######## cpu_mem_arbiter ########
===== src/rtl/cpu_mem_arbiter.sv =====
// Two-client (fetch / data-cache) arbiter onto one memory_controller_interface port; one transaction in flight.
// Optional round-robin arbitration under CPU_MEM_ARBITER_RR_EN; default build is fixed priority, d over if.
`timescale 1ns/1ps

package cpu_mem_arbiter_pkg;
    typedef struct packed {
        logic         valid;
        logic         rw;
        logic [31:0]  addr;
        logic [127:0] data;
    } mci_request_t;

    typedef struct packed {
        logic         ready;
        logic [127:0] data;
    } mci_response_t;
endpackage

module cpu_mem_arbiter
    import cpu_mem_arbiter_pkg::*;
#(
    parameter int RESP_TIMEOUT = 0
) (
    input  logic          i_clk,
    input  logic          i_reset,
    input  mci_request_t  i_if_req,
    output mci_response_t o_if_res,
    input  mci_request_t  i_d_req,
    output mci_response_t o_d_res,
    output mci_request_t  o_mem_req,
    input  mci_response_t i_mem_res,
    output logic          o_busy,
    output logic          o_owner,
    output logic          o_timeout
);

    localparam int CW = (RESP_TIMEOUT > 1) ? $clog2(RESP_TIMEOUT + 1) : 1;
    localparam logic [CW-1:0] TMO = CW'(RESP_TIMEOUT);

    typedef enum logic [1:0] {IDLE, BUSY, RELEASE} state_t;

    state_t       r_state;
    mci_request_t r_mem_req;
    logic         r_owner;
    logic         r_timeout;
    logic [CW-1:0] r_wdog;

    logic          w_any_vld;
    logic          w_grant_d;
    logic          w_mem_rdy;
    logic [CW-1:0] w_wdog_nxt;

    assign w_any_vld = i_if_req.valid || i_d_req.valid;

`ifdef CPU_MEM_ARBITER_RR_EN
    // r_rr_ptr holds the last-served client; on a tie the other one wins
    logic r_rr_ptr;
    assign w_grant_d = i_d_req.valid && (!i_if_req.valid || !r_rr_ptr);
`else
    assign w_grant_d = i_d_req.valid;
`endif

    assign w_wdog_nxt = (r_wdog == TMO) ? r_wdog : r_wdog + 1'b1;

    always_ff @(posedge i_clk or posedge i_reset) begin
        if (i_reset) begin
            r_state   <= IDLE;
            r_mem_req <= '0;
            r_owner   <= 1'b0;
            r_timeout <= 1'b0;
            r_wdog    <= '0;
`ifdef CPU_MEM_ARBITER_RR_EN
            r_rr_ptr  <= 1'b0;
`endif
        end else begin
            case (r_state)
                IDLE: begin
                    if (w_any_vld) begin
                        r_mem_req       <= w_grant_d ? i_d_req : i_if_req;
                        r_mem_req.valid <= 1'b1;
                        r_owner         <= w_grant_d;
                        r_state         <= BUSY;
`ifdef CPU_MEM_ARBITER_RR_EN
                        r_rr_ptr        <= w_grant_d;
`endif
                    end
                end
                BUSY: begin
                    // The watchdog only flags; the transaction is never aborted
                    if (RESP_TIMEOUT != 0 && w_wdog_nxt == TMO) begin
                        r_timeout <= 1'b1;
                    end
                    if (i_mem_res.ready) begin
                        r_mem_req.valid <= 1'b0;
                        r_wdog          <= '0;
                        r_state         <= RELEASE;
                    end else begin
                        r_wdog <= w_wdog_nxt;
                    end
                end
                RELEASE: r_state <= IDLE;
                default: r_state <= IDLE;
            endcase
        end
    end

    assign w_mem_rdy = (r_state == BUSY) && i_mem_res.ready;

    always_comb begin
        o_if_res       = '0;
        o_d_res        = '0;
        o_if_res.data  = i_mem_res.data;
        o_d_res.data   = i_mem_res.data;
        o_if_res.ready = w_mem_rdy && !r_owner;
        o_d_res.ready  = w_mem_rdy && r_owner;
    end

    assign o_mem_req = r_mem_req;
    assign o_busy    = (r_state != IDLE);
    assign o_owner   = r_owner;
    assign o_timeout = r_timeout;

endmodule


===== config.mk =====
export PLATFORM = sky130hd
export DESIGN_NAME = cpu_mem_arbiter
export DESIGN_NICKNAME = d
export VERILOG_FILES = /design/src/rtl/cpu_mem_arbiter.sv
export SDC_FILE = /design/constraint.sdc
export NUM_CORES = 1
export LEC_CHECK = 0
export CORE_AREA = 2 2 338 340
export CTS_CLUSTER_SIZE = 25
export DETAILED_ROUTE_END_ITERATION = 7
export DIE_AREA = 0 0 340 342
export SETUP_SLACK_MARGIN = 0.02
export SLEW_MARGIN = 0
export SYNTH_ARGS = -nofsm -noshare
export SYNTH_HDL_FRONTEND = slang
export SYNTH_SLANG_ARGS = --single-unit

===== constraint.sdc =====
create_clock -name i_clk -period 5.65 [get_ports i_clk]
set_clock_uncertainty 0.05 [all_clocks]
set_input_delay 1.13 -clock i_clk [delete_from_list [all_inputs] [get_ports i_clk]]
set_output_delay 1.13 -clock i_clk [all_outputs]
set_load 0.01 [all_outputs]

==> changes_impl.md <==
### Physical design

- Non-Filler Instances: around 2600
- Sequential portion of the cell area: a little over a quarter
- Worst setup endpoint: o_d_res[128]
- Gp weighted congestion: 0.792
- Die X: 340 um
- Most instantiated logic cells after routing: 491 x clkdlybuf4s50_1, 254 x mux2_2, 165 x dfrtp_1
- CP dominant cell by count: clkdlybuf4s50_1
- Period utilization: about two thirds
- Hold crit path type: reg -> reg
- Largest type area fraction: 40.2%
- Outcome: complete, no violations
- Initial antenna violation count: 3
- Worst setup margin: 1.97 ns
- Comb/total area: roughly a quarter
- Clk pwr share: 17.6%
- Comb. pwr: 0.00355 W
- CTS H-Tree Depth: 4
- Area post-placement: 15000 sq um
- Max-slew violation count: 0
- Clkbuf count: 18
- Nonclk inv count: 3
- Crit path DAT: 2.50 ns
- Required time of the worst setup path: 4.47 ns
- Clock Power: between 0.001 and 0.0015 W
- DR top layer: met4
- First-pass GRT wire length: around 63 mm
- Most frequent logic cell in the layout: clkdlybuf4s50_1
- Area growth syn-to-layout: 52.1%
- Met1 WL: approximately 19 mm
- Critical Path Source Type: input pin
- Stages on worst setup path: 5
- Via Count: 6715
cells by family (layout without fill, tap and decap cells):
family,Yosys count,in the layout,synth area share [%]
muxes,322,322,37.8
buffers and inverters,296,536,21.4
DFF,165,165,40.2
and+or+nand+nor,7,7,0.377
AOI/OAI and AO/OA,3,3,0.231
other,1,7,0.0365
per-stage QoR:
step	total power, W	hold WS, ns
2_1_floorplan	0.00394	0.468
3_3_place_gp	0.00581	0.408
3_5_place_dp	0.00583	0.441
4_1_cts	0.00716	0.460
5_1_grt	0.00739	0.475
6_report	0.00695	0.452
### M2 wires, cpu_mem_arbiter

Scale: 1 px per um.
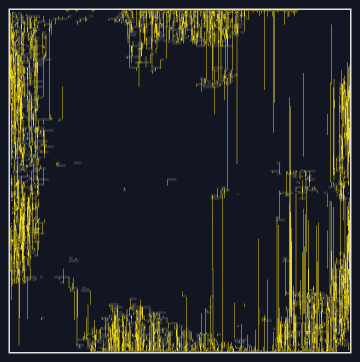
1327 nets have wire on it. The wires run mostly vertical. The layer holds 44% of the routed length.

### Track usage over the die, cpu_mem_arbiter

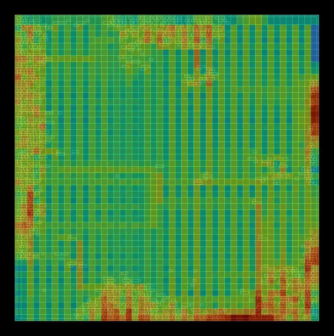
Finished Core Util: 13.8%
grt met2 use: 12.4%
most used routing layer: met2
GRT met3 Usage: 5.58%
M1 GR Usage: 8.82%


######## ampel_np ########
### M2 wires, ampel_np

Scale: 6 px per um.
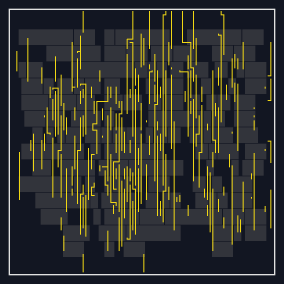
### Wires at chosen ports, followed through buffers, ampel_np

Scale: 12 px per um.
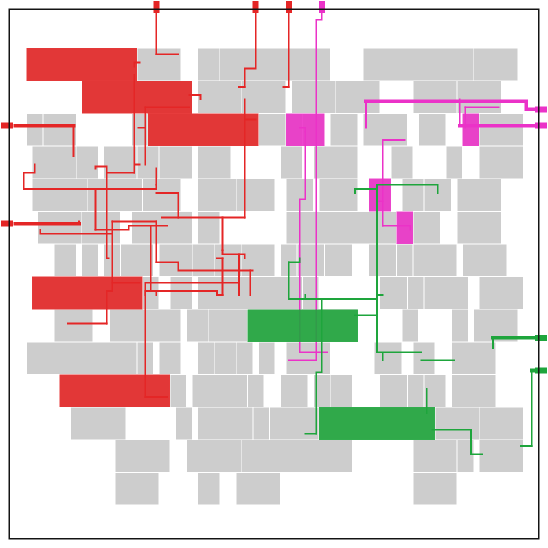
`src/rtl/ampel_pkg.sv`:
```
// Shared state encoding and default durations for the multi-phase traffic light.
package ampel_pkg;

   localparam logic [2:0] ST_ALLROT = 3'd0;
   localparam logic [2:0] ST_RGELB  = 3'd1;
   localparam logic [2:0] ST_GRUEN  = 3'd2;
   localparam logic [2:0] ST_GELB   = 3'd3;
   localparam logic [2:0] ST_NACHT  = 3'd4;

   localparam int DEF_N_PH    = 3;
   localparam int DEF_TW      = 5;
   localparam int DEF_T_ROT   = 1;
   localparam int DEF_T_RGELB = 1;
   localparam int DEF_T_GRUEN = 15;
   localparam int DEF_T_GELB  = 1;
   localparam int DEF_T_FG    = 5;

endpackage

```
`src/rtl/ampel_timer.sv`:
```
// Loadable down-counter that times each light state; ready flags the last cycle.
module ampel_timer #(
   parameter int              TW      = 5,
   parameter logic [TW-1:0]   RST_VAL = '0
) (
   input  logic          clk,
   input  logic          reset,
   input  logic          load,
   input  logic [TW-1:0] init,
   output logic [TW-1:0] count,
   output logic          ready
);

   always_ff @(posedge clk or posedge reset) begin
      if (reset) begin
         count <= RST_VAL;
      end else if (load) begin
         count <= init;
      end else if (count != '0) begin
         count <= count - 1'b1;
      end
   end

   assign ready = (count == '0);

endmodule

```
`src/rtl/ampel_np.sv`:
```
// N-phase traffic light with pedestrian requests that shorten the running green.
// Optional night blink mode is built in when AMPEL_NACHT_EN is defined.
module ampel_np
   import ampel_pkg::*;
#(
   parameter int N_PH    = DEF_N_PH,
   parameter int TW      = DEF_TW,
   parameter int T_ROT   = DEF_T_ROT,
   parameter int T_RGELB = DEF_T_RGELB,
   parameter int T_GRUEN = DEF_T_GRUEN,
   parameter int T_GELB  = DEF_T_GELB,
   parameter int T_FG    = DEF_T_FG,
   localparam int PW     = $clog2(N_PH)
) (
   input  logic            clk,
   input  logic            reset,
   input  logic [N_PH-1:0] f_an,
`ifdef AMPEL_NACHT_EN
   input  logic            night,
`endif
   output logic [N_PH-1:0] rt,
   output logic [N_PH-1:0] ge,
   output logic [N_PH-1:0] gr,
   output logic [N_PH-1:0] f_rt,
   output logic [N_PH-1:0] f_gr,
   output logic [N_PH-1:0] f_sg,
   output logic [PW-1:0]   phase,
   output logic [TW-1:0]   count,
   output logic [2:0]      state
);

   localparam logic [TW-1:0] I_ROT   = TW'(T_ROT - 1);
   localparam logic [TW-1:0] I_RGELB = TW'(T_RGELB - 1);
   localparam logic [TW-1:0] I_GRUEN = TW'(T_GRUEN - 1);
   localparam logic [TW-1:0] I_GELB  = TW'(T_GELB - 1);
   localparam logic [TW-1:0] I_FG    = TW'(T_FG - 1);
   localparam logic [PW-1:0] LAST_PH = PW'(N_PH - 1);

   logic [2:0]      state_n;
   logic [PW-1:0]   phase_n;
   logic            load;
   logic [TW-1:0]   init;
   logic            ready;
   logic [N_PH-1:0] sg_clr;
   logic [N_PH-1:0] sel;
   logic            req;

`ifdef AMPEL_NACHT_EN
   logic blink;
   logic blink_n;
`endif

   ampel_timer #(
      .TW      (TW),
      .RST_VAL (I_ROT)
   ) u_timer (
      .clk   (clk),
      .reset (reset),
      .load  (load),
      .init  (init),
      .count (count),
      .ready (ready)
   );

   assign sel = {{(N_PH-1){1'b0}}, 1'b1} << phase;
   assign req = f_sg[phase] | f_an[phase];

   always_comb begin
      state_n = state;
      phase_n = phase;
      load    = 1'b0;
      init    = '0;
      sg_clr  = '0;
`ifdef AMPEL_NACHT_EN
      blink_n = blink;
`endif
      case (state)
         ST_ALLROT: begin
            if (ready) begin
               state_n = ST_RGELB;
               phase_n = (phase == LAST_PH) ? '0 : phase + 1'b1;
               load    = 1'b1;
               init    = I_RGELB;
`ifdef AMPEL_NACHT_EN
               if (night) begin
                  state_n = ST_NACHT;
                  phase_n = phase;
                  init    = I_GELB;
                  blink_n = 1'b1;
               end
`endif
            end
         end
         ST_RGELB: begin
            // A request already pending when green starts gets the short green outright.
            if (ready) begin
               state_n = ST_GRUEN;
               load    = 1'b1;
               init    = req ? I_FG : I_GRUEN;
            end
         end
         ST_GRUEN: begin
            if (ready) begin
               state_n        = ST_GELB;
               load           = 1'b1;
               init           = I_GELB;
               sg_clr[phase]  = 1'b1;
            end else if (req && (count > I_FG)) begin
               load = 1'b1;
               init = I_FG;
            end
         end
         ST_GELB: begin
            if (ready) begin
               state_n = ST_ALLROT;
               load    = 1'b1;
               init    = I_ROT;
            end
         end
`ifdef AMPEL_NACHT_EN
         ST_NACHT: begin
            if (!night) begin
               state_n = ST_ALLROT;
               load    = 1'b1;
               init    = I_ROT;
            end else if (ready) begin
               blink_n = ~blink;
               load    = 1'b1;
               init    = I_GELB;
            end
         end
`endif
         default: begin
            state_n = ST_ALLROT;
            load    = 1'b1;
            init    = I_ROT;
         end
      endcase
   end

   always_ff @(posedge clk or posedge reset) begin
      if (reset) begin
         state <= ST_ALLROT;
         phase <= LAST_PH;
         f_sg  <= '0;
      end else begin
         state <= state_n;
         phase <= phase_n;
         // Clearing on GELB entry dominates a press in the same cycle.
         f_sg  <= (f_sg | f_an) & ~sg_clr;
      end
   end

`ifdef AMPEL_NACHT_EN
   always_ff @(posedge clk or posedge reset) begin
      if (reset) begin
         blink <= 1'b0;
      end else begin
         blink <= blink_n;
      end
   end
`endif

   always_comb begin
      rt   = '1;
      ge   = '0;
      gr   = '0;
      f_gr = '0;
      f_rt = '1;
      case (state)
         ST_RGELB: ge = sel;
         ST_GRUEN: begin
            rt   = ~sel;
            gr   = sel;
            f_gr = ~sel;
            f_rt = sel;
         end
         ST_GELB: begin
            rt = ~sel;
            ge = sel;
         end
`ifdef AMPEL_NACHT_EN
         ST_NACHT: begin
            rt   = '0;
            ge   = {N_PH{blink}};
            f_rt = '0;
         end
`endif
         default: ;
      endcase
   end

endmodule

```
`config.mk`:
```
export PLATFORM = sky130hd
export DESIGN_NAME = ampel_np
export DESIGN_NICKNAME = d
export VERILOG_FILES = /design/src/rtl/ampel_pkg.sv /design/src/rtl/ampel_timer.sv /design/src/rtl/ampel_np.sv
export SDC_FILE = /design/constraint.sdc
export NUM_CORES = 1
export LEC_CHECK = 0
export CORE_UTILIZATION = 47
export CTS_BUF_LIST = sky130_fd_sc_hd__clkbuf_2
export CTS_CLUSTER_DIAMETER = 100
export DETAILED_ROUTE_END_ITERATION = 12
export GPL_TIMING_DRIVEN = 0
export PLACE_DENSITY = 0.94
export SYNTH_ARGS = -nofsm -noshare
export SYNTH_HDL_FRONTEND = slang
export SYNTH_SLANG_ARGS = --single-unit
```
`constraint.sdc`:
```
create_clock -name clk -period 3.86 [get_ports clk]
set_input_delay 0.386 -clock clk [delete_from_list [all_inputs] [get_ports clk]]
set_output_delay 0.386 -clock clk [all_outputs]
set_load 0.005 [all_outputs]
```
==> changes_impl.md <==
### Physical design

- Outcome: complete, but fails checks
- Violated checks: design-rule violations
- Clkbuf count: 4
- MUX share of area: under 10%
- Comb/total area: between 40% and 50%
- Post-synth top cells: 11 x dfrtp_1, 10 x inv_1, 10 x nor2_1
- Number of remaining DRC errors: 4
- Clock slew at reported path FFs: about 0.13 ns
- Clk sinks: 12
- Hold crit path type: in -> async
- Leading cell kind: combinational gates
- Hold buffer count at CTS: 0
- Layout non-clock buf frac: 27.7%
- Reg-to-reg endpoint: u_timer.count[1]
- DP HPWL: 1.46 mm
- Simple share: between 20% and 30%
- Final setup fails: 0
- Total grt overflow: 0
- Root Driver: clkbuf_2
- Via Count: between 700 and 800
- Area growth syn-to-layout: 42.3%
- Most flops, register: u_timer.count
- Period utilization: around two thirds
- Critical path's top delay family: buffers and inverters
- Die X: 44.0 um
- Max reg flops: 5
- Area post-placement: around 1200 sq um
- Share of layout cells above drive strength 1: between 10 and 15%
- Yosys stat cell total: roughly 90
- First-pass GRT wire length: a little over 3 mm
- Power density over the cells: 790 nW/um^2
- Synthesis area per yosys: approximately 830 sq um
- Pleak: 0.506 nW
- Total Wirelength: ~1.9 mm
- Post-layout minimum cycle time: 2.59 ns
- Core Region: roughly 1600 sq um
- Initial antenna violation count: 0
- Syn Std Cell Area: around 830 sq um
- Comb_multi_in: between 60 and 70
- Tap cells: 16
- Design Area, Final: 1180 sq um
- IO buf count: 31
## Picture notes: 'M2 wires' of ampel_np
118 nets have wire on it. The layer holds 48% of the routed length.

## Picture notes: 'Wires at chosen ports, followed through buffers' of ampel_np
Green marks phase, bits 2, direction output, edge right, end cells 2, buffers 2, wire 76.2 um. Red marks count, bits 5, direction output, edge 3 top, 2 left, end cells 5, buffers 5, wire 193 um. Magenta marks f_an, bits 3, direction input, edge 2 right, 1 top, end cells 5, buffers 3, wire 95.5 um.

-- metrics by stage --
stage	setup WS, ns	utilization [%]	hold slack (ns)	power (W)
2_1_floorplan	2.24	-	0.250	0.000590
5_1_grt	1.14	74.8	0.458	0.00102
3_5_place_dp	1.60	73.5	0.496	0.000864
4_1_cts	1.29	74.8	0.430	0.000936
3_3_place_gp	1.62	73.5	0.475	0.000840
6_report	1.27	74.8	0.409	0.000931
-- per-layer routing --
metal  GRT usage [%]  part of all wire (%)  vias up
met5               0                     0        -
met4            9.09                   1.4        0
met3            2.92                   6.9        5
met2            36.7                    48       30
met1            27.1                    43      355
li1                -                     -      384

######## hd_ref_fifo ########
### Track usage over the die, hd_ref_fifo

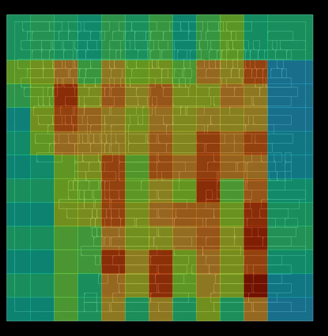
### M2 wires, hd_ref_fifo

Scale: 3 px per um.
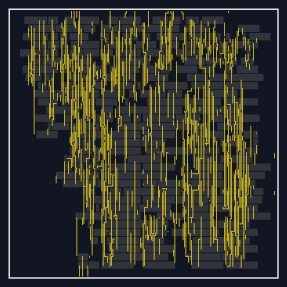
### Gate families picked out, hd_ref_fifo

Scale: 6 px per um.
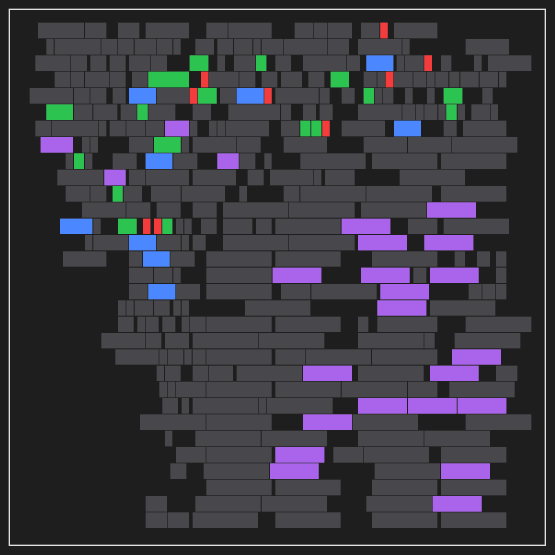
<file path="config.mk">
export PLATFORM = sky130hd
export DESIGN_NAME = hd_ref_fifo
export DESIGN_NICKNAME = d
export VERILOG_FILES = /design/src/rtl/hd_pkg.sv /design/src/rtl/hd_ref_ram.sv /design/src/rtl/hd_ref_fifo.sv
export SDC_FILE = /design/constraint.sdc
export NUM_CORES = 1
export LEC_CHECK = 0
export CORE_MARGIN = 2
export CORE_UTILIZATION = 53
export CTS_CLUSTER_SIZE = 25
export DETAILED_ROUTE_END_ITERATION = 6
export PLACE_DENSITY = 0.75
export REMOVE_ABC_BUFFERS = 1
export SYNTH_ARGS = -nofsm -noshare
export SYNTH_HDL_FRONTEND = slang
export SYNTH_SLANG_ARGS = --single-unit
</file>
<file path="constraint.sdc">
create_clock -name clk -period 2.2 [get_ports clk]
set_clock_uncertainty 0.15 [all_clocks]
set_input_delay 0.44 -clock clk [delete_from_list [all_inputs] [get_ports clk]]
set_output_delay 0.44 -clock clk [all_outputs]
set_load 0.01 [all_outputs]
</file>
<file path="src/rtl/hd_pkg.sv">
// Shared hd parameter set: default word width and FIFO depth used across the hd data path,
// plus the operation encoding the reference FIFO uses to update its occupancy.
package hd_pkg;

  localparam int unsigned HD_K     = 4;
  localparam int unsigned HD_DEPTH = 16;

  // One FIFO cycle reduces to one of four effective operations.
  typedef enum logic [1:0] {
    OP_IDLE = 2'b00,
    OP_POP  = 2'b01,
    OP_PUSH = 2'b10,
    OP_BOTH = 2'b11
  } fifo_op_e;

  function automatic fifo_op_e decode_op(input logic push, input logic pop);
    return fifo_op_e'({push, pop});
  endfunction

endpackage

</file>
<file path="src/rtl/hd_ref_ram.sv">
// Storage array for the reference FIFO: one synchronous write port, one asynchronous read port.
module hd_ref_ram #(
  parameter int unsigned WIDTH = 4,
  parameter int unsigned DEPTH = 16,
  parameter int unsigned AW    = $clog2(DEPTH)
) (
  input  logic             clk,
  input  logic             we,
  input  logic [AW-1:0]    waddr,
  input  logic [WIDTH-1:0] wdata,
  input  logic [AW-1:0]    raddr,
  output logic [WIDTH-1:0] rdata
);

  logic [WIDTH-1:0] mem [DEPTH];

  // NOTE: the array has no reset; occupancy, not contents, decides what is valid,
  // and leaving it unreset lets it map onto plain RAM/LUT storage.
  always_ff @(posedge clk) begin
    if (we) begin
      mem[waddr] <= wdata;
    end
  end

  assign rdata = mem[raddr];

endmodule

</file>
<file path="src/rtl/hd_ref_fifo.sv">
// First-word-fall-through reference FIFO between the data generator and the data checker,
// with sticky overflow, underflow and head-timeout flags.
module hd_ref_fifo
  import hd_pkg::*;
#(
  parameter int unsigned k       = HD_K,
  parameter int unsigned DEPTH   = HD_DEPTH,
  parameter int unsigned TIMEOUT = 64
) (
  input  logic                   clk,
  input  logic                   rst,
  input  logic [k-1:0]           gen_data,
  input  logic                   gen_vld,
  input  logic                   dec_vld,
  output logic [k-1:0]           din_d,
  output logic                   dvld_d,
  output logic [$clog2(DEPTH):0] count,
  output logic                   ovf,
  output logic                   unf,
  output logic                   tout
);

  localparam int unsigned AW = $clog2(DEPTH);
  localparam int unsigned CW = AW + 1;
  localparam int unsigned TW = $clog2(TIMEOUT + 1);

  if ((DEPTH < 4) || ((DEPTH & (DEPTH - 1)) != 0)) begin : g_bad_depth
    $error("hd_ref_fifo: DEPTH must be a power of two and at least 4");
  end
  if (TIMEOUT < 1) begin : g_bad_timeout
    $error("hd_ref_fifo: TIMEOUT must be at least 1");
  end

  logic [AW-1:0] wr_ptr;
  logic [AW-1:0] rd_ptr;
  logic [TW-1:0] age;
  logic [TW-1:0] age_next;
  logic [k-1:0]  head_word;
  logic          empty;
  logic          full;
  logic          pop;
  logic          push;
  fifo_op_e      op;

  assign empty = (count == '0);
  assign full  = (count == CW'(DEPTH));

  // A pop needs a valid head; a push into a full FIFO is only allowed when a pop frees the slot.
  assign pop  = dec_vld && !empty;
  assign push = gen_vld && (!full || pop);
  assign op   = decode_op(push, pop);

  // NOTE: every signal written here gets a default first, so no path can leave it
  // unassigned and infer a latch.
  always_comb begin
    age_next = '0;
    if (!empty && !pop) begin
      age_next = (age == TW'(TIMEOUT)) ? age : age + TW'(1);
    end
  end

  // NOTE: state registers use non-blocking assignments so every flop samples the
  // pre-edge value of its neighbours regardless of statement order.
  always_ff @(posedge clk) begin
    if (rst) begin
      wr_ptr <= '0;
      rd_ptr <= '0;
      count  <= '0;
      age    <= '0;
      ovf    <= 1'b0;
      unf    <= 1'b0;
      tout   <= 1'b0;
    end else begin
      if (push) begin
        wr_ptr <= wr_ptr + AW'(1);
      end
      if (pop) begin
        rd_ptr <= rd_ptr + AW'(1);
      end

      unique case (op)
        OP_PUSH: count <= count + CW'(1);
        OP_POP:  count <= count - CW'(1);
        default: count <= count;
      endcase

      age <= age_next;

      if (gen_vld && full && !pop) begin
        ovf <= 1'b1;
      end
      if (dec_vld && empty) begin
        unf <= 1'b1;
      end
      // age_next is only non-zero while a word stays at the head, so dvld_d is implied.
      if (age_next == TW'(TIMEOUT)) begin
        tout <= 1'b1;
      end
    end
  end

  hd_ref_ram #(
    .WIDTH (k),
    .DEPTH (DEPTH),
    .AW    (AW)
  ) u_ram (
    .clk   (clk),
    .we    (push && !rst),
    .waddr (wr_ptr),
    .wdata (gen_data),
    .raddr (rd_ptr),
    .rdata (head_word)
  );

  assign dvld_d = !empty;
  assign din_d  = dvld_d ? head_word : '0;

endmodule

</file>
==> changes_impl.md <==
### Physical design

- Crit path DAT: ~2.2 ns
- Wire length per cell: approximately 17 um
- Worst r2r path cells: 10
- Critical Path Max Stage Delay: 0.54 ns
- Number of remaining DRC errors: 0
- WHS Endpoint: unf
- Hold crit path type: reg -> reg
- Final setup fails: 7
- Reg2reg start: count[1]
- Cells along the critical path: buf_12, mux4_2, mux4_2, nor2b_1, buf_2
- HP Start: unf
- Buffers excl. clock: about 67
- Switch share: between 20 and 30%
- Main power group: registers
- Routed vias/inst: approximately 5.3
- Fmax: between 300 and 400 MHz
- Simple share: roughly a tenth
- Critical path's slowest cell: mux4_2
- Worst setup margin: -0.547 ns
- Max Cap Violations: 0
- Outcome: complete, but fails checks
- Post-CTS Setup Bufs: 7
- Violated checks: negative setup slack
- Main synth FF type: edfxtp_1
- Hold Slack: between 0.3 and 0.4 ns
- Crit path max fanout: 8
- Stages on worst setup path: 5
- Starting DRT DRC Count: 122
- WHS Path Cells: 2
## Picture notes: 'Track usage over the die' of hd_ref_fifo
Tot GR Track Use: 20.1%
GRT met3 Usage: 5.63%
M1 GR Usage: 27.3%
most used routing layer: met2

## Picture notes: 'M2 wires' of hd_ref_fifo
The layer carries 3770 um of wire. The wires run mostly vertical. The longest straight run is 45.2 um. The layer holds 50% of the routed length.

## Picture notes: 'Gate families picked out' of hd_ref_fifo
Blue marks adder and majority cells, cells 9. Purple marks multiplexers, cells 24. Green marks inverting AOI/OAI gates, cells 17. Red marks inverters, cells 9.

==> registers in the layout, summed over array words and instances, names as in the netlist, named ones only <==
name       cells
rd_ptr         4
wr_ptr         4
count          5
unf            1
tout           1
age            7
ovf            1
u_ram.mem     64
==> layer usage <==
metal / up-vias / wire [um] / GRT usage (%) / part of all wire [%]
li1: 1119 / - / - / -
met1: 1153 / 3290 / 27.3 / 44
met2: 53 / 3770 / 32.3 / 50
met3: 11 / 384 / 5.63 / 5.1
met4: 0 / 119 / 5.43 / 1.6
met5: - / 0 / 0 / 0

######## seq_lock_ctrl ########
### Track usage over the die, seq_lock_ctrl

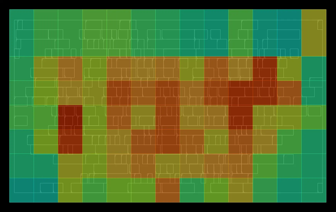
### Wires at chosen ports, followed through buffers, seq_lock_ctrl

Scale: 6 px per um.
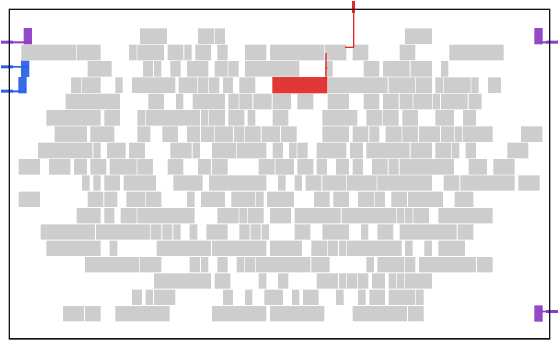
--- src/rtl/seq_lock_pkg.sv ---
// rtl/seq_lock_pkg.sv - shared state encoding and key-vector helpers for seq_lock_ctrl
package seq_lock_pkg;

  typedef enum logic [1:0] {
    ST_IDLE     = 2'd0,
    ST_UNLOCKED = 2'd1,
    ST_PROGRAM  = 2'd2,
    ST_LOCKOUT  = 2'd3
  } state_t;

  localparam int KEY_VEC_W = 32;

  function automatic logic is_onehot(input logic [KEY_VEC_W-1:0] v);
    return (v != '0) && ((v & (v - 1'b1)) == '0);
  endfunction

  function automatic logic [4:0] onehot_index(input logic [KEY_VEC_W-1:0] v);
    logic [4:0] r_idx;
    r_idx = '0;
    for (int i = 0; i < KEY_VEC_W; i++) begin
      if (v[i]) r_idx = i[4:0];
    end
    return r_idx;
  endfunction

endpackage

--- src/rtl/seq_lock_key_event.sv ---
// rtl/seq_lock_key_event.sv - TICK-qualified key press / bad / change detection
module seq_lock_key_event
  import seq_lock_pkg::*;
#(
  parameter  int NUM_KEYS = 2,
  localparam int KW       = $clog2(NUM_KEYS)
) (
  input  logic                CLK,
  input  logic                nRESET,
  input  logic                TICK,
  input  logic [NUM_KEYS-1:0] KEYS,
  output logic                o_press,
  output logic [KW-1:0]       o_press_key,
  output logic                o_bad,
  output logic                o_change
);

  logic [NUM_KEYS-1:0] r_prev_keys;
  logic                w_onehot;
  logic                w_from_idle;

  always_ff @(posedge CLK or negedge nRESET) begin
    if (!nRESET) begin
      r_prev_keys <= '0;
    end else if (TICK) begin
      r_prev_keys <= KEYS;
    end
  end

  assign w_onehot    = is_onehot(KEY_VEC_W'(KEYS));
  assign w_from_idle = (r_prev_keys == '0);
  assign o_press_key = KW'(onehot_index(KEY_VEC_W'(KEYS)));

  // A press needs a fully released keypad before it; anything else new is bad.
  assign o_press  = TICK && w_from_idle && w_onehot;
  assign o_change = TICK && (KEYS != r_prev_keys);
  assign o_bad    = o_change && (KEYS != '0) && !(w_from_idle && w_onehot);

endmodule

--- src/rtl/seq_lock_ctrl.sv ---
// rtl/seq_lock_ctrl.sv - sequence lock FSM with lockout, code programming and debug view
module seq_lock_ctrl
  import seq_lock_pkg::*;
#(
  parameter  int                              NUM_KEYS      = 2,
  parameter  int                              SEQ_LEN       = 5,
  parameter  logic [SEQ_LEN*$clog2(NUM_KEYS)-1:0] DEFAULT_CODE = 5'b01101,
  parameter  int                              MAX_FAILS     = 3,
  parameter  int                              LOCKOUT_TICKS = 10,
  parameter  int                              STATE_VIEW    = 0,
  localparam int                              KW            = $clog2(NUM_KEYS),
  localparam int                              IW            = $clog2(SEQ_LEN+1)
) (
  input  logic                CLK,
  input  logic                nRESET,
  input  logic                TICK,
  input  logic [NUM_KEYS-1:0] KEYS,
  input  logic                LOCK,
  input  logic                SET,
  output logic                UNLOCK,
  output logic                GREEN,
  output logic                RED,
  output logic                PROG_ACTIVE,
  output logic [1:0]          oSTATE,
  output logic [IW-1:0]       oIDX
);

  localparam int TW = $clog2(LOCKOUT_TICKS+1);
  localparam int FW = $clog2(MAX_FAILS+1);

  state_t                 r_state;
  logic [IW-1:0]          r_idx;
  logic [FW-1:0]          r_fail_cnt;
  logic [TW-1:0]          r_timer;
  logic [SEQ_LEN*KW-1:0]  r_code;
  logic [SEQ_LEN*KW-1:0]  r_shadow;
  logic                   r_unlock;
  logic                   r_green;
  logic                   r_red;
  logic                   r_prog;

  logic                   w_press;
  logic [KW-1:0]          w_press_key;
  logic                   w_bad;
  logic                   w_change;
  logic [KW-1:0]          w_expect;
  logic                   w_last;
  logic [SEQ_LEN*KW-1:0]  w_shadow_next;

  seq_lock_key_event #(.NUM_KEYS(NUM_KEYS)) u_key_event (
    .CLK         (CLK),
    .nRESET      (nRESET),
    .TICK        (TICK),
    .KEYS        (KEYS),
    .o_press     (w_press),
    .o_press_key (w_press_key),
    .o_bad       (w_bad),
    .o_change    (w_change)
  );

  assign w_expect = r_code[r_idx*KW +: KW];
  assign w_last   = (r_idx == IW'(SEQ_LEN-1));

  // Shadow with the current press merged in, so the final press commits atomically.
  always_comb begin
    w_shadow_next = r_shadow;
    w_shadow_next[r_idx*KW +: KW] = w_press_key;
  end

  always_ff @(posedge CLK or negedge nRESET) begin
    if (!nRESET) begin
      r_state    <= ST_IDLE;
      r_idx      <= '0;
      r_fail_cnt <= '0;
      r_timer    <= '0;
      r_code     <= DEFAULT_CODE;
      r_shadow   <= '0;
      r_unlock   <= 1'b0;
      r_green    <= 1'b0;
      r_red      <= 1'b0;
      r_prog     <= 1'b0;
    end else if (TICK) begin
      case (r_state)
        ST_IDLE: begin
          if (w_press && (w_press_key == w_expect)) begin
            if (w_last) begin
              r_state    <= ST_UNLOCKED;
              r_idx      <= '0;
              r_fail_cnt <= '0;
              r_unlock   <= 1'b1;
              r_green    <= 1'b1;
            end else begin
              r_idx <= r_idx + 1'b1;
            end
          end else if (w_press || w_bad) begin
            r_idx <= '0;
            if (r_fail_cnt >= FW'(MAX_FAILS-1)) begin
              r_fail_cnt <= FW'(MAX_FAILS);
              r_state    <= ST_LOCKOUT;
              r_timer    <= TW'(LOCKOUT_TICKS);
              r_red      <= 1'b1;
            end else begin
              r_fail_cnt <= r_fail_cnt + 1'b1;
            end
          end
        end
        ST_UNLOCKED: begin
          if (LOCK) begin
            r_state  <= ST_IDLE;
            r_idx    <= '0;
            r_unlock <= 1'b0;
            r_green  <= 1'b0;
          end else if (SET && !w_change) begin
            r_state <= ST_PROGRAM;
            r_idx   <= '0;
            r_green <= 1'b0;
            r_prog  <= 1'b1;
          end else if (w_change) begin
            // GREEN doubles as the "first change not yet seen" flag.
            if (r_green) begin
              r_green <= 1'b0;
            end else begin
              r_state  <= ST_IDLE;
              r_idx    <= '0;
              r_unlock <= 1'b0;
            end
          end
        end
        ST_PROGRAM: begin
          if (LOCK || w_bad) begin
            r_state  <= ST_IDLE;
            r_idx    <= '0;
            r_unlock <= 1'b0;
            r_prog   <= 1'b0;
          end else if (w_press) begin
            r_shadow <= w_shadow_next;
            if (w_last) begin
              r_code   <= w_shadow_next;
              r_state  <= ST_IDLE;
              r_idx    <= '0;
              r_unlock <= 1'b0;
              r_prog   <= 1'b0;
            end else begin
              r_idx <= r_idx + 1'b1;
            end
          end
        end
        ST_LOCKOUT: begin
          if (r_timer <= TW'(1)) begin
            r_state    <= ST_IDLE;
            r_timer    <= '0;
            r_fail_cnt <= '0;
            r_red      <= 1'b0;
          end else begin
            r_timer <= r_timer - 1'b1;
          end
        end
        default: r_state <= ST_IDLE;
      endcase
    end
  end

  assign UNLOCK      = r_unlock;
  assign GREEN       = r_green;
  assign RED         = r_red;
  assign PROG_ACTIVE = r_prog;
  assign oSTATE      = (STATE_VIEW != 0) ? r_state : 2'b00;
  assign oIDX        = (STATE_VIEW != 0) ? r_idx : '0;

endmodule
--- config.mk ---
export PLATFORM = sky130hd
export DESIGN_NAME = seq_lock_ctrl
export DESIGN_NICKNAME = d
export VERILOG_FILES = /design/src/rtl/seq_lock_pkg.sv /design/src/rtl/seq_lock_key_event.sv /design/src/rtl/seq_lock_ctrl.sv
export SDC_FILE = /design/constraint.sdc
export NUM_CORES = 1
export LEC_CHECK = 0
export CAP_MARGIN = 20
export CORE_ASPECT_RATIO = 0.6
export CORE_MARGIN = 1
export CORE_UTILIZATION = 42
export DETAILED_ROUTE_END_ITERATION = 8
export SYNTH_ARGS = -nofsm -noshare
export SYNTH_HDL_FRONTEND = slang
export SYNTH_SLANG_ARGS = --single-unit
--- constraint.sdc ---
create_clock -name CLK -period 2.2 [get_ports CLK]
set_clock_uncertainty 0.1 [all_clocks]
set_input_delay 0.22 -clock CLK [delete_from_list [all_inputs] [get_ports CLK]]
set_output_delay 0.22 -clock CLK [all_outputs]
set_load 0.005 [all_outputs]
==> changes_impl.md <==
### Physical design

- Outcome: complete, but fails checks
- Violated checks: negative setup slack
- Reg-to-reg endpoint: UNLOCK
- Critical Path Source Type: register
- Critical Path Max Stage Delay: between 0.5 and 0.6 ns
- Most instantiated logic cells after routing: 45 x buf_4, 27 x nand2_1, 22 x dfrtp_1
- Switch share: between 40% and 50%
- Post_cts resized: 9
- P_sw: 0.00101 W
- DR top layer: met4
- Nonclk inv count: 14
- Top cells by area: dfrtp_1 31%, ha_1 9.0%, nand2_1 5.6%, mux2i_1 4.6%, o21ai_0 4.4%
- Stages on worst setup path: 7
- Placement row count: 18
- Wire length on met3: around 320 um
- Worst setup margin: -0.0299 ns
- Clk tree area frac: under 10%
- Clock slew at reported path FFs: 0.10 ns
- Layout Nets: roughly 290
- Final setup fails: 2
Notes on 'Track usage over the die' of seq_lock_ctrl above:
GRT met3 Usage: 4.58%
grt met2 use: 34.5%
Finished Core Util: 61.4%
M1 GR Usage: 30.9%
most used routing layer: met2

Notes on 'Wires at chosen ports, followed through buffers' of seq_lock_ctrl above:
Red marks UNLOCK, bits 1, direction output, edge top, end cells 1, buffers 1, wire 12.0 um. Blue marks oSTATE, bits 2, direction output, edge left, end cells 2, buffers 0, wire 5.60 um. Purple marks oIDX, bits 3, direction output, edge 2 right, 1 left, end cells 3, buffers 0, wire 5.20 um.

==> metrics by stage <==
step / setup slack, ns / instance area (sq um) / TNS (ns) / instances / util [%]
4_1_cts: 0.00220 / 2430 / 0 / 319 / 56.9
3_5_place_dp: -0.620 / 2350 / -6.73 / 312 / 54.8
6_report: -0.0299 / 2630 / -0.0306 / 325 / 61.4
2_1_floorplan: -0.0691 / 1990 / -0.136 / 218 / -
3_3_place_gp: -0.564 / 2350 / -5.90 / 312 / 54.8
5_1_grt: -0.135 / 2630 / -0.328 / 325 / 61.4

######## run_controller ########
### config.mk
export PLATFORM = sky130hd
export DESIGN_NAME = run_controller
export DESIGN_NICKNAME = d
export VERILOG_FILES = /design/src/rtl/run_controller_pkg.sv /design/src/rtl/run_controller_input_debouncer.sv /design/src/rtl/run_controller.sv
export SDC_FILE = /design/constraint.sdc
export NUM_CORES = 1
export LEC_CHECK = 0
export CORE_ASPECT_RATIO = 1.4
export CORE_UTILIZATION = 28
export DETAILED_ROUTE_END_ITERATION = 10
export PLACE_DENSITY = 0.45
export SLEW_MARGIN = 20
export SYNTH_ARGS = -nofsm -noshare
export SYNTH_HDL_FRONTEND = slang
export SYNTH_HIERARCHICAL = 1
export SYNTH_SLANG_ARGS = --single-unit
### constraint.sdc
create_clock -name clk -period 7.19 [get_ports clk]
set_input_delay 0.719 -clock clk [delete_from_list [all_inputs] [get_ports clk]]
set_output_delay 0.719 -clock clk [all_outputs]
set_load 0.03 [all_outputs]
### src/rtl/run_controller_pkg.sv
// Shared definitions for the CPU run controller: FSM state codes as shown
// on the board LEDs, the LED bit positions of the state field, and a helper
// that tells whether a given state lets the CPU commit cycles.
package run_controller_pkg;

  localparam logic [1:0] ST_PAUSE     = 2'b00;
  localparam logic [1:0] ST_RUN       = 2'b01;
  localparam logic [1:0] ST_STEP_WAIT = 2'b10;
  localparam logic [1:0] ST_HALTED    = 2'b11;

  // LED index mapping of the two state bits
  localparam int LED_STATE_LO = 0;
  localparam int LED_STATE_HI = 1;

  typedef enum logic [1:0] {
    S_PAUSE     = ST_PAUSE,
    S_RUN       = ST_RUN,
    S_STEP_WAIT = ST_STEP_WAIT,
    S_HALTED    = ST_HALTED
  } runState_t;

  // The CPU clock is enabled while free-running or waiting for a step tick
  function automatic logic enableFor(input runState_t s);
    return (s == S_RUN) || (s == S_STEP_WAIT);
  endfunction

endpackage

### src/rtl/run_controller_input_debouncer.sv
// Input conditioning for one raw board input: a two-flop synchroniser
// followed by a debouncer that only accepts a new level after it has been
// seen continuously, plus a registered one-clock pulse on a rising edge of
// the accepted level.
module input_debouncer #(
  parameter int DEBOUNCE_CYCLES = 1000000,
  parameter int CNT_W           = 20
) (
  input  logic clk,
  input  logic rst,
  input  logic raw_in,
  output logic stable,
  output logic rise_p
);

  localparam logic [CNT_W-1:0] LAST_CNT = CNT_W'(DEBOUNCE_CYCLES - 1);

  logic             sync1_q;
  logic             sync2_q;
  logic             stable_q;
  logic             rise_q;
  logic [CNT_W-1:0] cnt_q;
  logic [CNT_W-1:0] cntInc;
  logic             accept;

  assign cntInc = cnt_q + CNT_W'(1);
  assign accept = (sync2_q != stable_q) && (cntInc == LAST_CNT);

  // Bring the asynchronous raw level into the clk domain
  always_ff @(posedge clk or posedge rst) begin
    if (rst) begin
      sync1_q <= 1'b0;
      sync2_q <= 1'b0;
    end else begin
      sync1_q <= raw_in;
      sync2_q <= sync1_q;
    end
  end

  // Count disagreement cycles; adopt the new level once it has persisted
  always_ff @(posedge clk or posedge rst) begin
    if (rst) begin
      cnt_q    <= '0;
      stable_q <= 1'b0;
      rise_q   <= 1'b0;
    end else begin
      rise_q <= accept & sync2_q;
      if (sync2_q == stable_q) begin
        cnt_q <= '0;
      end else if (accept) begin
        stable_q <= sync2_q;
        cnt_q    <= '0;
      end else begin
        cnt_q <= cntInc;
      end
    end
  end

  assign stable = stable_q;
  assign rise_p = rise_q;

endmodule

### src/rtl/run_controller.sv
// Board-level CPU run control: debounces the run, step and speed inputs,
// sequences pause / free-run / single-step, drives the CPU clock-enable and
// the fast/slow select, and counts committed CPU cycles.
// Optional feature macro: RUN_CTRL_HALT_EN -- when defined, a halt request
// coinciding with a CPU tick parks the controller in HALTED until reset.
module run_controller
  import run_controller_pkg::*;
#(
  parameter int DEBOUNCE_CYCLES = 1000000,
  parameter int CNT_W           = 20
) (
  input  logic        clk,
  input  logic        rst,
  input  logic        btn_run,
  input  logic        btn_step,
  input  logic        sw_speed,
  input  logic        cpu_tick,
  input  logic        halt,
  output logic        frequency,
  output logic        cpu_en,
  output logic [1:0]  state,
  output logic [31:0] cycle_cnt
);

  runState_t   state_q;
  runState_t   state_d;
  logic        cpuEn_q;
  logic        frequency_q;
  logic [31:0] cycleCnt_q;

  logic runStable;
  logic runPulse;
  logic stepStable;
  logic stepPulse;
  logic speedStable;
  logic speedRise;
  logic haltHit;
  logic unusedBits;

  input_debouncer #(
    .DEBOUNCE_CYCLES(DEBOUNCE_CYCLES),
    .CNT_W          (CNT_W)
  ) u_run_db (
    .clk   (clk),
    .rst   (rst),
    .raw_in(btn_run),
    .stable(runStable),
    .rise_p(runPulse)
  );

  input_debouncer #(
    .DEBOUNCE_CYCLES(DEBOUNCE_CYCLES),
    .CNT_W          (CNT_W)
  ) u_step_db (
    .clk   (clk),
    .rst   (rst),
    .raw_in(btn_step),
    .stable(stepStable),
    .rise_p(stepPulse)
  );

  input_debouncer #(
    .DEBOUNCE_CYCLES(DEBOUNCE_CYCLES),
    .CNT_W          (CNT_W)
  ) u_speed_db (
    .clk   (clk),
    .rst   (rst),
    .raw_in(sw_speed),
    .stable(speedStable),
    .rise_p(speedRise)
  );

`ifdef RUN_CTRL_HALT_EN
  assign haltHit    = halt & cpu_tick;
  assign unusedBits = runStable ^ stepStable ^ speedRise;
`else
  assign haltHit    = 1'b0;
  assign unusedBits = runStable ^ stepStable ^ speedRise ^ halt;
`endif

  // Next-state rules; halt beats run, run beats step, run beats a step tick
  always_comb begin
    state_d = state_q;
    unique case (state_q)
      S_PAUSE: begin
        if (runPulse)       state_d = S_RUN;
        else if (stepPulse) state_d = S_STEP_WAIT;
      end
      S_RUN: begin
        if (haltHit)       state_d = S_HALTED;
        else if (runPulse) state_d = S_PAUSE;
      end
      S_STEP_WAIT: begin
        if (haltHit)       state_d = S_HALTED;
        else if (runPulse) state_d = S_RUN;
        else if (cpu_tick) state_d = S_PAUSE;
      end
      S_HALTED: state_d = S_HALTED;
      default:  state_d = S_PAUSE;
    endcase
  end

  // State and clock-enable move together so cpu_en never lags the state
  always_ff @(posedge clk or posedge rst) begin
    if (rst) begin
      state_q <= S_PAUSE;
      cpuEn_q <= 1'b0;
    end else begin
      state_q <= state_d;
      cpuEn_q <= enableFor(state_d);
    end
  end

  // Speed select follows the debounced switch in every state
  always_ff @(posedge clk or posedge rst) begin
    if (rst) frequency_q <= 1'b0;
    else     frequency_q <= speedStable;
  end

  // Count every CPU tick that the CPU actually commits; wraps silently
  always_ff @(posedge clk or posedge rst) begin
    if (rst)                      cycleCnt_q <= '0;
    else if (cpu_tick && cpuEn_q) cycleCnt_q <= cycleCnt_q + 32'd1;
  end

  assign state[LED_STATE_HI:LED_STATE_LO] = state_q;
  assign cpu_en    = cpuEn_q;
  assign frequency = frequency_q;
  assign cycle_cnt = cycleCnt_q;

endmodule

### Gate families picked out, run_controller

Scale: 3 px per um.
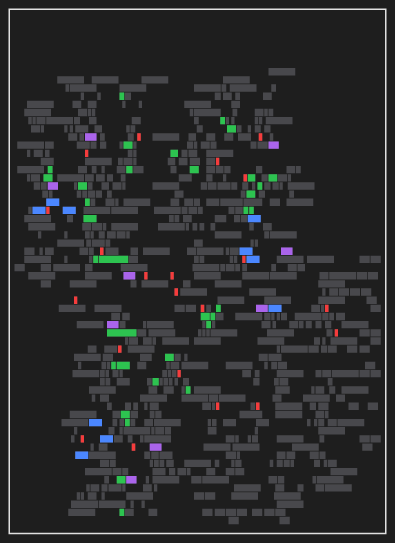
Purple marks multiplexers, cells 9. Red marks inverters, cells 21. Blue marks adder and majority cells, cells 10. Green marks inverting AOI/OAI gates, cells 34.

==> changes_impl.md <==
### Physical design

- Outcome: complete, but fails checks
- Area post-placement: ~6600 sq um
- Met1 WL: 5.92 mm
- Max_slew headroom: a little under two fifths
- Syn avg cell area: ~10 sq um
- Number of remaining DRC errors: 10
- DR top layer: met4
- Clock slew at reported path FFs: 0.08 ns
- Cells along the critical path: ha_1, or3b_1, a2111oi_0, a21oi_1, nor4_1, and4bb_1, mux2_1
- Critical path's top delay family: simple AND/OR/NAND/NOR gates
- Routed vias/inst: just over 5
- Tool Warnings: 33
- Layout Nets: between 600 and 700
- Mapped Nets: 616
- Hold Slack: between 0.3 and 0.4 ns
- I/O pin total: around 43
- Placement row count: a little over 60
- Syn Std Cell Area: slightly below 6000 sq um
- Root Driver: clkbuf_16
- Post_cts resized: 0
- Final setup fails: 0
- Crit path DAT: around 3.4 ns
- Worst-margin pin slew: approximately 0.94 ns
- CTS H-Tree Depth: 3
- Power density over the cells: 171 nW/um^2
- Clk buf depth: 2
- IO buf count: ~40
- Violated checks: design-rule violations
- Required time of the worst setup path: about 7.4 ns
- Final Power: 0.00117 W
- Reg2reg start: u_speed_db/cnt_q[0]
- Non-Filler Instances: about 890
- Max reg flops: 32
- Via Count: ~4500
- Starting DRT DRC Count: around 210
- Crit path max fanout: 17
- Ant. Diodes: 0
- Total CTS buffers: 9
- Reg-to-reg endpoint: u_speed_db/stable
- R2R setup slack: between 3 and 4 ns
- Vias in the first global route: roughly 4600
- Die area: 21800 sq um
[layout make-up]
| type | instances | area, sq um |
|---|---|---|
| multi-input combinational | 448 | 3050 |
| sequential | 107 | 2680 |
| clock buffer | 10 | 239 |
| tap | 256 | 320 |
| inverter | 21 | 78.8 |
| fill | 2093 | 13800 |
| timing repair buffer | 45 | 440 |
| clock inverter | 6 | 52.6 |
[report_power, final]
part / switching, W / total, W / internal [W] / leakage [nW]
clock network: 0.000245 / 0.000497 / 0.000252 / 0.143
logic: 0.0000372 / 0.0000550 / 0.0000178 / 1.13
registers: 0.0000121 / 0.000621 / 0.000609 / 1.47

######## razor_recovery_ctrl_flat ########
===== config.mk =====
export PLATFORM = sky130hd
export DESIGN_NAME = razor_recovery_ctrl_flat
export DESIGN_NICKNAME = d
export VERILOG_FILES = /design/src/rtl/razor_pkg.sv /design/src/rtl/razor_recovery_ctrl_if.sv /design/src/rtl/razor_err_prio.sv /design/src/rtl/razor_recovery_ctrl.sv /design/src/flat_wrapper.sv
export SDC_FILE = /design/constraint.sdc
export NUM_CORES = 1
export LEC_CHECK = 0
export CORE_UTILIZATION = 43
export CTS_BUF_LIST = sky130_fd_sc_hd__clkbuf_16
export DETAILED_ROUTE_END_ITERATION = 7
export MAX_ROUTING_LAYER = met4
export PLACE_DENSITY_LB_ADDON = 0.05
export SYNTH_ARGS = -nofsm -noshare
export SYNTH_HDL_FRONTEND = slang
export SYNTH_SLANG_ARGS = --single-unit

===== constraint.sdc =====
create_clock -name clk -period 5.1 [get_ports clk]
set_clock_uncertainty 0.15 [all_clocks]
set_input_delay 1.275 -clock clk [delete_from_list [all_inputs] [get_ports clk]]
set_output_delay 1.275 -clock clk [all_outputs]
set_load 0.005 [all_outputs]

===== src/rtl/razor_pkg.sv =====
`default_nettype none
// ============================================================================
// Module   : razor_pkg
// Brief    : Shared Razor pipeline types: recovery FSM states, stage indices.
// Revision : 1.0
// ============================================================================
package razor_pkg;

    typedef enum logic [1:0] {
        IDLE     = 2'd0,
        FLUSH    = 2'd1,
        REPLAY   = 2'd2,
        REDIRECT = 2'd3
    } razor_state_t;

    // Razor-protected pipeline registers, youngest first
    localparam int STG_IFID  = 0;
    localparam int STG_IDEX  = 1;
    localparam int STG_EXMEM = 2;
    localparam int STG_MEMWB = 3;

endpackage
`default_nettype wire


===== src/rtl/razor_recovery_ctrl_if.sv =====
`default_nettype none
// ============================================================================
// Module   : razor_recovery_ctrl_if
// Brief    : Error/PC inputs and recovery control outputs of the sequencer.
// Revision : 1.0
// ============================================================================
interface razor_recovery_ctrl_if #(
    parameter int NSTAGES = 4,
    parameter int CNT_W   = 16
);
    logic [NSTAGES-1:0]    stage_err;
    logic [32*NSTAGES-1:0] stage_pc;
    logic                  slow_ack;
    logic                  stall;
    logic [NSTAGES-1:0]    flush;
    logic                  razor_reset;
    logic                  redirect_valid;
    logic [31:0]           redirect_pc;
    logic                  recovering;
    logic [CNT_W-1:0]      err_count;
    logic                  slow_req;

    // master: pipeline / clock manager side
    modport master (
        output stage_err, stage_pc, slow_ack,
        input  stall, flush, razor_reset, redirect_valid, redirect_pc,
               recovering, err_count, slow_req
    );

    // slave: recovery controller side
    modport slave (
        input  stage_err, stage_pc, slow_ack,
        output stall, flush, razor_reset, redirect_valid, redirect_pc,
               recovering, err_count, slow_req
    );
endinterface
`default_nettype wire


===== src/rtl/razor_err_prio.sv =====
`default_nettype none
// ============================================================================
// Module   : razor_err_prio
// Brief    : Oldest-stage error encoder: index, valid, thermometer flush mask.
// Revision : 1.0
// ============================================================================
module razor_err_prio #(
    parameter int NSTAGES = 4,
    parameter int IDX_W   = (NSTAGES > 1) ? $clog2(NSTAGES) : 1
) (
    input  wire logic [NSTAGES-1:0] err,
    output logic      [IDX_W-1:0]   idx,
    output logic                    valid,
    output logic      [NSTAGES-1:0] mask
);

    always_comb begin
        logic w_acc;
        idx   = '0;
        valid = |err;
        mask  = '0;
        w_acc = 1'b0;
        for (int i = 0; i < NSTAGES; i++) begin
            if (err[i]) idx = IDX_W'(i);
        end
        // Each stage is flushed when it or any older stage errored
        for (int i = NSTAGES - 1; i >= 0; i--) begin
            w_acc   = w_acc | err[i];
            mask[i] = w_acc;
        end
    end

endmodule
`default_nettype wire


===== src/rtl/razor_recovery_ctrl.sv =====
`default_nettype none
// ============================================================================
// Module   : razor_recovery_ctrl
// Brief    : Razor recovery sequencer: stall, flush, replay, fetch redirect.
// Revision : 1.0
// ============================================================================
module razor_recovery_ctrl
    import razor_pkg::*;
#(
    parameter int NSTAGES       = 4,
    parameter int REPLAY_CYCLES = 2,
    parameter int ERR_THRESH    = 8,
    parameter int CNT_W         = 16
) (
    input  wire logic             clk,
    input  wire logic             reset_n,
    razor_recovery_ctrl_if.slave  bus
);

    localparam int c_IDX_W  = (NSTAGES > 1) ? $clog2(NSTAGES) : 1;
    localparam int c_RCNT_W = $clog2(REPLAY_CYCLES + 1);

    razor_state_t          r_state;
    logic [31:0]           r_pc_cap;
    logic [NSTAGES-1:0]    r_mask_cap;
    logic [c_RCNT_W-1:0]   r_rcnt;
    logic [CNT_W-1:0]      r_err_count;
    logic                  r_slow_req;

    logic [c_IDX_W-1:0]    w_err_idx;
    logic                  w_err_valid;
    logic [NSTAGES-1:0]    w_err_mask;
    logic [31:0]           w_pc_sel;
    logic                  w_cnt_inc;
    logic [CNT_W-1:0]      w_cnt_next;

    razor_err_prio #(
        .NSTAGES (NSTAGES),
        .IDX_W   (c_IDX_W)
    ) u_prio (
        .err   (bus.stage_err),
        .idx   (w_err_idx),
        .valid (w_err_valid),
        .mask  (w_err_mask)
    );

    always_comb begin
        w_pc_sel = '0;
        for (int k = 0; k < NSTAGES; k++) begin
            if (w_err_idx == c_IDX_W'(k)) w_pc_sel = bus.stage_pc[32*k +: 32];
        end
    end

    always_ff @(posedge clk or negedge reset_n) begin
        if (!reset_n) begin
            r_state    <= IDLE;
            r_pc_cap   <= '0;
            r_mask_cap <= '0;
            r_rcnt     <= '0;
        end else begin
            case (r_state)
                IDLE: begin
                    if (w_err_valid) begin
                        r_pc_cap   <= w_pc_sel;
                        r_mask_cap <= w_err_mask;
                        r_state    <= FLUSH;
                    end
                end
                FLUSH: begin
                    r_rcnt  <= c_RCNT_W'(REPLAY_CYCLES);
                    r_state <= REPLAY;
                end
                REPLAY: begin
                    r_rcnt <= r_rcnt - c_RCNT_W'(1);
                    if (r_rcnt == c_RCNT_W'(1)) r_state <= REDIRECT;
                end
                REDIRECT: r_state <= IDLE;
                default:  r_state <= IDLE;
            endcase
        end
    end

    // A slow_ack coinciding with a new event leaves that event counted
    assign w_cnt_inc  = (r_state == IDLE) && w_err_valid;
    always_comb begin
        w_cnt_next = r_err_count;
        if (bus.slow_ack)
            w_cnt_next = w_cnt_inc ? CNT_W'(1) : '0;
        else if (w_cnt_inc && !(&r_err_count))
            w_cnt_next = r_err_count + CNT_W'(1);
    end

    always_ff @(posedge clk or negedge reset_n) begin
        if (!reset_n) begin
            r_err_count <= '0;
            r_slow_req  <= 1'b0;
        end else begin
            r_err_count <= w_cnt_next;
            r_slow_req  <= (64'(w_cnt_next) >= 64'(ERR_THRESH));
        end
    end

    assign bus.stall          = (r_state != IDLE);
    assign bus.recovering     = (r_state != IDLE);
    assign bus.razor_reset    = (r_state == FLUSH);
    assign bus.flush          = (r_state == FLUSH) ? r_mask_cap : '0;
    assign bus.redirect_valid = (r_state == REDIRECT);
    assign bus.redirect_pc    = (r_state == REDIRECT) ? r_pc_cap : 32'h0;
    assign bus.err_count      = r_err_count;
    assign bus.slow_req       = r_slow_req;

endmodule
`default_nettype wire


===== src/flat_wrapper.sv =====
// flat-port wrapper written by rule: the top's interface ports become plain ports
module razor_recovery_ctrl_flat import razor_pkg::*;
#(
    parameter int NSTAGES       = 4,
    parameter int REPLAY_CYCLES = 2,
    parameter int ERR_THRESH    = 8,
    parameter int CNT_W         = 16
)
  (clk, reset_n, bus_stage_err, bus_stage_pc, bus_slow_ack, bus_stall, bus_flush, bus_razor_reset, bus_redirect_valid, bus_redirect_pc, bus_recovering, bus_err_count, bus_slow_req);
  razor_recovery_ctrl_if #(.NSTAGES(NSTAGES), .CNT_W(CNT_W)) bus_i ();
  input  wire logic clk;
  input  wire logic reset_n;
  input wire logic [$bits(bus_i.stage_err)-1:0] bus_stage_err;
  input wire logic [$bits(bus_i.stage_pc)-1:0] bus_stage_pc;
  input wire logic [$bits(bus_i.slow_ack)-1:0] bus_slow_ack;
  output wire logic [$bits(bus_i.stall)-1:0] bus_stall;
  output wire logic [$bits(bus_i.flush)-1:0] bus_flush;
  output wire logic [$bits(bus_i.razor_reset)-1:0] bus_razor_reset;
  output wire logic [$bits(bus_i.redirect_valid)-1:0] bus_redirect_valid;
  output wire logic [$bits(bus_i.redirect_pc)-1:0] bus_redirect_pc;
  output wire logic [$bits(bus_i.recovering)-1:0] bus_recovering;
  output wire logic [$bits(bus_i.err_count)-1:0] bus_err_count;
  output wire logic [$bits(bus_i.slow_req)-1:0] bus_slow_req;
  assign bus_i.stage_err = bus_stage_err;
  assign bus_i.stage_pc = bus_stage_pc;
  assign bus_i.slow_ack = bus_slow_ack;
  assign bus_stall = bus_i.stall;
  assign bus_flush = bus_i.flush;
  assign bus_razor_reset = bus_i.razor_reset;
  assign bus_redirect_valid = bus_i.redirect_valid;
  assign bus_redirect_pc = bus_i.redirect_pc;
  assign bus_recovering = bus_i.recovering;
  assign bus_err_count = bus_i.err_count;
  assign bus_slow_req = bus_i.slow_req;
  razor_recovery_ctrl #(.NSTAGES(NSTAGES), .REPLAY_CYCLES(REPLAY_CYCLES), .ERR_THRESH(ERR_THRESH), .CNT_W(CNT_W)) u_core (.clk(clk), .reset_n(reset_n), .bus(bus_i));
endmodule

### Register map, names as in the netlist, razor_recovery_ctrl_flat

Scale: 4 px per um. Other sequential cells in the stronger gray, the rest of the logic in the fainter gray.
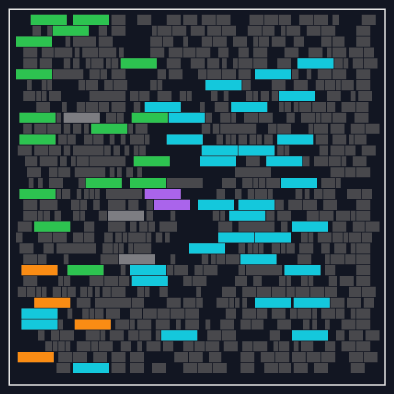
Orange marks u_core.r_mask_cap, flops 4, where lower left. Green marks u_core.bus.err_count, flops 16. Purple marks u_core.r_rcnt, flops 2. Cyan marks u_core.r_pc_cap, flops 32.
Another 3 sequential cells are not colored.

==> changes_impl.md <==
### Physical design

- Critical Path Max Stage Delay: roughly 0.85 ns
- IO buf count: about 190
- Nonclk inv count: 7
- Comb power frac: 41.1%
- Sequential portion of the cell area: 24.6%
- Required time of the worst setup path: 3.67 ns
- Outcome: complete, no violations
- Peak VDD IR: 0.000327 V
- Post-CTS Setup Bufs: 0
- DP Worst Slack: between 1 and 1.5 ns
- Cells along the critical path: ha_1, and2_1, clkdlybuf4s50_1
- Adders+Majority by Area: about 2.4%
- Post_cts resized: 0
- CP startpoint: u_core.r_state[0]
- Max Cap Violations: 0
- Initial antenna violation count: 0
- MUX share of area: less than 1%
- Worst setup margin: 1.33 ns
- Layout non-clock buf frac: approximately a third
- RSZ-0062 raised after global routing: no
- Worst-margin pin slew: ~1.3 ns
- Share of layout cells above drive strength 1: under 10%
- Tool Warnings: 30
- Period utilization: about three quarters
- Max_slew headroom: approximately 12%
- Worst setup endpoint: bus_redirect_pc[27]
- Final Power: about 0.0021 W
- Area growth syn-to-layout: 60.8%
- Aoi share: a little under a quarter
- Main power group: combinational logic
- Syn Std Cell Area: roughly 3600 sq um
- Root Driver: clkbuf_16
- Post-layout minimum cycle time: ~3.8 ns
- Clk pwr share: between 20% and 30%
- Crit Path Category: reg -> out
- Clk sinks: around 57
- Syn avg cell area: 8.51 sq um
- Vias in the first global route: 3608
- Buffers excl. clock: ~200
- Clk buf depth: 2
- Comb/total area: 34.6%
- Flip-flops: 57
- Finished Core Util: 70.9%
- Seq power: approximately 0.0007 W
- Fmax: 265 MHz
- Yosys cell types: ~50
- CP Capture Type: primary output
- Sequential group share of total power: 33.4%
- Cells after Synth: between 400 and 500
- CTS H-Tree Depth: 3
- Critical path's slowest cell: ha_1
- Clk latency late pin: 0.32 ns
- Pin count of the biggest net entering global routing: just under 70
- MI comb area: roughly 2000 sq um
- Total grt overflow: 0
- Top cells by area: dfrtp_1 40%, a221oi_1 7.5%, a22oi_1 6.5%, and2_1 6.2%, nor2_1 5.7%
metal layers:
metal  part of all wire [%]  track usage, %  vias up
li1                       -               -     1879
met1                     43            34.0     1815
met2                     49            47.0      130
met3                    6.0            4.55       24
met4                    2.0            10.8        0
met5                      0               -        -
cells in the final DEF (no fill, tap or decap), types with 8 or more instances in the layout:
cell type        Yosys  routed
and2_1              36      36
o21ai_0             40      40
nor2_1              55      55
nand3_1              8       8
nand2_1             52      52
clkbuf_16            0       9
a22oi_1             31      31
clkdlybuf4s50_1      0     189
a221oi_1            31      31
dfrtp_1             57      57

######## ingress_rst_seq_flat ########
### Register map, names as in the netlist, ingress_rst_seq_flat

Scale: 10 px per um. Other sequential cells in the stronger gray, the rest of the logic in the fainter gray.
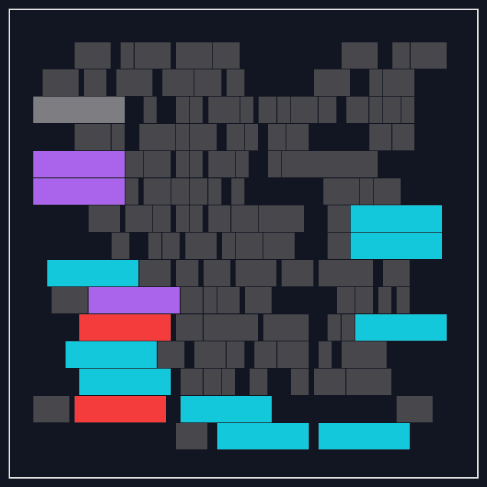
### M2 wires, ingress_rst_seq_flat

Scale: 6 px per um.
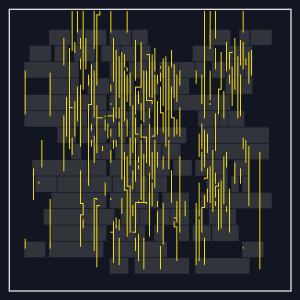
$ cat config.mk
export PLATFORM = sky130hd
export DESIGN_NAME = ingress_rst_seq_flat
export DESIGN_NICKNAME = d
export VERILOG_FILES = /design/src/rtl/ingress_rst_seq_pkg.sv /design/src/rtl/ingress_rst_seq_if.sv /design/src/rtl/ingress_rst_seq_sync.sv /design/src/rtl/ingress_rst_seq.sv /design/src/flat_wrapper.sv
export SDC_FILE = /design/constraint.sdc
export NUM_CORES = 1
export LEC_CHECK = 0
export ABC_AREA = 0
export CORE_MARGIN = 2
export CORE_UTILIZATION = 52
export DETAILED_ROUTE_END_ITERATION = 6
export PLACE_DENSITY_LB_ADDON = 0.08
export SYNTH_ARGS = -nofsm -noshare
export SYNTH_HDL_FRONTEND = slang
export SYNTH_HIERARCHICAL = 1
export SYNTH_SLANG_ARGS = --single-unit
$ cat constraint.sdc
create_clock -name primary_clock -period 2.7 [get_ports primary_clock]
set_clock_uncertainty 0.15 [all_clocks]
set_input_delay 0.54 -clock primary_clock [delete_from_list [all_inputs] [get_ports primary_clock]]
set_output_delay 0.54 -clock primary_clock [all_outputs]
set_load 0.01 [all_outputs]
$ cat src/rtl/ingress_rst_seq_pkg.sv
// Shared types and default timing for the ingress power/clock/reset sequencer.
package ingress_rst_pkg;

  typedef enum logic [2:0] {
    OFF     = 3'd0,
    CLK_EN  = 3'd1,
    HOLD    = 3'd2,
    RELEASE = 3'd3,
    ACTIVE  = 3'd4,
    DRAIN   = 3'd5
  } rst_state_e;

  // Moore decode of one state onto the domain controls
  typedef struct packed {
    logic en;
    logic cr;
    logic sr;
    logic qreq;
    logic done;
  } dom_ctrl_t;

  localparam int DEF_SYNC_STAGES   = 2;
  localparam int DEF_CLK_SETTLE    = 8;
  localparam int DEF_HOLD_CYCLES   = 16;
  localparam int DEF_STAGGER       = 4;
  localparam int DEF_DRAIN_TIMEOUT = 256;

  function automatic int max4(input int a, input int b, input int c, input int d);
    int m;
    m = a;
    if (b > m) m = b;
    if (c > m) m = c;
    if (d > m) m = d;
    return m;
  endfunction

endpackage

$ cat src/rtl/ingress_rst_seq_if.sv
// Software-reset handshake, interrupt and domain-control bundle of the sequencer.
interface ingress_rst_seq_if;
  logic sw_reset_req;
  logic quiesce_ack;
  logic int_clear;
  logic enable_secondary_clock;
  logic core_reset;
  logic secondary_reset;
  logic quiesce_req;
  logic reset_done;
  logic ingress_int;

  modport slave (
    input  sw_reset_req, quiesce_ack, int_clear,
    output enable_secondary_clock, core_reset, secondary_reset,
           quiesce_req, reset_done, ingress_int
  );

  modport master (
    output sw_reset_req, quiesce_ack, int_clear,
    input  enable_secondary_clock, core_reset, secondary_reset,
           quiesce_req, reset_done, ingress_int
  );
endinterface

$ cat src/rtl/ingress_rst_seq_sync.sv
// N-flop level synchroniser, cleared to 0 by the async reset.
module ingress_sync_cell #(
  parameter int N = 2
) (
  input  logic clk_i,
  input  logic rst_ni,
  input  logic d_i,
  output logic q_o
);
  logic [N-1:0] sync_q;

  always_ff @(posedge clk_i or negedge rst_ni) begin
    if (!rst_ni) sync_q <= '0;
    else         sync_q <= {sync_q[N-2:0], d_i};
  end

  assign q_o = sync_q[N-1];
endmodule

$ cat src/rtl/ingress_rst_seq.sv
// Power-good driven bring-up sequencer with software reset via quiesce handshake.
module ingress_rst_seq
  import ingress_rst_pkg::*;
#(
  parameter int SYNC_STAGES   = DEF_SYNC_STAGES,
  parameter int CLK_SETTLE    = DEF_CLK_SETTLE,
  parameter int HOLD_CYCLES   = DEF_HOLD_CYCLES,
  parameter int STAGGER       = DEF_STAGGER,
  parameter int DRAIN_TIMEOUT = DEF_DRAIN_TIMEOUT
) (
  input  logic              primary_clock,
  input  logic              primary_reset_n,
  input  logic              power_good,
  ingress_rst_seq_if.slave  ctl,
  output logic [2:0]        state_o
);
  localparam int CNT_W = $clog2(max4(CLK_SETTLE, HOLD_CYCLES, STAGGER, DRAIN_TIMEOUT)) + 1;

  logic             pg_s;
  rst_state_e       state_q, state_d;
  logic [CNT_W-1:0] cnt_q, cnt_d;
  logic             int_q, int_d;
  logic             timeout_set;
  dom_ctrl_t        ctrl;

  ingress_sync_cell #(.N(SYNC_STAGES)) u_pg_sync (
    .clk_i (primary_clock),
    .rst_ni(primary_reset_n),
    .d_i   (power_good),
    .q_o   (pg_s)
  );

  // Each timed state runs N cycles: load N-1 on entry, leave when 0
  function automatic logic [CNT_W-1:0] load_val(input rst_state_e s);
    case (s)
      CLK_EN:  return CNT_W'(CLK_SETTLE - 1);
      HOLD:    return CNT_W'(HOLD_CYCLES - 1);
      RELEASE: return CNT_W'(STAGGER - 1);
      DRAIN:   return CNT_W'(DRAIN_TIMEOUT - 1);
      default: return '0;
    endcase
  endfunction

  always_ff @(posedge primary_clock or negedge primary_reset_n) begin
    if (!primary_reset_n) begin
      state_q <= OFF;
      cnt_q   <= '0;
      int_q   <= 1'b0;
    end else begin
      state_q <= state_d;
      cnt_q   <= cnt_d;
      int_q   <= int_d;
    end
  end

  always_comb begin
    state_d     = state_q;
    timeout_set = 1'b0;
    case (state_q)
      OFF:     if (pg_s)          state_d = CLK_EN;
      CLK_EN:  if (cnt_q == '0)   state_d = HOLD;
      HOLD:    if (cnt_q == '0)   state_d = RELEASE;
      RELEASE: if (cnt_q == '0)   state_d = ACTIVE;
      ACTIVE:  if (ctl.sw_reset_req) state_d = DRAIN;
      DRAIN: begin
        if (ctl.quiesce_ack) begin
          state_d = HOLD;
        end else if (cnt_q == '0) begin
          state_d     = HOLD;
          timeout_set = 1'b1;
        end
      end
      default: state_d = OFF;
    endcase

    // Loss of power beats every other transition, including a pending timeout
    if (!pg_s) begin
      state_d     = OFF;
      timeout_set = 1'b0;
    end

    if (state_d != state_q) cnt_d = load_val(state_d);
    else if (cnt_q != '0)   cnt_d = cnt_q - CNT_W'(1);
    else                    cnt_d = '0;

    if (timeout_set)        int_d = 1'b1;
    else if (ctl.int_clear) int_d = 1'b0;
    else                    int_d = int_q;
  end

  always_comb begin
    ctrl = '{en: 1'b0, cr: 1'b1, sr: 1'b1, qreq: 1'b0, done: 1'b0};
    case (state_q)
      CLK_EN, HOLD: ctrl = '{en: 1'b1, cr: 1'b1, sr: 1'b1, qreq: 1'b0, done: 1'b0};
      RELEASE:      ctrl = '{en: 1'b1, cr: 1'b0, sr: 1'b1, qreq: 1'b0, done: 1'b0};
      ACTIVE:       ctrl = '{en: 1'b1, cr: 1'b0, sr: 1'b0, qreq: 1'b0, done: 1'b1};
      DRAIN:        ctrl = '{en: 1'b1, cr: 1'b0, sr: 1'b0, qreq: 1'b1, done: 1'b0};
      default:      ctrl = '{en: 1'b0, cr: 1'b1, sr: 1'b1, qreq: 1'b0, done: 1'b0};
    endcase
  end

  assign ctl.enable_secondary_clock = ctrl.en;
  assign ctl.core_reset             = ctrl.cr;
  assign ctl.secondary_reset        = ctrl.sr;
  assign ctl.quiesce_req            = ctrl.qreq;
  assign ctl.reset_done             = ctrl.done;
  assign ctl.ingress_int            = int_q;
  assign state_o                    = state_q;
endmodule

$ cat src/flat_wrapper.sv
// flat-port wrapper written by rule: the top's interface ports become plain ports
module ingress_rst_seq_flat import ingress_rst_pkg::*;
#(
  parameter int SYNC_STAGES   = DEF_SYNC_STAGES,
  parameter int CLK_SETTLE    = DEF_CLK_SETTLE,
  parameter int HOLD_CYCLES   = DEF_HOLD_CYCLES,
  parameter int STAGGER       = DEF_STAGGER,
  parameter int DRAIN_TIMEOUT = DEF_DRAIN_TIMEOUT
)
  (primary_clock, primary_reset_n, power_good, state_o, ctl_sw_reset_req, ctl_quiesce_ack, ctl_int_clear, ctl_enable_secondary_clock, ctl_core_reset, ctl_secondary_reset, ctl_quiesce_req, ctl_reset_done, ctl_ingress_int);
  ingress_rst_seq_if ctl_i ();
  input  logic primary_clock;
  input  logic primary_reset_n;
  input  logic power_good;
  output logic [2:0] state_o;
  input wire logic [$bits(ctl_i.sw_reset_req)-1:0] ctl_sw_reset_req;
  input wire logic [$bits(ctl_i.quiesce_ack)-1:0] ctl_quiesce_ack;
  input wire logic [$bits(ctl_i.int_clear)-1:0] ctl_int_clear;
  output wire logic [$bits(ctl_i.enable_secondary_clock)-1:0] ctl_enable_secondary_clock;
  output wire logic [$bits(ctl_i.core_reset)-1:0] ctl_core_reset;
  output wire logic [$bits(ctl_i.secondary_reset)-1:0] ctl_secondary_reset;
  output wire logic [$bits(ctl_i.quiesce_req)-1:0] ctl_quiesce_req;
  output wire logic [$bits(ctl_i.reset_done)-1:0] ctl_reset_done;
  output wire logic [$bits(ctl_i.ingress_int)-1:0] ctl_ingress_int;
  assign ctl_i.sw_reset_req = ctl_sw_reset_req;
  assign ctl_i.quiesce_ack = ctl_quiesce_ack;
  assign ctl_i.int_clear = ctl_int_clear;
  assign ctl_enable_secondary_clock = ctl_i.enable_secondary_clock;
  assign ctl_core_reset = ctl_i.core_reset;
  assign ctl_secondary_reset = ctl_i.secondary_reset;
  assign ctl_quiesce_req = ctl_i.quiesce_req;
  assign ctl_reset_done = ctl_i.reset_done;
  assign ctl_ingress_int = ctl_i.ingress_int;
  ingress_rst_seq #(.SYNC_STAGES(SYNC_STAGES), .CLK_SETTLE(CLK_SETTLE), .HOLD_CYCLES(HOLD_CYCLES), .STAGGER(STAGGER), .DRAIN_TIMEOUT(DRAIN_TIMEOUT)) u_core (.primary_clock(primary_clock), .primary_reset_n(primary_reset_n), .power_good(power_good), .ctl(ctl_i), .state_o(state_o));
endmodule
==> changes_impl.md <==
### Physical design

- Starting DRT DRC Count: 33
- Syn Std Cell Area: roughly 950 sq um
- Share of layout cells above drive strength 1: 15.6%
- Syn avg cell area: 8.86 sq um
- Layout Nets: 137
- Die X: between 40 and 50 um
- Max_slew headroom: 59.4%
- Pleak: 0.505 nW
- Comb. pwr: between 0.0006 and 0.0007 W
- IO buf count: 14
- Outcome: complete, no violations
- R2R setup slack: 0.22 ns
- Fmax: 394 MHz
- Clk pwr share: about 13%
- Clock slew at reported path FFs: approximately 0.10 ns
- P_sw: ~0.00047 W
About 'Register map, names as in the netlist' of ingress_rst_seq_flat:
Purple marks u_core/state_o, flops 3. Red marks u_core/u_pg_sync/sync_q, flops 2. Cyan marks u_core/cnt_q, flops 9.

About 'M2 wires' of ingress_rst_seq_flat:
The layer holds 46% of the routed length. The wires run mostly vertical. The longest straight run is 21.1 um. The layer carries 963 um of wire. 117 nets have wire on it.

## final cells by class
class | instances | area [sq um] | share of cell area (%)
clock buffers | 3 | 22.5 | 1.90
clock inverters | 1 | 7.51 | 0.635
inverters | 8 | 30.0 | 2.54
repair buffers | 22 | 200 | 16.9
multi-input cells | 79 | 515 | 43.6
well taps | 25 | 31.3 | 2.65
flip-flops and latches | 15 | 375 | 31.7
## state kept, by name (all words and copies together) (netlist names)
register,flops
u_core/u_pg_sync/sync_q,2
u_core/state_o,3
u_core/cnt_q,9
u_core/ctl.ingress_int,1

######## display_buttons_scanner ########
### Register map, names as in the netlist, display_buttons_scanner

Scale: 3 px per um. Other sequential cells in the stronger gray, the rest of the logic in the fainter gray.
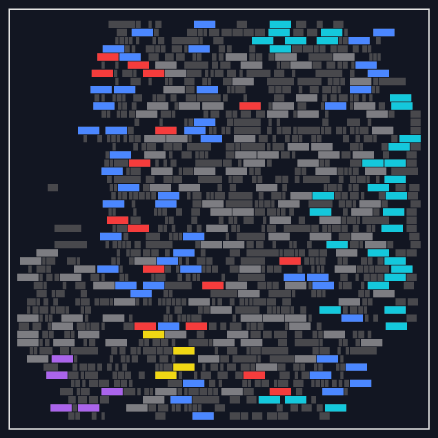
### Gate families picked out, display_buttons_scanner

Scale: 3 px per um.
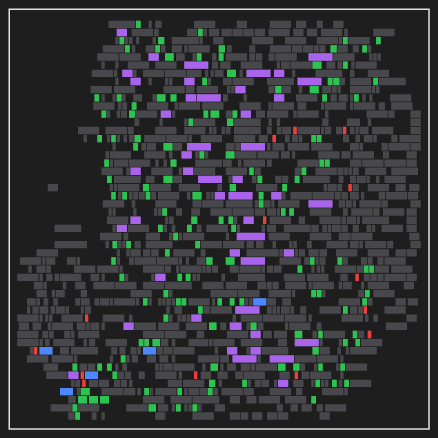
### M2 wires, display_buttons_scanner

Scale: 2 px per um.
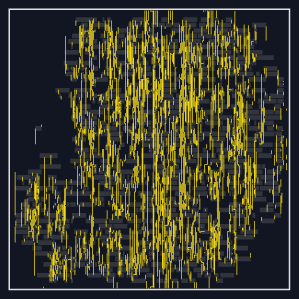
<file path="config.mk">
export PLATFORM = sky130hd
export DESIGN_NAME = display_buttons_scanner
export DESIGN_NICKNAME = d
export VERILOG_FILES = /design/src/rtl/display_buttons_pkg.sv /design/src/rtl/button_debounce.sv /design/src/rtl/display_buttons_scanner.sv
export SDC_FILE = /design/constraint.sdc
export NUM_CORES = 1
export LEC_CHECK = 0
export CORE_MARGIN = 2
export CORE_UTILIZATION = 47
export DETAILED_ROUTE_END_ITERATION = 16
export PLACE_DENSITY_LB_ADDON = 0.25
export SYNTH_ARGS = -nofsm -noshare
export SYNTH_HDL_FRONTEND = slang
export SYNTH_SLANG_ARGS = --single-unit
export TNS_END_PERCENT = 100
</file>
<file path="constraint.sdc">
create_clock -name clk -period 5.7 [get_ports clk]
set_input_delay 1.14 -clock clk [delete_from_list [all_inputs] [get_ports clk]]
set_output_delay 1.14 -clock clk [all_outputs]
set_load 0.005 [all_outputs]
</file>
<file path="src/rtl/display_buttons_pkg.sv">
// Shared types and register map for the display-board button scanner.
`default_nettype none

package display_buttons_pkg;

  typedef enum logic [2:0] {
    S_IDLE     = 3'd0,
    S_LOAD     = 3'd1,
    S_SHIFT_LO = 3'd2,
    S_SHIFT_HI = 3'd3,
    S_UPDATE   = 3'd4
  } scan_state_e;

  localparam logic [1:0] ADDR_STATUS     = 2'd0;
  localparam logic [1:0] ADDR_PRESSED    = 2'd1;
  localparam logic [1:0] ADDR_IRQ_MASK   = 2'd2;
  localparam logic [1:0] ADDR_SCAN_COUNT = 2'd3;

endpackage

`default_nettype wire

</file>
<file path="src/rtl/button_debounce.sv">
// Per-bit scan-history debouncer: a bit changes only after DEBOUNCE_SCANS identical samples.
`default_nettype none

module button_debounce #(
  parameter int NBITS          = 16,
  parameter int DEBOUNCE_SCANS = 4
) (
  input  logic             clk,
  input  logic             reset,
  input  logic             valid_i,
  input  logic [NBITS-1:0] raw_i,
  output logic [NBITS-1:0] debounced_o,
  output logic [NBITS-1:0] rise_o
);

  logic [DEBOUNCE_SCANS-1:0] hist_q [NBITS];
  logic [DEBOUNCE_SCANS-1:0] hist_d [NBITS];
  logic [NBITS-1:0]          deb_q;
  logic [NBITS-1:0]          deb_d;

  always_comb begin
    hist_d = hist_q;
    deb_d  = deb_q;
    if (valid_i) begin
      for (int i = 0; i < NBITS; i++) begin
        hist_d[i] = {hist_q[i][DEBOUNCE_SCANS-2:0], raw_i[i]};
        if (&hist_d[i]) begin
          deb_d[i] = 1'b1;
        end else if (~|hist_d[i]) begin
          deb_d[i] = 1'b0;
        end
      end
    end
  end

  always_ff @(posedge clk) begin
    if (reset) begin
      for (int i = 0; i < NBITS; i++) begin
        hist_q[i] <= '0;
      end
      deb_q <= '0;
    end else begin
      hist_q <= hist_d;
      deb_q  <= deb_d;
    end
  end

  assign debounced_o = deb_q;
  // Combinational so PRESSED can be set on the same edge STATUS changes.
  assign rise_o      = deb_d & ~deb_q;

endmodule

`default_nettype wire

</file>
<file path="src/rtl/display_buttons_scanner.sv">
// Scans the display-board button shift register, debounces it and exposes it over Avalon-MM.
`default_nettype none

module display_buttons_scanner
  import display_buttons_pkg::*;
#(
  parameter int CLK_DIV        = 25,
  parameter int NBITS          = 16,
  parameter int SCAN_INTERVAL  = 50000,
  parameter int DEBOUNCE_SCANS = 4
) (
  input  logic        clk,
  input  logic        reset,
  input  logic        shift_in,
  output logic        shift_loadn,
  output logic        shift_clk,
  input  logic [1:0]  avs_address,
  input  logic        avs_read,
  output logic [31:0] avs_readdata,
  input  logic        avs_write,
  input  logic [31:0] avs_writedata,
  output logic        irq
);

  localparam int IW = $clog2(SCAN_INTERVAL);
  localparam int DW = $clog2(CLK_DIV);
  localparam int KW = (NBITS > 1) ? $clog2(NBITS) : 1;

  scan_state_e      state_q, state_d;
  logic [IW-1:0]    int_q, int_d;
  logic [DW-1:0]    div_q, div_d;
  logic [KW-1:0]    k_q, k_d;
  logic [NBITS-1:0] raw_q, raw_d;
  logic [31:0]      scan_cnt_q, scan_cnt_d;
  logic [NBITS-1:0] pressed_q, pressed_d;
  logic [NBITS-1:0] mask_q, mask_d;
  logic [31:0]      rdata_q, rdata_d;
  logic             irq_q, loadn_q, sclk_q;
  logic             sample_valid;
  logic             div_last;
  logic [NBITS-1:0] deb_state, deb_rise, w1c;
  logic             unused_wdata;

  assign div_last     = (div_q == DW'(CLK_DIV - 1));
  assign unused_wdata = ^avs_writedata;

  // Scan sequencer; the interval counter free-runs so scans stay start-to-start.
  always_comb begin
    state_d      = state_q;
    div_d        = div_q;
    k_d          = k_q;
    raw_d        = raw_q;
    scan_cnt_d   = scan_cnt_q;
    sample_valid = 1'b0;
    int_d        = (int_q == IW'(SCAN_INTERVAL - 1)) ? '0 : int_q + 1'b1;
    case (state_q)
      S_IDLE: begin
        if (int_q == IW'(SCAN_INTERVAL - 1)) begin
          state_d = S_LOAD;
          div_d   = '0;
        end
      end
      S_LOAD: begin
        div_d = div_q + 1'b1;
        if (div_last) begin
          state_d = S_SHIFT_LO;
          div_d   = '0;
          k_d     = '0;
        end
      end
      S_SHIFT_LO: begin
        div_d = div_q + 1'b1;
        if (div_last) begin
          raw_d   = (raw_q << 1) | NBITS'(shift_in);
          state_d = S_SHIFT_HI;
          div_d   = '0;
        end
      end
      S_SHIFT_HI: begin
        div_d = div_q + 1'b1;
        if (div_last) begin
          div_d = '0;
          if (k_q == KW'(NBITS - 1)) begin
            state_d = S_UPDATE;
          end else begin
            k_d     = k_q + 1'b1;
            state_d = S_SHIFT_LO;
          end
        end
      end
      S_UPDATE: begin
        sample_valid = 1'b1;
        scan_cnt_d   = scan_cnt_q + 32'd1;
        state_d      = S_IDLE;
      end
      default: state_d = S_IDLE;
    endcase
  end

  button_debounce #(
    .NBITS          (NBITS),
    .DEBOUNCE_SCANS (DEBOUNCE_SCANS)
  ) u_debounce (
    .clk         (clk),
    .reset       (reset),
    .valid_i     (sample_valid),
    .raw_i       (~raw_q),
    .debounced_o (deb_state),
    .rise_o      (deb_rise)
  );

  // Register file; a rise overrides a simultaneous W1C on the same bit.
  always_comb begin
    w1c       = (avs_write && avs_address == ADDR_PRESSED) ? avs_writedata[NBITS-1:0] : '0;
    pressed_d = (pressed_q & ~w1c) | deb_rise;
    mask_d    = (avs_write && avs_address == ADDR_IRQ_MASK) ? avs_writedata[NBITS-1:0] : mask_q;
    rdata_d   = '0;
    if (avs_read) begin
      case (avs_address)
        ADDR_STATUS:   rdata_d = 32'(deb_state);
        ADDR_PRESSED:  rdata_d = 32'(pressed_q);
        ADDR_IRQ_MASK: rdata_d = 32'(mask_q);
        default:       rdata_d = scan_cnt_q;
      endcase
    end
  end

  always_ff @(posedge clk) begin
    if (reset) begin
      state_q    <= S_IDLE;
      int_q      <= '0;
      div_q      <= '0;
      k_q        <= '0;
      raw_q      <= '0;
      scan_cnt_q <= '0;
      pressed_q  <= '0;
      mask_q     <= '0;
      rdata_q    <= '0;
      irq_q      <= 1'b0;
      loadn_q    <= 1'b1;
      sclk_q     <= 1'b0;
    end else begin
      state_q    <= state_d;
      int_q      <= int_d;
      div_q      <= div_d;
      k_q        <= k_d;
      raw_q      <= raw_d;
      scan_cnt_q <= scan_cnt_d;
      pressed_q  <= pressed_d;
      mask_q     <= mask_d;
      rdata_q    <= rdata_d;
      irq_q      <= |(pressed_d & mask_d);
      loadn_q    <= (state_d != S_LOAD);
      sclk_q     <= (state_d == S_SHIFT_HI);
    end
  end

  assign shift_loadn  = loadn_q;
  assign shift_clk    = sclk_q;
  assign avs_readdata = rdata_q;
  assign irq          = irq_q;

endmodule

`default_nettype wire

</file>
==> changes_impl.md <==
### Physical design

- Wire length per cell: 15.1 um
- Synth area leader: dfxtp_1
- Ant. Diodes: 0
- Yosys cell types: 54
- MUX share of area: between 7 and 8%
- Post_cts resized: 0
- Largest type area fraction: between 40% and 50%
- Non-Filler Instances: between 1000 and 1500
- Total Wirelength: ~19 mm
- Mapped Nets: approximately 1000
- Nonclk inv count: 14
- Buffers excl. clock: roughly 65
- Via Count: slightly below 7000
- Pin count of the biggest net entering global routing: 110
- Tot GR Track Use: 19.3%
- FP Core Util: a little under half
- Sequential portion of the cell area: between 40 and 50%
- RSZ-0062 raised after global routing: no
- Layout non-clock buf frac: slightly above 6%
- Layout Nets: 1038
- Reg2reg start: state_q[2]
- Root Driver: clkbuf_16
- Crit path max fanout: 12
- CTS H-Tree Depth: 1
- Die Span Y: 139 um
- Stages on worst setup path: 7
- Post-layout minimum cycle time: just over 3 ns
- Area growth syn-to-layout: 16.9%
- Peak VDD IR: around 0.00027 V
- Comb_multi_in: 684
- Final TNS setup: 0 ns
- Required time of the worst setup path: around 6.0 ns
- I/O pin total: roughly 74
- Outcome: complete, no violations
- Most flops, register: u_debounce.hist_q
- Worst-margin pin slew: 1.18 ns
- CP Capture Type: register
- HP Start: int_q[0]
- Area post-placement: 9330 sq um
- DP Worst Slack: approximately 2.1 ns
About 'Register map, names as in the netlist' of display_buttons_scanner:
Blue marks u_debounce.hist_q, flops 48. Red marks raw_q, flops 16. Cyan marks avs_readdata, flops 32. Yellow marks k_q, flops 4, where bottom center. Purple marks div_q, flops 5, where lower left.
Another 102 sequential cells are not colored.

About 'Gate families picked out' of display_buttons_scanner:
Blue marks adder and majority cells, cells 5, where lower left. Purple marks multiplexers, cells 47. Green marks inverting AOI/OAI gates, cells 143. Red marks inverters, cells 14.

About 'M2 wires' of display_buttons_scanner:
The wires run mostly vertical. The layer carries 8680 um of wire. 798 nets have wire on it. The layer holds 46% of the routed length.

## power breakdown
group | switching, W | total (W) | internal (W)
Combinational | 0.0000495 | 0.0000824 | 0.0000329
Clock | 0.000554 | 0.00146 | 0.000902
Sequential | 0.00000351 | 0.00146 | 0.00145
Total | 0.000607 | 0.00299 | 0.00239
## layer usage
metal | wire, um | global-route usage (%) | vias to the layer above
li1 | - | - | 3426
met1 | 8870 | 26.3 | 3209
met2 | 8680 | 31.8 | 118
met3 | 713 | 2.92 | 31
met4 | 411 | 5.90 | 0
met5 | 0 | 0 | -

######## alu_slice_reg ########
### src/rtl/alu_slice_pkg.sv
// Shared definitions for the registered ALU slice: operation encoding and default width.
package alu_slice_pkg;

   localparam int unsigned DefaultWidth = 8;

   typedef enum logic [2:0] {
      OP_PASSB = 3'd0,
      OP_RSV1  = 3'd1,
      OP_ADD   = 3'd2,
      OP_SUB   = 3'd3,
      OP_AND   = 3'd4,
      OP_OR    = 3'd5,
      OP_XOR   = 3'd6,
      OP_RSV7  = 3'd7
   } op_e;

endpackage

### src/rtl/alu_bit_slice.sv
// One bit of the ALU: logic ops, an add full-adder and a subtract full-adder (on ~b),
// with the result picked by the operation code. Both carry chains always ripple.
module alu_bit_slice
   import alu_slice_pkg::*;
(
   input  logic a,
   input  logic b,
   input  op_e  op,
   input  logic cin_add,
   input  logic cin_sub,
   output logic res,
   output logic cout_add,
   output logic cout_sub
);

   logic sum_add;
   logic sum_sub;
   logic nb;

   assign nb       = ~b;
   assign sum_add  = a ^ b ^ cin_add;
   assign cout_add = (a & b) | (a & cin_add) | (b & cin_add);
   assign sum_sub  = a ^ nb ^ cin_sub;
   assign cout_sub = (a & nb) | (a & cin_sub) | (nb & cin_sub);

   // Select this bit's result; reserved codes drive a solid 0.
   always_comb begin
      res = 1'b0;
      unique case (op)
         OP_PASSB: res = b;
         OP_ADD:   res = sum_add;
         OP_SUB:   res = sum_sub;
         OP_AND:   res = a & b;
         OP_OR:    res = a | b;
         OP_XOR:   res = a ^ b;
         OP_RSV1,
         OP_RSV7:  res = 1'b0;
         default:  res = 1'b0;
      endcase
   end

endmodule

### src/rtl/alu_slice_reg.sv
// Registered ALU built from WIDTH bit slices with linked add/sub carry chains.
// One-cycle latency, no back-pressure; flags hold when in_valid is low.
// Optional feature: define ALU_SLICE_OVERFLOW_EN to add the signed overflow output.
module alu_slice_reg
   import alu_slice_pkg::*;
#(
   parameter int unsigned WIDTH = DefaultWidth
) (
   input  logic             clk,
   input  logic             rst_n,
   input  logic             in_valid,
   input  logic [2:0]       control,
   input  logic [WIDTH-1:0] a,
   input  logic [WIDTH-1:0] b,
   output logic             out_valid,
   output logic [WIDTH-1:0] result,
   output logic             carry_out,
   output logic             zero,
   output logic             negative
`ifdef ALU_SLICE_OVERFLOW_EN
   ,
   output logic             overflow
`endif
);

   op_e              op;
   logic [WIDTH:0]   cadd;
   logic [WIDTH:0]   csub;
   logic [WIDTH-1:0] res_d;
   logic             carry_d;

   logic             valid_q;
   logic [WIDTH-1:0] result_q;
   logic             carry_q;
   logic             zero_q;

   assign op      = op_e'(control);
   assign cadd[0] = 1'b0;
   assign csub[0] = 1'b1;

   for (genvar i = 0; i < WIDTH; i++) begin : g_slice
      alu_bit_slice u_slice (
         .a        (a[i]),
         .b        (b[i]),
         .op       (op),
         .cin_add  (cadd[i]),
         .cin_sub  (csub[i]),
         .res      (res_d[i]),
         .cout_add (cadd[i+1]),
         .cout_sub (csub[i+1])
      );
   end

   // Carry out of the MSB for whichever chain is selected; 0 for non-arithmetic ops.
   always_comb begin
      carry_d = 1'b0;
      if (op == OP_ADD) carry_d = cadd[WIDTH];
      else if (op == OP_SUB) carry_d = csub[WIDTH];
   end

   // Result and flag registers: capture on valid input, otherwise hold.
   always_ff @(posedge clk or negedge rst_n) begin
      if (!rst_n) begin
         valid_q  <= 1'b0;
         result_q <= '0;
         carry_q  <= 1'b0;
         zero_q   <= 1'b0;
      end else begin
         valid_q <= in_valid;
         if (in_valid) begin
            result_q <= res_d;
            carry_q  <= carry_d;
            zero_q   <= (res_d == '0);
         end
      end
   end

   assign out_valid = valid_q;
   assign result    = result_q;
   assign carry_out = carry_q;
   assign zero      = zero_q;
   assign negative  = result_q[WIDTH-1];

`ifdef ALU_SLICE_OVERFLOW_EN
   logic ovf_d;
   logic ovf_q;

   // Signed overflow: carry into the MSB differs from carry out of it.
   always_comb begin
      ovf_d = 1'b0;
      if (op == OP_ADD) ovf_d = cadd[WIDTH-1] ^ cadd[WIDTH];
      else if (op == OP_SUB) ovf_d = csub[WIDTH-1] ^ csub[WIDTH];
   end

   // Overflow register, updated alongside the result.
   always_ff @(posedge clk or negedge rst_n) begin
      if (!rst_n) begin
         ovf_q <= 1'b0;
      end else if (in_valid) begin
         ovf_q <= ovf_d;
      end
   end

   assign overflow = ovf_q;
`endif

endmodule

### config.mk
export PLATFORM = sky130hd
export DESIGN_NAME = alu_slice_reg
export DESIGN_NICKNAME = d
export VERILOG_FILES = /design/src/rtl/alu_slice_pkg.sv /design/src/rtl/alu_bit_slice.sv /design/src/rtl/alu_slice_reg.sv
export SDC_FILE = /design/constraint.sdc
export NUM_CORES = 1
export LEC_CHECK = 0
export ABC_AREA = 1
export CAP_MARGIN = 20
export CORE_UTILIZATION = 30
export CTS_BUF_LIST = sky130_fd_sc_hd__clkbuf_8
export CTS_CLUSTER_SIZE = 20
export DETAILED_ROUTE_END_ITERATION = 7
export PLACE_DENSITY_LB_ADDON = 0.12
export SLEW_MARGIN = 20
export SYNTH_ARGS = -nofsm -noshare
export SYNTH_HDL_FRONTEND = slang
export SYNTH_SLANG_ARGS = --single-unit
### constraint.sdc
create_clock -name clk -period 0.85 [get_ports clk]
set_clock_uncertainty 0.15 [all_clocks]
set_input_delay 0.085 -clock clk [delete_from_list [all_inputs] [get_ports clk]]
set_output_delay 0.085 -clock clk [all_outputs]
set_load 0.1 [all_outputs]
### M2 wires, alu_slice_reg

Scale: 4 px per um.
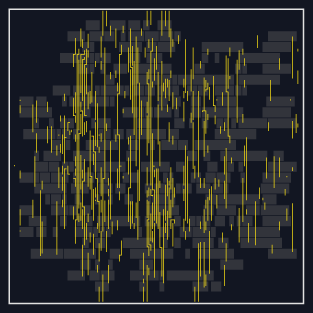
250 nets have wire on it. The layer carries 1890 um of wire. The layer holds 49% of the routed length. The longest straight run is 41.4 um.

### Track usage over the die, alu_slice_reg

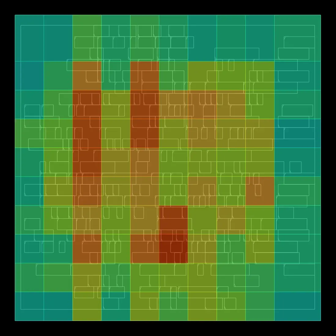
Finished Core Util: 54.0%
M1 GR Usage: 21.5%
GRT met3 Usage: 1.38%

==> changes_impl.md <==
### Physical design

- Outcome: complete, but fails checks
- Top cells by area: fa_1 18%, dfrtp_1 18%, ha_1 14%, inv_1 8.6%, nand3_1 8.2%
- Peak VDD IR: between 0.0005 and 0.0006 V
- Violated checks: negative setup slack
- CTS H-Tree Depth: 1
- YS warnings: 0
- Total Wirelength: around 3.8 mm
- Sequential share of the synthesized area: a little under a fifth
- Post-synth top cells: 35 x inv_1, 31 x nand2_1, 25 x nand3_1
- Area post-placement: about 2500 sq um
- Layout non-clock buf frac: roughly 32%
- Core Region: approximately 4800 sq um
- Die Span Y: around 73 um
- Final setup fails: 22
- Cells along the critical path: buf_8, ha_4, inv_2, fa_2, fa_2, fa_2, fa_2, fa_2, fa_2, inv_2, fa_1, nand3_2, nand2_2, nor3_2, nand2_1, nor2_1, nand2_1, nand2_1
- Comb power frac: ~61%
- Grt met2 use: 28.5%
- Worst setup margin: -2.59 ns
- Cells after Synth: around 190
-- cell families (layout without fill, tap and decap cells) --
| group | count (synthesis) | in the layout | synth area share [%] |
|---|---|---|---|
| simple gates | 93 | 93 | 31.4 |
| buf+inv | 44 | 123 | 13.3 |
| fa+ha+maj | 31 | 31 | 32.4 |
| compound gates | 13 | 13 | 4.77 |
| flops | 11 | 11 | 18.1 |
-- state kept, by name, summed over array words and instances (netlist names) --
signal	count
out_valid	1
zero	1
result	8
carry_out	1

######## voice_timer_sched ########
### Register map, names as in the netlist, voice_timer_sched

Scale: 4 px per um. Other sequential cells in the stronger gray, the rest of the logic in the fainter gray.
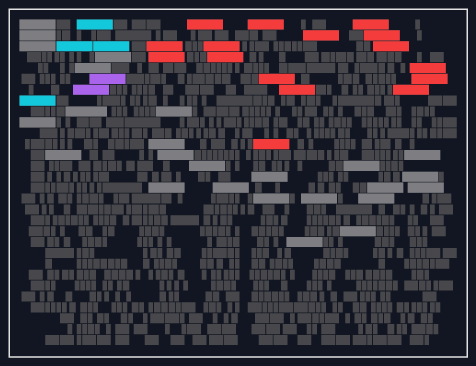
[src/rtl/voice_timer_sched.sv]
// Shared 16-bit interval timer for the voice path, time-multiplexed between NUM_REQ requesters.
// A round-robin arbiter picks a requester from IDLE, the timer counts qualified ticks up to the
// latched length, and the winner receives a one-cycle done pulse.
// Optional build macro: VOICE_TIMER_SCHED_PRIO_EN selects fixed priority (lowest index wins)
// and removes the round-robin pointer.
module voice_timer_sched #(
  parameter int unsigned NUM_REQ = 4,
  parameter int unsigned CNT_W   = 16
) (
  input  logic                     clk,
  input  logic                     i_rst_n,
  input  logic                     i_tick,
  input  logic [NUM_REQ-1:0]       i_req,
  input  logic [NUM_REQ*CNT_W-1:0] i_len,
  output logic [NUM_REQ-1:0]       o_gnt,
  output logic [NUM_REQ-1:0]       o_done,
  output logic                     o_busy,
  output logic [CNT_W-1:0]         o_cnt
);

  localparam int unsigned IdxW = $clog2(NUM_REQ);

  typedef enum logic [1:0] {StIdle, StLoad, StRun, StDone} state_e;

  state_e             state_q, state_d;
  logic [IdxW-1:0]    gnt_idx_q, gnt_idx_d;
  logic [CNT_W-1:0]   len_q, len_d;
  logic [CNT_W-1:0]   cnt_q, cnt_d;
  logic [NUM_REQ-1:0] gnt_q, gnt_d;
  logic [NUM_REQ-1:0] done_q, done_d;
  logic               busy_q, busy_d;

  logic [IdxW-1:0]    scan_base;
  logic               pick_vld;
  logic [IdxW-1:0]    pick_idx;
  logic [CNT_W-1:0]   pick_len;
  int unsigned        scan_cand;

`ifdef VOICE_TIMER_SCHED_PRIO_EN
  // Fixed priority: every scan starts at requester 0.
  assign scan_base = '0;
`else
  logic [IdxW-1:0] ptr_q, ptr_d;
  logic [IdxW-1:0] next_ptr;

  assign scan_base = ptr_q;
  // Explicit wrap so non-power-of-two NUM_REQ returns to 0.
  assign next_ptr  = (32'(gnt_idx_q) == NUM_REQ - 1) ? '0 : gnt_idx_q + IdxW'(1);

  // Round-robin pointer: first requester to check on the next arbitration.
  always_ff @(posedge clk or negedge i_rst_n) begin
    if (!i_rst_n) begin
      ptr_q <= '0;
    end else begin
      ptr_q <= ptr_d;
    end
  end
`endif

  // Arbiter: first set request scanning upward from scan_base with wrap-around.
  always_comb begin
    pick_vld  = 1'b0;
    pick_idx  = '0;
    pick_len  = '0;
    scan_cand = 0;
    for (int unsigned i = 0; i < NUM_REQ; i++) begin
      scan_cand = (32'(scan_base) + i) % NUM_REQ;
      if (!pick_vld && i_req[scan_cand]) begin
        pick_vld = 1'b1;
        pick_idx = IdxW'(scan_cand);
        pick_len = i_len[scan_cand*CNT_W +: CNT_W];
      end
    end
  end

  // Next-state logic plus registered-output next values.
  always_comb begin
    state_d   = state_q;
    gnt_idx_d = gnt_idx_q;
    len_d     = len_q;
    cnt_d     = cnt_q;
`ifndef VOICE_TIMER_SCHED_PRIO_EN
    ptr_d     = ptr_q;
`endif
    unique case (state_q)
      StIdle: begin
        if (pick_vld) begin
          state_d   = StLoad;
          gnt_idx_d = pick_idx;
          len_d     = pick_len;
          cnt_d     = '0;
        end
      end
      StLoad: begin
        if (!i_req[gnt_idx_q]) begin
          // Abort: no done pulse, counter holds, pointer still moves on.
          state_d = StIdle;
`ifndef VOICE_TIMER_SCHED_PRIO_EN
          ptr_d   = next_ptr;
`endif
        end else if (len_q == '0) begin
          state_d = StDone;
        end else begin
          state_d = StRun;
        end
      end
      StRun: begin
        if (!i_req[gnt_idx_q]) begin
          state_d = StIdle;
`ifndef VOICE_TIMER_SCHED_PRIO_EN
          ptr_d   = next_ptr;
`endif
        end else if (i_tick) begin
          cnt_d = cnt_q + CNT_W'(1);
          // Terminal compare fires before the counter can wrap, even at the maximum length.
          if (cnt_q == len_q - CNT_W'(1)) begin
            state_d = StDone;
          end
        end
      end
      StDone: begin
        state_d = StIdle;
`ifndef VOICE_TIMER_SCHED_PRIO_EN
        ptr_d   = next_ptr;
`endif
      end
      default: begin
        state_d = StIdle;
      end
    endcase

    busy_d = (state_d != StIdle);
    gnt_d  = '0;
    if (busy_d) begin
      gnt_d[gnt_idx_d] = 1'b1;
    end
    done_d = '0;
    if (state_d == StDone) begin
      done_d[gnt_idx_d] = 1'b1;
    end
  end

  // State, latched transaction data and registered outputs.
  always_ff @(posedge clk or negedge i_rst_n) begin
    if (!i_rst_n) begin
      state_q   <= StIdle;
      gnt_idx_q <= '0;
      len_q     <= '0;
      cnt_q     <= '0;
      gnt_q     <= '0;
      done_q    <= '0;
      busy_q    <= 1'b0;
    end else begin
      state_q   <= state_d;
      gnt_idx_q <= gnt_idx_d;
      len_q     <= len_d;
      cnt_q     <= cnt_d;
      gnt_q     <= gnt_d;
      done_q    <= done_d;
      busy_q    <= busy_d;
    end
  end

  assign o_gnt  = gnt_q;
  assign o_done = done_q;
  assign o_busy = busy_q;
  assign o_cnt  = cnt_q;

endmodule

[config.mk]
export PLATFORM = sky130hd
export DESIGN_NAME = voice_timer_sched
export DESIGN_NICKNAME = d
export VERILOG_FILES = /design/src/rtl/voice_timer_sched.sv
export SDC_FILE = /design/constraint.sdc
export NUM_CORES = 1
export LEC_CHECK = 0
export ABC_AREA = 1
export CAP_MARGIN = 10
export CORE_ASPECT_RATIO = 0.75
export CORE_MARGIN = 2
export CORE_UTILIZATION = 53
export CTS_CLUSTER_DIAMETER = 30
export DETAILED_ROUTE_END_ITERATION = 12
export PLACE_DENSITY_LB_ADDON = 0.05
export RECOVER_POWER = 100
export SLEW_MARGIN = 40
export SYNTH_ARGS = -nofsm -noshare
export SYNTH_HDL_FRONTEND = slang
export SYNTH_SLANG_ARGS = --single-unit
[constraint.sdc]
create_clock -name clk -period 2.5 [get_ports clk]
set_input_delay 0.5 -clock clk [delete_from_list [all_inputs] [get_ports clk]]
set_output_delay 0.5 -clock clk [all_outputs]
set_load 0.02 [all_outputs]
==> changes_impl.md <==
### Physical design

- FP Core Util: between 50 and 60%
- Final setup fails: 0
- Reg2reg start: len_q[0]
- Vias in the first global route: 5207
- Placed cell count: 1048
- Simple share: 39.0%
- Flop area: ~1200 sq um
- Fmax: 432 MHz
- Wire length per cell: roughly 13 um
- Leading cell kind: combinational gates
- DR top layer: met4
- Via Count: between 5000 and 6000
- Fillers: roughly 800
- Hold Slack: roughly 0.041 ns
- Main synth FF type: dfrtp_1
- Synth area leader: dfrtp_1
- Design Area, Final: 6170 sq um
- Die Span Y: between 80 and 90 um
- Layout non-clock buf frac: 19.6%
- Die X: 114 um
- Max_slew headroom: approximately 17%
- Critical Path Source Type: input pin
- Cells after Synth: between 800 and 900
- Sequential portion of the cell area: between 10% and 20%
- Worst setup margin: 0.186 ns
- Most used routing layer: met2
- Aoi share: between 20 and 25%
- Total CTS buffers: 5
- GRT met3 Usage: approximately 4.8%
- Clock skew: a little over 0.003 ns
- Crit path max fanout: 7
- Tap cells: about 110
- Fin. Hold Viols: 0
- Critical path's slowest cell: clkdlybuf4s50_1
- M1 GR Usage: between 30 and 40%
- Outcome: complete, no violations
- CTS H-Tree Depth: 2
- R2R setup slack: 0.19 ns
- Stages on worst setup path: 14
- YS warnings: 0
- Clock slew at reported path FFs: approximately 0.070 ns
- Worst-margin pin slew: around 1.3 ns
- Flip-flops: between 40 and 50
- MUX share of area: 0%
- XOR/XNOR Fraction of Synth Area: 2.75%
- Adders+Majority by Area: 1.82%
- Comb/total area: between 50% and 60%
- First-pass DRT Iterations: 6
- Clk tree area frac: between 2 and 2.5%
- Sequential share of the synthesized area: 24.4%
- MI comb area: 3100 sq um
- Pleak: between 3 and 4 nW
- Required time of the worst setup path: between 2 and 3 ns
- Top logic family: simple AND/OR/NAND/NOR gates
Notes on 'Register map, names as in the netlist' of voice_timer_sched above:
Purple marks state_q, flops 2. Red marks o_cnt, flops 16. Cyan marks o_gnt, flops 4, where upper left.

-- timing repair --
action                                  in CTS  in global routing
hold buffers                                 0                  0
endpoints found under the setup margin       0                 11
resized                                      0                  8
setup buffers                                0                  5
-- registers in the layout, summed over array words and instances, names as in the netlist --
signal	count
gnt_idx_q	2
o_done	4
o_gnt	4
o_busy	1
len_q	16
state_q	2
o_cnt	16
ptr_q	2
-- power by group --
part	internal (W)	leakage, nW	switching (W)
Sequential	0.00101	0.616	0.000290
Combinational	0.00204	2.37	0.00367
Clock	0.000369	0.0658	0.000302

######## e203_lsu_agu_icb_align ########
### Track usage over the die, e203_lsu_agu_icb_align

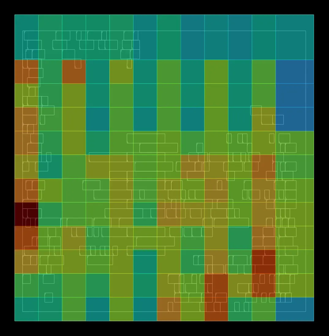
### Zoomed window, e203_lsu_agu_icb_align

Region (24, 42) to (64, 82) um. Cells in gray, sequential cells in the stronger gray; small squares are vias.
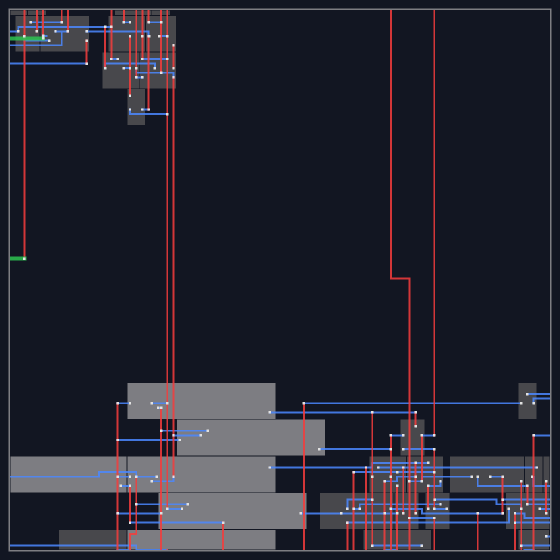
### Register map, names as in the netlist, e203_lsu_agu_icb_align

Scale: 6 px per um. Other sequential cells in the stronger gray, the rest of the logic in the fainter gray.
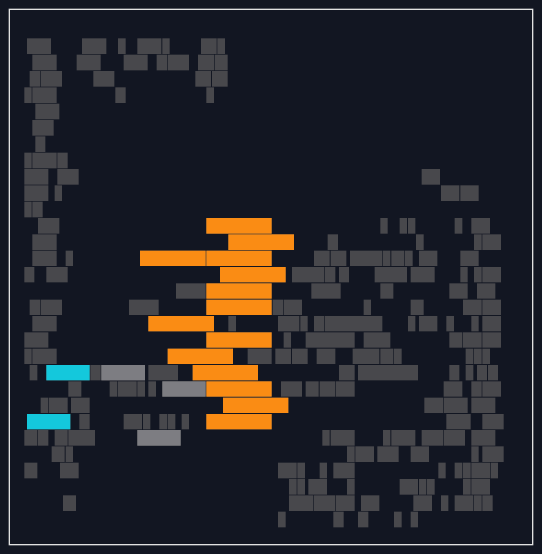
===== src/rtl/e203_lsu_agu_icb_align.sv =====
// LSU alignment stage between the AGU ICB and the memory ICB: lane-replicates store data,
// builds byte masks, tracks outstanding transactions in order and aligns/extends load data.
module e203_lsu_agu_icb_align #(
   parameter int unsigned OUTS_DEPTH = 2
) (
   input  logic        clk,
   input  logic        rst,

   input  logic        agu_icb_cmd_valid,
   output logic        agu_icb_cmd_ready,
   input  logic [31:0] agu_icb_cmd_addr,
   input  logic        agu_icb_cmd_read,
   input  logic [31:0] agu_icb_cmd_wdata,
   input  logic [1:0]  agu_icb_cmd_size,
   input  logic        agu_icb_cmd_usign,
   input  logic        agu_icb_cmd_itag,

   output logic        agu_icb_rsp_valid,
   input  logic        agu_icb_rsp_ready,
   output logic        agu_icb_rsp_err,
   output logic [31:0] agu_icb_rsp_rdata,
   output logic        agu_icb_rsp_itag,

   output logic        mem_icb_cmd_valid,
   input  logic        mem_icb_cmd_ready,
   output logic [31:0] mem_icb_cmd_addr,
   output logic        mem_icb_cmd_read,
   output logic [31:0] mem_icb_cmd_wdata,
   output logic [3:0]  mem_icb_cmd_wmask,

   input  logic        mem_icb_rsp_valid,
   output logic        mem_icb_rsp_ready,
   input  logic        mem_icb_rsp_err,
   input  logic [31:0] mem_icb_rsp_rdata,

   output logic        outs_empty
);

   localparam int unsigned PW = (OUTS_DEPTH > 1) ? $clog2(OUTS_DEPTH) : 1;
   localparam int unsigned CW = $clog2(OUTS_DEPTH + 1);

   typedef struct packed {
      logic [1:0] addr;
      logic [1:0] size;
      logic       usign;
      logic       read;
      logic       itag;
   } ent_t;

   ent_t          ent_q [OUTS_DEPTH];
   ent_t          head;
   logic [PW-1:0] rptr_q, rptr_d, wptr_q, wptr_d;
   logic [CW-1:0] cnt_q, cnt_d;
   logic          full, empty, push, pop;

   assign full  = (cnt_q == CW'(OUTS_DEPTH));
   assign empty = (cnt_q == '0);

   // No bypass: a pop in the same cycle does not free a slot for the incoming command.
   assign mem_icb_cmd_valid = agu_icb_cmd_valid & ~full;
   assign agu_icb_cmd_ready = mem_icb_cmd_ready & ~full;
   assign mem_icb_cmd_addr  = agu_icb_cmd_addr;
   assign mem_icb_cmd_read  = agu_icb_cmd_read;

   assign agu_icb_rsp_valid = mem_icb_rsp_valid & ~empty;
   assign mem_icb_rsp_ready = agu_icb_rsp_ready & ~empty;
   assign agu_icb_rsp_err   = mem_icb_rsp_err;

   assign push       = agu_icb_cmd_valid & agu_icb_cmd_ready;
   assign pop        = agu_icb_rsp_valid & agu_icb_rsp_ready;
   assign outs_empty = empty;
   assign head       = ent_q[rptr_q];

   always_comb begin
      mem_icb_cmd_wdata = agu_icb_cmd_wdata;
      mem_icb_cmd_wmask = 4'b1111;
      case (agu_icb_cmd_size)
         2'd0: begin
            mem_icb_cmd_wdata = {4{agu_icb_cmd_wdata[7:0]}};
            mem_icb_cmd_wmask = 4'b0001 << agu_icb_cmd_addr[1:0];
         end
         2'd1: begin
            mem_icb_cmd_wdata = {2{agu_icb_cmd_wdata[15:0]}};
            mem_icb_cmd_wmask = agu_icb_cmd_addr[1] ? 4'b1100 : 4'b0011;
         end
         default: ;
      endcase
   end

   logic [31:0] rsp_shift;
   logic        rsp_sbit;

   always_comb begin
      rsp_shift         = mem_icb_rsp_rdata >> {head.addr, 3'b000};
      rsp_sbit          = 1'b0;
      agu_icb_rsp_rdata = rsp_shift;
      case (head.size)
         2'd0: begin
            rsp_sbit          = ~head.usign & rsp_shift[7];
            agu_icb_rsp_rdata = {{24{rsp_sbit}}, rsp_shift[7:0]};
         end
         2'd1: begin
            rsp_sbit          = ~head.usign & rsp_shift[15];
            agu_icb_rsp_rdata = {{16{rsp_sbit}}, rsp_shift[15:0]};
         end
         default: ;
      endcase
      if (!head.read || mem_icb_rsp_err) begin
         agu_icb_rsp_rdata = '0;
      end
      agu_icb_rsp_itag = head.itag;
   end

   // Explicit wrap keeps non-power-of-two depths correct.
   always_comb begin
      wptr_d = wptr_q;
      rptr_d = rptr_q;
      cnt_d  = cnt_q;
      if (push) begin
         wptr_d = (wptr_q == PW'(OUTS_DEPTH - 1)) ? '0 : wptr_q + PW'(1);
      end
      if (pop) begin
         rptr_d = (rptr_q == PW'(OUTS_DEPTH - 1)) ? '0 : rptr_q + PW'(1);
      end
      case ({push, pop})
         2'b10:   cnt_d = cnt_q + CW'(1);
         2'b01:   cnt_d = cnt_q - CW'(1);
         default: ;
      endcase
   end

   always_ff @(posedge clk) begin
      if (rst) begin
         wptr_q <= '0;
         rptr_q <= '0;
         cnt_q  <= '0;
      end else begin
         wptr_q <= wptr_d;
         rptr_q <= rptr_d;
         cnt_q  <= cnt_d;
      end
   end

   always_ff @(posedge clk) begin
      if (push) begin
         ent_q[wptr_q] <= '{addr:  agu_icb_cmd_addr[1:0],
                            size:  agu_icb_cmd_size,
                            usign: agu_icb_cmd_usign,
                            read:  agu_icb_cmd_read,
                            itag:  agu_icb_cmd_itag};
      end
   end

endmodule


===== config.mk =====
export PLATFORM = sky130hd
export DESIGN_NAME = e203_lsu_agu_icb_align
export DESIGN_NICKNAME = d
export VERILOG_FILES = /design/src/rtl/e203_lsu_agu_icb_align.sv
export SDC_FILE = /design/constraint.sdc
export NUM_CORES = 1
export LEC_CHECK = 0
export CELL_PAD_IN_SITES_DETAIL_PLACEMENT = 0
export CELL_PAD_IN_SITES_GLOBAL_PLACEMENT = 1
export CORE_AREA = 2 2 85 87
export DETAILED_ROUTE_END_ITERATION = 7
export DIE_AREA = 0 0 87 89
export DONT_BUFFER_PORTS = 1
export MAX_ROUTING_LAYER = met4
export PLACE_DENSITY = 0.77
export SLEW_MARGIN = 20
export SYNTH_ARGS = -nofsm -noshare
export SYNTH_HDL_FRONTEND = slang
export SYNTH_SLANG_ARGS = --single-unit

===== constraint.sdc =====
create_clock -name clk -period 5 [get_ports clk]
set_input_delay 1 -clock clk [delete_from_list [all_inputs] [get_ports clk]]
set_output_delay 1 -clock clk [all_outputs]
set_load 0.01 [all_outputs]

==> changes_impl.md <==
### Physical design

- Core Region: 6720 sq um
- Clk buf depth: 2
- First-pass DRT Iterations: 4
- Met1 WL: 2.29 mm
- Final Power: about 0.00046 W
- Gp weighted congestion: 0.837
- Fmax: around 250 MHz
- Largest type area fraction: ~18%
- Critical Path Source Type: register
- Met2 WL: around 3.4 mm
- Die area: around 7700 sq um
- Asr flop ratio synth: 0%
- EDFF count, synth: 14
- Clk pwr share: 21.7%
- Seq power: 0.000189 W
- Comb_multi_in: 190
- Flops out of synthesis: 19
- FP Core Util: 35.7%
- Final setup fails: 0
- Outcome: complete, no violations
- Total Wirelength: approximately 6.4 mm
- Pleak: slightly above 0.7 nW
- Post_cts resized: 0
- Worst r2r path cells: 5
- Top cells by area: edfxtp_1 18%, buf_4 13%, mux2_2 12%, mux2i_1 7.1%, nand2_1 6.0%
- R2R setup slack: between 3 and 4 ns
- Crit path max fanout: 24
- Flop area: between 500 and 600 sq um
- Worst setup margin: ~1 ns
- Sequential group share of total power: 41.2%
- WHS Endpoint: rptr_q
- CTS H-Tree Depth: 1
- Peak VDD IR: ~0.00014 V
- Post-synth top cells: 42 x buf_4, 38 x nand2_1, 25 x mux2_2
- Comb power frac: ~37%
## Picture notes: 'Track usage over the die' of e203_lsu_agu_icb_align
GRT met3 Usage: 3.88%
M1 GR Usage: 15.6%
Tot GR Track Use: 14.9%

## Picture notes: 'Zoomed window' of e203_lsu_agu_icb_align
Green marks met3. Red marks met2. Blue marks met1.
Most frequent: edfxtp_1 (6). 26 logic cells have their middle in the window. Sequential cells in the window: 6. Netlist names of flops here include ent_q (6).

## Picture notes: 'Register map, names as in the netlist' of e203_lsu_agu_icb_align
Cyan marks cnt_q, flops 2. Orange marks ent_q, flops 14, where center.
Another 3 sequential cells are not colored.

## sequential cells by signal, summed over array words and instances, names as in the netlist, named ones only
name	count
ent_q	14
wptr_q	1
cnt_q	2
rptr_q	1
## cells in the final DEF, fill, tap and decap left out, drive strengths merged, types with 3 or more instances in the layout
| master | instances |
|---|---|
| nor2 | 18 |
| clkbuf | 4 |
| edfxtp | 14 |
| a21oi | 10 |
| a311oi | 7 |
| xnor2 | 3 |
| and2 | 3 |
| nand2 | 38 |
| inv | 6 |
| mux2i | 18 |
| o221ai | 18 |
| o21ai | 10 |
| mux2 | 27 |
| dfxtp | 5 |
| a2bb2oi | 7 |

######## fetch_controller_flat ########
### src/rtl/fetch_controller_pkg.sv
// Shared definitions for the SimpleRisc fetch controller: state encodings,
// PC increment and the NOP encoding used by the instruction buffer.
package fetch_controller_pkg;

    localparam int unsigned ADDR_W_DEF = 32;
    localparam int unsigned INST_W_DEF = 32;
    localparam int unsigned PC_INC     = 4;

    // SimpleRisc nop: opcode 5'b01101, all other fields zero
    localparam logic [31:0] NOP_INST = 32'h6800_0000;

    typedef logic [2:0] fetchState_t;

    localparam fetchState_t StIdle = 3'd0;
    localparam fetchState_t StReq  = 3'd1;
    localparam fetchState_t StWait = 3'd2;
    localparam fetchState_t StHold = 3'd3;
    localparam fetchState_t StHalt = 3'd4;

endpackage

### src/rtl/fetch_controller_if.sv
// Instruction-memory request/ack bus and decode valid/ready handshake of the
// fetch controller; master is the controller side.
interface fetch_controller_if #(
    parameter int unsigned ADDR_W = 32,
    parameter int unsigned INST_W = 32
);
    logic              imem_req_out;
    logic [ADDR_W-1:0] imem_addr_out;
    logic              imem_ack_in;
    logic [INST_W-1:0] imem_data_in;
    logic              inst_valid_out;
    logic              inst_ready_in;
    logic [INST_W-1:0] inst_out;
    logic [ADDR_W-1:0] inst_pc_out;

    modport master (
        output imem_req_out,
        output imem_addr_out,
        input  imem_ack_in,
        input  imem_data_in,
        output inst_valid_out,
        input  inst_ready_in,
        output inst_out,
        output inst_pc_out
    );

    modport slave (
        input  imem_req_out,
        input  imem_addr_out,
        output imem_ack_in,
        output imem_data_in,
        input  inst_valid_out,
        output inst_ready_in,
        input  inst_out,
        input  inst_pc_out
    );

endinterface

### src/rtl/fetch_pc_reg.sv
// Program counter register: async reset to RESET_PC, redirect has priority
// over increment, otherwise hold.
module fetch_pc_reg
    import fetch_controller_pkg::*;
#(
    parameter int unsigned       ADDR_W   = 32,
    parameter logic [ADDR_W-1:0] RESET_PC = '0
) (
    input  logic              clk,
    input  logic              rst,
    input  logic              redirect,
    input  logic [ADDR_W-1:0] redirectPc,
    input  logic              inc,
    output logic [ADDR_W-1:0] pc
);

    logic [ADDR_W-1:0] pcQ;

    // Increment wraps modulo 2^ADDR_W
    always_ff @(posedge clk or posedge rst) begin
        if (rst) begin
            pcQ <= RESET_PC;
        end else if (redirect) begin
            pcQ <= {redirectPc[ADDR_W-1:2], 2'b00};
        end else if (inc) begin
            pcQ <= pcQ + ADDR_W'(PC_INC);
        end
    end

    assign pc = pcQ;

endmodule

### src/rtl/fetch_controller.sv
// SimpleRisc fetch sequencer: one outstanding imem request, branch redirect with
// stale-response squash, valid/ready to decode. FETCH_PERF_EN adds perf counters.
module fetch_controller
    import fetch_controller_pkg::*;
#(
    parameter int unsigned       ADDR_W   = 32,
    parameter int unsigned       INST_W   = 32,
    parameter logic [ADDR_W-1:0] RESET_PC = '0
) (
    input  logic              clk,
    input  logic              rst,
    input  logic              branch_taken_in,
    input  logic [ADDR_W-1:0] branch_pc_in,
    input  logic              halt_in,
    output logic              halted_out,
    fetch_controller_if.master bus
`ifdef FETCH_PERF_EN
    ,
    output logic [31:0]       perf_fetch_cnt_out,
    output logic [15:0]       perf_squash_cnt_out
`endif
);

    fetchState_t       stateQ, stateD;
    logic              squashQ, squashD;
    logic              haltPendQ, haltPendD;
    logic              validQ, validD;
    logic [INST_W-1:0] instQ, instD;
    logic [ADDR_W-1:0] instPcQ, instPcD;

    logic [ADDR_W-1:0] pc;
    logic              redirect;
    logic              pcInc;
    logic              transfer;
    logic              ackDrop;
    logic              haltNow;

    assign redirect = branch_taken_in && (stateQ != StHalt);
    assign transfer = (stateQ == StHold) && validQ && bus.inst_ready_in;
    assign haltNow  = haltPendQ || halt_in;
    // A branch coinciding with the ack kills that response without arming squash
    assign ackDrop  = (stateQ == StWait) && bus.imem_ack_in && (squashQ || branch_taken_in);
    assign pcInc    = (stateQ == StWait) && bus.imem_ack_in && !squashQ && !branch_taken_in;

    fetch_pc_reg #(
        .ADDR_W  (ADDR_W),
        .RESET_PC(RESET_PC)
    ) u_pc_reg (
        .clk       (clk),
        .rst       (rst),
        .redirect  (redirect),
        .redirectPc(branch_pc_in),
        .inc       (pcInc),
        .pc        (pc)
    );

    always_comb begin
        stateD    = stateQ;
        squashD   = squashQ;
        haltPendD = haltNow;
        validD    = validQ;
        instD     = instQ;
        instPcD   = instPcQ;
        case (stateQ)
            StIdle: stateD = StReq;
            StReq: begin
                stateD = StWait;
                if (branch_taken_in) squashD = 1'b1;
            end
            StWait: begin
                if (bus.imem_ack_in) begin
                    squashD = 1'b0;
                    if (ackDrop) begin
                        stateD = StReq;
                    end else begin
                        validD  = 1'b1;
                        instD   = bus.imem_data_in;
                        instPcD = pc;
                        stateD  = StHold;
                    end
                end else if (branch_taken_in) begin
                    squashD = 1'b1;
                end
            end
            StHold: begin
                if (transfer) begin
                    validD = 1'b0;
                    stateD = haltNow ? StHalt : StReq;
                end else if (branch_taken_in) begin
                    validD = 1'b0;
                    stateD = StReq;
                end
            end
            StHalt: stateD = StHalt;
            default: stateD = StIdle;
        endcase
    end

    always_ff @(posedge clk or posedge rst) begin
        if (rst) begin
            stateQ    <= StIdle;
            squashQ   <= 1'b0;
            haltPendQ <= 1'b0;
            validQ    <= 1'b0;
            instQ     <= '0;
            instPcQ   <= '0;
        end else begin
            stateQ    <= stateD;
            squashQ   <= squashD;
            haltPendQ <= haltPendD;
            validQ    <= validD;
            instQ     <= instD;
            instPcQ   <= instPcD;
        end
    end

    assign bus.imem_req_out   = (stateQ == StReq);
    assign bus.imem_addr_out  = (stateQ == StReq) ? pc : '0;
    assign bus.inst_valid_out = validQ;
    assign bus.inst_out       = instQ;
    assign bus.inst_pc_out    = instPcQ;
    assign halted_out         = (stateQ == StHalt);

`ifdef FETCH_PERF_EN
    logic [31:0] fetchCntQ;
    logic [15:0] squashCntQ;

    always_ff @(posedge clk or posedge rst) begin
        if (rst) begin
            fetchCntQ  <= '0;
            squashCntQ <= '0;
        end else begin
            if (transfer && !(&fetchCntQ)) fetchCntQ <= fetchCntQ + 32'd1;
            if (ackDrop && !(&squashCntQ)) squashCntQ <= squashCntQ + 16'd1;
        end
    end

    assign perf_fetch_cnt_out  = fetchCntQ;
    assign perf_squash_cnt_out = squashCntQ;
`endif

endmodule
### src/flat_wrapper.sv
// flat-port wrapper written by rule: the top's interface ports become plain ports
module fetch_controller_flat import fetch_controller_pkg::*;
#(
    parameter int unsigned       ADDR_W   = 32,
    parameter int unsigned       INST_W   = 32,
    parameter logic [ADDR_W-1:0] RESET_PC = '0
)
  (clk, rst, branch_taken_in, branch_pc_in, halt_in, halted_out, bus_imem_req_out, bus_imem_addr_out, bus_imem_ack_in, bus_imem_data_in, bus_inst_valid_out, bus_inst_ready_in, bus_inst_out, bus_inst_pc_out);
  fetch_controller_if #(.ADDR_W(ADDR_W), .INST_W(INST_W)) bus_i ();
  input  logic clk;
  input  logic rst;
  input  logic branch_taken_in;
  input  logic [ADDR_W-1:0] branch_pc_in;
  input  logic halt_in;
  output logic halted_out;
  output wire logic [$bits(bus_i.imem_req_out)-1:0] bus_imem_req_out;
  output wire logic [$bits(bus_i.imem_addr_out)-1:0] bus_imem_addr_out;
  input wire logic [$bits(bus_i.imem_ack_in)-1:0] bus_imem_ack_in;
  input wire logic [$bits(bus_i.imem_data_in)-1:0] bus_imem_data_in;
  output wire logic [$bits(bus_i.inst_valid_out)-1:0] bus_inst_valid_out;
  input wire logic [$bits(bus_i.inst_ready_in)-1:0] bus_inst_ready_in;
  output wire logic [$bits(bus_i.inst_out)-1:0] bus_inst_out;
  output wire logic [$bits(bus_i.inst_pc_out)-1:0] bus_inst_pc_out;
  assign bus_imem_req_out = bus_i.imem_req_out;
  assign bus_imem_addr_out = bus_i.imem_addr_out;
  assign bus_i.imem_ack_in = bus_imem_ack_in;
  assign bus_i.imem_data_in = bus_imem_data_in;
  assign bus_inst_valid_out = bus_i.inst_valid_out;
  assign bus_i.inst_ready_in = bus_inst_ready_in;
  assign bus_inst_out = bus_i.inst_out;
  assign bus_inst_pc_out = bus_i.inst_pc_out;
  fetch_controller #(.ADDR_W(ADDR_W), .INST_W(INST_W), .RESET_PC(RESET_PC)) u_core (.clk(clk), .rst(rst), .branch_taken_in(branch_taken_in), .branch_pc_in(branch_pc_in), .halt_in(halt_in), .halted_out(halted_out), .bus(bus_i));
endmodule
### config.mk
export PLATFORM = sky130hd
export DESIGN_NAME = fetch_controller_flat
export DESIGN_NICKNAME = d
export VERILOG_FILES = /design/src/rtl/fetch_controller_pkg.sv /design/src/rtl/fetch_controller_if.sv /design/src/rtl/fetch_pc_reg.sv /design/src/rtl/fetch_controller.sv /design/src/flat_wrapper.sv
export SDC_FILE = /design/constraint.sdc
export NUM_CORES = 1
export LEC_CHECK = 0
export ABC_CLOCK_PERIOD_IN_PS = 3950
export CAP_MARGIN = 20
export CORE_UTILIZATION = 30
export DETAILED_ROUTE_END_ITERATION = 10
export PLACE_DENSITY = 0.54
export SETUP_SLACK_MARGIN = 0.3
export SYNTH_ARGS = -nofsm -noshare
export SYNTH_HDL_FRONTEND = slang
export SYNTH_SLANG_ARGS = --single-unit
### constraint.sdc
create_clock -name clk -period 3.95 [get_ports clk]
set_input_delay 0.79 -clock clk [delete_from_list [all_inputs] [get_ports clk]]
set_output_delay 0.79 -clock clk [all_outputs]
set_load 0.05 [all_outputs]
### Track usage over the die, fetch_controller_flat

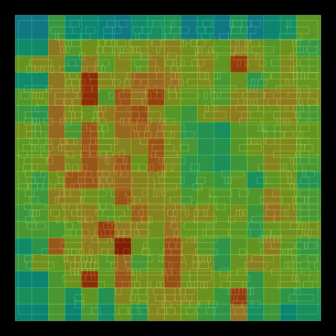
GRT met3 Usage: 5.82%
M1 GR Usage: 24.7%
wire length per cell: 15.6 um
grt met2 use: 29.2%

### Register map, names as in the netlist, fetch_controller_flat

Scale: 4 px per um. Other sequential cells in the stronger gray, the rest of the logic in the fainter gray.
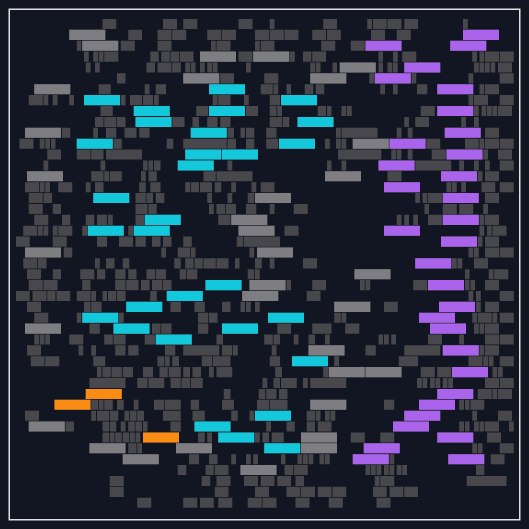
Orange marks u_core.stateQ, flops 3. Purple marks u_core.bus.inst_out, flops 32, where a column on the right. Cyan marks u_core.u_pc_reg.pc, flops 30.
Another 33 sequential cells are not colored.

### M2 wires, fetch_controller_flat

Scale: 2 px per um.
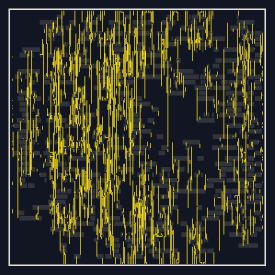
The layer holds 45% of the routed length. The layer carries 6460 um of wire. The longest straight run is 45.9 um.

==> registers in the layout, summed over array words and instances, names as in the netlist <==
signal                     cells
u_core.bus.inst_out           32
u_core.stateQ                  3
u_core.squashQ                 1
u_core.bus.inst_pc_out        30
u_core.haltPendQ               1
u_core.bus.inst_valid_out      1
u_core.u_pc_reg.pc            30
==> layout make-up <==
| class | count | share of cell area (%) |
|---|---|---|
| clock buffers | 11 | 3.66 |
| flip-flops and latches | 98 | 35.5 |
| well taps | 211 | 3.82 |
| inverters | 11 | 0.634 |
| multi-input cells | 403 | 30.1 |
| repair buffers | 174 | 25.1 |
| clock inverters | 5 | 1.23 |
==> changes_impl.md <==
### Physical design

- Yosys cell types: ~48
- Met1 WL: ~6.8 mm
- Most instantiated logic cells after routing: 189 x nand2_1, 162 x clkdlybuf4s50_1, 98 x dfrtp_1
- Post-synth top cells: 190 x nand2_1, 98 x dfrtp_1, 35 x and2_1
- Sequential group share of total power: about 29%
- Main synth FF type: dfrtp_1
- Worst setup endpoint: bus_imem_addr_out[26]
- Worst setup margin: around 0.77 ns
- Post_cts resized: 0
- Internal power of the cells: slightly below 0.003 W
- Top cells by area: dfrtp_1 52%, nand2_1 15%, and2_1 4.7%, clkbuf_1 2.3%, nor2_1 2.2%
- Cells after Synth: around 550
- Hold buffer count at CTS: 0
- First-pass DRT Iterations: 4
- HP Start: u_core.haltPendQ
- FP Core Util: around 31%
- Clk pwr share: between 10% and 20%
- Max Cap Violations: 0
- Starting DRT DRC Count: about 190
- Outcome: complete, no violations
- Most frequent cell after synthesis: nand2_1
- Hold crit path type: reg -> reg
- Routed vias/inst: 4.80
- Layout Nets: approximately 770
- DP Worst Slack: roughly 0.60 ns
- DP HPWL: ~10 mm
- CTS H-Tree Depth: 3
- Fmax: about 310 MHz
- Finished Core Util: 45.3%
- Die X: ~130 um
- Max_slew headroom: ~33%
- Placement row count: around 45
- Clk buf depth: 2
- MI comb area: between 2000 and 2500 sq um

######## wallace_csa_reduce_flat ########
### Register map, names as in the netlist, wallace_csa_reduce_flat

Scale: 1 px per um. Other sequential cells in the stronger gray, the rest of the logic in the fainter gray.
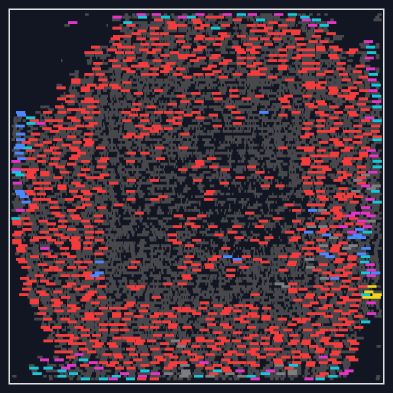
### Zoomed window, wallace_csa_reduce_flat

Region (167, 241) to (207, 281) um. Cells in gray, sequential cells in the stronger gray; small squares are vias.
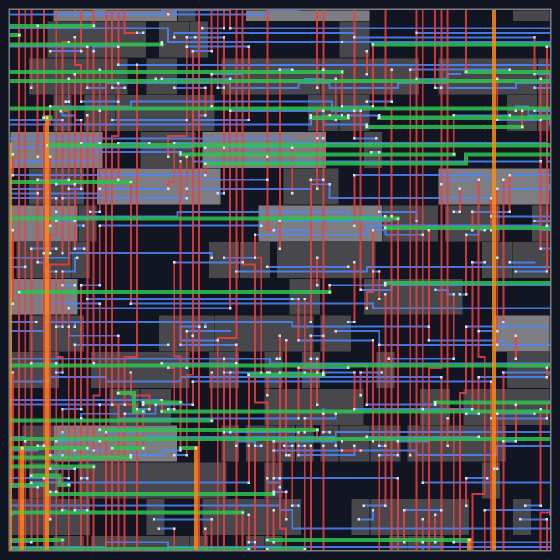
--- src/rtl/wallace_csa_reduce_pkg.sv ---
// +--------------------------------------------------------------------------+
// | Module  : wallace_pkg                                                    |
// | Brief   : Shared widths, row-count table and 3:2 compressor function for |
// |           the Wallace-tree reduction front end.                          |
// | Revision: 1.0 - initial release                                          |
// +--------------------------------------------------------------------------+
`default_nettype none

package wallace_pkg;

    localparam int N_W        = 32;
    localparam int P_W        = 64;
    localparam int NUM_LAYERS = 8;

    // Unsigned row count entering each layer; the signed build starts at 33
    // and joins this sequence after the first layer.
    localparam int ROWS [0:NUM_LAYERS] = '{32, 22, 15, 10, 7, 5, 4, 3, 2};

    typedef struct packed {
        logic [P_W-1:0] s;
        logic [P_W-1:0] c;
    } csa_out_t;

    // Carry is returned already shifted to its weight; bit P_W-1's carry drops.
    function automatic csa_out_t csa3(input logic [P_W-1:0] x,
                                      input logic [P_W-1:0] y,
                                      input logic [P_W-1:0] z);
        csa_out_t res;
        res.s = x ^ y ^ z;
        res.c = ((x & y) | (x & z) | (y & z)) << 1;
        return res;
    endfunction

    function automatic int rows_after(input int start, input int layers);
        int r;
        r = start;
        for (int l = 0; l < layers; l++) begin
            r = (r / 3) * 2 + (r % 3);
        end
        return r;
    endfunction

endpackage

`default_nettype wire

--- src/rtl/wallace_csa_reduce_if.sv ---
// +--------------------------------------------------------------------------+
// | Module  : wallace_csa_reduce_if                                          |
// | Brief   : Operand / result handshake bundle of the CSA reduction tree.   |
// | Revision: 1.0 - initial release                                          |
// +--------------------------------------------------------------------------+
`default_nettype none

interface wallace_csa_reduce_if
    import wallace_pkg::*;
#(
    parameter int N = N_W
);
    logic           in_valid;
    logic           in_ready;
    logic [N-1:0]   a;
    logic [N-1:0]   b;
    logic           out_valid;
    logic           out_ready;
    logic [2*N-1:0] sum_vec;
    logic [2*N-1:0] carry_vec;

    modport master (
        output in_valid, a, b, out_ready,
        input  in_ready, out_valid, sum_vec, carry_vec
    );

    modport slave (
        input  in_valid, a, b, out_ready,
        output in_ready, out_valid, sum_vec, carry_vec
    );

endinterface

`default_nettype wire

--- src/rtl/wallace_csa_reduce_csa_3to2.sv ---
// +--------------------------------------------------------------------------+
// | Module  : csa_3to2                                                       |
// | Brief   : One full-width 3:2 carry-save compressor.                      |
// | Revision: 1.0 - initial release                                          |
// +--------------------------------------------------------------------------+
`default_nettype none

module csa_3to2
    import wallace_pkg::*;
(
    input  wire logic [P_W-1:0] i_x,
    input  wire logic [P_W-1:0] i_y,
    input  wire logic [P_W-1:0] i_z,
    output logic      [P_W-1:0] o_s,
    output logic      [P_W-1:0] o_c
);

    csa_out_t w_res;

    assign w_res = csa3(i_x, i_y, i_z);
    assign o_s   = w_res.s;
    assign o_c   = w_res.c;

endmodule

`default_nettype wire

--- src/rtl/wallace_csa_reduce.sv ---
// +--------------------------------------------------------------------------+
// | Module  : wallace_csa_reduce                                             |
// | Brief   : Pipelined Wallace-tree partial-product reduction to two 2N-bit |
// |           vectors; WALLACE_SIGNED_EN selects Baugh-Wooley signed mode.   |
// | Revision: 1.0 - initial release                                          |
// +--------------------------------------------------------------------------+
`default_nettype none

module wallace_csa_reduce
    import wallace_pkg::*;
#(
    parameter int N   = N_W,
    parameter int LPS = 2
) (
    input  wire logic           clk,
    input  wire logic           rst,
    wallace_csa_reduce_if.slave bus
);

`ifdef WALLACE_SIGNED_EN
    localparam int R0 = N + 1;
    localparam logic [P_W-1:0] BW_CONST = (P_W'(1) << N) | (P_W'(1) << (P_W - 1));
`else
    localparam int R0 = N;
`endif
    localparam int NSTG = NUM_LAYERS / LPS;

    logic           adv;
    logic [N-1:0]   a_q;
    logic [N-1:0]   a_d;
    logic [N-1:0]   b_q;
    logic [N-1:0]   b_d;
    logic [NSTG:0]  vld_q;
    logic [NSTG:0]  vld_d;
    logic [P_W-1:0] pp [R0];

    // One global stall: the whole pipe moves or the whole pipe holds.
    assign adv           = !vld_q[NSTG] || bus.out_ready;
    assign bus.in_ready  = adv;
    assign bus.out_valid = vld_q[NSTG];

    always_comb begin
        a_d   = a_q;
        b_d   = b_q;
        vld_d = vld_q;
        if (adv) begin
            a_d   = bus.a;
            b_d   = bus.b;
            vld_d = {vld_q[NSTG-1:0], bus.in_valid};
        end
    end

    always_ff @(posedge clk or posedge rst) begin
        if (rst) begin
            a_q   <= '0;
            b_q   <= '0;
            vld_q <= '0;
        end else begin
            a_q   <= a_d;
            b_q   <= b_d;
            vld_q <= vld_d;
        end
    end

    always_comb begin : p_pp
        logic [P_W-1:0] row;
        row = '0;
        for (int r = 0; r < R0; r++) begin
            pp[r] = '0;
        end
        for (int i = 0; i < N; i++) begin
            row = '0;
            for (int j = 0; j < N; j++) begin
                row[j] = a_q[j] & b_q[i];
            end
`ifdef WALLACE_SIGNED_EN
            // Sign-weighted terms are complemented; BW_CONST restores the bias.
            if (i < N - 1) begin
                row[N-1] = ~(a_q[N-1] & b_q[i]);
            end else begin
                for (int j = 0; j < N - 1; j++) begin
                    row[j] = ~(a_q[j] & b_q[N-1]);
                end
            end
`endif
            pp[i] = row << i;
        end
`ifdef WALLACE_SIGNED_EN
        pp[N] = BW_CONST;
`endif
    end

    for (genvar s = 1; s <= NSTG; s++) begin : g_stage
        localparam int RS = rows_after(R0, s * LPS);

        logic [P_W-1:0] row_q [RS];
        logic [P_W-1:0] row_d [RS];

        for (genvar k = 0; k < LPS; k++) begin : g_layer
            localparam int L    = (s - 1) * LPS + k;
            localparam int RIN  = rows_after(R0, L);
            localparam int ROUT = rows_after(R0, L + 1);
            localparam int NG   = RIN / 3;

            logic [P_W-1:0] rin  [RIN];
            logic [P_W-1:0] rout [ROUT];

            for (genvar r = 0; r < RIN; r++) begin : g_src
                if (k > 0) begin : g_from_layer
                    assign rin[r] = g_layer[k-1].rout[r];
                end else if (s > 1) begin : g_from_stage
                    assign rin[r] = g_stage[s-1].row_q[r];
                end else begin : g_from_pp
                    assign rin[r] = pp[r];
                end
            end

            for (genvar g = 0; g < NG; g++) begin : g_csa
                csa_3to2 u_csa (
                    .i_x (rin[3*g]),
                    .i_y (rin[3*g+1]),
                    .i_z (rin[3*g+2]),
                    .o_s (rout[2*g]),
                    .o_c (rout[2*g+1])
                );
            end

            // Rows left over from the last full group of three pass straight on.
            for (genvar r = 3 * NG; r < RIN; r++) begin : g_pass
                assign rout[r-NG] = rin[r];
            end
        end

        always_comb begin
            for (int r = 0; r < RS; r++) begin
                row_d[r] = adv ? g_layer[LPS-1].rout[r] : row_q[r];
            end
        end

        always_ff @(posedge clk or posedge rst) begin
            if (rst) begin
                for (int r = 0; r < RS; r++) begin
                    row_q[r] <= '0;
                end
            end else begin
                for (int r = 0; r < RS; r++) begin
                    row_q[r] <= row_d[r];
                end
            end
        end
    end

    assign bus.sum_vec   = g_stage[NSTG].row_q[0];
    assign bus.carry_vec = g_stage[NSTG].row_q[1];

endmodule

`default_nettype wire
--- src/flat_wrapper.sv ---
// flat-port wrapper written by rule: the top's interface ports become plain ports
module wallace_csa_reduce_flat import wallace_pkg::*;
#(
    parameter int N   = N_W,
    parameter int LPS = 2
)
  (clk, rst, bus_in_valid, bus_a, bus_b, bus_out_ready, bus_in_ready, bus_out_valid, bus_sum_vec, bus_carry_vec);
  wallace_csa_reduce_if #(.N(N)) bus_i ();
  input  wire logic clk;
  input  wire logic rst;
  input wire logic [$bits(bus_i.in_valid)-1:0] bus_in_valid;
  input wire logic [$bits(bus_i.a)-1:0] bus_a;
  input wire logic [$bits(bus_i.b)-1:0] bus_b;
  input wire logic [$bits(bus_i.out_ready)-1:0] bus_out_ready;
  output wire logic [$bits(bus_i.in_ready)-1:0] bus_in_ready;
  output wire logic [$bits(bus_i.out_valid)-1:0] bus_out_valid;
  output wire logic [$bits(bus_i.sum_vec)-1:0] bus_sum_vec;
  output wire logic [$bits(bus_i.carry_vec)-1:0] bus_carry_vec;
  assign bus_i.in_valid = bus_in_valid;
  assign bus_i.a = bus_a;
  assign bus_i.b = bus_b;
  assign bus_i.out_ready = bus_out_ready;
  assign bus_in_ready = bus_i.in_ready;
  assign bus_out_valid = bus_i.out_valid;
  assign bus_sum_vec = bus_i.sum_vec;
  assign bus_carry_vec = bus_i.carry_vec;
  wallace_csa_reduce #(.N(N), .LPS(LPS)) u_core (.clk(clk), .rst(rst), .bus(bus_i));
endmodule
--- config.mk ---
export PLATFORM = sky130hd
export DESIGN_NAME = wallace_csa_reduce_flat
export DESIGN_NICKNAME = d
export VERILOG_FILES = /design/src/rtl/wallace_csa_reduce_pkg.sv /design/src/rtl/wallace_csa_reduce_if.sv /design/src/rtl/wallace_csa_reduce_csa_3to2.sv /design/src/rtl/wallace_csa_reduce.sv /design/src/flat_wrapper.sv
export SDC_FILE = /design/constraint.sdc
export NUM_CORES = 2
export LEC_CHECK = 0
export ABC_AREA = 0
export CORE_UTILIZATION = 55
export DETAILED_ROUTE_END_ITERATION = 10
export GPL_TIMING_DRIVEN = 0
export PLACE_DENSITY_LB_ADDON = 0.25
export SYNTH_ARGS = -nofsm -noshare
export SYNTH_HDL_FRONTEND = slang
export SYNTH_SLANG_ARGS = --single-unit
--- constraint.sdc ---
create_clock -name clk -period 46.3 [get_ports clk]
set_input_delay 13.89 -clock clk [delete_from_list [all_inputs] [get_ports clk]]
set_output_delay 13.89 -clock clk [all_outputs]
set_load 0.01 [all_outputs]
==> changes_impl.md <==
### Physical design

- Required time of the worst setup path: ~32 ns
- Most frequent cell after synthesis: dfrtp_1
- CP Capture Type: primary output
- Gp weighted congestion: a little over 1
- WHS Endpoint: u_core.bus.carry_vec[13]
- Vias in the first global route: ~50000
- GRT met3 Usage: between 10% and 20%
- Main power group: combinational logic
- MUX share of area: between 10% and 20%
- M1 GR Usage: 48.1%
- Cells after Synth: about 5900
- Clk pwr share: between 10% and 20%
- Clk sinks: roughly 1200
- WHS Path Cells: 1
- Pleak: 42.5 nW
- Total CTS buffers: approximately 140
- Core Region: 136000 sq um
- Area post-placement: between 80000 and 90000 sq um
- Grt met2 use: 50.4%
- Crit Path Category: in -> out
- Critical path's top delay family: buffers and inverters
- Post-layout minimum cycle time: around 30 ns
- DR top layer: met5
- Starting DRT DRC Count: between 4000 and 5000
- Max-slew violation count: 0
- Outcome: complete, no violations
- Switch share: approximately two fifths
- Power density over the cells: 86.4 nW/um^2
- YS warnings: 0
- EDFF count, synth: 0
- Clk buf depth: 3
- Via Count: about 46000
- Syn avg cell area: ~13 sq um
- Flops out of synthesis: 1156
- Synth area leader: dfrtp_1
- Post-CTS Setup Bufs: 0
- IO buf count: between 150 and 200
- Reg-to-reg endpoint: u_core.g_stage[1].row_q[655]
- Seq power: ~0.0019 W
- Critical path's slowest cell: clkdlybuf4s50_1
- Period utilization: approximately two thirds
- Max Cap Violations: 0
- Met1 WL: between 90 and 100 mm
- R2R setup slack: 42.50 ns
- Design Area, Final: roughly 85000 sq um
About 'Register map, names as in the netlist' of wallace_csa_reduce_flat:
Cyan marks u_core.bus.carry_vec, flops 55, where spread over the die. Yellow marks u_core.vld_q, flops 5, where lower right. Magenta marks u_core.bus.sum_vec, flops 63, where spread over the die. Blue marks u_core.b_q, flops 32. Red marks u_core.g_stage.row_q, flops 969, where spread over the die.
Another 32 sequential cells are not colored.

About 'Zoomed window' of wallace_csa_reduce_flat:
Orange marks met4. Blue marks met1. Red marks met2. Green marks met3.
Most frequent: and2_1 (22), fa_1 (16), inv_1 (12). Sequential cells in the window: 8. Netlist names of flops here include u_core.g_stage.row_q (8). 73 logic cells have their middle in the window.

[sequential cells by signal, summed over array words and instances, names as in the netlist]
register,flops
u_core.a_q,32
u_core.b_q,32
u_core.bus.carry_vec,55
u_core.bus.sum_vec,63
u_core.g_stage.row_q,969
u_core.vld_q,5
[cell type report]
type	count	area, sq um
antenna	24	60.1
buffer	347	2020
clock buffer	194	3800
clock inverter	49	614
fill	10371	51000
inverter	1038	3900
multi-input combinational	3332	40900
sequential	1156	28900
tap	1781	2230
timing repair buffer	220	2530

######## pipe_run_monitor ########
<file path="config.mk">
export PLATFORM = sky130hd
export DESIGN_NAME = pipe_run_monitor
export DESIGN_NICKNAME = d
export VERILOG_FILES = /design/src/rtl/pipe_run_monitor.sv
export SDC_FILE = /design/constraint.sdc
export NUM_CORES = 1
export LEC_CHECK = 0
export ABC_AREA = 1
export CAP_MARGIN = 10
export CORE_UTILIZATION = 55
export DETAILED_ROUTE_END_ITERATION = 10
export PLACE_DENSITY = 0.79
export SYNTH_ARGS = -nofsm -noshare
export SYNTH_HDL_FRONTEND = slang
export SYNTH_SLANG_ARGS = --single-unit
export TNS_END_PERCENT = 5
</file>
<file path="constraint.sdc">
create_clock -name clk -period 3.45 [get_ports clk]
set_input_delay 1.035 -clock clk [delete_from_list [all_inputs] [get_ports clk]]
set_output_delay 1.035 -clock clk [all_outputs]
set_load 0.02 [all_outputs]
</file>
<file path="src/rtl/pipe_run_monitor.sv">
// Run/retire monitor for the Y86 pipeline, observing the W stage.
// Counts RUN cycles, AOK retirements and bubbles, latches the first faulting
// status (or a no-retire watchdog timeout), drains for DRAIN_CYC cycles and
// then holds a sticky done until reboot.
module pipe_run_monitor #(
  parameter int unsigned CNT_W     = 32,
  parameter int unsigned TIMEOUT   = 4096,
  parameter int unsigned DRAIN_CYC = 1
) (
  input  logic             clk,
  input  logic             reboot_n,
  input  logic             start,
  input  logic             W_valid,
  input  logic [3:0]       W_icode,
  input  logic [1:0]       W_stat,
  output logic             running,
  output logic             done,
  output logic [1:0]       final_stat,
  output logic [3:0]       stop_icode,
  output logic [1:0]       stop_cause,
  output logic [CNT_W-1:0] cycle_cnt,
  output logic [CNT_W-1:0] instr_cnt,
  output logic [CNT_W-1:0] bubble_cnt
);

  localparam int unsigned DrainW = (DRAIN_CYC > 1) ? $clog2(DRAIN_CYC) : 1;
  // Last watchdog value before a stop; unused when the watchdog is disabled.
  localparam longint unsigned TimeoutLast = (TIMEOUT == 0) ? 0 : longint'(TIMEOUT) - 1;

  typedef enum logic [1:0] {StIdle, StRun, StDrain, StDone} state_e;

  state_e             state_q;
  logic [CNT_W-1:0]   cycle_cnt_q;
  logic [CNT_W-1:0]   instr_cnt_q;
  logic [CNT_W-1:0]   bubble_cnt_q;
  logic [CNT_W-1:0]   wd_cnt_q;
  logic [DrainW-1:0]  drain_q;
  logic [1:0]         final_stat_q;
  logic [3:0]         stop_icode_q;
  logic [1:0]         stop_cause_q;

  logic   retire;
  logic   stat_stop;
  logic   wd_hit;
  logic   any_stop;
  state_e stop_state;

  function automatic logic [CNT_W-1:0] sat_inc(input logic [CNT_W-1:0] v);
    return (v == {CNT_W{1'b1}}) ? v : v + CNT_W'(1);
  endfunction

  // Decode this cycle's W-stage event and whether it ends the run.
  always_comb begin
    retire     = W_valid && (W_stat == 2'd0);
    stat_stop  = W_valid && (W_stat != 2'd0);
    wd_hit     = (TIMEOUT != 0) && (64'(wd_cnt_q) == 64'(TimeoutLast));
    any_stop   = stat_stop || (wd_hit && !retire);
    stop_state = (DRAIN_CYC == 0) ? StDone : StDrain;
  end

  // Run-control FSM together with all counters and latched stop information.
  always_ff @(posedge clk or negedge reboot_n) begin
    if (!reboot_n) begin
      state_q      <= StIdle;
      cycle_cnt_q  <= '0;
      instr_cnt_q  <= '0;
      bubble_cnt_q <= '0;
      wd_cnt_q     <= '0;
      drain_q      <= '0;
      final_stat_q <= 2'd0;
      stop_icode_q <= 4'd0;
      stop_cause_q <= 2'd0;
    end else begin
      unique case (state_q)
        StIdle: begin
          if (start) begin
            state_q      <= StRun;
            cycle_cnt_q  <= '0;
            instr_cnt_q  <= '0;
            bubble_cnt_q <= '0;
            wd_cnt_q     <= '0;
            drain_q      <= '0;
            final_stat_q <= 2'd0;
            stop_icode_q <= 4'd0;
            stop_cause_q <= 2'd0;
          end
        end
        StRun: begin
          cycle_cnt_q <= sat_inc(cycle_cnt_q);
          if (retire) begin
            instr_cnt_q <= sat_inc(instr_cnt_q);
            wd_cnt_q    <= '0;
          end else begin
            wd_cnt_q <= sat_inc(wd_cnt_q);
          end
          if (!W_valid) begin
            bubble_cnt_q <= sat_inc(bubble_cnt_q);
          end
          if (any_stop) begin
            state_q      <= stop_state;
            drain_q      <= '0;
            stop_icode_q <= W_icode;
            // A faulting status outranks a simultaneous watchdog expiry.
            if (stat_stop) begin
              final_stat_q <= W_stat;
              stop_cause_q <= 2'd1;
            end else begin
              final_stat_q <= 2'd0;
              stop_cause_q <= 2'd2;
            end
          end
        end
        StDrain: begin
          if (drain_q == DrainW'(DRAIN_CYC - 1)) begin
            state_q <= StDone;
          end else begin
            drain_q <= drain_q + DrainW'(1);
          end
        end
        StDone: begin
          state_q <= StDone;
        end
        default: begin
          state_q <= StIdle;
        end
      endcase
    end
  end

  // Outputs come straight from state and registers.
  always_comb begin
    running    = (state_q == StRun);
    done       = (state_q == StDone);
    final_stat = final_stat_q;
    stop_icode = stop_icode_q;
    stop_cause = stop_cause_q;
    cycle_cnt  = cycle_cnt_q;
    instr_cnt  = instr_cnt_q;
    bubble_cnt = bubble_cnt_q;
  end

endmodule

</file>
==> changes_impl.md <==
### Physical design

- Outcome: complete, no violations
- Clk sinks: ~140
- Yosys cell types: 39
- Comb. pwr: 0.0000602 W
- Gp weighted congestion: around 0.94
- Simple share: 43.0%
- Clk latency late pin: between 0.4 and 0.5 ns
- Synthesis area per yosys: between 9000 and 10000 sq um
- Aoi share: around 6.6%
- MUX share of area: 0%
- Sequential group share of total power: 46.0%
- Crit Path Category: reg -> out
- Fin. Hold Viols: 0
- Total CTS buffers: 17
- Ant. Diodes: 0
- Wire length per cell: 14.6 um
- IO buf count: about 120
- Die Span Y: about 130 um
- Synth area leader: dfrtp_1
- WHS Path Cells: 2
- HP Start: final_stat[1]
- Wire length on met3: about 1.6 mm
- Post-CTS Setup Bufs: 0
- Sequential share of the synthesized area: 37.8%
- Tot GR Track Use: ~31%
- Core Region: around 16000 sq um
- Total Wirelength: roughly 25 mm
- Period utilization: ~87%
- FP Core Util: between 50% and 60%
- Crit path DAT: 1.96 ns
- Clock slew at reported path FFs: roughly 0.060 ns
- WHS Endpoint: final_stat[1]
- Switch share: 21.7%
- Placement row count: roughly 46
- Tool Warnings: 26
- Vias in the first global route: roughly 8500
[area by class of cell]
cell class / count / area [sq um]
multi-input combinational: 1102 / 5030
tap: 216 / 270
clock inverter: 10 / 116
clock buffer: 22 / 474
sequential: 138 / 3450
inverter: 121 / 457
fill: 1391 / 5010
timing repair buffer: 124 / 1240
[stage by stage]
step / total power, W / hold WS [ns]
after floorplan: 0.00166 / 0.483
after global placement: 0.00171 / 0.452
after detailed placement: 0.00171 / 0.457
after CTS: 0.00353 / 0.471
after global routing: 0.00362 / 0.496
final: 0.00352 / 0.467
### Gate families picked out, pipe_run_monitor

Scale: 4 px per um.
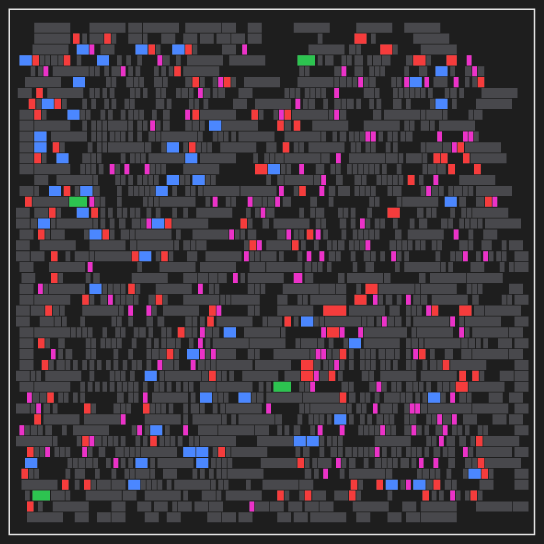
Magenta marks inverters, cells 121, where spread over the die. Red marks inverting AOI/OAI gates, cells 105, where spread over the die. Green marks adder and majority cells, cells 4. Blue marks XOR/XNOR gates, cells 51, where spread over the die.


######## fp_addsub_seq_flat ########
### Register map, names as in the netlist, fp_addsub_seq_flat

Scale: 2 px per um. Other sequential cells in the stronger gray, the rest of the logic in the fainter gray.
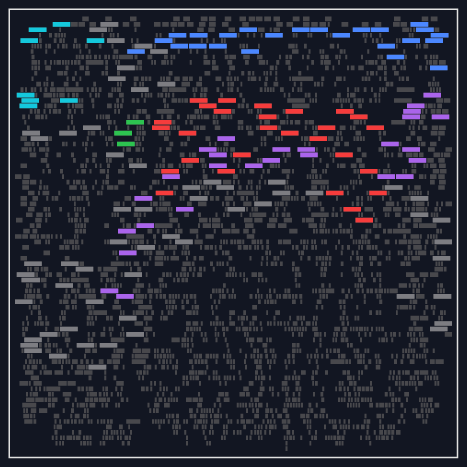
### M2 wires, fp_addsub_seq_flat

Scale: 1 px per um.
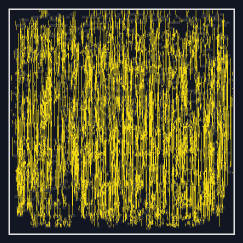
## config.mk

```make
export PLATFORM = sky130hd
export DESIGN_NAME = fp_addsub_seq_flat
export DESIGN_NICKNAME = d
export VERILOG_FILES = /design/src/rtl/fp_addsub_seq_if.sv /design/src/rtl/fp_addsub_seq.sv /design/src/flat_wrapper.sv
export SDC_FILE = /design/constraint.sdc
export NUM_CORES = 1
export LEC_CHECK = 0
export ABC_AREA = 1
export ABC_CLOCK_PERIOD_IN_PS = 3260
export CAP_MARGIN = 30
export CELL_PAD_IN_SITES_DETAIL_PLACEMENT = 0
export CELL_PAD_IN_SITES_GLOBAL_PLACEMENT = 1
export CORE_MARGIN = 2
export CORE_UTILIZATION = 34
export CTS_CLUSTER_DIAMETER = 150
export CTS_CLUSTER_SIZE = 16
export DETAILED_ROUTE_END_ITERATION = 16
export PLACE_DENSITY_LB_ADDON = 0.08
export SLEW_MARGIN = 20
export SYNTH_ARGS = -nofsm -noshare
export SYNTH_HDL_FRONTEND = slang
export SYNTH_SLANG_ARGS = --single-unit
```

## constraint.sdc

```tcl
create_clock -name clk -period 3.26 [get_ports clk]
set_input_delay 0.652 -clock clk [delete_from_list [all_inputs] [get_ports clk]]
set_output_delay 0.652 -clock clk [all_outputs]
set_load 0.01 [all_outputs]
```

## src/rtl/fp_addsub_seq_if.sv

```systemverilog
// Request/result bundle for the multicycle FP adder/subtractor.
// master drives operands and start; slave (the core) returns result and status.
interface fp_addsub_seq_if #(
    parameter int EXP_W = 8,
    parameter int MAN_W = 24
);
    logic             start;
    logic             op;
    logic             s_a;
    logic             s_b;
    logic [EXP_W-1:0] exp_a;
    logic [EXP_W-1:0] exp_b;
    logic [MAN_W-1:0] mant_a;
    logic [MAN_W-1:0] mant_b;

    logic             s_r;
    logic [EXP_W-1:0] exp_r;
    logic [MAN_W-1:0] mant_r;
    logic             done;
    logic             busy;
    logic             zero;
    logic             overflow;
    logic             underflow;

    modport master (
        output start, op, s_a, s_b, exp_a, exp_b, mant_a, mant_b,
        input  s_r, exp_r, mant_r, done, busy, zero, overflow, underflow
    );

    modport slave (
        input  start, op, s_a, s_b, exp_a, exp_b, mant_a, mant_b,
        output s_r, exp_r, mant_r, done, busy, zero, overflow, underflow
    );
endinterface

```

## src/rtl/fp_addsub_seq.sv

```systemverilog
// Multicycle floating-point adder/subtractor with explicit leading-one
// mantissas. Serial alignment (one bit per cycle, collapsed for large gaps),
// serial normalisation, round-to-nearest-even on guard/round/sticky.
module fp_addsub_seq #(
    parameter int EXP_W = 8,
    parameter int MAN_W = 24
) (
    input  logic           clk,
    input  logic           rst,
    fp_addsub_seq_if.slave bus
);
    // Working mantissa: {mantissa, G, R, S}
    localparam int          W       = MAN_W + 3;
    localparam int unsigned GAP_MAX = MAN_W + 2;

    typedef enum logic [2:0] {IDLE, ALIGN, ADD, NORM, ROUND, DONE} state_t;
    state_t state;

    logic             sa, sb, sr;
    logic [EXP_W-1:0] ea, eb, er;
    logic [W-1:0]     ma, mb;
    logic [W:0]       mag;

    logic             sb_eff, a_inf, b_inf, a_zero, b_zero;
    logic             a_big, collapse;
    logic [EXP_W-1:0] diff, er_inc;
    logic [W-1:0]     shr_a, shr_b;
    logic             rnd_inc;
    logic [MAN_W:0]   rnd_sum;

    // Capture decode, alignment step values and rounding increment
    always_comb begin
        sb_eff   = bus.s_b ^ bus.op;
        a_inf    = &bus.exp_a;
        b_inf    = &bus.exp_b;
        a_zero   = (bus.exp_a == '0);
        b_zero   = (bus.exp_b == '0);
        a_big    = (ea > eb);
        diff     = a_big ? (ea - eb) : (eb - ea);
        collapse = (32'(diff) > GAP_MAX);
        shr_a    = {1'b0, ma[W-1:2], ma[1] | ma[0]};
        shr_b    = {1'b0, mb[W-1:2], mb[1] | mb[0]};
        er_inc   = er + 1'b1;
        rnd_inc  = mag[2] & (mag[1] | mag[0] | mag[3]);
        rnd_sum  = {1'b0, mag[W-1:3]} + {{MAN_W{1'b0}}, rnd_inc};
    end

    // Control FSM with registered datapath, result and status outputs
    always_ff @(posedge clk or negedge rst) begin
        if (!rst) begin
            state         <= IDLE;
            sa            <= 1'b0;
            sb            <= 1'b0;
            sr            <= 1'b0;
            ea            <= '0;
            eb            <= '0;
            er            <= '0;
            ma            <= '0;
            mb            <= '0;
            mag           <= '0;
            bus.s_r       <= 1'b0;
            bus.exp_r     <= '0;
            bus.mant_r    <= '0;
            bus.done      <= 1'b0;
            bus.busy      <= 1'b0;
            bus.zero      <= 1'b0;
            bus.overflow  <= 1'b0;
            bus.underflow <= 1'b0;
        end else if ((state == IDLE || state == DONE) && bus.start) begin
            // DONE accepts a new request too, so back-to-back issue is possible
            bus.busy      <= 1'b1;
            bus.done      <= 1'b0;
            bus.zero      <= 1'b0;
            bus.overflow  <= 1'b0;
            bus.underflow <= 1'b0;
            sa            <= bus.s_a;
            sb            <= sb_eff;
            ea            <= bus.exp_a;
            eb            <= bus.exp_b;
            ma            <= {bus.mant_a, 3'b000};
            mb            <= {bus.mant_b, 3'b000};
            if (a_inf || b_inf) begin
                bus.s_r      <= a_inf ? bus.s_a : sb_eff;
                bus.exp_r    <= '1;
                bus.mant_r   <= '0;
                bus.overflow <= 1'b1;
                bus.done     <= 1'b1;
                state        <= DONE;
            end else if (a_zero && b_zero) begin
                bus.s_r    <= bus.s_a & sb_eff;
                bus.exp_r  <= '0;
                bus.mant_r <= '0;
                bus.zero   <= 1'b1;
                bus.done   <= 1'b1;
                state      <= DONE;
            end else if (a_zero) begin
                bus.s_r    <= sb_eff;
                bus.exp_r  <= bus.exp_b;
                bus.mant_r <= bus.mant_b;
                bus.done   <= 1'b1;
                state      <= DONE;
            end else if (b_zero) begin
                bus.s_r    <= bus.s_a;
                bus.exp_r  <= bus.exp_a;
                bus.mant_r <= bus.mant_a;
                bus.done   <= 1'b1;
                state      <= DONE;
            end else begin
                state <= (bus.exp_a == bus.exp_b) ? ADD : ALIGN;
            end
        end else begin
            case (state)
                IDLE: state <= IDLE;
                ALIGN: begin
                    // Only entered with unequal exponents; the step that
                    // equalises them moves straight on to ADD
                    if (a_big) begin
                        if (collapse) begin
                            mb    <= {{(W-1){1'b0}}, |mb};
                            eb    <= ea;
                            state <= ADD;
                        end else begin
                            mb <= shr_b;
                            eb <= eb + 1'b1;
                            if (diff == EXP_W'(1)) state <= ADD;
                        end
                    end else begin
                        if (collapse) begin
                            ma    <= {{(W-1){1'b0}}, |ma};
                            ea    <= eb;
                            state <= ADD;
                        end else begin
                            ma <= shr_a;
                            ea <= ea + 1'b1;
                            if (diff == EXP_W'(1)) state <= ADD;
                        end
                    end
                end
                ADD: begin
                    er <= ea;
                    if (sa == sb) begin
                        mag <= {1'b0, ma} + {1'b0, mb};
                        sr  <= sa;
                    end else if (ma > mb) begin
                        mag <= {1'b0, ma - mb};
                        sr  <= sa;
                    end else if (ma < mb) begin
                        mag <= {1'b0, mb - ma};
                        sr  <= sb;
                    end else begin
                        mag <= '0;
                        sr  <= 1'b0;
                    end
                    state <= NORM;
                end
                NORM: begin
                    if (mag[W]) begin
                        mag <= {1'b0, mag[W:2], mag[1] | mag[0]};
                        er  <= er_inc;
                        if (er_inc == '1) begin
                            bus.s_r      <= sr;
                            bus.exp_r    <= '1;
                            bus.mant_r   <= '0;
                            bus.overflow <= 1'b1;
                            bus.done     <= 1'b1;
                            state        <= DONE;
                        end else begin
                            state <= ROUND;
                        end
                    end else if (mag == '0) begin
                        bus.s_r    <= sr;
                        bus.exp_r  <= '0;
                        bus.mant_r <= '0;
                        bus.zero   <= 1'b1;
                        bus.done   <= 1'b1;
                        state      <= DONE;
                    end else if (mag[W-1]) begin
                        state <= ROUND;
                    end else if (er == EXP_W'(1)) begin
                        bus.s_r       <= sr;
                        bus.exp_r     <= '0;
                        bus.mant_r    <= '0;
                        bus.zero      <= 1'b1;
                        bus.underflow <= 1'b1;
                        bus.done      <= 1'b1;
                        state         <= DONE;
                    end else begin
                        mag <= {mag[W-1:0], 1'b0};
                        er  <= er - 1'b1;
                    end
                end
                ROUND: begin
                    bus.s_r <= sr;
                    if (rnd_sum[MAN_W]) begin
                        if (er_inc == '1) begin
                            bus.exp_r    <= '1;
                            bus.mant_r   <= '0;
                            bus.overflow <= 1'b1;
                        end else begin
                            bus.exp_r  <= er_inc;
                            bus.mant_r <= {1'b1, {(MAN_W-1){1'b0}}};
                        end
                    end else begin
                        bus.exp_r  <= er;
                        bus.mant_r <= rnd_sum[MAN_W-1:0];
                    end
                    bus.done <= 1'b1;
                    state    <= DONE;
                end
                DONE: begin
                    bus.done <= 1'b0;
                    bus.busy <= 1'b0;
                    state    <= IDLE;
                end
                default: state <= IDLE;
            endcase
        end
    end
endmodule

```

## src/flat_wrapper.sv

```systemverilog
// flat-port wrapper written by rule: the top's interface ports become plain ports
module fp_addsub_seq_flat 
#(
    parameter int EXP_W = 8,
    parameter int MAN_W = 24
)
  (clk, rst, bus_start, bus_op, bus_s_a, bus_s_b, bus_exp_a, bus_exp_b, bus_mant_a, bus_mant_b, bus_s_r, bus_exp_r, bus_mant_r, bus_done, bus_busy, bus_zero, bus_overflow, bus_underflow);
  fp_addsub_seq_if #(.EXP_W(EXP_W), .MAN_W(MAN_W)) bus_i ();
  input  logic clk;
  input  logic rst;
  input wire logic [$bits(bus_i.start)-1:0] bus_start;
  input wire logic [$bits(bus_i.op)-1:0] bus_op;
  input wire logic [$bits(bus_i.s_a)-1:0] bus_s_a;
  input wire logic [$bits(bus_i.s_b)-1:0] bus_s_b;
  input wire logic [$bits(bus_i.exp_a)-1:0] bus_exp_a;
  input wire logic [$bits(bus_i.exp_b)-1:0] bus_exp_b;
  input wire logic [$bits(bus_i.mant_a)-1:0] bus_mant_a;
  input wire logic [$bits(bus_i.mant_b)-1:0] bus_mant_b;
  output wire logic [$bits(bus_i.s_r)-1:0] bus_s_r;
  output wire logic [$bits(bus_i.exp_r)-1:0] bus_exp_r;
  output wire logic [$bits(bus_i.mant_r)-1:0] bus_mant_r;
  output wire logic [$bits(bus_i.done)-1:0] bus_done;
  output wire logic [$bits(bus_i.busy)-1:0] bus_busy;
  output wire logic [$bits(bus_i.zero)-1:0] bus_zero;
  output wire logic [$bits(bus_i.overflow)-1:0] bus_overflow;
  output wire logic [$bits(bus_i.underflow)-1:0] bus_underflow;
  assign bus_i.start = bus_start;
  assign bus_i.op = bus_op;
  assign bus_i.s_a = bus_s_a;
  assign bus_i.s_b = bus_s_b;
  assign bus_i.exp_a = bus_exp_a;
  assign bus_i.exp_b = bus_exp_b;
  assign bus_i.mant_a = bus_mant_a;
  assign bus_i.mant_b = bus_mant_b;
  assign bus_s_r = bus_i.s_r;
  assign bus_exp_r = bus_i.exp_r;
  assign bus_mant_r = bus_i.mant_r;
  assign bus_done = bus_i.done;
  assign bus_busy = bus_i.busy;
  assign bus_zero = bus_i.zero;
  assign bus_overflow = bus_i.overflow;
  assign bus_underflow = bus_i.underflow;
  fp_addsub_seq #(.EXP_W(EXP_W), .MAN_W(MAN_W)) u_core (.clk(clk), .rst(rst), .bus(bus_i));
endmodule
```

==> changes_impl.md <==
### Physical design

- Outcome: complete, no violations
- Final setup fails: 0
- Finished Core Util: between 40% and 50%
- Max-slew violation count: 0
- Initial antenna violation count: 1
- Max reg flops: 28
- Starting DRT DRC Count: between 1000 and 1500
- Reg-to-reg endpoint: u_core.mag[27]
- Layout non-clock buf frac: a little under an eighth
- Vias in the first global route: around 18000
- Most frequent logic cell in the layout: nand2_1
- Flop area: about 3800 sq um
- Leading cell kind: combinational gates
- Flip-flops: 150
- Hold Slack: approximately 0.21 ns
- Via Count: roughly 19000
- Post-layout minimum cycle time: around 3.0 ns
- Area post-placement: approximately 19000 sq um
- DR top layer: met5
- Wire length per cell: around 21 um
- Period utilization: ~90%
- Clk buf depth: 2
- Hold crit path type: in -> async
- DP HPWL: approximately 62 mm
## Picture notes: 'Register map, names as in the netlist' of fp_addsub_seq_flat
Cyan marks u_core.er, flops 8, where upper left. Blue marks u_core.bus.mant_r, flops 24. Green marks u_core.state, flops 3. Purple marks u_core.ma, flops 27. Red marks u_core.mag, flops 28.

## Picture notes: 'M2 wires' of fp_addsub_seq_flat
The layer carries 36.7 mm of wire. The wires run mostly vertical. The longest straight run is 124 um. 2449 nets have wire on it. The layer holds 48% of the routed length.

[what timing repair did]
| action | in CTS | in global routing |
|---|---|---|
| gates resized | 0 | 6 |
| endpoints found under the setup margin | 0 | 71 |
| setup buffers | 0 | 1 |
| hold endpoints to repair | 0 | 0 |
[worst max path at each step]
stage / to / slack (ns) / depth (start not counted)
global route: u_core.mag[1] / 0.006 / 19
CTS: u_core.mb[19] / 0.07 / 17
detailed placement: u_core.mb[19] / 0.09 / 17
floorplan: u_core.mb[15] / 0.65 / 20
global placement: u_core.mb[19] / 0.08 / 17
finish: u_core.mag[27] / 0.24 / 14

######## reaction_timer ########
### Gate families picked out, reaction_timer

Scale: 4 px per um.
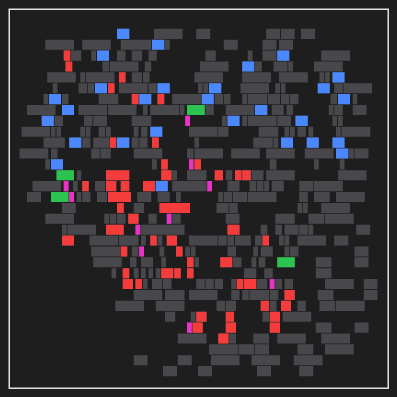
--- config.mk ---
export PLATFORM = sky130hd
export DESIGN_NAME = reaction_timer
export DESIGN_NICKNAME = d
export VERILOG_FILES = /design/src/rtl/rt_pkg.sv /design/src/rtl/rt_lfsr.sv /design/src/rtl/reaction_timer.sv
export SDC_FILE = /design/constraint.sdc
export NUM_CORES = 1
export LEC_CHECK = 0
export CAP_MARGIN = 5
export CORE_MARGIN = 2
export CORE_UTILIZATION = 39
export CTS_BUF_LIST = sky130_fd_sc_hd__clkbuf_4 sky130_fd_sc_hd__clkbuf_8 sky130_fd_sc_hd__clkbuf_16
export DETAILED_ROUTE_END_ITERATION = 6
export MAX_ROUTING_LAYER = met4
export SETUP_SLACK_MARGIN = 0.2
export SYNTH_ARGS = -nofsm -noshare
export SYNTH_HDL_FRONTEND = slang
export SYNTH_HIERARCHICAL = 1
export SYNTH_SLANG_ARGS = --single-unit
--- constraint.sdc ---
create_clock -name Clk -period 6.35 [get_ports Clk]
set_clock_uncertainty 0.2 [all_clocks]
set_input_delay 1.905 -clock Clk [delete_from_list [all_inputs] [get_ports Clk]]
set_output_delay 1.905 -clock Clk [all_outputs]
set_load 0.01 [all_outputs]
--- src/rtl/rt_pkg.sv ---
// rt_pkg: shared FSM states and timing constants for reaction_timer
package rt_pkg;
  typedef enum logic [2:0] {
    S_Idle,
    S_AnnWait,
    S_Delay,
    S_Lit,
    S_Report,
    S_Release
  } state_t;
  localparam logic [9:0]  MAX_REACTION_MS = 10'd999;
  localparam logic [10:0] SLOW_MS         = 11'd1000;
  localparam logic [15:0] MIN_DELAY_MS    = 16'd1000;
  localparam logic [15:0] LFSR_SEED       = 16'hACE1;
  localparam logic [15:0] LFSR_TAPS       = 16'hB400;
endpackage

--- src/rtl/rt_lfsr.sv ---
// rt_lfsr: free-running 16-bit Galois LFSR (taps 16,14,13,11) used for the random pre-LED delay
module rt_lfsr
  import rt_pkg::*;
(
  input  logic        Clk,
  input  logic        Rst,
  output logic [15:0] Value
);
  // shift right, folding the output bit back through the tap mask
  always_ff @(posedge Clk)
    Value <= Rst ? LFSR_SEED : ({1'b0, Value[15:1]} ^ (Value[0] ? LFSR_TAPS : 16'h0000));
endmodule

--- src/rtl/reaction_timer.sv ---
// reaction_timer: LED reaction-time game FSM with LCD handshake; RT_RANDOM_DELAY_EN selects an LFSR-based random pre-LED delay
module reaction_timer
  import rt_pkg::*;
#(
  parameter int CLK_PER_MS     = 50000,
  parameter int FIXED_DELAY_MS = 2000
) (
  input  logic       Clk,
  input  logic       Rst,
  input  logic       Start,
  input  logic       React,
  input  logic       LCDAck,
  output logic [7:0] LED,
  output logic       Cheat,
  output logic       Slow,
  output logic       Wait,
  output logic [9:0] ReactionTime,
  output logic       LCDUpdate
);
  localparam int PW = $clog2(CLK_PER_MS + 1);
  state_t state, state_n;
  logic start_q, react_q, start_p, react_p, tick;
  logic [PW-1:0] presc;
  logic [15:0] dly, dly_n, delay_ms;
  logic [9:0] ms, ms_n, rt_n;
  logic upd_n, cheat_n, slow_n, wait_n;
`ifdef RT_RANDOM_DELAY_EN
  logic [15:0] lfsr;
  rt_lfsr u_lfsr (
    .Clk(Clk),
    .Rst(Rst),
    .Value(lfsr)
  );
  assign delay_ms = MIN_DELAY_MS + {6'd0, lfsr[9:0]};
`else
  assign delay_ms = 16'(FIXED_DELAY_MS);
`endif
  assign start_p = Start & ~start_q;
  assign react_p = React & ~react_q;
  assign tick    = presc == PW'(CLK_PER_MS - 1);
  assign LED     = (state == S_Lit) ? 8'hFF : 8'h00;
  // button history for press (rising edge) detection
  always_ff @(posedge Clk) begin
    start_q <= Rst ? 1'b0 : Start;
    react_q <= Rst ? 1'b0 : React;
  end
  // ms prescaler restarts on every state change so each state sees whole ticks
  always_ff @(posedge Clk)
    presc <= (Rst || tick || state_n != state) ? '0 : presc + 1'b1;
  // next-state, counters and registered display outputs
  always_comb begin
    state_n = state;
    cheat_n = Cheat;
    slow_n  = Slow;
    wait_n  = Wait;
    rt_n    = ReactionTime;
    dly_n   = dly;
    ms_n    = ms;
    case (state)
      S_Idle:
        if (start_p) begin
          state_n = S_AnnWait;
          wait_n  = 1'b1;
          cheat_n = 1'b0;
          slow_n  = 1'b0;
        end
      S_AnnWait:
        if (LCDUpdate && LCDAck) begin
          state_n = S_Delay;
          dly_n   = delay_ms;
        end
      S_Delay:
        if (react_p) begin
          state_n = S_Report;
          cheat_n = 1'b1;
          wait_n  = 1'b0;
        end else if (tick) begin
          if (dly <= 16'd1) begin
            state_n = S_Lit;
            ms_n    = '0;
          end else
            dly_n = dly - 16'd1;
        end
      S_Lit:
        if (react_p) begin
          state_n = S_Report;
          rt_n    = ms;
          cheat_n = 1'b0;
          slow_n  = 1'b0;
          wait_n  = 1'b0;
        end else if (tick) begin
          if (11'(ms) + 11'd1 == SLOW_MS) begin
            state_n = S_Report;
            rt_n    = MAX_REACTION_MS;
            slow_n  = 1'b1;
            cheat_n = 1'b0;
            wait_n  = 1'b0;
          end else
            ms_n = ms + 10'd1;
        end
      S_Report:
        if (LCDUpdate && LCDAck) state_n = S_Release;
      S_Release:
        if (!LCDAck) state_n = S_Idle;
      default: state_n = S_Idle;
    endcase
    upd_n = (state_n == S_AnnWait || state_n == S_Report) && !LCDAck;
  end
  // state and output registers
  always_ff @(posedge Clk) begin
    if (Rst) begin
      state        <= S_Idle;
      LCDUpdate    <= 1'b0;
      Cheat        <= 1'b0;
      Slow         <= 1'b0;
      Wait         <= 1'b0;
      ReactionTime <= '0;
      dly          <= '0;
      ms           <= '0;
    end else begin
      state        <= state_n;
      LCDUpdate    <= upd_n;
      Cheat        <= cheat_n;
      Slow         <= slow_n;
      Wait         <= wait_n;
      ReactionTime <= rt_n;
      dly          <= dly_n;
      ms           <= ms_n;
    end
  end
endmodule

==> changes_impl.md <==
### Physical design

- Share of layout cells above drive strength 1: a little over an eighth
- Detail Route Antenna Nets: 0
- Post-CTS Setup Bufs: 0
- Total CTS buffers: 9
- EDFF count, synth: 0
- CP Capture Type: primary output
- Most frequent logic cell in the layout: dfxtp_1
- Crit path buffers/inverters: 3
- Initial antenna violation count: 0
- Finished Core Util: 46.0%
- Flops out of synthesis: roughly 61
- XOR/XNOR Fraction of Synth Area: 7.70%
- Fmax: 216 MHz
- DP Worst Slack: 1.62 ns
- MI comb area: approximately 1700 sq um
- Period utilization: around 73%
- Area post-placement: 3380 sq um
- Layout Nets: 381
- Seq power: around 0.0004 W
- Reg-to-reg endpoint: ms[1]
- Switch share: 23.5%
- Most frequent cell after synthesis: dfxtp_1
- Crit Path Category: reg -> out
- Synthesis area per yosys: roughly 3200 sq um
- Main synth FF type: dfxtp_1
- Power density over the cells: around 220 nW/um^2
- Syn avg cell area: slightly below 9 sq um
- DP HPWL: around 4.8 mm
- Core Region: just under 8000 sq um
- Clock slew at reported path FFs: roughly 0.06 ns
- R2R setup slack: 3.77 ns
- Most instantiated logic cells after routing: 61 x dfxtp_1, 48 x nor2_1, 26 x clkdlybuf4s50_1
- Routed vias/inst: between 5 and 6
- Flip-flops: ~61
- Die X: around 94 um
- Placement row count: 32
- Worst setup endpoint: LED[5]
- Outcome: complete, no violations
- Max-slew violation count: 0
- Non-Filler Instances: approximately 480
- Aoi share: between 10% and 20%
- Tool Warnings: 27
- Buffers excl. clock: 28
- Top cells by area: dfxtp_1 38%, nor2_1 5.7%, xnor2_1 5.5%, o221a_2 2.8%, nand2_1 2.7%
- Comb/total area: between 40 and 50%
- Clk buf depth: 2
- Post_cts resized: 0
- HP Start: presc[0]
- Fillers: 778
Notes on 'Gate families picked out' of reaction_timer above:
Red marks inverting AOI/OAI gates, cells 51. Magenta marks inverters, cells 10. Green marks adder and majority cells, cells 4. Blue marks XOR/XNOR gates, cells 28.

==> layer usage <==
metal | part of all wire (%) | global-route usage, % | vias to the layer above
met3 | 3.5 | 4.47 | 11
met1 | 50 | 23.5 | 1228
li1 | - | - | 1313
met2 | 45 | 26.2 | 44
met4 | 1.6 | 6.40 | 0
met5 | 0 | - | -
==> sequential cells by signal, summed over array words and instances (netlist names) <==
signal / flops
Cheat: 1
LCDUpdate: 1
ReactionTime: 10
Slow: 1
Wait: 1
dly: 16
ms: 10
presc: 16
react_q: 1
start_q: 1
state: 3

######## instr_load_ctrl ########
### Zoomed window, instr_load_ctrl

Region (27, 46) to (67, 86) um. Cells in gray, sequential cells in the stronger gray; small squares are vias.
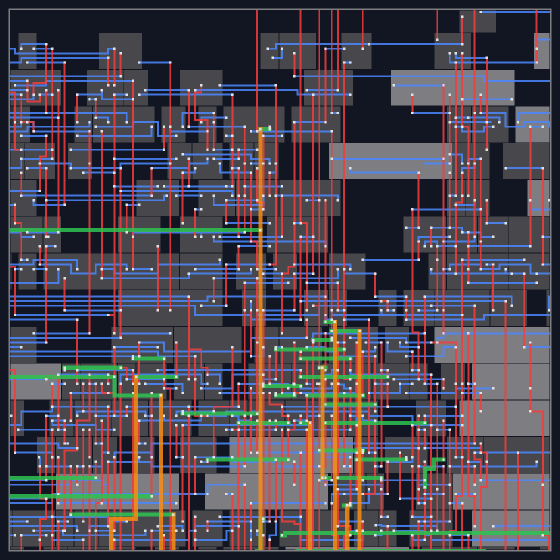
### Register map, names as in the netlist, instr_load_ctrl

Scale: 4 px per um. Other sequential cells in the stronger gray, the rest of the logic in the fainter gray.
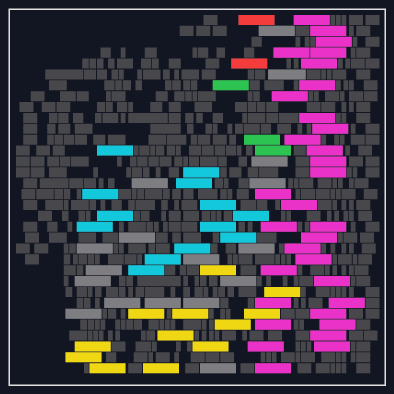
$ cat config.mk
export PLATFORM = sky130hd
export DESIGN_NAME = instr_load_ctrl
export DESIGN_NICKNAME = d
export VERILOG_FILES = /design/src/rtl/j10_pkg.sv /design/src/rtl/instr_load_ctrl.sv
export SDC_FILE = /design/constraint.sdc
export NUM_CORES = 1
export LEC_CHECK = 0
export CORE_UTILIZATION = 52
export DETAILED_ROUTE_END_ITERATION = 10
export PLACE_DENSITY = 0.87
export SYNTH_ARGS = -nofsm -noshare
export SYNTH_HDL_FRONTEND = slang
export SYNTH_SLANG_ARGS = --single-unit
$ cat constraint.sdc
create_clock -name clk -period 4.8 [get_ports clk]
set_input_delay 0.48 -clock clk [delete_from_list [all_inputs] [get_ports clk]]
set_output_delay 0.48 -clock clk [all_outputs]
set_load 0.005 [all_outputs]
$ cat src/rtl/j10_pkg.sv
// Shared definitions for the 10-instruction processor boot path:
// loader states, opcode encodings and instruction field positions.
package j10_pkg;

    typedef enum logic [2:0] {
        IDLE    = 3'd0,
        LOAD    = 3'd1,
        FLUSH   = 3'd2,
        RELEASE = 3'd3,
        RUN     = 3'd4
    } loader_state_t;

    localparam logic [3:0] LD  = 4'b0001;
    localparam logic [3:0] ST  = 4'b0010;
    localparam logic [3:0] BRA = 4'b0011;
    localparam logic [3:0] ADD = 4'b0101;

    localparam int OPCODE_MSB = 31;
    localparam int OPCODE_LSB = 28;
    localparam int MODE_MSB   = 27;
    localparam int MODE_LSB   = 24;
    localparam int SRC_MSB    = 23;
    localparam int SRC_LSB    = 12;
    localparam int DST_MSB    = 11;
    localparam int DST_LSB    = 0;

    // Assemble one instruction word from its fields.
    function automatic logic [31:0] make_instr(
        input logic [3:0]  opcode,
        input logic [3:0]  mode,
        input logic [11:0] src,
        input logic [11:0] dst
    );
        logic [31:0] word;
        word = '0;
        word[OPCODE_MSB:OPCODE_LSB] = opcode;
        word[MODE_MSB:MODE_LSB]     = mode;
        word[SRC_MSB:SRC_LSB]       = src;
        word[DST_MSB:DST_LSB]       = dst;
        return word;
    endfunction

endpackage

$ cat src/rtl/instr_load_ctrl.sv
// Boot sequencer: streams instruction words into consecutive processor RAM
// addresses through the init-write port, holding the processor in reset meanwhile.
module instr_load_ctrl
    import j10_pkg::*;
#(
    parameter int DATA_WIDTH    = 32,
    parameter int ADDRESS_WIDTH = 12,
    parameter int RESET_HOLD    = 3
) (
    input  logic                     clk,
    input  logic                     reset,
    input  logic                     load_start,
    input  logic [ADDRESS_WIDTH-1:0] load_base,
    input  logic [ADDRESS_WIDTH:0]   load_count,
    input  logic                     in_valid,
    input  logic [DATA_WIDTH-1:0]    in_data,
    output logic                     in_ready,
    output logic [ADDRESS_WIDTH-1:0] ram_init_wadrs,
    output logic [DATA_WIDTH-1:0]    ram_write_instruction,
    output logic                     initialize_instructions,
    output logic                     proc_reset,
    output logic                     busy,
    output logic                     done,
    output logic                     error
);

    localparam int HOLD_W = (RESET_HOLD > 1) ? $clog2(RESET_HOLD) : 1;
    localparam logic [ADDRESS_WIDTH+1:0] DEPTH = (ADDRESS_WIDTH+2)'(1) << ADDRESS_WIDTH;

    loader_state_t              state, state_nxt;
    logic [ADDRESS_WIDTH-1:0]   addr, addr_nxt;
    logic [ADDRESS_WIDTH:0]     remaining, remaining_nxt;
    logic [HOLD_W-1:0]          hold_cnt, hold_cnt_nxt;
    logic [ADDRESS_WIDTH-1:0]   wadrs_nxt;
    logic [DATA_WIDTH-1:0]      wdata_nxt;
    logic                       init_nxt;
    logic                       proc_reset_nxt;
    logic                       busy_nxt;
    logic                       done_nxt;
    logic                       error_nxt;
    logic                       accept;
    logic [ADDRESS_WIDTH+1:0]   load_end;
    logic                       range_ok;

    assign in_ready = (state == LOAD) && (remaining != '0);
    assign accept   = in_valid && in_ready;

    // One past the last address written; a load may end exactly at the top of RAM.
    assign load_end = {2'b00, load_base} + {1'b0, load_count};
    assign range_ok = (load_end <= DEPTH);

    always_comb begin
        // NOTE: every signal gets a default first so no path through the case infers a latch.
        state_nxt     = state;
        addr_nxt      = addr;
        remaining_nxt = remaining;
        hold_cnt_nxt  = '0;
        wadrs_nxt     = ram_init_wadrs;
        wdata_nxt     = ram_write_instruction;
        init_nxt      = 1'b0;
        done_nxt      = 1'b0;
        error_nxt     = error;

        case (state)
            IDLE, RUN: begin
                if (load_start) begin
                    if (!range_ok) begin
                        error_nxt = 1'b1;
                    end else begin
                        error_nxt     = 1'b0;
                        addr_nxt      = load_base;
                        remaining_nxt = load_count;
                        state_nxt     = (load_count == '0) ? RELEASE : LOAD;
                    end
                end
            end

            LOAD: begin
                if (accept) begin
                    init_nxt      = 1'b1;
                    wadrs_nxt     = addr;
                    wdata_nxt     = in_data;
                    addr_nxt      = addr + ADDRESS_WIDTH'(1);
                    remaining_nxt = remaining - (ADDRESS_WIDTH+1)'(1);
                    if (remaining == (ADDRESS_WIDTH+1)'(1)) begin
                        state_nxt = FLUSH;
                    end
                end
            end

            FLUSH: begin
                state_nxt = RELEASE;
            end

            RELEASE: begin
                if (hold_cnt == HOLD_W'(RESET_HOLD - 1)) begin
                    state_nxt = RUN;
                    done_nxt  = 1'b1;
                end else begin
                    hold_cnt_nxt = hold_cnt + HOLD_W'(1);
                end
            end

            default: begin
                state_nxt = IDLE;
            end
        endcase

        // Processor is held in reset in every state except RUN, including a reload from RUN.
        proc_reset_nxt = (state_nxt != RUN);
        busy_nxt       = (state_nxt == LOAD) || (state_nxt == FLUSH) || (state_nxt == RELEASE);
    end

    always_ff @(posedge clk or negedge reset) begin
        if (!reset) begin
            // NOTE: sequential state uses non-blocking assignments so all flops update together.
            state                   <= IDLE;
            addr                    <= '0;
            remaining               <= '0;
            hold_cnt                <= '0;
            ram_init_wadrs          <= '0;
            ram_write_instruction   <= '0;
            initialize_instructions <= 1'b0;
            proc_reset              <= 1'b1;
            busy                    <= 1'b0;
            done                    <= 1'b0;
            error                   <= 1'b0;
        end else begin
            state                   <= state_nxt;
            addr                    <= addr_nxt;
            remaining               <= remaining_nxt;
            hold_cnt                <= hold_cnt_nxt;
            ram_init_wadrs          <= wadrs_nxt;
            ram_write_instruction   <= wdata_nxt;
            initialize_instructions <= init_nxt;
            proc_reset              <= proc_reset_nxt;
            busy                    <= busy_nxt;
            done                    <= done_nxt;
            error                   <= error_nxt;
        end
    end

endmodule

==> changes_impl.md <==
### Physical design

- Most frequent cell after synthesis: nand2_1
- Sequential group share of total power: a little under two fifths
- Layout non-clock buf frac: between 10% and 20%
- Mapped Nets: 567
- Outcome: complete, no violations
- Period utilization: about 83%
- Most frequent logic cell in the layout: nand2_1
- Worst-margin pin slew: about 0.95 ns
- Worst setup margin: approximately 0.82 ns
- CP Capture Type: register
- Area growth syn-to-layout: 30.8%
- Worst setup endpoint: remaining[11]
- Fin. Hold Viols: 0
- Main synth FF type: dfrtp_1
- Final setup fails: 0
- Finished Core Util: about 70%
- Worst r2r path cells: 9
- Design Area, Final: roughly 5700 sq um
- R2R setup slack: around 1.9 ns
- CTS H-Tree Depth: 3
- First-pass GRT wire length: 18.2 mm
- Met2 WL: 5.25 mm
- Root Driver: clkbuf_8
- Ant. Diodes: 0
- Clkbuf count: 9
- Final Power: between 0.002 and 0.003 W
- Wire length per cell: around 16 um
- Hold buffer count at CTS: 0
- Critical path's slowest cell: or2_1
- Tool Warnings: 27
- M1 GR Usage: between 30% and 40%
- Crit path DAT: around 4.2 ns
- Largest type area fraction: between 40% and 50%
- Number of remaining DRC errors: 0
- Post-CTS Setup Bufs: 0
- Pin count of the biggest net entering global routing: 80
- Layout Nets: between 600 and 700
- Post_cts resized: 0
- Pleak: approximately 2.6 nW
- Clk tree area frac: under 10%
- Fillers: 614
- Hold crit path type: in -> async
- Crit path max fanout: 19
- Internal power of the cells: about 0.0018 W
About 'Zoomed window' of instr_load_ctrl:
Blue marks met1. Green marks met3. Orange marks met4. Red marks met2.
Sequential cells in the window: 10. Most frequent: nand2_1 (14), o21ai_0 (10), dfrtp_1 (10). Netlist names of flops here include state (3), remaining (2). 126 logic cells have their middle in the window.

About 'Register map, names as in the netlist' of instr_load_ctrl:
Yellow marks ram_init_wadrs, flops 12. Cyan marks remaining, flops 13, where center. Red marks hold_cnt, flops 2. Green marks state, flops 3. Magenta marks ram_write_instruction, flops 32, where a column on the right.

==> state kept, by name, summed over array words and instances, names as in the netlist <==
signal,flops
initialize_instructions,1
hold_cnt,2
done,1
proc_reset,1
addr,12
ram_init_wadrs,12
state,3
error,1
ram_write_instruction,32
remaining,13
busy,1
==> logic make-up (layout without fill, tap and decap cells) <==
kind of cell	after synthesis	in the layout	synth area share (%)
AOI/OAI and AO/OA	108	108	19.1
xor gates and xnor gates	7	7	1.40
adders and majority gates	16	16	4.76
buffers and inverters	34	138	3.73
DFF	79	79	45.3
muxes	9	9	2.26
and+or+nand+nor	237	237	23.5

######## bin2bcd_seq ########
**src/rtl/bin2bcd_pkg.sv**
```systemverilog
// Shared types and constants for the sequential double-dabble binary-to-BCD converter.
package bin2bcd_pkg;

    typedef enum logic [1:0] {
        StIdle,
        StConv,
        StDone
    } state_e;

    localparam logic [3:0] ADJ_THRESH = 4'd5;
    localparam logic [3:0] ADJ_ADD    = 4'd3;

    // Decimal digits needed to represent 2^bin_w - 1.
    function automatic int unsigned min_digits(input int unsigned bin_w);
        longint unsigned max_val;
        int unsigned     n;
        max_val = (64'd1 << bin_w) - 64'd1;
        n       = 1;
        while (max_val >= 64'd10) begin
            max_val = max_val / 64'd10;
            n++;
        end
        return n;
    endfunction

endpackage

```
**src/rtl/bin2bcd_seq_adj.sv**
```systemverilog
// Single BCD digit adjust for double-dabble: adds 3 to a digit of 5 or more, no carry out.
module bcd_digit_adj
    import bin2bcd_pkg::*;
(
    input  logic [3:0] digit_i,
    output logic [3:0] digit_o
);

    always_comb begin
        digit_o = digit_i;
        if (digit_i >= ADJ_THRESH) begin
            digit_o = digit_i + ADJ_ADD;
        end
    end

endmodule

```
**src/rtl/bin2bcd_seq.sv**
```systemverilog
// Multi-cycle binary-to-BCD converter (shift-and-add-3), start/busy/done handshake.
// Define BIN2BCD_EXCESS3_EN to emit each result digit in excess-3 code.
module bin2bcd_seq
    import bin2bcd_pkg::*;
#(
    parameter int unsigned BIN_W  = 8,
    parameter int unsigned DIGITS = 3
) (
    input  logic                  clk,
    input  logic                  rst_n,
    input  logic                  start,
    input  logic [BIN_W-1:0]      bin_in,
    output logic                  busy,
    output logic                  done,
    output logic [4*DIGITS-1:0]   bcd_out
);

    localparam int unsigned BCD_W = 4 * DIGITS;
    localparam int unsigned SR_W  = BCD_W + BIN_W;
    localparam int unsigned CNT_W = $clog2(BIN_W + 1);
    localparam logic [CNT_W-1:0] LAST_CNT = CNT_W'(BIN_W - 1);

    if (BIN_W < 4 || BIN_W > 32) begin : g_bad_width
        $error("bin2bcd_seq: BIN_W=%0d outside 4..32", BIN_W);
    end
    if (DIGITS < min_digits(BIN_W)) begin : g_bad_digits
        $error("bin2bcd_seq: DIGITS=%0d too small for BIN_W=%0d (need %0d)",
               DIGITS, BIN_W, min_digits(BIN_W));
    end

    state_e             state_q;
    logic [SR_W-1:0]    sr_q;
    logic [CNT_W-1:0]   cnt_q;
    logic               busy_q;
    logic               done_q;
    logic [BCD_W-1:0]   bcd_q;

    logic [BCD_W-1:0]   bcd_adj;
    logic [SR_W-1:0]    sr_shift;
    logic [BCD_W-1:0]   bcd_result;

    for (genvar g = 0; g < DIGITS; g++) begin : g_adj
        bcd_digit_adj u_adj (
            .digit_i (sr_q[BIN_W + 4*g +: 4]),
            .digit_o (bcd_adj[4*g +: 4])
        );
    end

    // Adjust all digits in parallel, then shift the whole register left by one.
    assign sr_shift = {bcd_adj[BCD_W-2:0], sr_q[BIN_W-1:0], 1'b0};

    always_comb begin
        bcd_result = sr_shift[SR_W-1 -: BCD_W];
`ifdef BIN2BCD_EXCESS3_EN
        for (int unsigned i = 0; i < DIGITS; i++) begin
            bcd_result[4*i +: 4] = sr_shift[BIN_W + 4*i +: 4] + ADJ_ADD;
        end
`endif
    end

    always_ff @(posedge clk or negedge rst_n) begin
        if (!rst_n) begin
            state_q <= StIdle;
            sr_q    <= '0;
            cnt_q   <= '0;
            busy_q  <= 1'b0;
            done_q  <= 1'b0;
            bcd_q   <= '0;
        end else begin
            case (state_q)
                StIdle: begin
                    done_q <= 1'b0;
                    if (start) begin
                        state_q <= StConv;
                        busy_q  <= 1'b1;
                        sr_q    <= {{BCD_W{1'b0}}, bin_in};
                        cnt_q   <= '0;
                    end
                end
                StConv: begin
                    sr_q  <= sr_shift;
                    cnt_q <= cnt_q + CNT_W'(1);
                    if (cnt_q == LAST_CNT) begin
                        state_q <= StDone;
                        busy_q  <= 1'b0;
                        done_q  <= 1'b1;
                        bcd_q   <= bcd_result;
                    end
                end
                StDone: begin
                    done_q <= 1'b0;
                    // A start here is taken immediately so results can stream back to back.
                    if (start) begin
                        state_q <= StConv;
                        busy_q  <= 1'b1;
                        sr_q    <= {{BCD_W{1'b0}}, bin_in};
                        cnt_q   <= '0;
                    end else begin
                        state_q <= StIdle;
                    end
                end
                default: begin
                    state_q <= StIdle;
                    busy_q  <= 1'b0;
                    done_q  <= 1'b0;
                end
            endcase
        end
    end

    assign busy    = busy_q;
    assign done    = done_q;
    assign bcd_out = bcd_q;

endmodule
```
**config.mk**
```make
export PLATFORM = sky130hd
export DESIGN_NAME = bin2bcd_seq
export DESIGN_NICKNAME = d
export VERILOG_FILES = /design/src/rtl/bin2bcd_pkg.sv /design/src/rtl/bin2bcd_seq_adj.sv /design/src/rtl/bin2bcd_seq.sv
export SDC_FILE = /design/constraint.sdc
export NUM_CORES = 1
export LEC_CHECK = 0
export CELL_PAD_IN_SITES_DETAIL_PLACEMENT = 1
export CELL_PAD_IN_SITES_GLOBAL_PLACEMENT = 2
export CORE_MARGIN = 2
export CORE_UTILIZATION = 30
export CTS_BUF_LIST = sky130_fd_sc_hd__clkbuf_4 sky130_fd_sc_hd__clkbuf_8
export DETAILED_ROUTE_END_ITERATION = 8
export PLACE_DENSITY_LB_ADDON = 0.1
export SKIP_LAST_GASP = 1
export SLEW_MARGIN = 20
export SYNTH_ARGS = -nofsm -noshare
export SYNTH_HDL_FRONTEND = slang
export SYNTH_SLANG_ARGS = --single-unit
```
**constraint.sdc**
```tcl
create_clock -name clk -period 2.4 [get_ports clk]
set_input_delay 0.6 -clock clk [delete_from_list [all_inputs] [get_ports clk]]
set_output_delay 0.6 -clock clk [all_outputs]
set_load 0.005 [all_outputs]
```
==> changes_impl.md <==
### Physical design

- I/O pin total: 25
- Outcome: complete, no violations
- First-pass GRT wire length: slightly below 7 mm
- Main power group: combinational logic
- Pleak: 1.02 nW
- Critical path's top delay family: buffers and inverters
- Vias in the first global route: 1442
- Starting DRT DRC Count: 38
- Clock Power: between 0.0004 and 0.0005 W
- Clk tree area frac: around 4.2%
- Clk sinks: around 40
- Clkbuf count: 8
- DP HPWL: between 2 and 3 mm
- Pin count of the biggest net entering global routing: between 40 and 50
- Total grt overflow: 0
- Seq power: about 0.0012 W
- Die area: between 6000 and 7000 sq um
- Hold Slack: 0.351 ns
- Switch share: a little over a third
- CP Capture Type: primary output
- Most instantiated logic cells after routing: 40 x dfrtp_1, 23 x o21ai_0, 23 x clkdlybuf4s50_1
- Crit path DAT: 1.17 ns
- Clk latency late pin: 0.29 ns
- Yosys cell types: 26
- Via Count: approximately 1300
- Mapped Nets: 192
- Met2 WL: 1.92 mm
- Ant. Diodes: 0
- Total CTS buffers: 5
- Comb power frac: ~45%
- M1 GR Usage: between 10% and 20%
- Clk pwr share: ~16%
- Tool Warnings: 29
- Die Span Y: between 80 and 90 um
- Peak VDD IR: about 0.00037 V
- XOR/XNOR Fraction of Synth Area: about 2.3%
- Sequential group share of total power: between 30% and 40%
- Worst r2r path cells: 6
- Synthesis area per yosys: between 1500 and 2000 sq um
- Period utilization: 73.9%
- Core Region: just under 6000 sq um
- DR top layer: met4
==> stage by stage <==
stage               worst slack (ns)  instances  total power (W)  utilization (%)
floorplan                      0.898        174          0.00210                -
global placement               0.480        272          0.00258             37.0
detailed placement             0.340        272          0.00265             37.0
CTS                            0.610        280          0.00315             38.7
global route                   0.565        280          0.00338             38.7
finish                         0.627        280          0.00309             38.7
==> sequential cells by signal, indices dropped and copies added (netlist names) <==
signal and flops:
bcd_out 12, done 1, busy 1, sr_q 20, state_q 2, cnt_q 4
### Zoomed window, bin2bcd_seq

Region (21, 38) to (61, 78) um. Cells in gray, sequential cells in the stronger gray; small squares are vias.
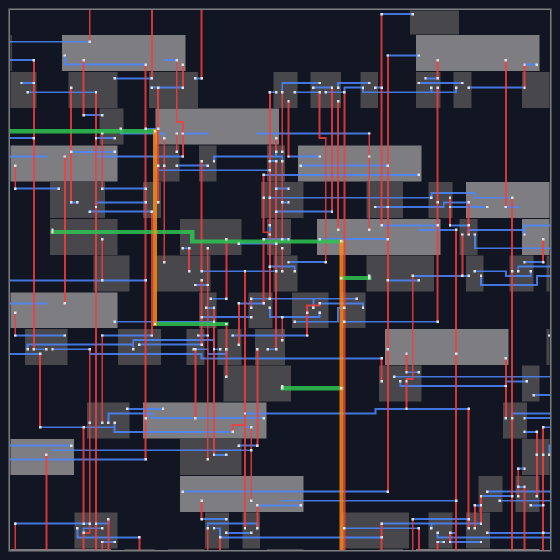
Red marks met2. Green marks met3. Orange marks met4. Blue marks met1.
Most frequent: dfrtp_1 (12), o21ai_0 (10). Sequential cells in the window: 12. 64 logic cells have their middle in the window. Netlist names of flops here include sr_q (7), bcd_out (4).

### Register map, names as in the netlist, bin2bcd_seq

Scale: 6 px per um. Other sequential cells in the stronger gray, the rest of the logic in the fainter gray.
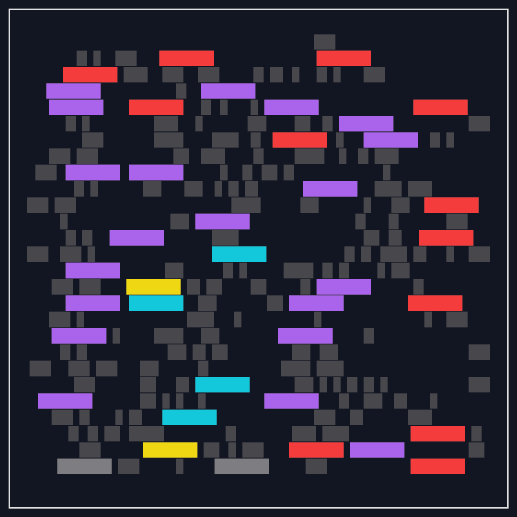
Cyan marks cnt_q, flops 4. Yellow marks state_q, flops 2. Red marks bcd_out, flops 12. Purple marks sr_q, flops 20.


######## irq_controller ########
<file path="config.mk">
export PLATFORM = sky130hd
export DESIGN_NAME = irq_controller
export DESIGN_NICKNAME = d
export VERILOG_FILES = /design/src/rtl/irq_pkg.sv /design/src/rtl/irq_controller_prio_enc.sv /design/src/rtl/irq_controller.sv
export SDC_FILE = /design/constraint.sdc
export NUM_CORES = 1
export LEC_CHECK = 0
export CORE_MARGIN = 2
export CORE_UTILIZATION = 36
export CTS_CLUSTER_SIZE = 30
export DETAILED_ROUTE_END_ITERATION = 6
export PLACE_DENSITY_LB_ADDON = 0.15
export SLEW_MARGIN = 20
export SYNTH_ARGS = -nofsm -noshare
export SYNTH_HDL_FRONTEND = slang
export SYNTH_HIERARCHICAL = 1
export SYNTH_SLANG_ARGS = --single-unit
export TNS_END_PERCENT = 1
</file>
<file path="constraint.sdc">
create_clock -name clk -period 4.14 [get_ports clk]
set_clock_uncertainty 0.05 [all_clocks]
set_input_delay 1.242 -clock clk [delete_from_list [all_inputs] [get_ports clk]]
set_output_delay 1.242 -clock clk [all_outputs]
set_load 0.02 [all_outputs]
</file>
<file path="src/rtl/irq_pkg.sv">
// rtl/irq_pkg.sv - shared constants, FSM encoding and helpers for the interrupt controller
package irq_pkg;

    // Register offsets relative to the controller's base address
    localparam logic [7:0] MASK_OFF = 8'h00;
    localparam logic [7:0] PEND_OFF = 8'h04;
    localparam logic [7:0] ID_OFF   = 8'h08;
    localparam logic [7:0] EOI_OFF  = 8'h0C;

    // Handshake states seen by the CPU
    typedef enum logic [1:0] {
        ST_IDLE = 2'd0,
        ST_REQ  = 2'd1,
        ST_SVC  = 2'd2
    } irq_state_t;

    // Status/ID register bit positions
    localparam int ID_ERR_BIT   = 31;
    localparam int ID_INSVC_BIT = 30;
    localparam int ID_REQ_BIT   = 29;

    // Width of a source ID; never narrower than one bit
    function automatic int id_width(input int n);
        return (n <= 2) ? 1 : $clog2(n);
    endfunction

endpackage

</file>
<file path="src/rtl/irq_controller_prio_enc.sv">
// rtl/irq_controller_prio_enc.sv - circular priority encoder picking the first set bit from a start index
module irq_prio_enc #(
    parameter int N = 4,
    parameter int W = 2
) (
    input  logic [N-1:0] i_elig,
    input  logic [W-1:0] i_start,
    output logic         o_valid,
    output logic [W-1:0] o_idx
);

    // Walk the vector from i_start, wrapping, and report the first eligible index
    always_comb begin
        int idx;
        idx     = 0;
        o_valid = 1'b0;
        o_idx   = '0;
        for (int k = 0; k < N; k++) begin
            idx = (int'(i_start) + k) % N;
            if (!o_valid && i_elig[idx]) begin
                o_valid = 1'b1;
                o_idx   = W'(idx);
            end
        end
    end

endmodule

</file>
<file path="src/rtl/irq_controller.sv">
// rtl/irq_controller.sv - memory-mapped interrupt controller (optional round robin: IRQ_RR_PRIORITY_EN)
module irq_controller
    import irq_pkg::*;
#(
    parameter int          BITS      = 32,
    parameter int          NUM_SRC   = 4,
    parameter logic [31:0] MASK_ADDR = 32'hF0000100,
    parameter logic [31:0] PEND_ADDR = 32'hF0000104,
    parameter logic [31:0] ID_ADDR   = 32'hF0000108,
    parameter logic [31:0] EOI_ADDR  = 32'hF000010C
) (
    input  logic               clk,
    input  logic               reset,
    input  logic               i_we,
    input  logic               i_re,
    input  logic [BITS-1:0]    i_mem_addr,
    input  logic [BITS-1:0]    i_data_bus_in,
    input  logic [NUM_SRC-1:0] i_irq_in,
    input  logic               i_intr_ack,
    output logic               o_intr_req,
    output logic [BITS-1:0]    o_data_bus_out
);

    localparam int ID_W = id_width(NUM_SRC);

    logic [NUM_SRC-1:0] r_hist;
    logic [NUM_SRC-1:0] r_mask;
    logic [NUM_SRC-1:0] r_pend;
    logic [ID_W-1:0]    r_cur_id;
    logic               r_in_svc;
    logic               r_eoi_err;
    logic               r_intr_req;
    irq_state_t         r_state;

    logic [NUM_SRC-1:0] w_rise;
    logic               w_mask_wr;
    logic               w_pend_wr;
    logic               w_eoi_wr;
    logic               w_id_rd;
    logic [NUM_SRC-1:0] w_pend_clr_bus;
    logic [NUM_SRC-1:0] w_mask_next;
    logic [NUM_SRC-1:0] w_pend_sw_next;
    logic [NUM_SRC-1:0] w_claim_clr;
    logic [NUM_SRC-1:0] w_eligible;
    logic               w_drop;
    logic               w_claim;
    logic               w_eoi_match;
    logic               w_win_valid;
    logic [ID_W-1:0]    w_win_idx;
    logic [ID_W-1:0]    w_start;
    logic               w_unused_data;

    assign w_rise    = i_irq_in & ~r_hist;
    assign w_mask_wr = i_we && (i_mem_addr == BITS'(MASK_ADDR));
    assign w_pend_wr = i_we && (i_mem_addr == BITS'(PEND_ADDR));
    assign w_eoi_wr  = i_we && (i_mem_addr == BITS'(EOI_ADDR));
    assign w_id_rd   = i_re && !i_we && (i_mem_addr == BITS'(ID_ADDR));

    assign w_pend_clr_bus = w_pend_wr ? i_data_bus_in[NUM_SRC-1:0] : '0;
    assign w_mask_next    = w_mask_wr ? i_data_bus_in[NUM_SRC-1:0] : r_mask;
    // Pending as software leaves it this cycle; a fresh edge beats a clear
    assign w_pend_sw_next = (r_pend & ~w_pend_clr_bus) | w_rise;

    // A request is withdrawn as soon as software disables or clears its source
    assign w_drop  = (r_state == ST_REQ) &&
                     (!w_mask_next[r_cur_id] || !w_pend_sw_next[r_cur_id]);
    assign w_claim = (r_state == ST_REQ) && !w_drop && i_intr_ack;
    assign w_claim_clr = w_claim ? ({{(NUM_SRC-1){1'b0}}, 1'b1} << r_cur_id) : '0;

    assign w_eoi_match = (i_data_bus_in[ID_W-1:0] == r_cur_id);
    assign w_eligible  = r_pend & r_mask;
    assign o_intr_req  = r_intr_req;

    assign w_unused_data = &{1'b0, i_data_bus_in};

`ifdef IRQ_RR_PRIORITY_EN
    logic [ID_W-1:0] r_last_served;
    assign w_start = (r_last_served == ID_W'(NUM_SRC - 1)) ? '0 : r_last_served + 1'b1;
`else
    assign w_start = '0;
`endif

    irq_prio_enc #(
        .N (NUM_SRC),
        .W (ID_W)
    ) u_prio_enc (
        .i_elig  (w_eligible),
        .i_start (w_start),
        .o_valid (w_win_valid),
        .o_idx   (w_win_idx)
    );

    // Edge-detect history of the request lines
    always_ff @(posedge clk) begin
        if (reset) r_hist <= '0;
        else       r_hist <= i_irq_in;
    end

    // Enable mask register
    always_ff @(posedge clk) begin
        if (reset)          r_mask <= '0;
        else if (w_mask_wr) r_mask <= i_data_bus_in[NUM_SRC-1:0];
    end

    // Pending latch: edges set, software write-1 and claims clear, set wins
    always_ff @(posedge clk) begin
        if (reset) r_pend <= '0;
        else       r_pend <= (r_pend & ~w_pend_clr_bus & ~w_claim_clr) | w_rise;
    end

    // Sticky error for an EOI naming the wrong source; reading the ID register clears it
    always_ff @(posedge clk) begin
        if (reset)
            r_eoi_err <= 1'b0;
        else if (w_eoi_wr && (r_state == ST_SVC) && !w_eoi_match)
            r_eoi_err <= 1'b1;
        else if (w_id_rd)
            r_eoi_err <= 1'b0;
    end

    // Request/acknowledge/EOI handshake with registered request output
    always_ff @(posedge clk) begin
        if (reset) begin
            r_state    <= ST_IDLE;
            r_cur_id   <= '0;
            r_in_svc   <= 1'b0;
            r_intr_req <= 1'b0;
`ifdef IRQ_RR_PRIORITY_EN
            r_last_served <= ID_W'(NUM_SRC - 1);
`endif
        end else begin
            case (r_state)
                ST_IDLE: begin
                    r_intr_req <= 1'b0;
                    if (w_win_valid) begin
                        r_cur_id   <= w_win_idx;
                        r_state    <= ST_REQ;
                        r_intr_req <= 1'b1;
                    end
                end
                ST_REQ: begin
                    if (w_drop) begin
                        r_state    <= ST_IDLE;
                        r_intr_req <= 1'b0;
                    end else if (w_claim) begin
                        r_state    <= ST_SVC;
                        r_in_svc   <= 1'b1;
                        r_intr_req <= 1'b0;
`ifdef IRQ_RR_PRIORITY_EN
                        r_last_served <= r_cur_id;
`endif
                    end
                end
                ST_SVC: begin
                    r_intr_req <= 1'b0;
                    if (w_eoi_wr && w_eoi_match) begin
                        r_in_svc <= 1'b0;
                        r_state  <= ST_IDLE;
                    end
                end
                default: begin
                    r_state    <= ST_IDLE;
                    r_intr_req <= 1'b0;
                end
            endcase
        end
    end

    // Combinational register read mux; idle bus reads as zero
    always_comb begin
        o_data_bus_out = '0;
        if (i_re && !i_we) begin
            if (i_mem_addr == BITS'(MASK_ADDR)) begin
                o_data_bus_out = BITS'(r_mask);
            end else if (i_mem_addr == BITS'(PEND_ADDR)) begin
                o_data_bus_out = BITS'(r_pend);
            end else if (i_mem_addr == BITS'(ID_ADDR)) begin
                o_data_bus_out[ID_W-1:0]     = r_cur_id;
                o_data_bus_out[ID_ERR_BIT]   = r_eoi_err;
                o_data_bus_out[ID_INSVC_BIT] = r_in_svc;
                o_data_bus_out[ID_REQ_BIT]   = r_intr_req;
            end
        end
    end

endmodule

</file>
### Zoomed window, irq_controller

Region (15, 29) to (55, 69) um. Cells in gray, sequential cells in the stronger gray; small squares are vias.
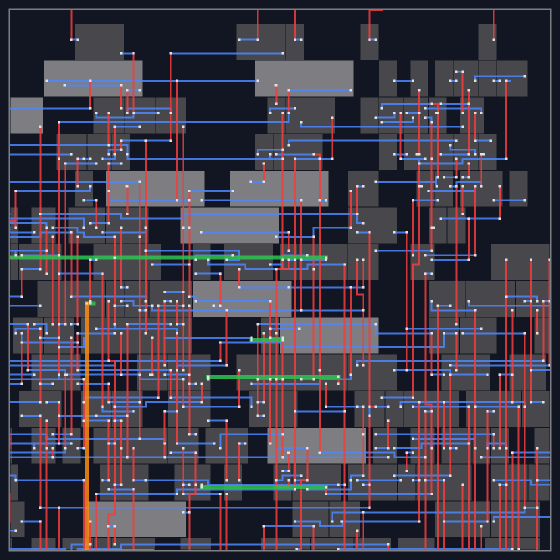
Blue marks met1. Red marks met2. Orange marks met4. Green marks met3.
114 logic cells have their middle in the window. Sequential cells in the window: 9. Most frequent: nor2_1 (15), mux2i_1 (11), conb_1 (10). Netlist names of flops here include r_mask (4), r_cur_id (2).

### Register map, names as in the netlist, irq_controller

Scale: 6 px per um. Other sequential cells in the stronger gray, the rest of the logic in the fainter gray.
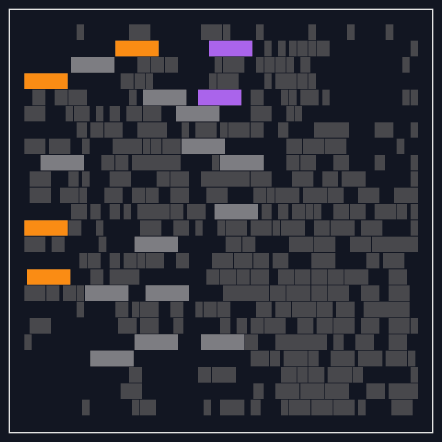
Orange marks r_hist, flops 4. Purple marks r_cur_id, flops 2.

### Gate families picked out, irq_controller

Scale: 6 px per um.
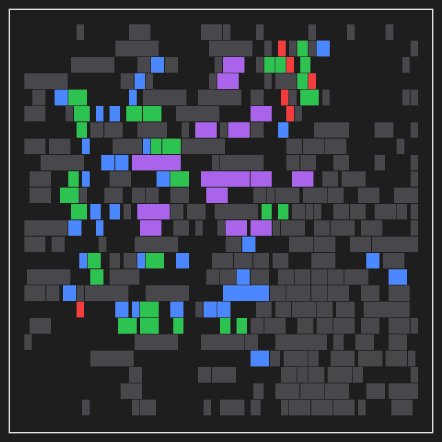
Green marks inverting AOI/OAI gates, cells 28. Purple marks multiplexers, cells 14. Red marks inverters, cells 6. Blue marks NAND gates, cells 33.

==> worst max-delay path, cell delays in order <==
cell and delay, ns:
buf_6 0.09, or4_4 0.54, nor4b_4 0.32, buf_4 0.16, nand4b_1 0.16, buf_6 0.19
nor3_4 0.18, buf_6 0.14
==> flip-flops by register name, indices dropped and copies added (netlist names) <==
register / count
r_in_svc: 1
r_cur_id: 2
o_intr_req: 1
r_hist: 4
r_mask: 4
r_pend: 4
r_state: 2
r_eoi_err: 1
==> changes_impl.md <==
### Physical design

- Top cells by area: dfxtp_1 24%, buf_4 12%, mux2i_1 7.0%, nor2_1 4.7%, nand2b_1 4.3%
- Adders+Majority by Area: 0%
- Final setup fails: 7
- Fillers: ~400
- Peak VDD IR: 0.000192 V
- Reg2reg start: r_cur_id[1]
- Most frequent cell after synthesis: buf_4
- Clock Power: 0.000130 W
- Starting DRT DRC Count: 61
- Layout non-clock buf frac: 31.1%
- First-pass DRT Iterations: 5
- YS warnings: 6
- Grt met2 use: between 30% and 40%
- CTS H-Tree Depth: 1
- Tool Warnings: 57
- Switch share: around 29%
- Violated checks: negative setup slack
- Wire length per cell: roughly 14 um
- P_sw: about 0.00012 W
- Most instantiated logic cells after routing: 32 x conb_1, 25 x buf_4, 20 x clkdlybuf4s50_1
- Clk sinks: 19
- First-pass GRT wire length: approximately 7.2 mm
- Required time of the worst setup path: around 2.9 ns
- Die X: 70.3 um
- Outcome: complete, but fails checks
- CP startpoint: i_mem_addr[17]
- Clk tree area frac: 1.93%
- Worst setup endpoint: o_data_bus_out[3]
- Power density over the cells: 178 nW/um^2
- Crit path max fanout: 5
- M1 GR Usage: roughly 24%
- Worst setup margin: -0.175 ns
- Root Driver: clkbuf_8
- Synth area leader: dfxtp_1
- Final TNS setup: -0.904 ns
- Crit Path Category: in -> out
- Period utilization: 104%
- Max Cap Violations: 0
- Vias in the first global route: around 1500
- Yosys cell types: 44
- R2R setup slack: ~2.1 ns
- Hold crit path type: reg -> reg
- RSZ-0062 raised after global routing: yes
- Layout Nets: 356
- Share of layout cells above drive strength 1: 25.2%
- Met2 WL: between 2 and 2.5 mm
- Pin count of the biggest net entering global routing: 21
- Hold Slack: about 0.42 ns
- Post_cts resized: between 90 and 100
- Internal power of the cells: 0.000305 W
- Pleak: 1.10 nW
- Worst-margin pin slew: approximately 0.71 ns
- Main power group: registers

######## lsu_bus_ctrl ########
### Gate families picked out, lsu_bus_ctrl

Scale: 4 px per um.
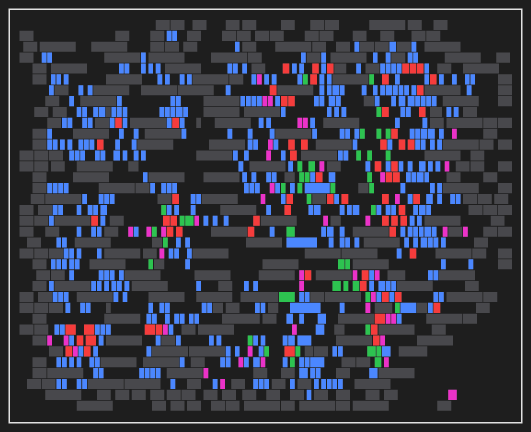
==> config.mk <==
export PLATFORM = sky130hd
export DESIGN_NAME = lsu_bus_ctrl
export DESIGN_NICKNAME = d
export VERILOG_FILES = /design/src/rtl/lsu_pkg.sv /design/src/rtl/lsu_region_dec.sv /design/src/rtl/lsu_bus_ctrl.sv
export SDC_FILE = /design/constraint.sdc
export NUM_CORES = 1
export LEC_CHECK = 0
export ABC_AREA = 1
export CAP_MARGIN = 0
export CORE_ASPECT_RATIO = 0.8
export CORE_MARGIN = 2
export CORE_UTILIZATION = 41
export CTS_CLUSTER_SIZE = 24
export DETAILED_ROUTE_END_ITERATION = 12
export PLACE_DENSITY_LB_ADDON = 0.15
export REMOVE_ABC_BUFFERS = 1
export SLEW_MARGIN = 20
export SYNTH_ARGS = -nofsm -noshare
export SYNTH_HDL_FRONTEND = slang
export SYNTH_SLANG_ARGS = --single-unit
==> constraint.sdc <==
create_clock -name clk -period 3.1 [get_ports clk]
set_input_delay 0.62 -clock clk [delete_from_list [all_inputs] [get_ports clk]]
set_output_delay 0.62 -clock clk [all_outputs]
set_load 0.01 [all_outputs]
==> src/rtl/lsu_pkg.sv <==
// Shared types and constants for the load/store bus controller: FSM states,
// access-size encoding, region select codes and region address windows.
package lsu_pkg;

  localparam int ADDR_W = 13;

  typedef enum logic [1:0] {
    IDLE   = 2'b00,
    ACCESS = 2'b01,
    RESP   = 2'b10
  } state_t;

  typedef enum logic [1:0] {
    SZ_BYTE = 2'b00,
    SZ_HALF = 2'b01,
    SZ_WORD = 2'b10,
    SZ_ILL  = 2'b11
  } size_t;

  localparam logic [1:0] SEL_MEM_LO = 2'b11;
  localparam logic [1:0] SEL_MEM_HI = 2'b10;
  localparam logic [1:0] SEL_PERIPH = 2'b01;
  localparam logic [1:0] SEL_ROM    = 2'b00;

  localparam logic [ADDR_W-1:0] MEM_LO_BASE  = 13'h0000;
  localparam logic [ADDR_W-1:0] MEM_LO_LIMIT = 13'h07FF;
  localparam logic [ADDR_W-1:0] MEM_HI_BASE  = 13'h0800;
  localparam logic [ADDR_W-1:0] MEM_HI_LIMIT = 13'h0FFF;
  localparam logic [ADDR_W-1:0] PERIPH_BASE  = 13'h1C00;
  localparam logic [ADDR_W-1:0] PERIPH_LIMIT = 13'h1C0F;
  localparam logic [ADDR_W-1:0] ROM_BASE     = 13'h1E00;
  localparam logic [ADDR_W-1:0] ROM_LIMIT    = 13'h1E0F;

  function automatic logic in_range(input logic [ADDR_W-1:0] addr,
                                    input logic [ADDR_W-1:0] base,
                                    input logic [ADDR_W-1:0] limit);
    return (addr >= base) && (addr <= limit);
  endfunction

  function automatic logic [3:0] byte_enables(input logic [1:0] size,
                                              input logic [1:0] offset);
    case (size)
      SZ_BYTE: return 4'b0001 << offset;
      SZ_HALF: return 4'b0011 << offset;
      SZ_WORD: return 4'b1111;
      default: return 4'b0000;
    endcase
  endfunction

  function automatic logic [31:0] lane_replicate(input logic [1:0]  size,
                                                 input logic [31:0] wdata);
    case (size)
      SZ_BYTE: return {4{wdata[7:0]}};
      SZ_HALF: return {2{wdata[15:0]}};
      default: return wdata;
    endcase
  endfunction

endpackage

==> src/rtl/lsu_region_dec.sv <==
// Combinational address decoder: maps an address to a target select and flags
// unmapped addresses and writes to the read-only region.
module lsu_region_dec
  import lsu_pkg::*;
(
  input  logic [ADDR_W-1:0] addr,
  input  logic              we,
  output logic [1:0]        sel,
  output logic              fault
);

  logic unmapped;

  always_comb begin
    sel      = SEL_MEM_LO;
    unmapped = 1'b0;
    if (in_range(addr, MEM_LO_BASE, MEM_LO_LIMIT)) begin
      sel = SEL_MEM_LO;
    end else if (in_range(addr, MEM_HI_BASE, MEM_HI_LIMIT)) begin
      sel = SEL_MEM_HI;
    end else if (in_range(addr, PERIPH_BASE, PERIPH_LIMIT)) begin
      sel = SEL_PERIPH;
    end else if (in_range(addr, ROM_BASE, ROM_LIMIT)) begin
      sel = SEL_ROM;
    end else begin
      unmapped = 1'b1;
    end
  end

  assign fault = unmapped || (we && (sel == SEL_ROM));

endmodule

==> src/rtl/lsu_bus_ctrl.sv <==
// Load/store bus controller: one outstanding core access to a region-decoded target bus with timeout.
// Optional LSU_ALIGN_CHECK_EN: fault misaligned half/word accesses instead of force-aligning them.
module lsu_bus_ctrl
  import lsu_pkg::*;
#(
  parameter int TIMEOUT_CYCLES = 16
) (
  input  logic              clk,
  input  logic              rst,
  input  logic              req_valid,
  output logic              req_ready,
  input  logic              req_we,
  input  logic [ADDR_W-1:0] req_addr,
  input  logic [1:0]        req_size,
  input  logic              req_unsigned,
  input  logic [31:0]       req_wdata,
  output logic              rsp_valid,
  input  logic              rsp_ready,
  output logic [31:0]       rsp_rdata,
  output logic              rsp_err,
  output logic [1:0]        mem_sel,
  output logic              mem_en,
  output logic              mem_we,
  output logic [ADDR_W-1:0] mem_addr,
  output logic [3:0]        mem_be,
  output logic [31:0]       mem_wdata,
  input  logic [31:0]       mem_rdata,
  input  logic              mem_ack
);

  localparam int CNT_W = $clog2(TIMEOUT_CYCLES + 1);

  state_t            state, state_nxt;
  logic [CNT_W-1:0]  cnt;
  logic [1:0]        cap_size;
  logic              cap_unsigned;
  logic              accept;
  logic              timeout_hit;
  logic [ADDR_W-1:0] addr_eff;
  logic              misalign;
  logic [1:0]        dec_sel;
  logic              dec_fault;
  logic              fault;
  logic [31:0]       shifted;
  logic [31:0]       load_data;

  always_comb begin
    addr_eff = req_addr;
    misalign = 1'b0;
`ifdef LSU_ALIGN_CHECK_EN
    misalign = ((req_size == SZ_HALF) && req_addr[0]) ||
               ((req_size == SZ_WORD) && (req_addr[1:0] != 2'b00));
`else
    if (req_size == SZ_HALF) addr_eff[0]   = 1'b0;
    if (req_size == SZ_WORD) addr_eff[1:0] = 2'b00;
`endif
  end

  lsu_region_dec u_dec (
    .addr  (addr_eff),
    .we    (req_we),
    .sel   (dec_sel),
    .fault (dec_fault)
  );

  assign fault       = dec_fault || (req_size == SZ_ILL) || misalign;
  assign accept      = req_valid && (state == IDLE);
  assign timeout_hit = (cnt == CNT_W'(TIMEOUT_CYCLES - 1));

  always_ff @(posedge clk or posedge rst) begin
    if (rst) state <= IDLE;
    else     state <= state_nxt;
  end

  always_comb begin
    state_nxt = state;
    req_ready = 1'b0;
    rsp_valid = 1'b0;
    mem_en    = 1'b0;
    case (state)
      IDLE: begin
        req_ready = 1'b1;
        if (req_valid) state_nxt = fault ? RESP : ACCESS;
      end
      ACCESS: begin
        mem_en = 1'b1;
        // An ack in the expiry cycle wins over the timeout.
        if (mem_ack || timeout_hit) state_nxt = RESP;
      end
      RESP: begin
        rsp_valid = 1'b1;
        if (rsp_ready) state_nxt = IDLE;
      end
      default: state_nxt = IDLE;
    endcase
  end

  // Lane extraction uses the already-aligned captured address.
  always_comb begin
    shifted = mem_rdata >> {mem_addr[1:0], 3'b000};
    case (cap_size)
      SZ_BYTE: load_data = cap_unsigned ? {24'h0, shifted[7:0]}
                                        : {{24{shifted[7]}}, shifted[7:0]};
      SZ_HALF: load_data = cap_unsigned ? {16'h0, shifted[15:0]}
                                        : {{16{shifted[15]}}, shifted[15:0]};
      default: load_data = shifted;
    endcase
  end

  always_ff @(posedge clk or posedge rst) begin
    if (rst) begin
      cnt          <= '0;
      cap_size     <= 2'b00;
      cap_unsigned <= 1'b0;
      mem_sel      <= SEL_MEM_LO;
      mem_we       <= 1'b0;
      mem_addr     <= '0;
      mem_be       <= 4'b0000;
      mem_wdata    <= 32'h0;
      rsp_rdata    <= 32'h0;
      rsp_err      <= 1'b0;
    end else begin
      case (state)
        IDLE: begin
          if (accept) begin
            cnt          <= '0;
            cap_size     <= req_size;
            cap_unsigned <= req_unsigned;
            rsp_rdata    <= 32'h0;
            rsp_err      <= fault;
            if (!fault) begin
              mem_sel   <= dec_sel;
              mem_we    <= req_we;
              mem_addr  <= addr_eff;
              mem_be    <= byte_enables(req_size, addr_eff[1:0]);
              mem_wdata <= lane_replicate(req_size, req_wdata);
            end
          end
        end
        ACCESS: begin
          if (mem_ack) begin
            rsp_err   <= 1'b0;
            rsp_rdata <= mem_we ? 32'h0 : load_data;
          end else if (timeout_hit) begin
            rsp_err   <= 1'b1;
            rsp_rdata <= 32'h0;
          end else begin
            cnt <= cnt + CNT_W'(1);
          end
        end
        default: ;
      endcase
    end
  end

endmodule

==> changes_impl.md <==
### Physical design

- Post-CTS Setup Bufs: 0
- Hold buffer count at CTS: 0
- Worst-margin pin slew: ~0.78 ns
- Syn Std Cell Area: 5020 sq um
- Design Area, Final: between 7000 and 8000 sq um
- Most frequent cell after synthesis: nand2_1
- Clkbuf count: 12
- Clk sinks: 95
- Critical path's top delay family: buffers and inverters
- Outcome: complete, no violations
- HP Start: mem_sel[1]
- Flops out of synthesis: around 95
- Total grt overflow: 0
- R2R setup slack: 0.94 ns
- Starting DRT DRC Count: between 300 and 400
- Worst r2r path cells: 12
- I/O pin total: around 170
- Clock skew: between 0.009 and 0.01 ns
- Cells along the critical path: buf_4, clkdlybuf4s50_1
- DP HPWL: around 11 mm
- First-pass DRT Iterations: 5
- Detail Route Antenna Nets: 0
- Non-Filler Instances: roughly 1000
- Clk tree area frac: 3.80%
- Comb/total area: 31.9%
- Yosys stat cell total: 705
- Stages on worst setup path: 2
- Crit Path Category: reg -> out
- WHS Endpoint: mem_sel[1]
- Tap cells: between 150 and 200
- EDFF count, synth: 0
- Post-layout minimum cycle time: roughly 2.4 ns
- Crit path buffers/inverters: 2
- Reg-to-reg endpoint: rsp_err
- Peak VDD IR: roughly 0.00046 V
- Reg2reg start: cnt[0]
- CTS tree: done
- Adders+Majority by Area: less than 1%
- Critical Path Max Stage Delay: around 0.65 ns
- Fmax: ~410 MHz
- Finished Core Util: between 50% and 60%
- Main synth FF type: dfrtp_1
- Top Registers: mem_wdata: 32 flops, rsp_rdata: 32 flops, mem_addr: 13 flops
- Placed cell count: 1007
- Wire length per cell: ~14 um
- Root Driver: clkbuf_16
- Post-synth top cells: 382 x nand2_1, 93 x dfrtp_1, 47 x o21ai_0
- Total Wirelength: 14.6 mm
- Flip-flops: roughly 95
- Final TNS setup: 0 ns
- MI comb area: between 2000 and 2500 sq um
- Top cells by area: dfrtp_1 46%, nand2_1 29%, o21ai_0 4.7%, inv_1 2.9%, nand3_1 2.6%
- Sequential portion of the cell area: ~34%
- Max-slew violation count: 0
- DP Worst Slack: 0.389 ns
Notes on 'Gate families picked out' of lsu_bus_ctrl above:
Blue marks NAND gates, cells 419, where spread over the die. Green marks NOR gates, cells 43. Magenta marks inverters, cells 44. Red marks inverting AOI/OAI gates, cells 68, where spread over the die.

## routing by layer
metal  vias to the layer above  part of all wire (%)  global-route usage (%)  wire (um)
met5                         -                     0                       0          0
li1                       2500                     -                       -          -
met2                       186                    44                    36.3       6450
met3                        18                   8.0                    6.90       1160
met4                         0                   1.6                    6.85        228
met1                      2266                    46                    31.3       6720
## power breakdown
part / leakage (nW) / total, W / internal [W] / switching, W
logic: 2.26 / 0.00284 / 0.00136 / 0.00147
registers: 1.23 / 0.00213 / 0.00174 / 0.000384
clock network: 0.123 / 0.00103 / 0.000549 / 0.000482
total: 3.61 / 0.00600 / 0.00366 / 0.00234

######## hf_decompression ########
File: config.mk
export PLATFORM = sky130hd
export DESIGN_NAME = hf_decompression
export DESIGN_NICKNAME = d
export VERILOG_FILES = /design/src/rtl/hf_decompression.sv
export SDC_FILE = /design/constraint.sdc
export NUM_CORES = 1
export LEC_CHECK = 0
export CORE_ASPECT_RATIO = 2
export CORE_MARGIN = 1.5
export CORE_UTILIZATION = 60
export CTS_CLUSTER_SIZE = 10
export DETAILED_ROUTE_END_ITERATION = 8
export MAX_ROUTING_LAYER = met4
export PLACE_DENSITY = 0.78
export SYNTH_ARGS = -nofsm -noshare
export SYNTH_HDL_FRONTEND = slang
export SYNTH_SLANG_ARGS = --single-unit
File: constraint.sdc
create_clock -name CLK -period 4.3 [get_ports CLK]
set_input_delay 0.86 -clock CLK [delete_from_list [all_inputs] [get_ports CLK]]
set_output_delay 0.86 -clock CLK [all_outputs]
set_load 0.02 [all_outputs]
File: src/rtl/hf_decompression.sv
// hf_decompression: serial Huffman decoder. A 16-entry code table (one entry per
// 4-bit symbol) is matched in parallel against the bits received so far. Each
// complete code is emitted as a 4-bit symbol through a valid/ready output register.
// Optional feature macro HF_DEC_STATS_EN: enables the sym_count transfer counter.

// One table entry compared against the candidate code (acc, cnt).
module hf_dec_match #(
   parameter int MAX_LEN = 16,
   parameter int LEN_W   = 5
) (
   input  logic [MAX_LEN-1:0] code,
   input  logic [LEN_W-1:0]   len,
   input  logic [MAX_LEN-1:0] acc,
   input  logic [LEN_W-1:0]   cnt,
   output logic               hit
);
   logic [MAX_LEN-1:0] mask;

   // Only the low len bits of the code take part in the compare.
   for (genvar i = 0; i < MAX_LEN; i++) begin : g_mask
      assign mask[i] = (len > LEN_W'(i));
   end

   // A zero-length entry can never match, because cnt is at least 1 here.
   assign hit = (len == cnt) && (((code ^ acc) & mask) == '0);
endmodule

module hf_decompression #(
   parameter int  MAX_LEN = 16,
   localparam int LEN_W   = $clog2(MAX_LEN + 1)
) (
   input  logic               CLK,
   input  logic               Reset,
   input  logic               tbl_clr,
   input  logic               tbl_wr,
   input  logic [3:0]         tbl_sym,
   input  logic [MAX_LEN-1:0] tbl_code,
   input  logic [LEN_W-1:0]   tbl_len,
   output logic               tbl_ready,
   input  logic               bit_in,
   input  logic               bit_valid,
   output logic               bit_ready,
   output logic [3:0]         hf_d,
   output logic               hf_d_valid,
   input  logic               hf_d_ready,
   output logic               err,
   output logic [15:0]        sym_count
);
   typedef enum logic [1:0] {ST_IDLE, ST_ACCUM, ST_ERROR} state_t;

   logic [15:0][LEN_W-1:0]   len_q, len_d;
   logic [15:0][MAX_LEN-1:0] code_q, code_d;
   // A stored partial code is at most MAX_LEN-1 bits, so the top bit is never kept.
   logic [MAX_LEN-2:0]       acc_q, acc_d;
   logic [MAX_LEN-1:0]       acc_n;
   logic [LEN_W-1:0]         cnt_q, cnt_d, cnt_n;
   state_t                   state_q, state_d;
   logic [3:0]               hf_d_q, hf_d_d;
   logic                     hf_d_valid_q, hf_d_valid_d;
   logic                     err_q, err_d;
   logic [15:0]              hit;
   logic [3:0]               hit_sym;
   logic                     accept, xfer;

   assign acc_n      = {acc_q, bit_in};
   assign cnt_n      = cnt_q + LEN_W'(1);
   assign bit_ready  = (state_q != ST_ERROR) && (!hf_d_valid_q || hf_d_ready) && !tbl_clr;
   assign tbl_ready  = (state_q == ST_IDLE) && !hf_d_valid_q;
   assign accept     = bit_valid && bit_ready;
   assign xfer       = hf_d_valid_q && hf_d_ready;
   assign hf_d       = hf_d_q;
   assign hf_d_valid = hf_d_valid_q;
   assign err        = err_q;

   for (genvar g = 0; g < 16; g++) begin : g_match
      hf_dec_match #(.MAX_LEN(MAX_LEN), .LEN_W(LEN_W)) u_match (
         .code (code_q[g]),
         .len  (len_q[g]),
         .acc  (acc_n),
         .cnt  (cnt_n),
         .hit  (hit[g])
      );
   end

   // Lowest matching symbol index wins when the table is not prefix-free.
   always_comb begin
      hit_sym = '0;
      for (int i = 15; i >= 0; i--) begin
         if (hit[i]) hit_sym = 4'(i);
      end
   end

   // Next-state: table maintenance, bit accumulation, match/error, and output handshake.
   always_comb begin
      len_d        = len_q;
      code_d       = code_q;
      acc_d        = acc_q;
      cnt_d        = cnt_q;
      state_d      = state_q;
      hf_d_d       = hf_d_q;
      hf_d_valid_d = hf_d_valid_q;
      err_d        = err_q;
      if (xfer) hf_d_valid_d = 1'b0;
      if (tbl_clr) begin
         // The output register is left alone, so a pending symbol is still delivered.
         len_d   = '0;
         acc_d   = '0;
         cnt_d   = '0;
         err_d   = 1'b0;
         state_d = ST_IDLE;
      end else begin
         if (tbl_wr && tbl_ready) begin
            len_d[tbl_sym]  = tbl_len;
            code_d[tbl_sym] = tbl_code;
         end
         if (accept) begin
            if (|hit) begin
               hf_d_d       = hit_sym;
               hf_d_valid_d = 1'b1;
               acc_d        = '0;
               cnt_d        = '0;
               state_d      = ST_IDLE;
            end else if (cnt_n == LEN_W'(MAX_LEN)) begin
               err_d   = 1'b1;
               acc_d   = '0;
               cnt_d   = '0;
               state_d = ST_ERROR;
            end else begin
               acc_d   = acc_n[MAX_LEN-2:0];
               cnt_d   = cnt_n;
               state_d = ST_ACCUM;
            end
         end
      end
   end

   // State and datapath registers; reset invalidates the table and drops any partial code.
   always_ff @(posedge CLK or negedge Reset) begin
      if (!Reset) begin
         len_q        <= '0;
         code_q       <= '0;
         acc_q        <= '0;
         cnt_q        <= '0;
         state_q      <= ST_IDLE;
         hf_d_q       <= '0;
         hf_d_valid_q <= 1'b0;
         err_q        <= 1'b0;
      end else begin
         len_q        <= len_d;
         code_q       <= code_d;
         acc_q        <= acc_d;
         cnt_q        <= cnt_d;
         state_q      <= state_d;
         hf_d_q       <= hf_d_d;
         hf_d_valid_q <= hf_d_valid_d;
         err_q        <= err_d;
      end
   end

`ifdef HF_DEC_STATS_EN
   logic [15:0] sym_count_q, sym_count_d;

   // Count output transfers; wraps naturally, cleared by tbl_clr.
   always_comb begin
      sym_count_d = sym_count_q;
      if (tbl_clr)   sym_count_d = '0;
      else if (xfer) sym_count_d = sym_count_q + 16'd1;
   end

   // Transfer counter register.
   always_ff @(posedge CLK or negedge Reset) begin
      if (!Reset) sym_count_q <= '0;
      else        sym_count_q <= sym_count_d;
   end

   assign sym_count = sym_count_q;
`else
   assign sym_count = 16'h0000;
`endif
endmodule

### M2 wires, hf_decompression

Scale: 1.5 px per um.
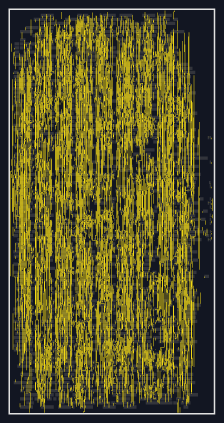
The wires run mostly vertical. The layer holds 48% of the routed length. 1762 nets have wire on it. The longest straight run is 91.1 um. The layer carries 33.7 mm of wire.

### Register map, names as in the netlist, hf_decompression

Scale: 2 px per um. Other sequential cells in the stronger gray, the rest of the logic in the fainter gray.
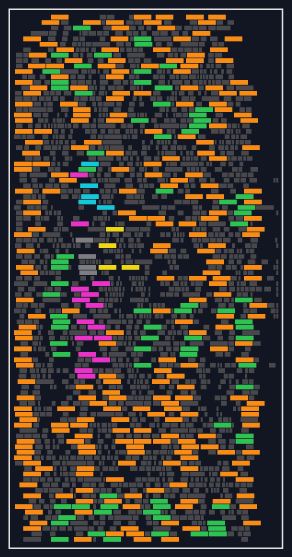
Cyan marks cnt_q, flops 5. Magenta marks acc_q, flops 15, where middle left. Orange marks code_q, flops 256, where spread over the die. Green marks len_q, flops 80, where spread over the die. Yellow marks hf_d, flops 4.
Another 4 sequential cells are not colored.

==> changes_impl.md <==
### Physical design

- Outcome: complete, no violations
- Crit path DAT: between 4 and 5 ns
- Largest type area fraction: a little over two fifths
- Sequential portion of the cell area: just under 40%
- Buffers excl. clock: approximately 130
- Top cells by area: dfrtp_1 43%, mux2_2 14%, xnor2_1 7.1%, xor2_1 5.3%, a22o_1 3.6%
- Non-Filler Instances: around 2400
- Post-synth top cells: 364 x dfrtp_1, 256 x mux2_2, 171 x xnor2_1
- Number of remaining DRC errors: 0
- Adders+Majority by Area: less than 1%
- M1 GR Usage: between 40% and 50%
- Flop area: 9110 sq um
- Period utilization: about 90%
- Placed cell count: 2338
- Hold buffer count at CTS: 0
- Worst-margin pin slew: 1.40 ns
- Clk sinks: 364
- FP Core Util: around three fifths
- Yosys cell types: about 95
- Area growth syn-to-layout: 8.51%
- Fmax: between 200 and 300 MHz
- Gp weighted congestion: 0.983
- Fillers: ~2700
- Fin. Hold Viols: 0
- Root Driver: clkbuf_16
- Met2 WL: 33.7 mm
- Layout non-clock buf frac: 5.39%
- Detail Route Antenna Nets: 0
- Via Count: ~17000
- Most frequent cell after synthesis: dfrtp_1
-- worst max-delay path, stage by stage (launching register included) --
cell and delay, ns:
dfrtp_1 0.41, ha_1 0.30, and3_2 0.25, xnor2_2 0.68, buf_4 0.32, xnor2_1 0.13, nor4_1 0.07, o2111ai_1 0.25
and2_2 0.27, nand3_2 0.15, nor3_4 0.70, a32o_1 0.29
-- power breakdown --
group / internal, W / switching (W) / leakage (nW)
registers: 0.00424 / 0.000600 / 4.86
logic: 0.00172 / 0.00182 / 4.76
clock network: 0.00173 / 0.00140 / 0.535

######## alu_op_sequencer_flat ########
$ cat src/rtl/alu_op_sequencer_if.sv
// alu_op_sequencer_if: decode-side request and datapath control strobes of the sequencer
interface alu_op_sequencer_if;
  logic        start;
  logic [4:0]  opcode;
  logic [3:0]  ra, rb, rc;
  logic        busy, done, err;
  logic [15:0] r_out, r_in;
  logic        mdr_out, mdr_in, read, y_in;
  logic        zlow_in, zhigh_in, zlow_out, zhigh_out, lo_in, hi_in;
  logic [4:0]  op;
  modport master (
    output start, opcode, ra, rb, rc,
    input  busy, done, err, r_out, r_in, mdr_out, mdr_in, read, y_in,
           zlow_in, zhigh_in, zlow_out, zhigh_out, lo_in, hi_in, op
  );
  modport slave (
    input  start, opcode, ra, rb, rc,
    output busy, done, err, r_out, r_in, mdr_out, mdr_in, read, y_in,
           zlow_in, zhigh_in, zlow_out, zhigh_out, lo_in, hi_in, op
  );
endinterface

$ cat src/rtl/alu_op_sequencer.sv
// alu_op_sequencer: steps one register instruction through the datapath T-steps with registered strobes
module alu_op_sequencer (
  input logic clock,
  input logic clear,
  alu_op_sequencer_if.slave bus
);
  localparam logic [4:0] OP_AND = 5'b00001;
  localparam logic [4:0] OP_OR  = 5'b00010;
  localparam logic [4:0] OP_ADD = 5'b00011;
  localparam logic [4:0] OP_SUB = 5'b00100;
  localparam logic [4:0] OP_LDI = 5'b01000;
  localparam logic [4:0] OP_MUL = 5'b01111;
  localparam logic [4:0] OP_DIV = 5'b10000;
  typedef enum logic [2:0] {IDLE, T_Y, T_ALU, T_ZLO, T_ZHI, T_RD, T_MDR, T_ERR} state_t;
  typedef struct packed {
    logic        busy, done, err;
    logic [15:0] r_out, r_in;
    logic        mdr_out, mdr_in, read, y_in;
    logic        zlow_in, zhigh_in, zlow_out, zhigh_out, lo_in, hi_in;
    logic [4:0]  op;
  } out_t;
  state_t state, ns;
  logic [4:0] opc, n_opc;
  logic [3:0] ra, rb, rc, n_ra, n_rb, n_rc;
  logic acc, alu, wide, ldi;
  out_t q, d;
  // next state plus the strobes of that state, so every output comes straight from a flop
  always_comb begin
    acc   = state == IDLE && bus.start;
    n_opc = acc ? bus.opcode : opc;
    n_ra  = acc ? bus.ra : ra;
    n_rb  = acc ? bus.rb : rb;
    n_rc  = acc ? bus.rc : rc;
    alu   = n_opc == OP_AND || n_opc == OP_OR || n_opc == OP_ADD || n_opc == OP_SUB;
    wide  = n_opc == OP_MUL || n_opc == OP_DIV;
    ldi   = n_opc == OP_LDI;
    ns    = IDLE;
    case (state)
      IDLE:    ns = !acc ? IDLE : (alu || wide) ? T_Y : ldi ? T_RD : T_ERR;
      T_Y:     ns = T_ALU;
      T_ALU:   ns = T_ZLO;
      T_ZLO:   ns = wide ? T_ZHI : IDLE;
      T_RD:    ns = T_MDR;
      default: ns = IDLE;
    endcase
    d           = '0;
    d.busy      = ns != IDLE;
    d.done      = (ns == T_ZLO && !wide) || ns == T_ZHI || ns == T_MDR || ns == T_ERR;
    d.err       = ns == T_ERR;
    d.r_out     = ns == T_Y ? 16'd1 << n_rb : ns == T_ALU ? 16'd1 << n_rc : 16'd0;
    d.r_in      = (ns == T_ZLO && !wide) || ns == T_MDR ? 16'd1 << n_ra : 16'd0;
    d.y_in      = ns == T_Y;
    d.op        = ns == T_ALU ? n_opc : 5'd0;
    d.zlow_in   = ns == T_ALU;
    d.zhigh_in  = ns == T_ALU;
    d.zlow_out  = ns == T_ZLO;
    d.lo_in     = ns == T_ZLO && wide;
    d.zhigh_out = ns == T_ZHI;
    d.hi_in     = ns == T_ZHI;
    d.read      = ns == T_RD;
    d.mdr_in    = ns == T_RD;
    d.mdr_out   = ns == T_MDR;
  end
  // state, latched instruction fields and output flops; clear forces everything idle at once
  always_ff @(posedge clock or negedge clear)
    if (!clear) begin
      state <= IDLE;
      opc   <= '0;
      ra    <= '0;
      rb    <= '0;
      rc    <= '0;
      q     <= '0;
    end else begin
      state <= ns;
      opc   <= n_opc;
      ra    <= n_ra;
      rb    <= n_rb;
      rc    <= n_rc;
      q     <= d;
    end
  assign bus.busy      = q.busy;
  assign bus.done      = q.done;
  assign bus.err       = q.err;
  assign bus.r_out     = q.r_out;
  assign bus.r_in      = q.r_in;
  assign bus.mdr_out   = q.mdr_out;
  assign bus.mdr_in    = q.mdr_in;
  assign bus.read      = q.read;
  assign bus.y_in      = q.y_in;
  assign bus.zlow_in   = q.zlow_in;
  assign bus.zhigh_in  = q.zhigh_in;
  assign bus.zlow_out  = q.zlow_out;
  assign bus.zhigh_out = q.zhigh_out;
  assign bus.lo_in     = q.lo_in;
  assign bus.hi_in     = q.hi_in;
  assign bus.op        = q.op;
endmodule

$ cat src/flat_wrapper.sv
// flat-port wrapper written by rule: the top's interface ports become plain ports
module alu_op_sequencer_flat 
  (clock, clear, bus_start, bus_opcode, bus_ra, bus_rb, bus_rc, bus_busy, bus_done, bus_err, bus_r_out, bus_r_in, bus_mdr_out, bus_mdr_in, bus_read, bus_y_in, bus_zlow_in, bus_zhigh_in, bus_zlow_out, bus_zhigh_out, bus_lo_in, bus_hi_in, bus_op);
  alu_op_sequencer_if bus_i ();
  input logic clock;
  input logic clear;
  input wire logic [$bits(bus_i.start)-1:0] bus_start;
  input wire logic [$bits(bus_i.opcode)-1:0] bus_opcode;
  input wire logic [$bits(bus_i.ra)-1:0] bus_ra;
  input wire logic [$bits(bus_i.rb)-1:0] bus_rb;
  input wire logic [$bits(bus_i.rc)-1:0] bus_rc;
  output wire logic [$bits(bus_i.busy)-1:0] bus_busy;
  output wire logic [$bits(bus_i.done)-1:0] bus_done;
  output wire logic [$bits(bus_i.err)-1:0] bus_err;
  output wire logic [$bits(bus_i.r_out)-1:0] bus_r_out;
  output wire logic [$bits(bus_i.r_in)-1:0] bus_r_in;
  output wire logic [$bits(bus_i.mdr_out)-1:0] bus_mdr_out;
  output wire logic [$bits(bus_i.mdr_in)-1:0] bus_mdr_in;
  output wire logic [$bits(bus_i.read)-1:0] bus_read;
  output wire logic [$bits(bus_i.y_in)-1:0] bus_y_in;
  output wire logic [$bits(bus_i.zlow_in)-1:0] bus_zlow_in;
  output wire logic [$bits(bus_i.zhigh_in)-1:0] bus_zhigh_in;
  output wire logic [$bits(bus_i.zlow_out)-1:0] bus_zlow_out;
  output wire logic [$bits(bus_i.zhigh_out)-1:0] bus_zhigh_out;
  output wire logic [$bits(bus_i.lo_in)-1:0] bus_lo_in;
  output wire logic [$bits(bus_i.hi_in)-1:0] bus_hi_in;
  output wire logic [$bits(bus_i.op)-1:0] bus_op;
  assign bus_i.start = bus_start;
  assign bus_i.opcode = bus_opcode;
  assign bus_i.ra = bus_ra;
  assign bus_i.rb = bus_rb;
  assign bus_i.rc = bus_rc;
  assign bus_busy = bus_i.busy;
  assign bus_done = bus_i.done;
  assign bus_err = bus_i.err;
  assign bus_r_out = bus_i.r_out;
  assign bus_r_in = bus_i.r_in;
  assign bus_mdr_out = bus_i.mdr_out;
  assign bus_mdr_in = bus_i.mdr_in;
  assign bus_read = bus_i.read;
  assign bus_y_in = bus_i.y_in;
  assign bus_zlow_in = bus_i.zlow_in;
  assign bus_zhigh_in = bus_i.zhigh_in;
  assign bus_zlow_out = bus_i.zlow_out;
  assign bus_zhigh_out = bus_i.zhigh_out;
  assign bus_lo_in = bus_i.lo_in;
  assign bus_hi_in = bus_i.hi_in;
  assign bus_op = bus_i.op;
  alu_op_sequencer u_core (.clock(clock), .clear(clear), .bus(bus_i));
endmodule
$ cat config.mk
export PLATFORM = sky130hd
export DESIGN_NAME = alu_op_sequencer_flat
export DESIGN_NICKNAME = d
export VERILOG_FILES = /design/src/rtl/alu_op_sequencer_if.sv /design/src/rtl/alu_op_sequencer.sv /design/src/flat_wrapper.sv
export SDC_FILE = /design/constraint.sdc
export NUM_CORES = 1
export LEC_CHECK = 0
export ABC_AREA = 1
export CAP_MARGIN = 20
export CORE_UTILIZATION = 44
export CTS_CLUSTER_DIAMETER = 60
export CTS_CLUSTER_SIZE = 16
export DETAILED_ROUTE_END_ITERATION = 10
export PLACE_DENSITY_LB_ADDON = 0.1
export SYNTH_ARGS = -nofsm -noshare
export SYNTH_HDL_FRONTEND = slang
export SYNTH_SLANG_ARGS = --single-unit
$ cat constraint.sdc
create_clock -name clock -period 2 [get_ports clock]
set_input_delay 0.2 -clock clock [delete_from_list [all_inputs] [get_ports clock]]
set_output_delay 0.2 -clock clock [all_outputs]
set_load 0.03 [all_outputs]
==> changes_impl.md <==
### Physical design

- Gp weighted congestion: 0.827
- Final Power: approximately 0.0062 W
- Comb power frac: about half
- Outcome: complete, no violations
- Worst setup margin: roughly 0.0030 ns
- YS warnings: 0
- Via Count: 2238
- Clock Power: between 0.001 and 0.0015 W
- Most frequent logic cell in the layout: clkdlybuf4s50_1
- Wire length per cell: 12.9 um
- Total Wirelength: about 6.2 mm
- Synthesis area per yosys: ~2800 sq um
- Required time of the worst setup path: 2.23 ns
- Clock skew: around 0.0063 ns
- CP dominant cell by count: nand2_2
- Top cells by area: dfrtp_1 59%, nor2_1 6.6%, nand2_1 6.2%, inv_1 4.2%, nand2_4 4.0%
- Clk latency late pin: approximately 0.34 ns
- DP HPWL: 4.29 mm
- Stages on worst setup path: 15
- Crit path buffers/inverters: 2
- Design Area, Final: about 4000 sq um
[cell families (layout without fill, tap and decap cells)]
family / Yosys count / after routing / share of synthesized area, %
AOI/OAI and AO/OA: 13 / 13 / 2.56
buffers and inverters: 46 / 154 / 7.31
DFF: 67 / 67 / 59.0
and+or+nand+nor: 170 / 170 / 31.1
[area by class of cell]
cell class	count	area, sq um
Clock buffer	12	165
Timing Repair Buffer	99	938
Multi-Input combinational cell	183	961
Inverter	39	146
Sequential cell	67	1680
Clock inverter	4	47.5
Fill cell	488	2030
Tap cell	75	93.8
### Gate families picked out, alu_op_sequencer_flat

Scale: 6 px per um.
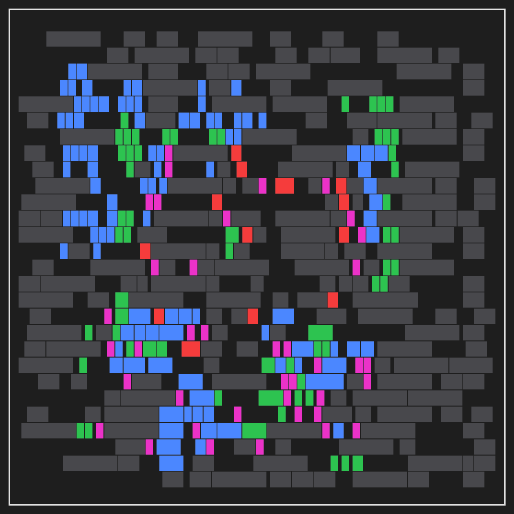
Blue marks NAND gates, cells 99. Magenta marks inverters, cells 39. Red marks inverting AOI/OAI gates, cells 13, where center. Green marks NOR gates, cells 59.

### Zoomed window, alu_op_sequencer_flat

Region (21, 38) to (61, 78) um. Cells in gray, sequential cells in the stronger gray; small squares are vias.
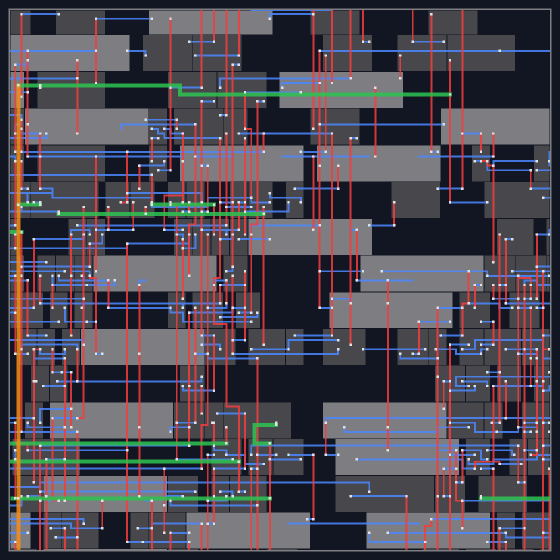
Orange marks met4. Green marks met3. Blue marks met1. Red marks met2.
118 logic cells have their middle in the window. Most frequent: dfrtp_1 (18), nand2_1 (17), clkdlybuf4s50_1 (13). Netlist names of flops here include u_core.bus.r_out (6), u_core.ra (4), u_core.rb (3). Sequential cells in the window: 18.


######## alu_sequencer_flat ########
### Track usage over the die, alu_sequencer_flat

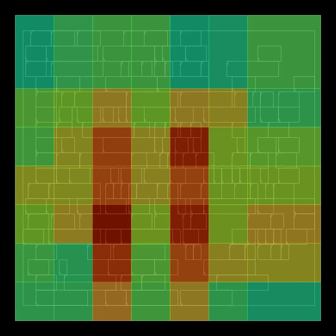
### Gate families picked out, alu_sequencer_flat

Scale: 8 px per um.
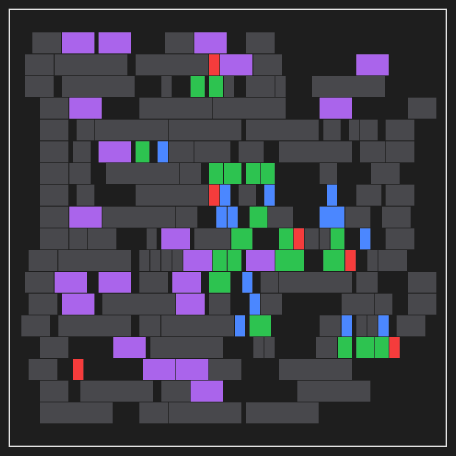
===== src/rtl/alu_sequencer_if.sv =====
// Command channel into the ALU sequencer: valid/ready handshake carrying {op, operand}.
`timescale 1ns/1ps
interface alu_sequencer_if #(
  parameter int unsigned WIDTH = 4,
  parameter int unsigned OP_W  = 3
);
  logic             cmd_valid;
  logic             cmd_ready;
  logic [OP_W-1:0]  cmd_op;
  logic [WIDTH-1:0] cmd_data;

  modport master (output cmd_valid, output cmd_op, output cmd_data, input cmd_ready);
  modport slave  (input cmd_valid, input cmd_op, input cmd_data, output cmd_ready);
endinterface


===== src/rtl/alu_sequencer.sv =====
// Command-driven controller for the 4-bit combinational ALU; owns the accumulator and C/Z flags.
// MUL is sequenced as repeated ALU additions of the latched multiplicand.
`timescale 1ns/1ps
module alu_sequencer #(
  parameter int unsigned WIDTH = 4,
  parameter int unsigned OP_W  = 3
) (
  input  logic             clock,
  input  logic             reset,
  alu_sequencer_if.slave   cmd,
  output logic [WIDTH-1:0] alu_a,
  output logic [WIDTH-1:0] alu_b,
  output logic [2:0]       alu_f,
  input  logic [WIDTH-1:0] alu_s,
  input  logic             alu_c,
  input  logic             alu_z,
  output logic [WIDTH-1:0] acc,
  output logic             flag_c,
  output logic             flag_z,
  output logic             busy,
  output logic             done,
  output logic             err
);

  typedef enum logic [2:0] {
    S_IDLE,
    S_EXEC,
    S_MUL_INIT,
    S_MUL_LOOP,
    S_DONE
  } state_e;

  typedef enum logic [OP_W-1:0] {
    OP_NOP  = OP_W'(0),
    OP_LIT  = OP_W'(1),
    OP_ADD  = OP_W'(2),
    OP_SUB  = OP_W'(3),
    OP_CMP  = OP_W'(4),
    OP_NAND = OP_W'(5),
    OP_MUL  = OP_W'(6),
    OP_ILL  = OP_W'(7)
  } op_e;

  typedef enum logic [2:0] {
    F_PASS_A = 3'b000,
    F_SUB    = 3'b001,
    F_PASS_B = 3'b010,
    F_ADD    = 3'b011,
    F_NAND   = 3'b100
  } alu_f_e;

  state_e           state_q, state_d;
  op_e              op_q, op_d;
  logic [WIDTH-1:0] data_q, data_d;
  logic [WIDTH-1:0] acc_q, acc_d;
  logic             c_q, c_d;
  logic             z_q, z_d;
  logic [WIDTH-1:0] mcand_q, mcand_d;
  logic [WIDTH-1:0] cnt_q, cnt_d;
  logic             sticky_q, sticky_d;
  alu_f_e           f_sel;
  logic             wr_acc;
  logic             wr_flag;

  always_ff @(posedge clock or posedge reset) begin
    if (reset) begin
      state_q  <= S_IDLE;
      op_q     <= OP_NOP;
      data_q   <= '0;
      acc_q    <= '0;
      c_q      <= 1'b0;
      z_q      <= 1'b0;
      mcand_q  <= '0;
      cnt_q    <= '0;
      sticky_q <= 1'b0;
    end else begin
      state_q  <= state_d;
      op_q     <= op_d;
      data_q   <= data_d;
      acc_q    <= acc_d;
      c_q      <= c_d;
      z_q      <= z_d;
      mcand_q  <= mcand_d;
      cnt_q    <= cnt_d;
      sticky_q <= sticky_d;
    end
  end

  always_comb begin
    state_d  = state_q;
    op_d     = op_q;
    data_d   = data_q;
    acc_d    = acc_q;
    c_d      = c_q;
    z_d      = z_q;
    mcand_d  = mcand_q;
    cnt_d    = cnt_q;
    sticky_d = sticky_q;
    f_sel    = F_PASS_A;
    alu_b    = '0;
    wr_acc   = 1'b0;
    wr_flag  = 1'b0;

    unique case (state_q)
      S_IDLE: begin
        if (cmd.cmd_valid) begin
          op_d    = op_e'(cmd.cmd_op);
          data_d  = cmd.cmd_data;
          state_d = (op_e'(cmd.cmd_op) == OP_MUL) ? S_MUL_INIT : S_EXEC;
        end
      end
      S_EXEC: begin
        alu_b = data_q;
        case (op_q)
          OP_LIT:  begin f_sel = F_PASS_B; wr_acc = 1'b1; wr_flag = 1'b1; end
          OP_ADD:  begin f_sel = F_ADD;    wr_acc = 1'b1; wr_flag = 1'b1; end
          OP_SUB:  begin f_sel = F_SUB;    wr_acc = 1'b1; wr_flag = 1'b1; end
          OP_CMP:  begin f_sel = F_SUB;                   wr_flag = 1'b1; end
          OP_NAND: begin f_sel = F_NAND;   wr_acc = 1'b1; wr_flag = 1'b1; end
          default: f_sel = F_PASS_A;
        endcase
        if (wr_acc) acc_d = alu_s;
        if (wr_flag) begin
          c_d = alu_c;
          z_d = alu_z;
        end
        state_d = S_DONE;
      end
      S_MUL_INIT: begin
        f_sel    = F_PASS_B;
        mcand_d  = acc_q;
        cnt_d    = data_q;
        acc_d    = '0;
        sticky_d = 1'b0;
        if (data_q == '0) begin
          c_d     = 1'b0;
          z_d     = 1'b1;
          state_d = S_DONE;
        end else begin
          state_d = S_MUL_LOOP;
        end
      end
      S_MUL_LOOP: begin
        // Final flags fold in this cycle's carry/result since the registers update at the same edge.
        f_sel    = F_ADD;
        alu_b    = mcand_q;
        acc_d    = alu_s;
        sticky_d = sticky_q | alu_c;
        cnt_d    = cnt_q - WIDTH'(1);
        if (cnt_q == WIDTH'(1)) begin
          c_d     = sticky_q | alu_c;
          z_d     = (alu_s == '0);
          state_d = S_DONE;
        end
      end
      S_DONE:  state_d = S_IDLE;
      default: state_d = S_IDLE;
    endcase
  end

  assign alu_f         = f_sel;
  assign alu_a         = acc_q;
  assign acc           = acc_q;
  assign flag_c        = c_q;
  assign flag_z        = z_q;
  assign cmd.cmd_ready = (state_q == S_IDLE);
  assign busy          = (state_q != S_IDLE);
  assign done          = (state_q == S_DONE);
  assign err           = (state_q == S_DONE) && (op_q == OP_ILL);

endmodule


===== src/flat_wrapper.sv =====
// flat-port wrapper written by rule: the top's interface ports become plain ports
module alu_sequencer_flat 
#(
  parameter int unsigned WIDTH = 4,
  parameter int unsigned OP_W  = 3
)
  (clock, reset, alu_a, alu_b, alu_f, alu_s, alu_c, alu_z, acc, flag_c, flag_z, busy, done, err, cmd_cmd_valid, cmd_cmd_op, cmd_cmd_data, cmd_cmd_ready);
  alu_sequencer_if #(.WIDTH(WIDTH), .OP_W(OP_W)) cmd_i ();
  input  logic clock;
  input  logic reset;
  output logic [WIDTH-1:0] alu_a;
  output logic [WIDTH-1:0] alu_b;
  output logic [2:0] alu_f;
  input  logic [WIDTH-1:0] alu_s;
  input  logic alu_c;
  input  logic alu_z;
  output logic [WIDTH-1:0] acc;
  output logic flag_c;
  output logic flag_z;
  output logic busy;
  output logic done;
  output logic err;
  input wire logic [$bits(cmd_i.cmd_valid)-1:0] cmd_cmd_valid;
  input wire logic [$bits(cmd_i.cmd_op)-1:0] cmd_cmd_op;
  input wire logic [$bits(cmd_i.cmd_data)-1:0] cmd_cmd_data;
  output wire logic [$bits(cmd_i.cmd_ready)-1:0] cmd_cmd_ready;
  assign cmd_i.cmd_valid = cmd_cmd_valid;
  assign cmd_i.cmd_op = cmd_cmd_op;
  assign cmd_i.cmd_data = cmd_cmd_data;
  assign cmd_cmd_ready = cmd_i.cmd_ready;
  alu_sequencer #(.WIDTH(WIDTH), .OP_W(OP_W)) u_core (.clock(clock), .reset(reset), .cmd(cmd_i), .alu_a(alu_a), .alu_b(alu_b), .alu_f(alu_f), .alu_s(alu_s), .alu_c(alu_c), .alu_z(alu_z), .acc(acc), .flag_c(flag_c), .flag_z(flag_z), .busy(busy), .done(done), .err(err));
endmodule

===== config.mk =====
export PLATFORM = sky130hd
export DESIGN_NAME = alu_sequencer_flat
export DESIGN_NICKNAME = d
export VERILOG_FILES = /design/src/rtl/alu_sequencer_if.sv /design/src/rtl/alu_sequencer.sv /design/src/flat_wrapper.sv
export SDC_FILE = /design/constraint.sdc
export NUM_CORES = 1
export LEC_CHECK = 0
export CAP_MARGIN = 20
export CORE_UTILIZATION = 51
export DETAILED_ROUTE_END_ITERATION = 10
export GPL_ROUTABILITY_DRIVEN = 0
export PLACE_DENSITY = 0.93
export SYNTH_ARGS = -nofsm -noshare
export SYNTH_HDL_FRONTEND = slang
export SYNTH_SLANG_ARGS = --single-unit

===== constraint.sdc =====
create_clock -name clock -period 4 [get_ports clock]
set_clock_uncertainty 0.2 [all_clocks]
set_input_delay 0.8 -clock clock [delete_from_list [all_inputs] [get_ports clock]]
set_output_delay 0.8 -clock clock [all_outputs]
set_load 0.005 [all_outputs]

==> changes_impl.md <==
### Physical design

- Outcome: complete, no violations
- Wire length on met3: 132 um
- Final Power: roughly 0.0013 W
- Clk latency late pin: between 0.3 and 0.4 ns
- Met1 WL: 1.33 mm
- Die Span Y: 54.4 um
- YS warnings: 0
- Clkbuf count: 4
- Top logic family: simple AND/OR/NAND/NOR gates
- WHS Endpoint: u_core.flag_c
- Comb/total area: 38.0%
- Comb_multi_in: approximately 94
- Share of layout cells above drive strength 1: between 10% and 20%
- CTS tree: done
- Number of remaining DRC errors: 0
- Fillers: around 200
- Worst r2r path cells: 4
- Reg2reg start: u_core.state_q[1]
- EDFF count, synth: 0
- Hold buffer count at CTS: 0
- Peak VDD IR: about 0.00056 V
- Final setup fails: 0
- Sequential share of the synthesized area: between 40% and 50%
- Layout Nets: 185
- Post-CTS Setup Bufs: 0
- Post-layout minimum cycle time: between 3 and 4 ns
- Buffers excl. clock: 37
- Max_slew headroom: 38.7%
- Main power group: combinational logic
- Most instantiated logic cells after routing: 36 x clkdlybuf4s50_1, 25 x dfrtp_1, 14 x nor2_1, 14 x mux2_2, 12 x nand2_1
- CTS H-Tree Depth: 1
- Main synth FF type: dfrtp_1
- Area growth syn-to-layout: 24.1%
- Synth area leader: dfrtp_1
- Crit Path Category: reg -> out
- Clk sinks: 25
- Aoi share: 9.55%
- Clk tree area frac: 1.51%
- Leading cell kind: combinational gates
- CP Capture Type: primary output
- Total grt overflow: 0
- Cells after Synth: about 140
- Detail Route Antenna Nets: 0
- IO buf count: 36
- Crit path DAT: slightly above 2 ns
- Sequential portion of the cell area: 35.9%
- Required time of the worst setup path: 3.00 ns
- Layout non-clock buf frac: about a fifth
- Vias in the first global route: approximately 1000
- Internal power of the cells: roughly 0.00083 W
- Sequential group share of total power: 40.6%
- MI comb area: between 600 and 700 sq um
- Tool Warnings: 27
## Picture notes: 'Track usage over the die' of alu_sequencer_flat
Tot GR Track Use: 22.7%
GRT met3 Usage: 4.44%
most used routing layer: met2
grt met2 use: 41.5%
wire length per cell: 15.4 um

## Picture notes: 'Gate families picked out' of alu_sequencer_flat
Red marks inverters, cells 6. Blue marks NAND gates, cells 13, where center. Purple marks multiplexers, cells 21. Green marks inverting AOI/OAI gates, cells 20.

==> cell usage after synthesis (2+ instances only) <==
master,n
dfrtp_1,25
mux2_2,14
nor2_1,14
nand2_1,12
buf_4,7
a21oi_1,6
inv_1,6
nor2b_1,6
o21ai_0,6
mux2i_1,5
buf_6,3
a21o_1,2
a31oi_1,2
ha_1,2
mux2_1,2
nor3b_1,2
o211ai_1,2
xor2_1,2
==> critical path, cell delays in order, from the launching register on <==
cell and delay [ns]:
dfrtp_1 0.70, nand2b_2 0.21, nor4_1 0.27, clkdlybuf4s50_1 0.55


==> notes/layouts.md <==
Pictures saved along the way, in no particular order.

Gate families picked out.
Plate I
Scale: 4 px per um.
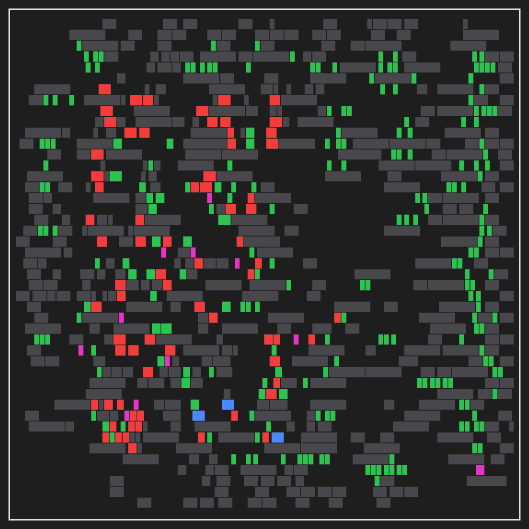
Plate II
Scale: 10 px per um.
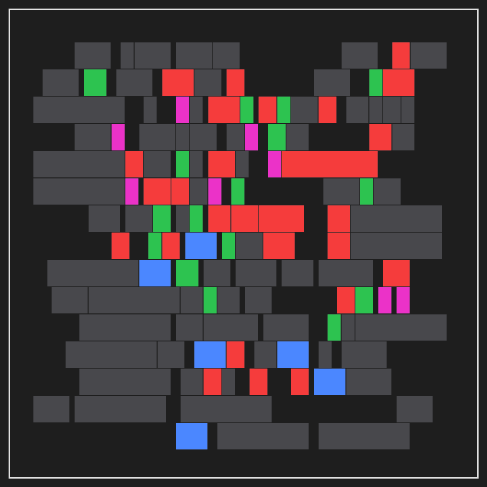
Plate III
Scale: 4 px per um.
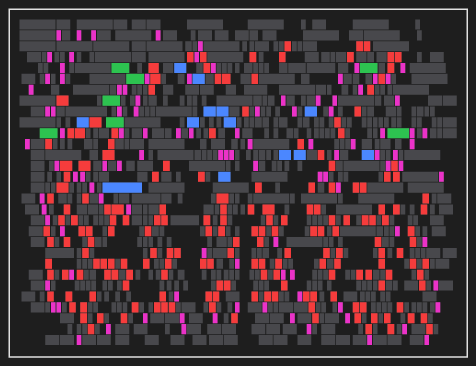
Plate IV
Scale: 2 px per um.
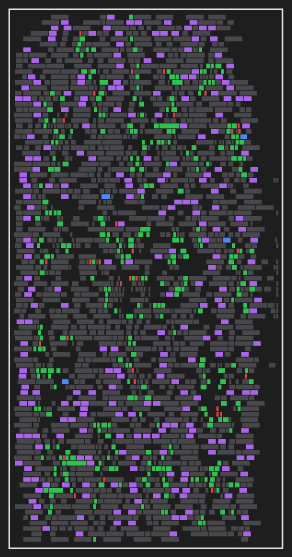
Plate V
Scale: 1.5 px per um.
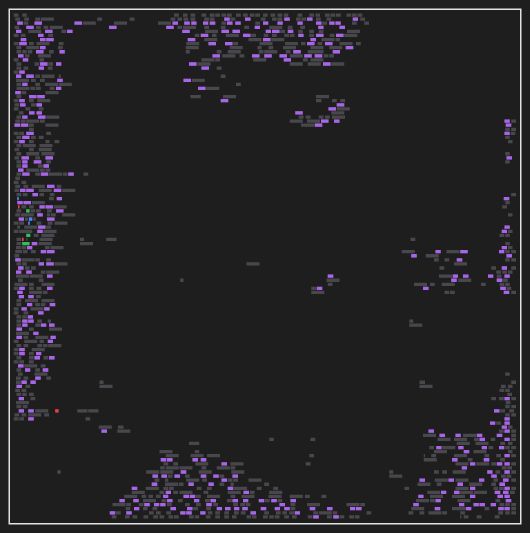
Plate VI
Scale: 6 px per um.
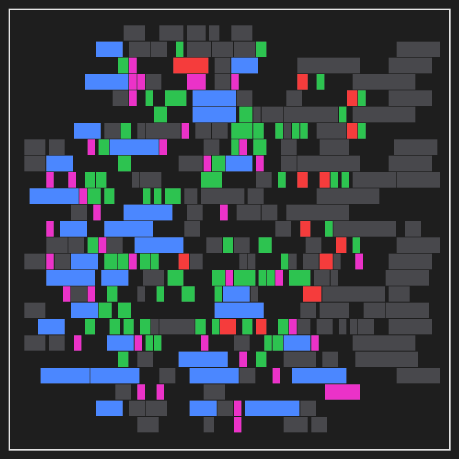
For ingress_rst_seq_flat, see Plate II.
For voice_timer_sched, see Plate III.
For hf_decompression, see Plate IV.
For fetch_controller_flat, see Plate I.
For cpu_mem_arbiter, see Plate V.
For alu_slice_reg, see Plate VI.
Of these, smallest die: Plate II


==> gallery <==
Gate families picked out.
panel A
Scale: 6 px per um.
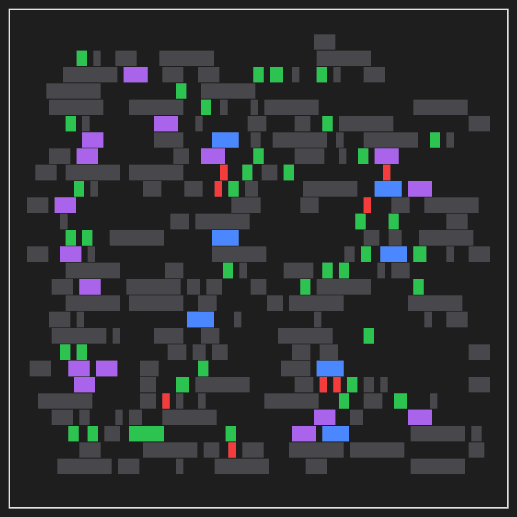
panel B
Scale: 4 px per um.
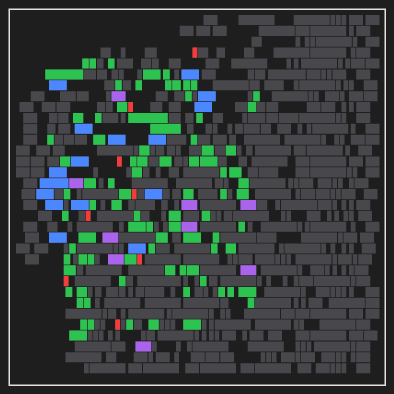
panel C
Scale: 4 px per um.
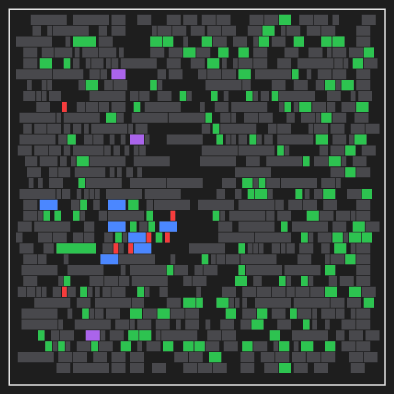
panel D
Scale: 6 px per um.
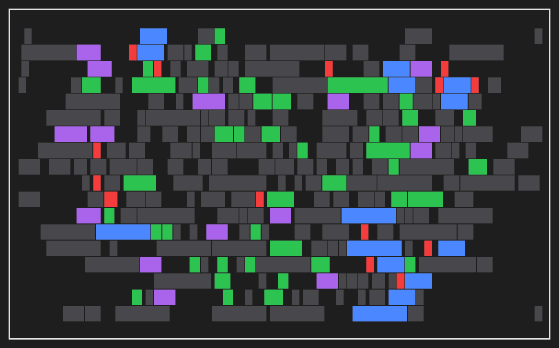
panel E
Scale: 12 px per um.
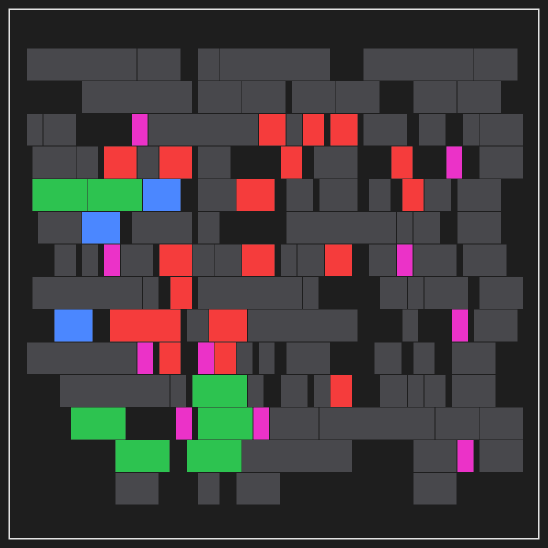
panel F
Scale: 6 px per um.
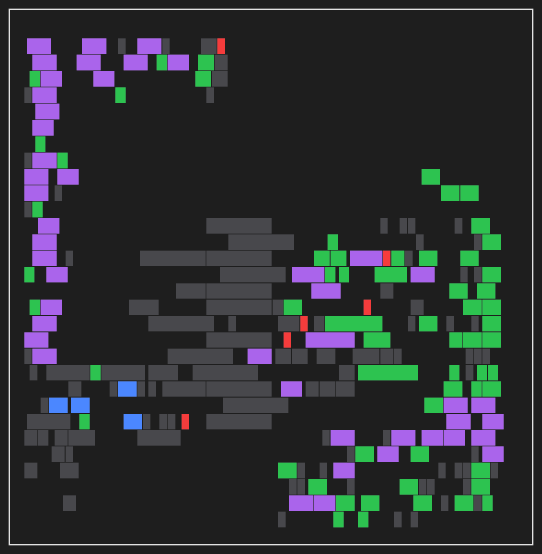
panel D: seq_lock_ctrl
panel E: ampel_np
panel F: e203_lsu_agu_icb_align
panel A: bin2bcd_seq
panel B: instr_load_ctrl
panel C: razor_recovery_ctrl_flat
The one with the fewest cells is panel E.
The one with the smallest die is panel E.

Power is estimated from default activity; no workload was simulated.
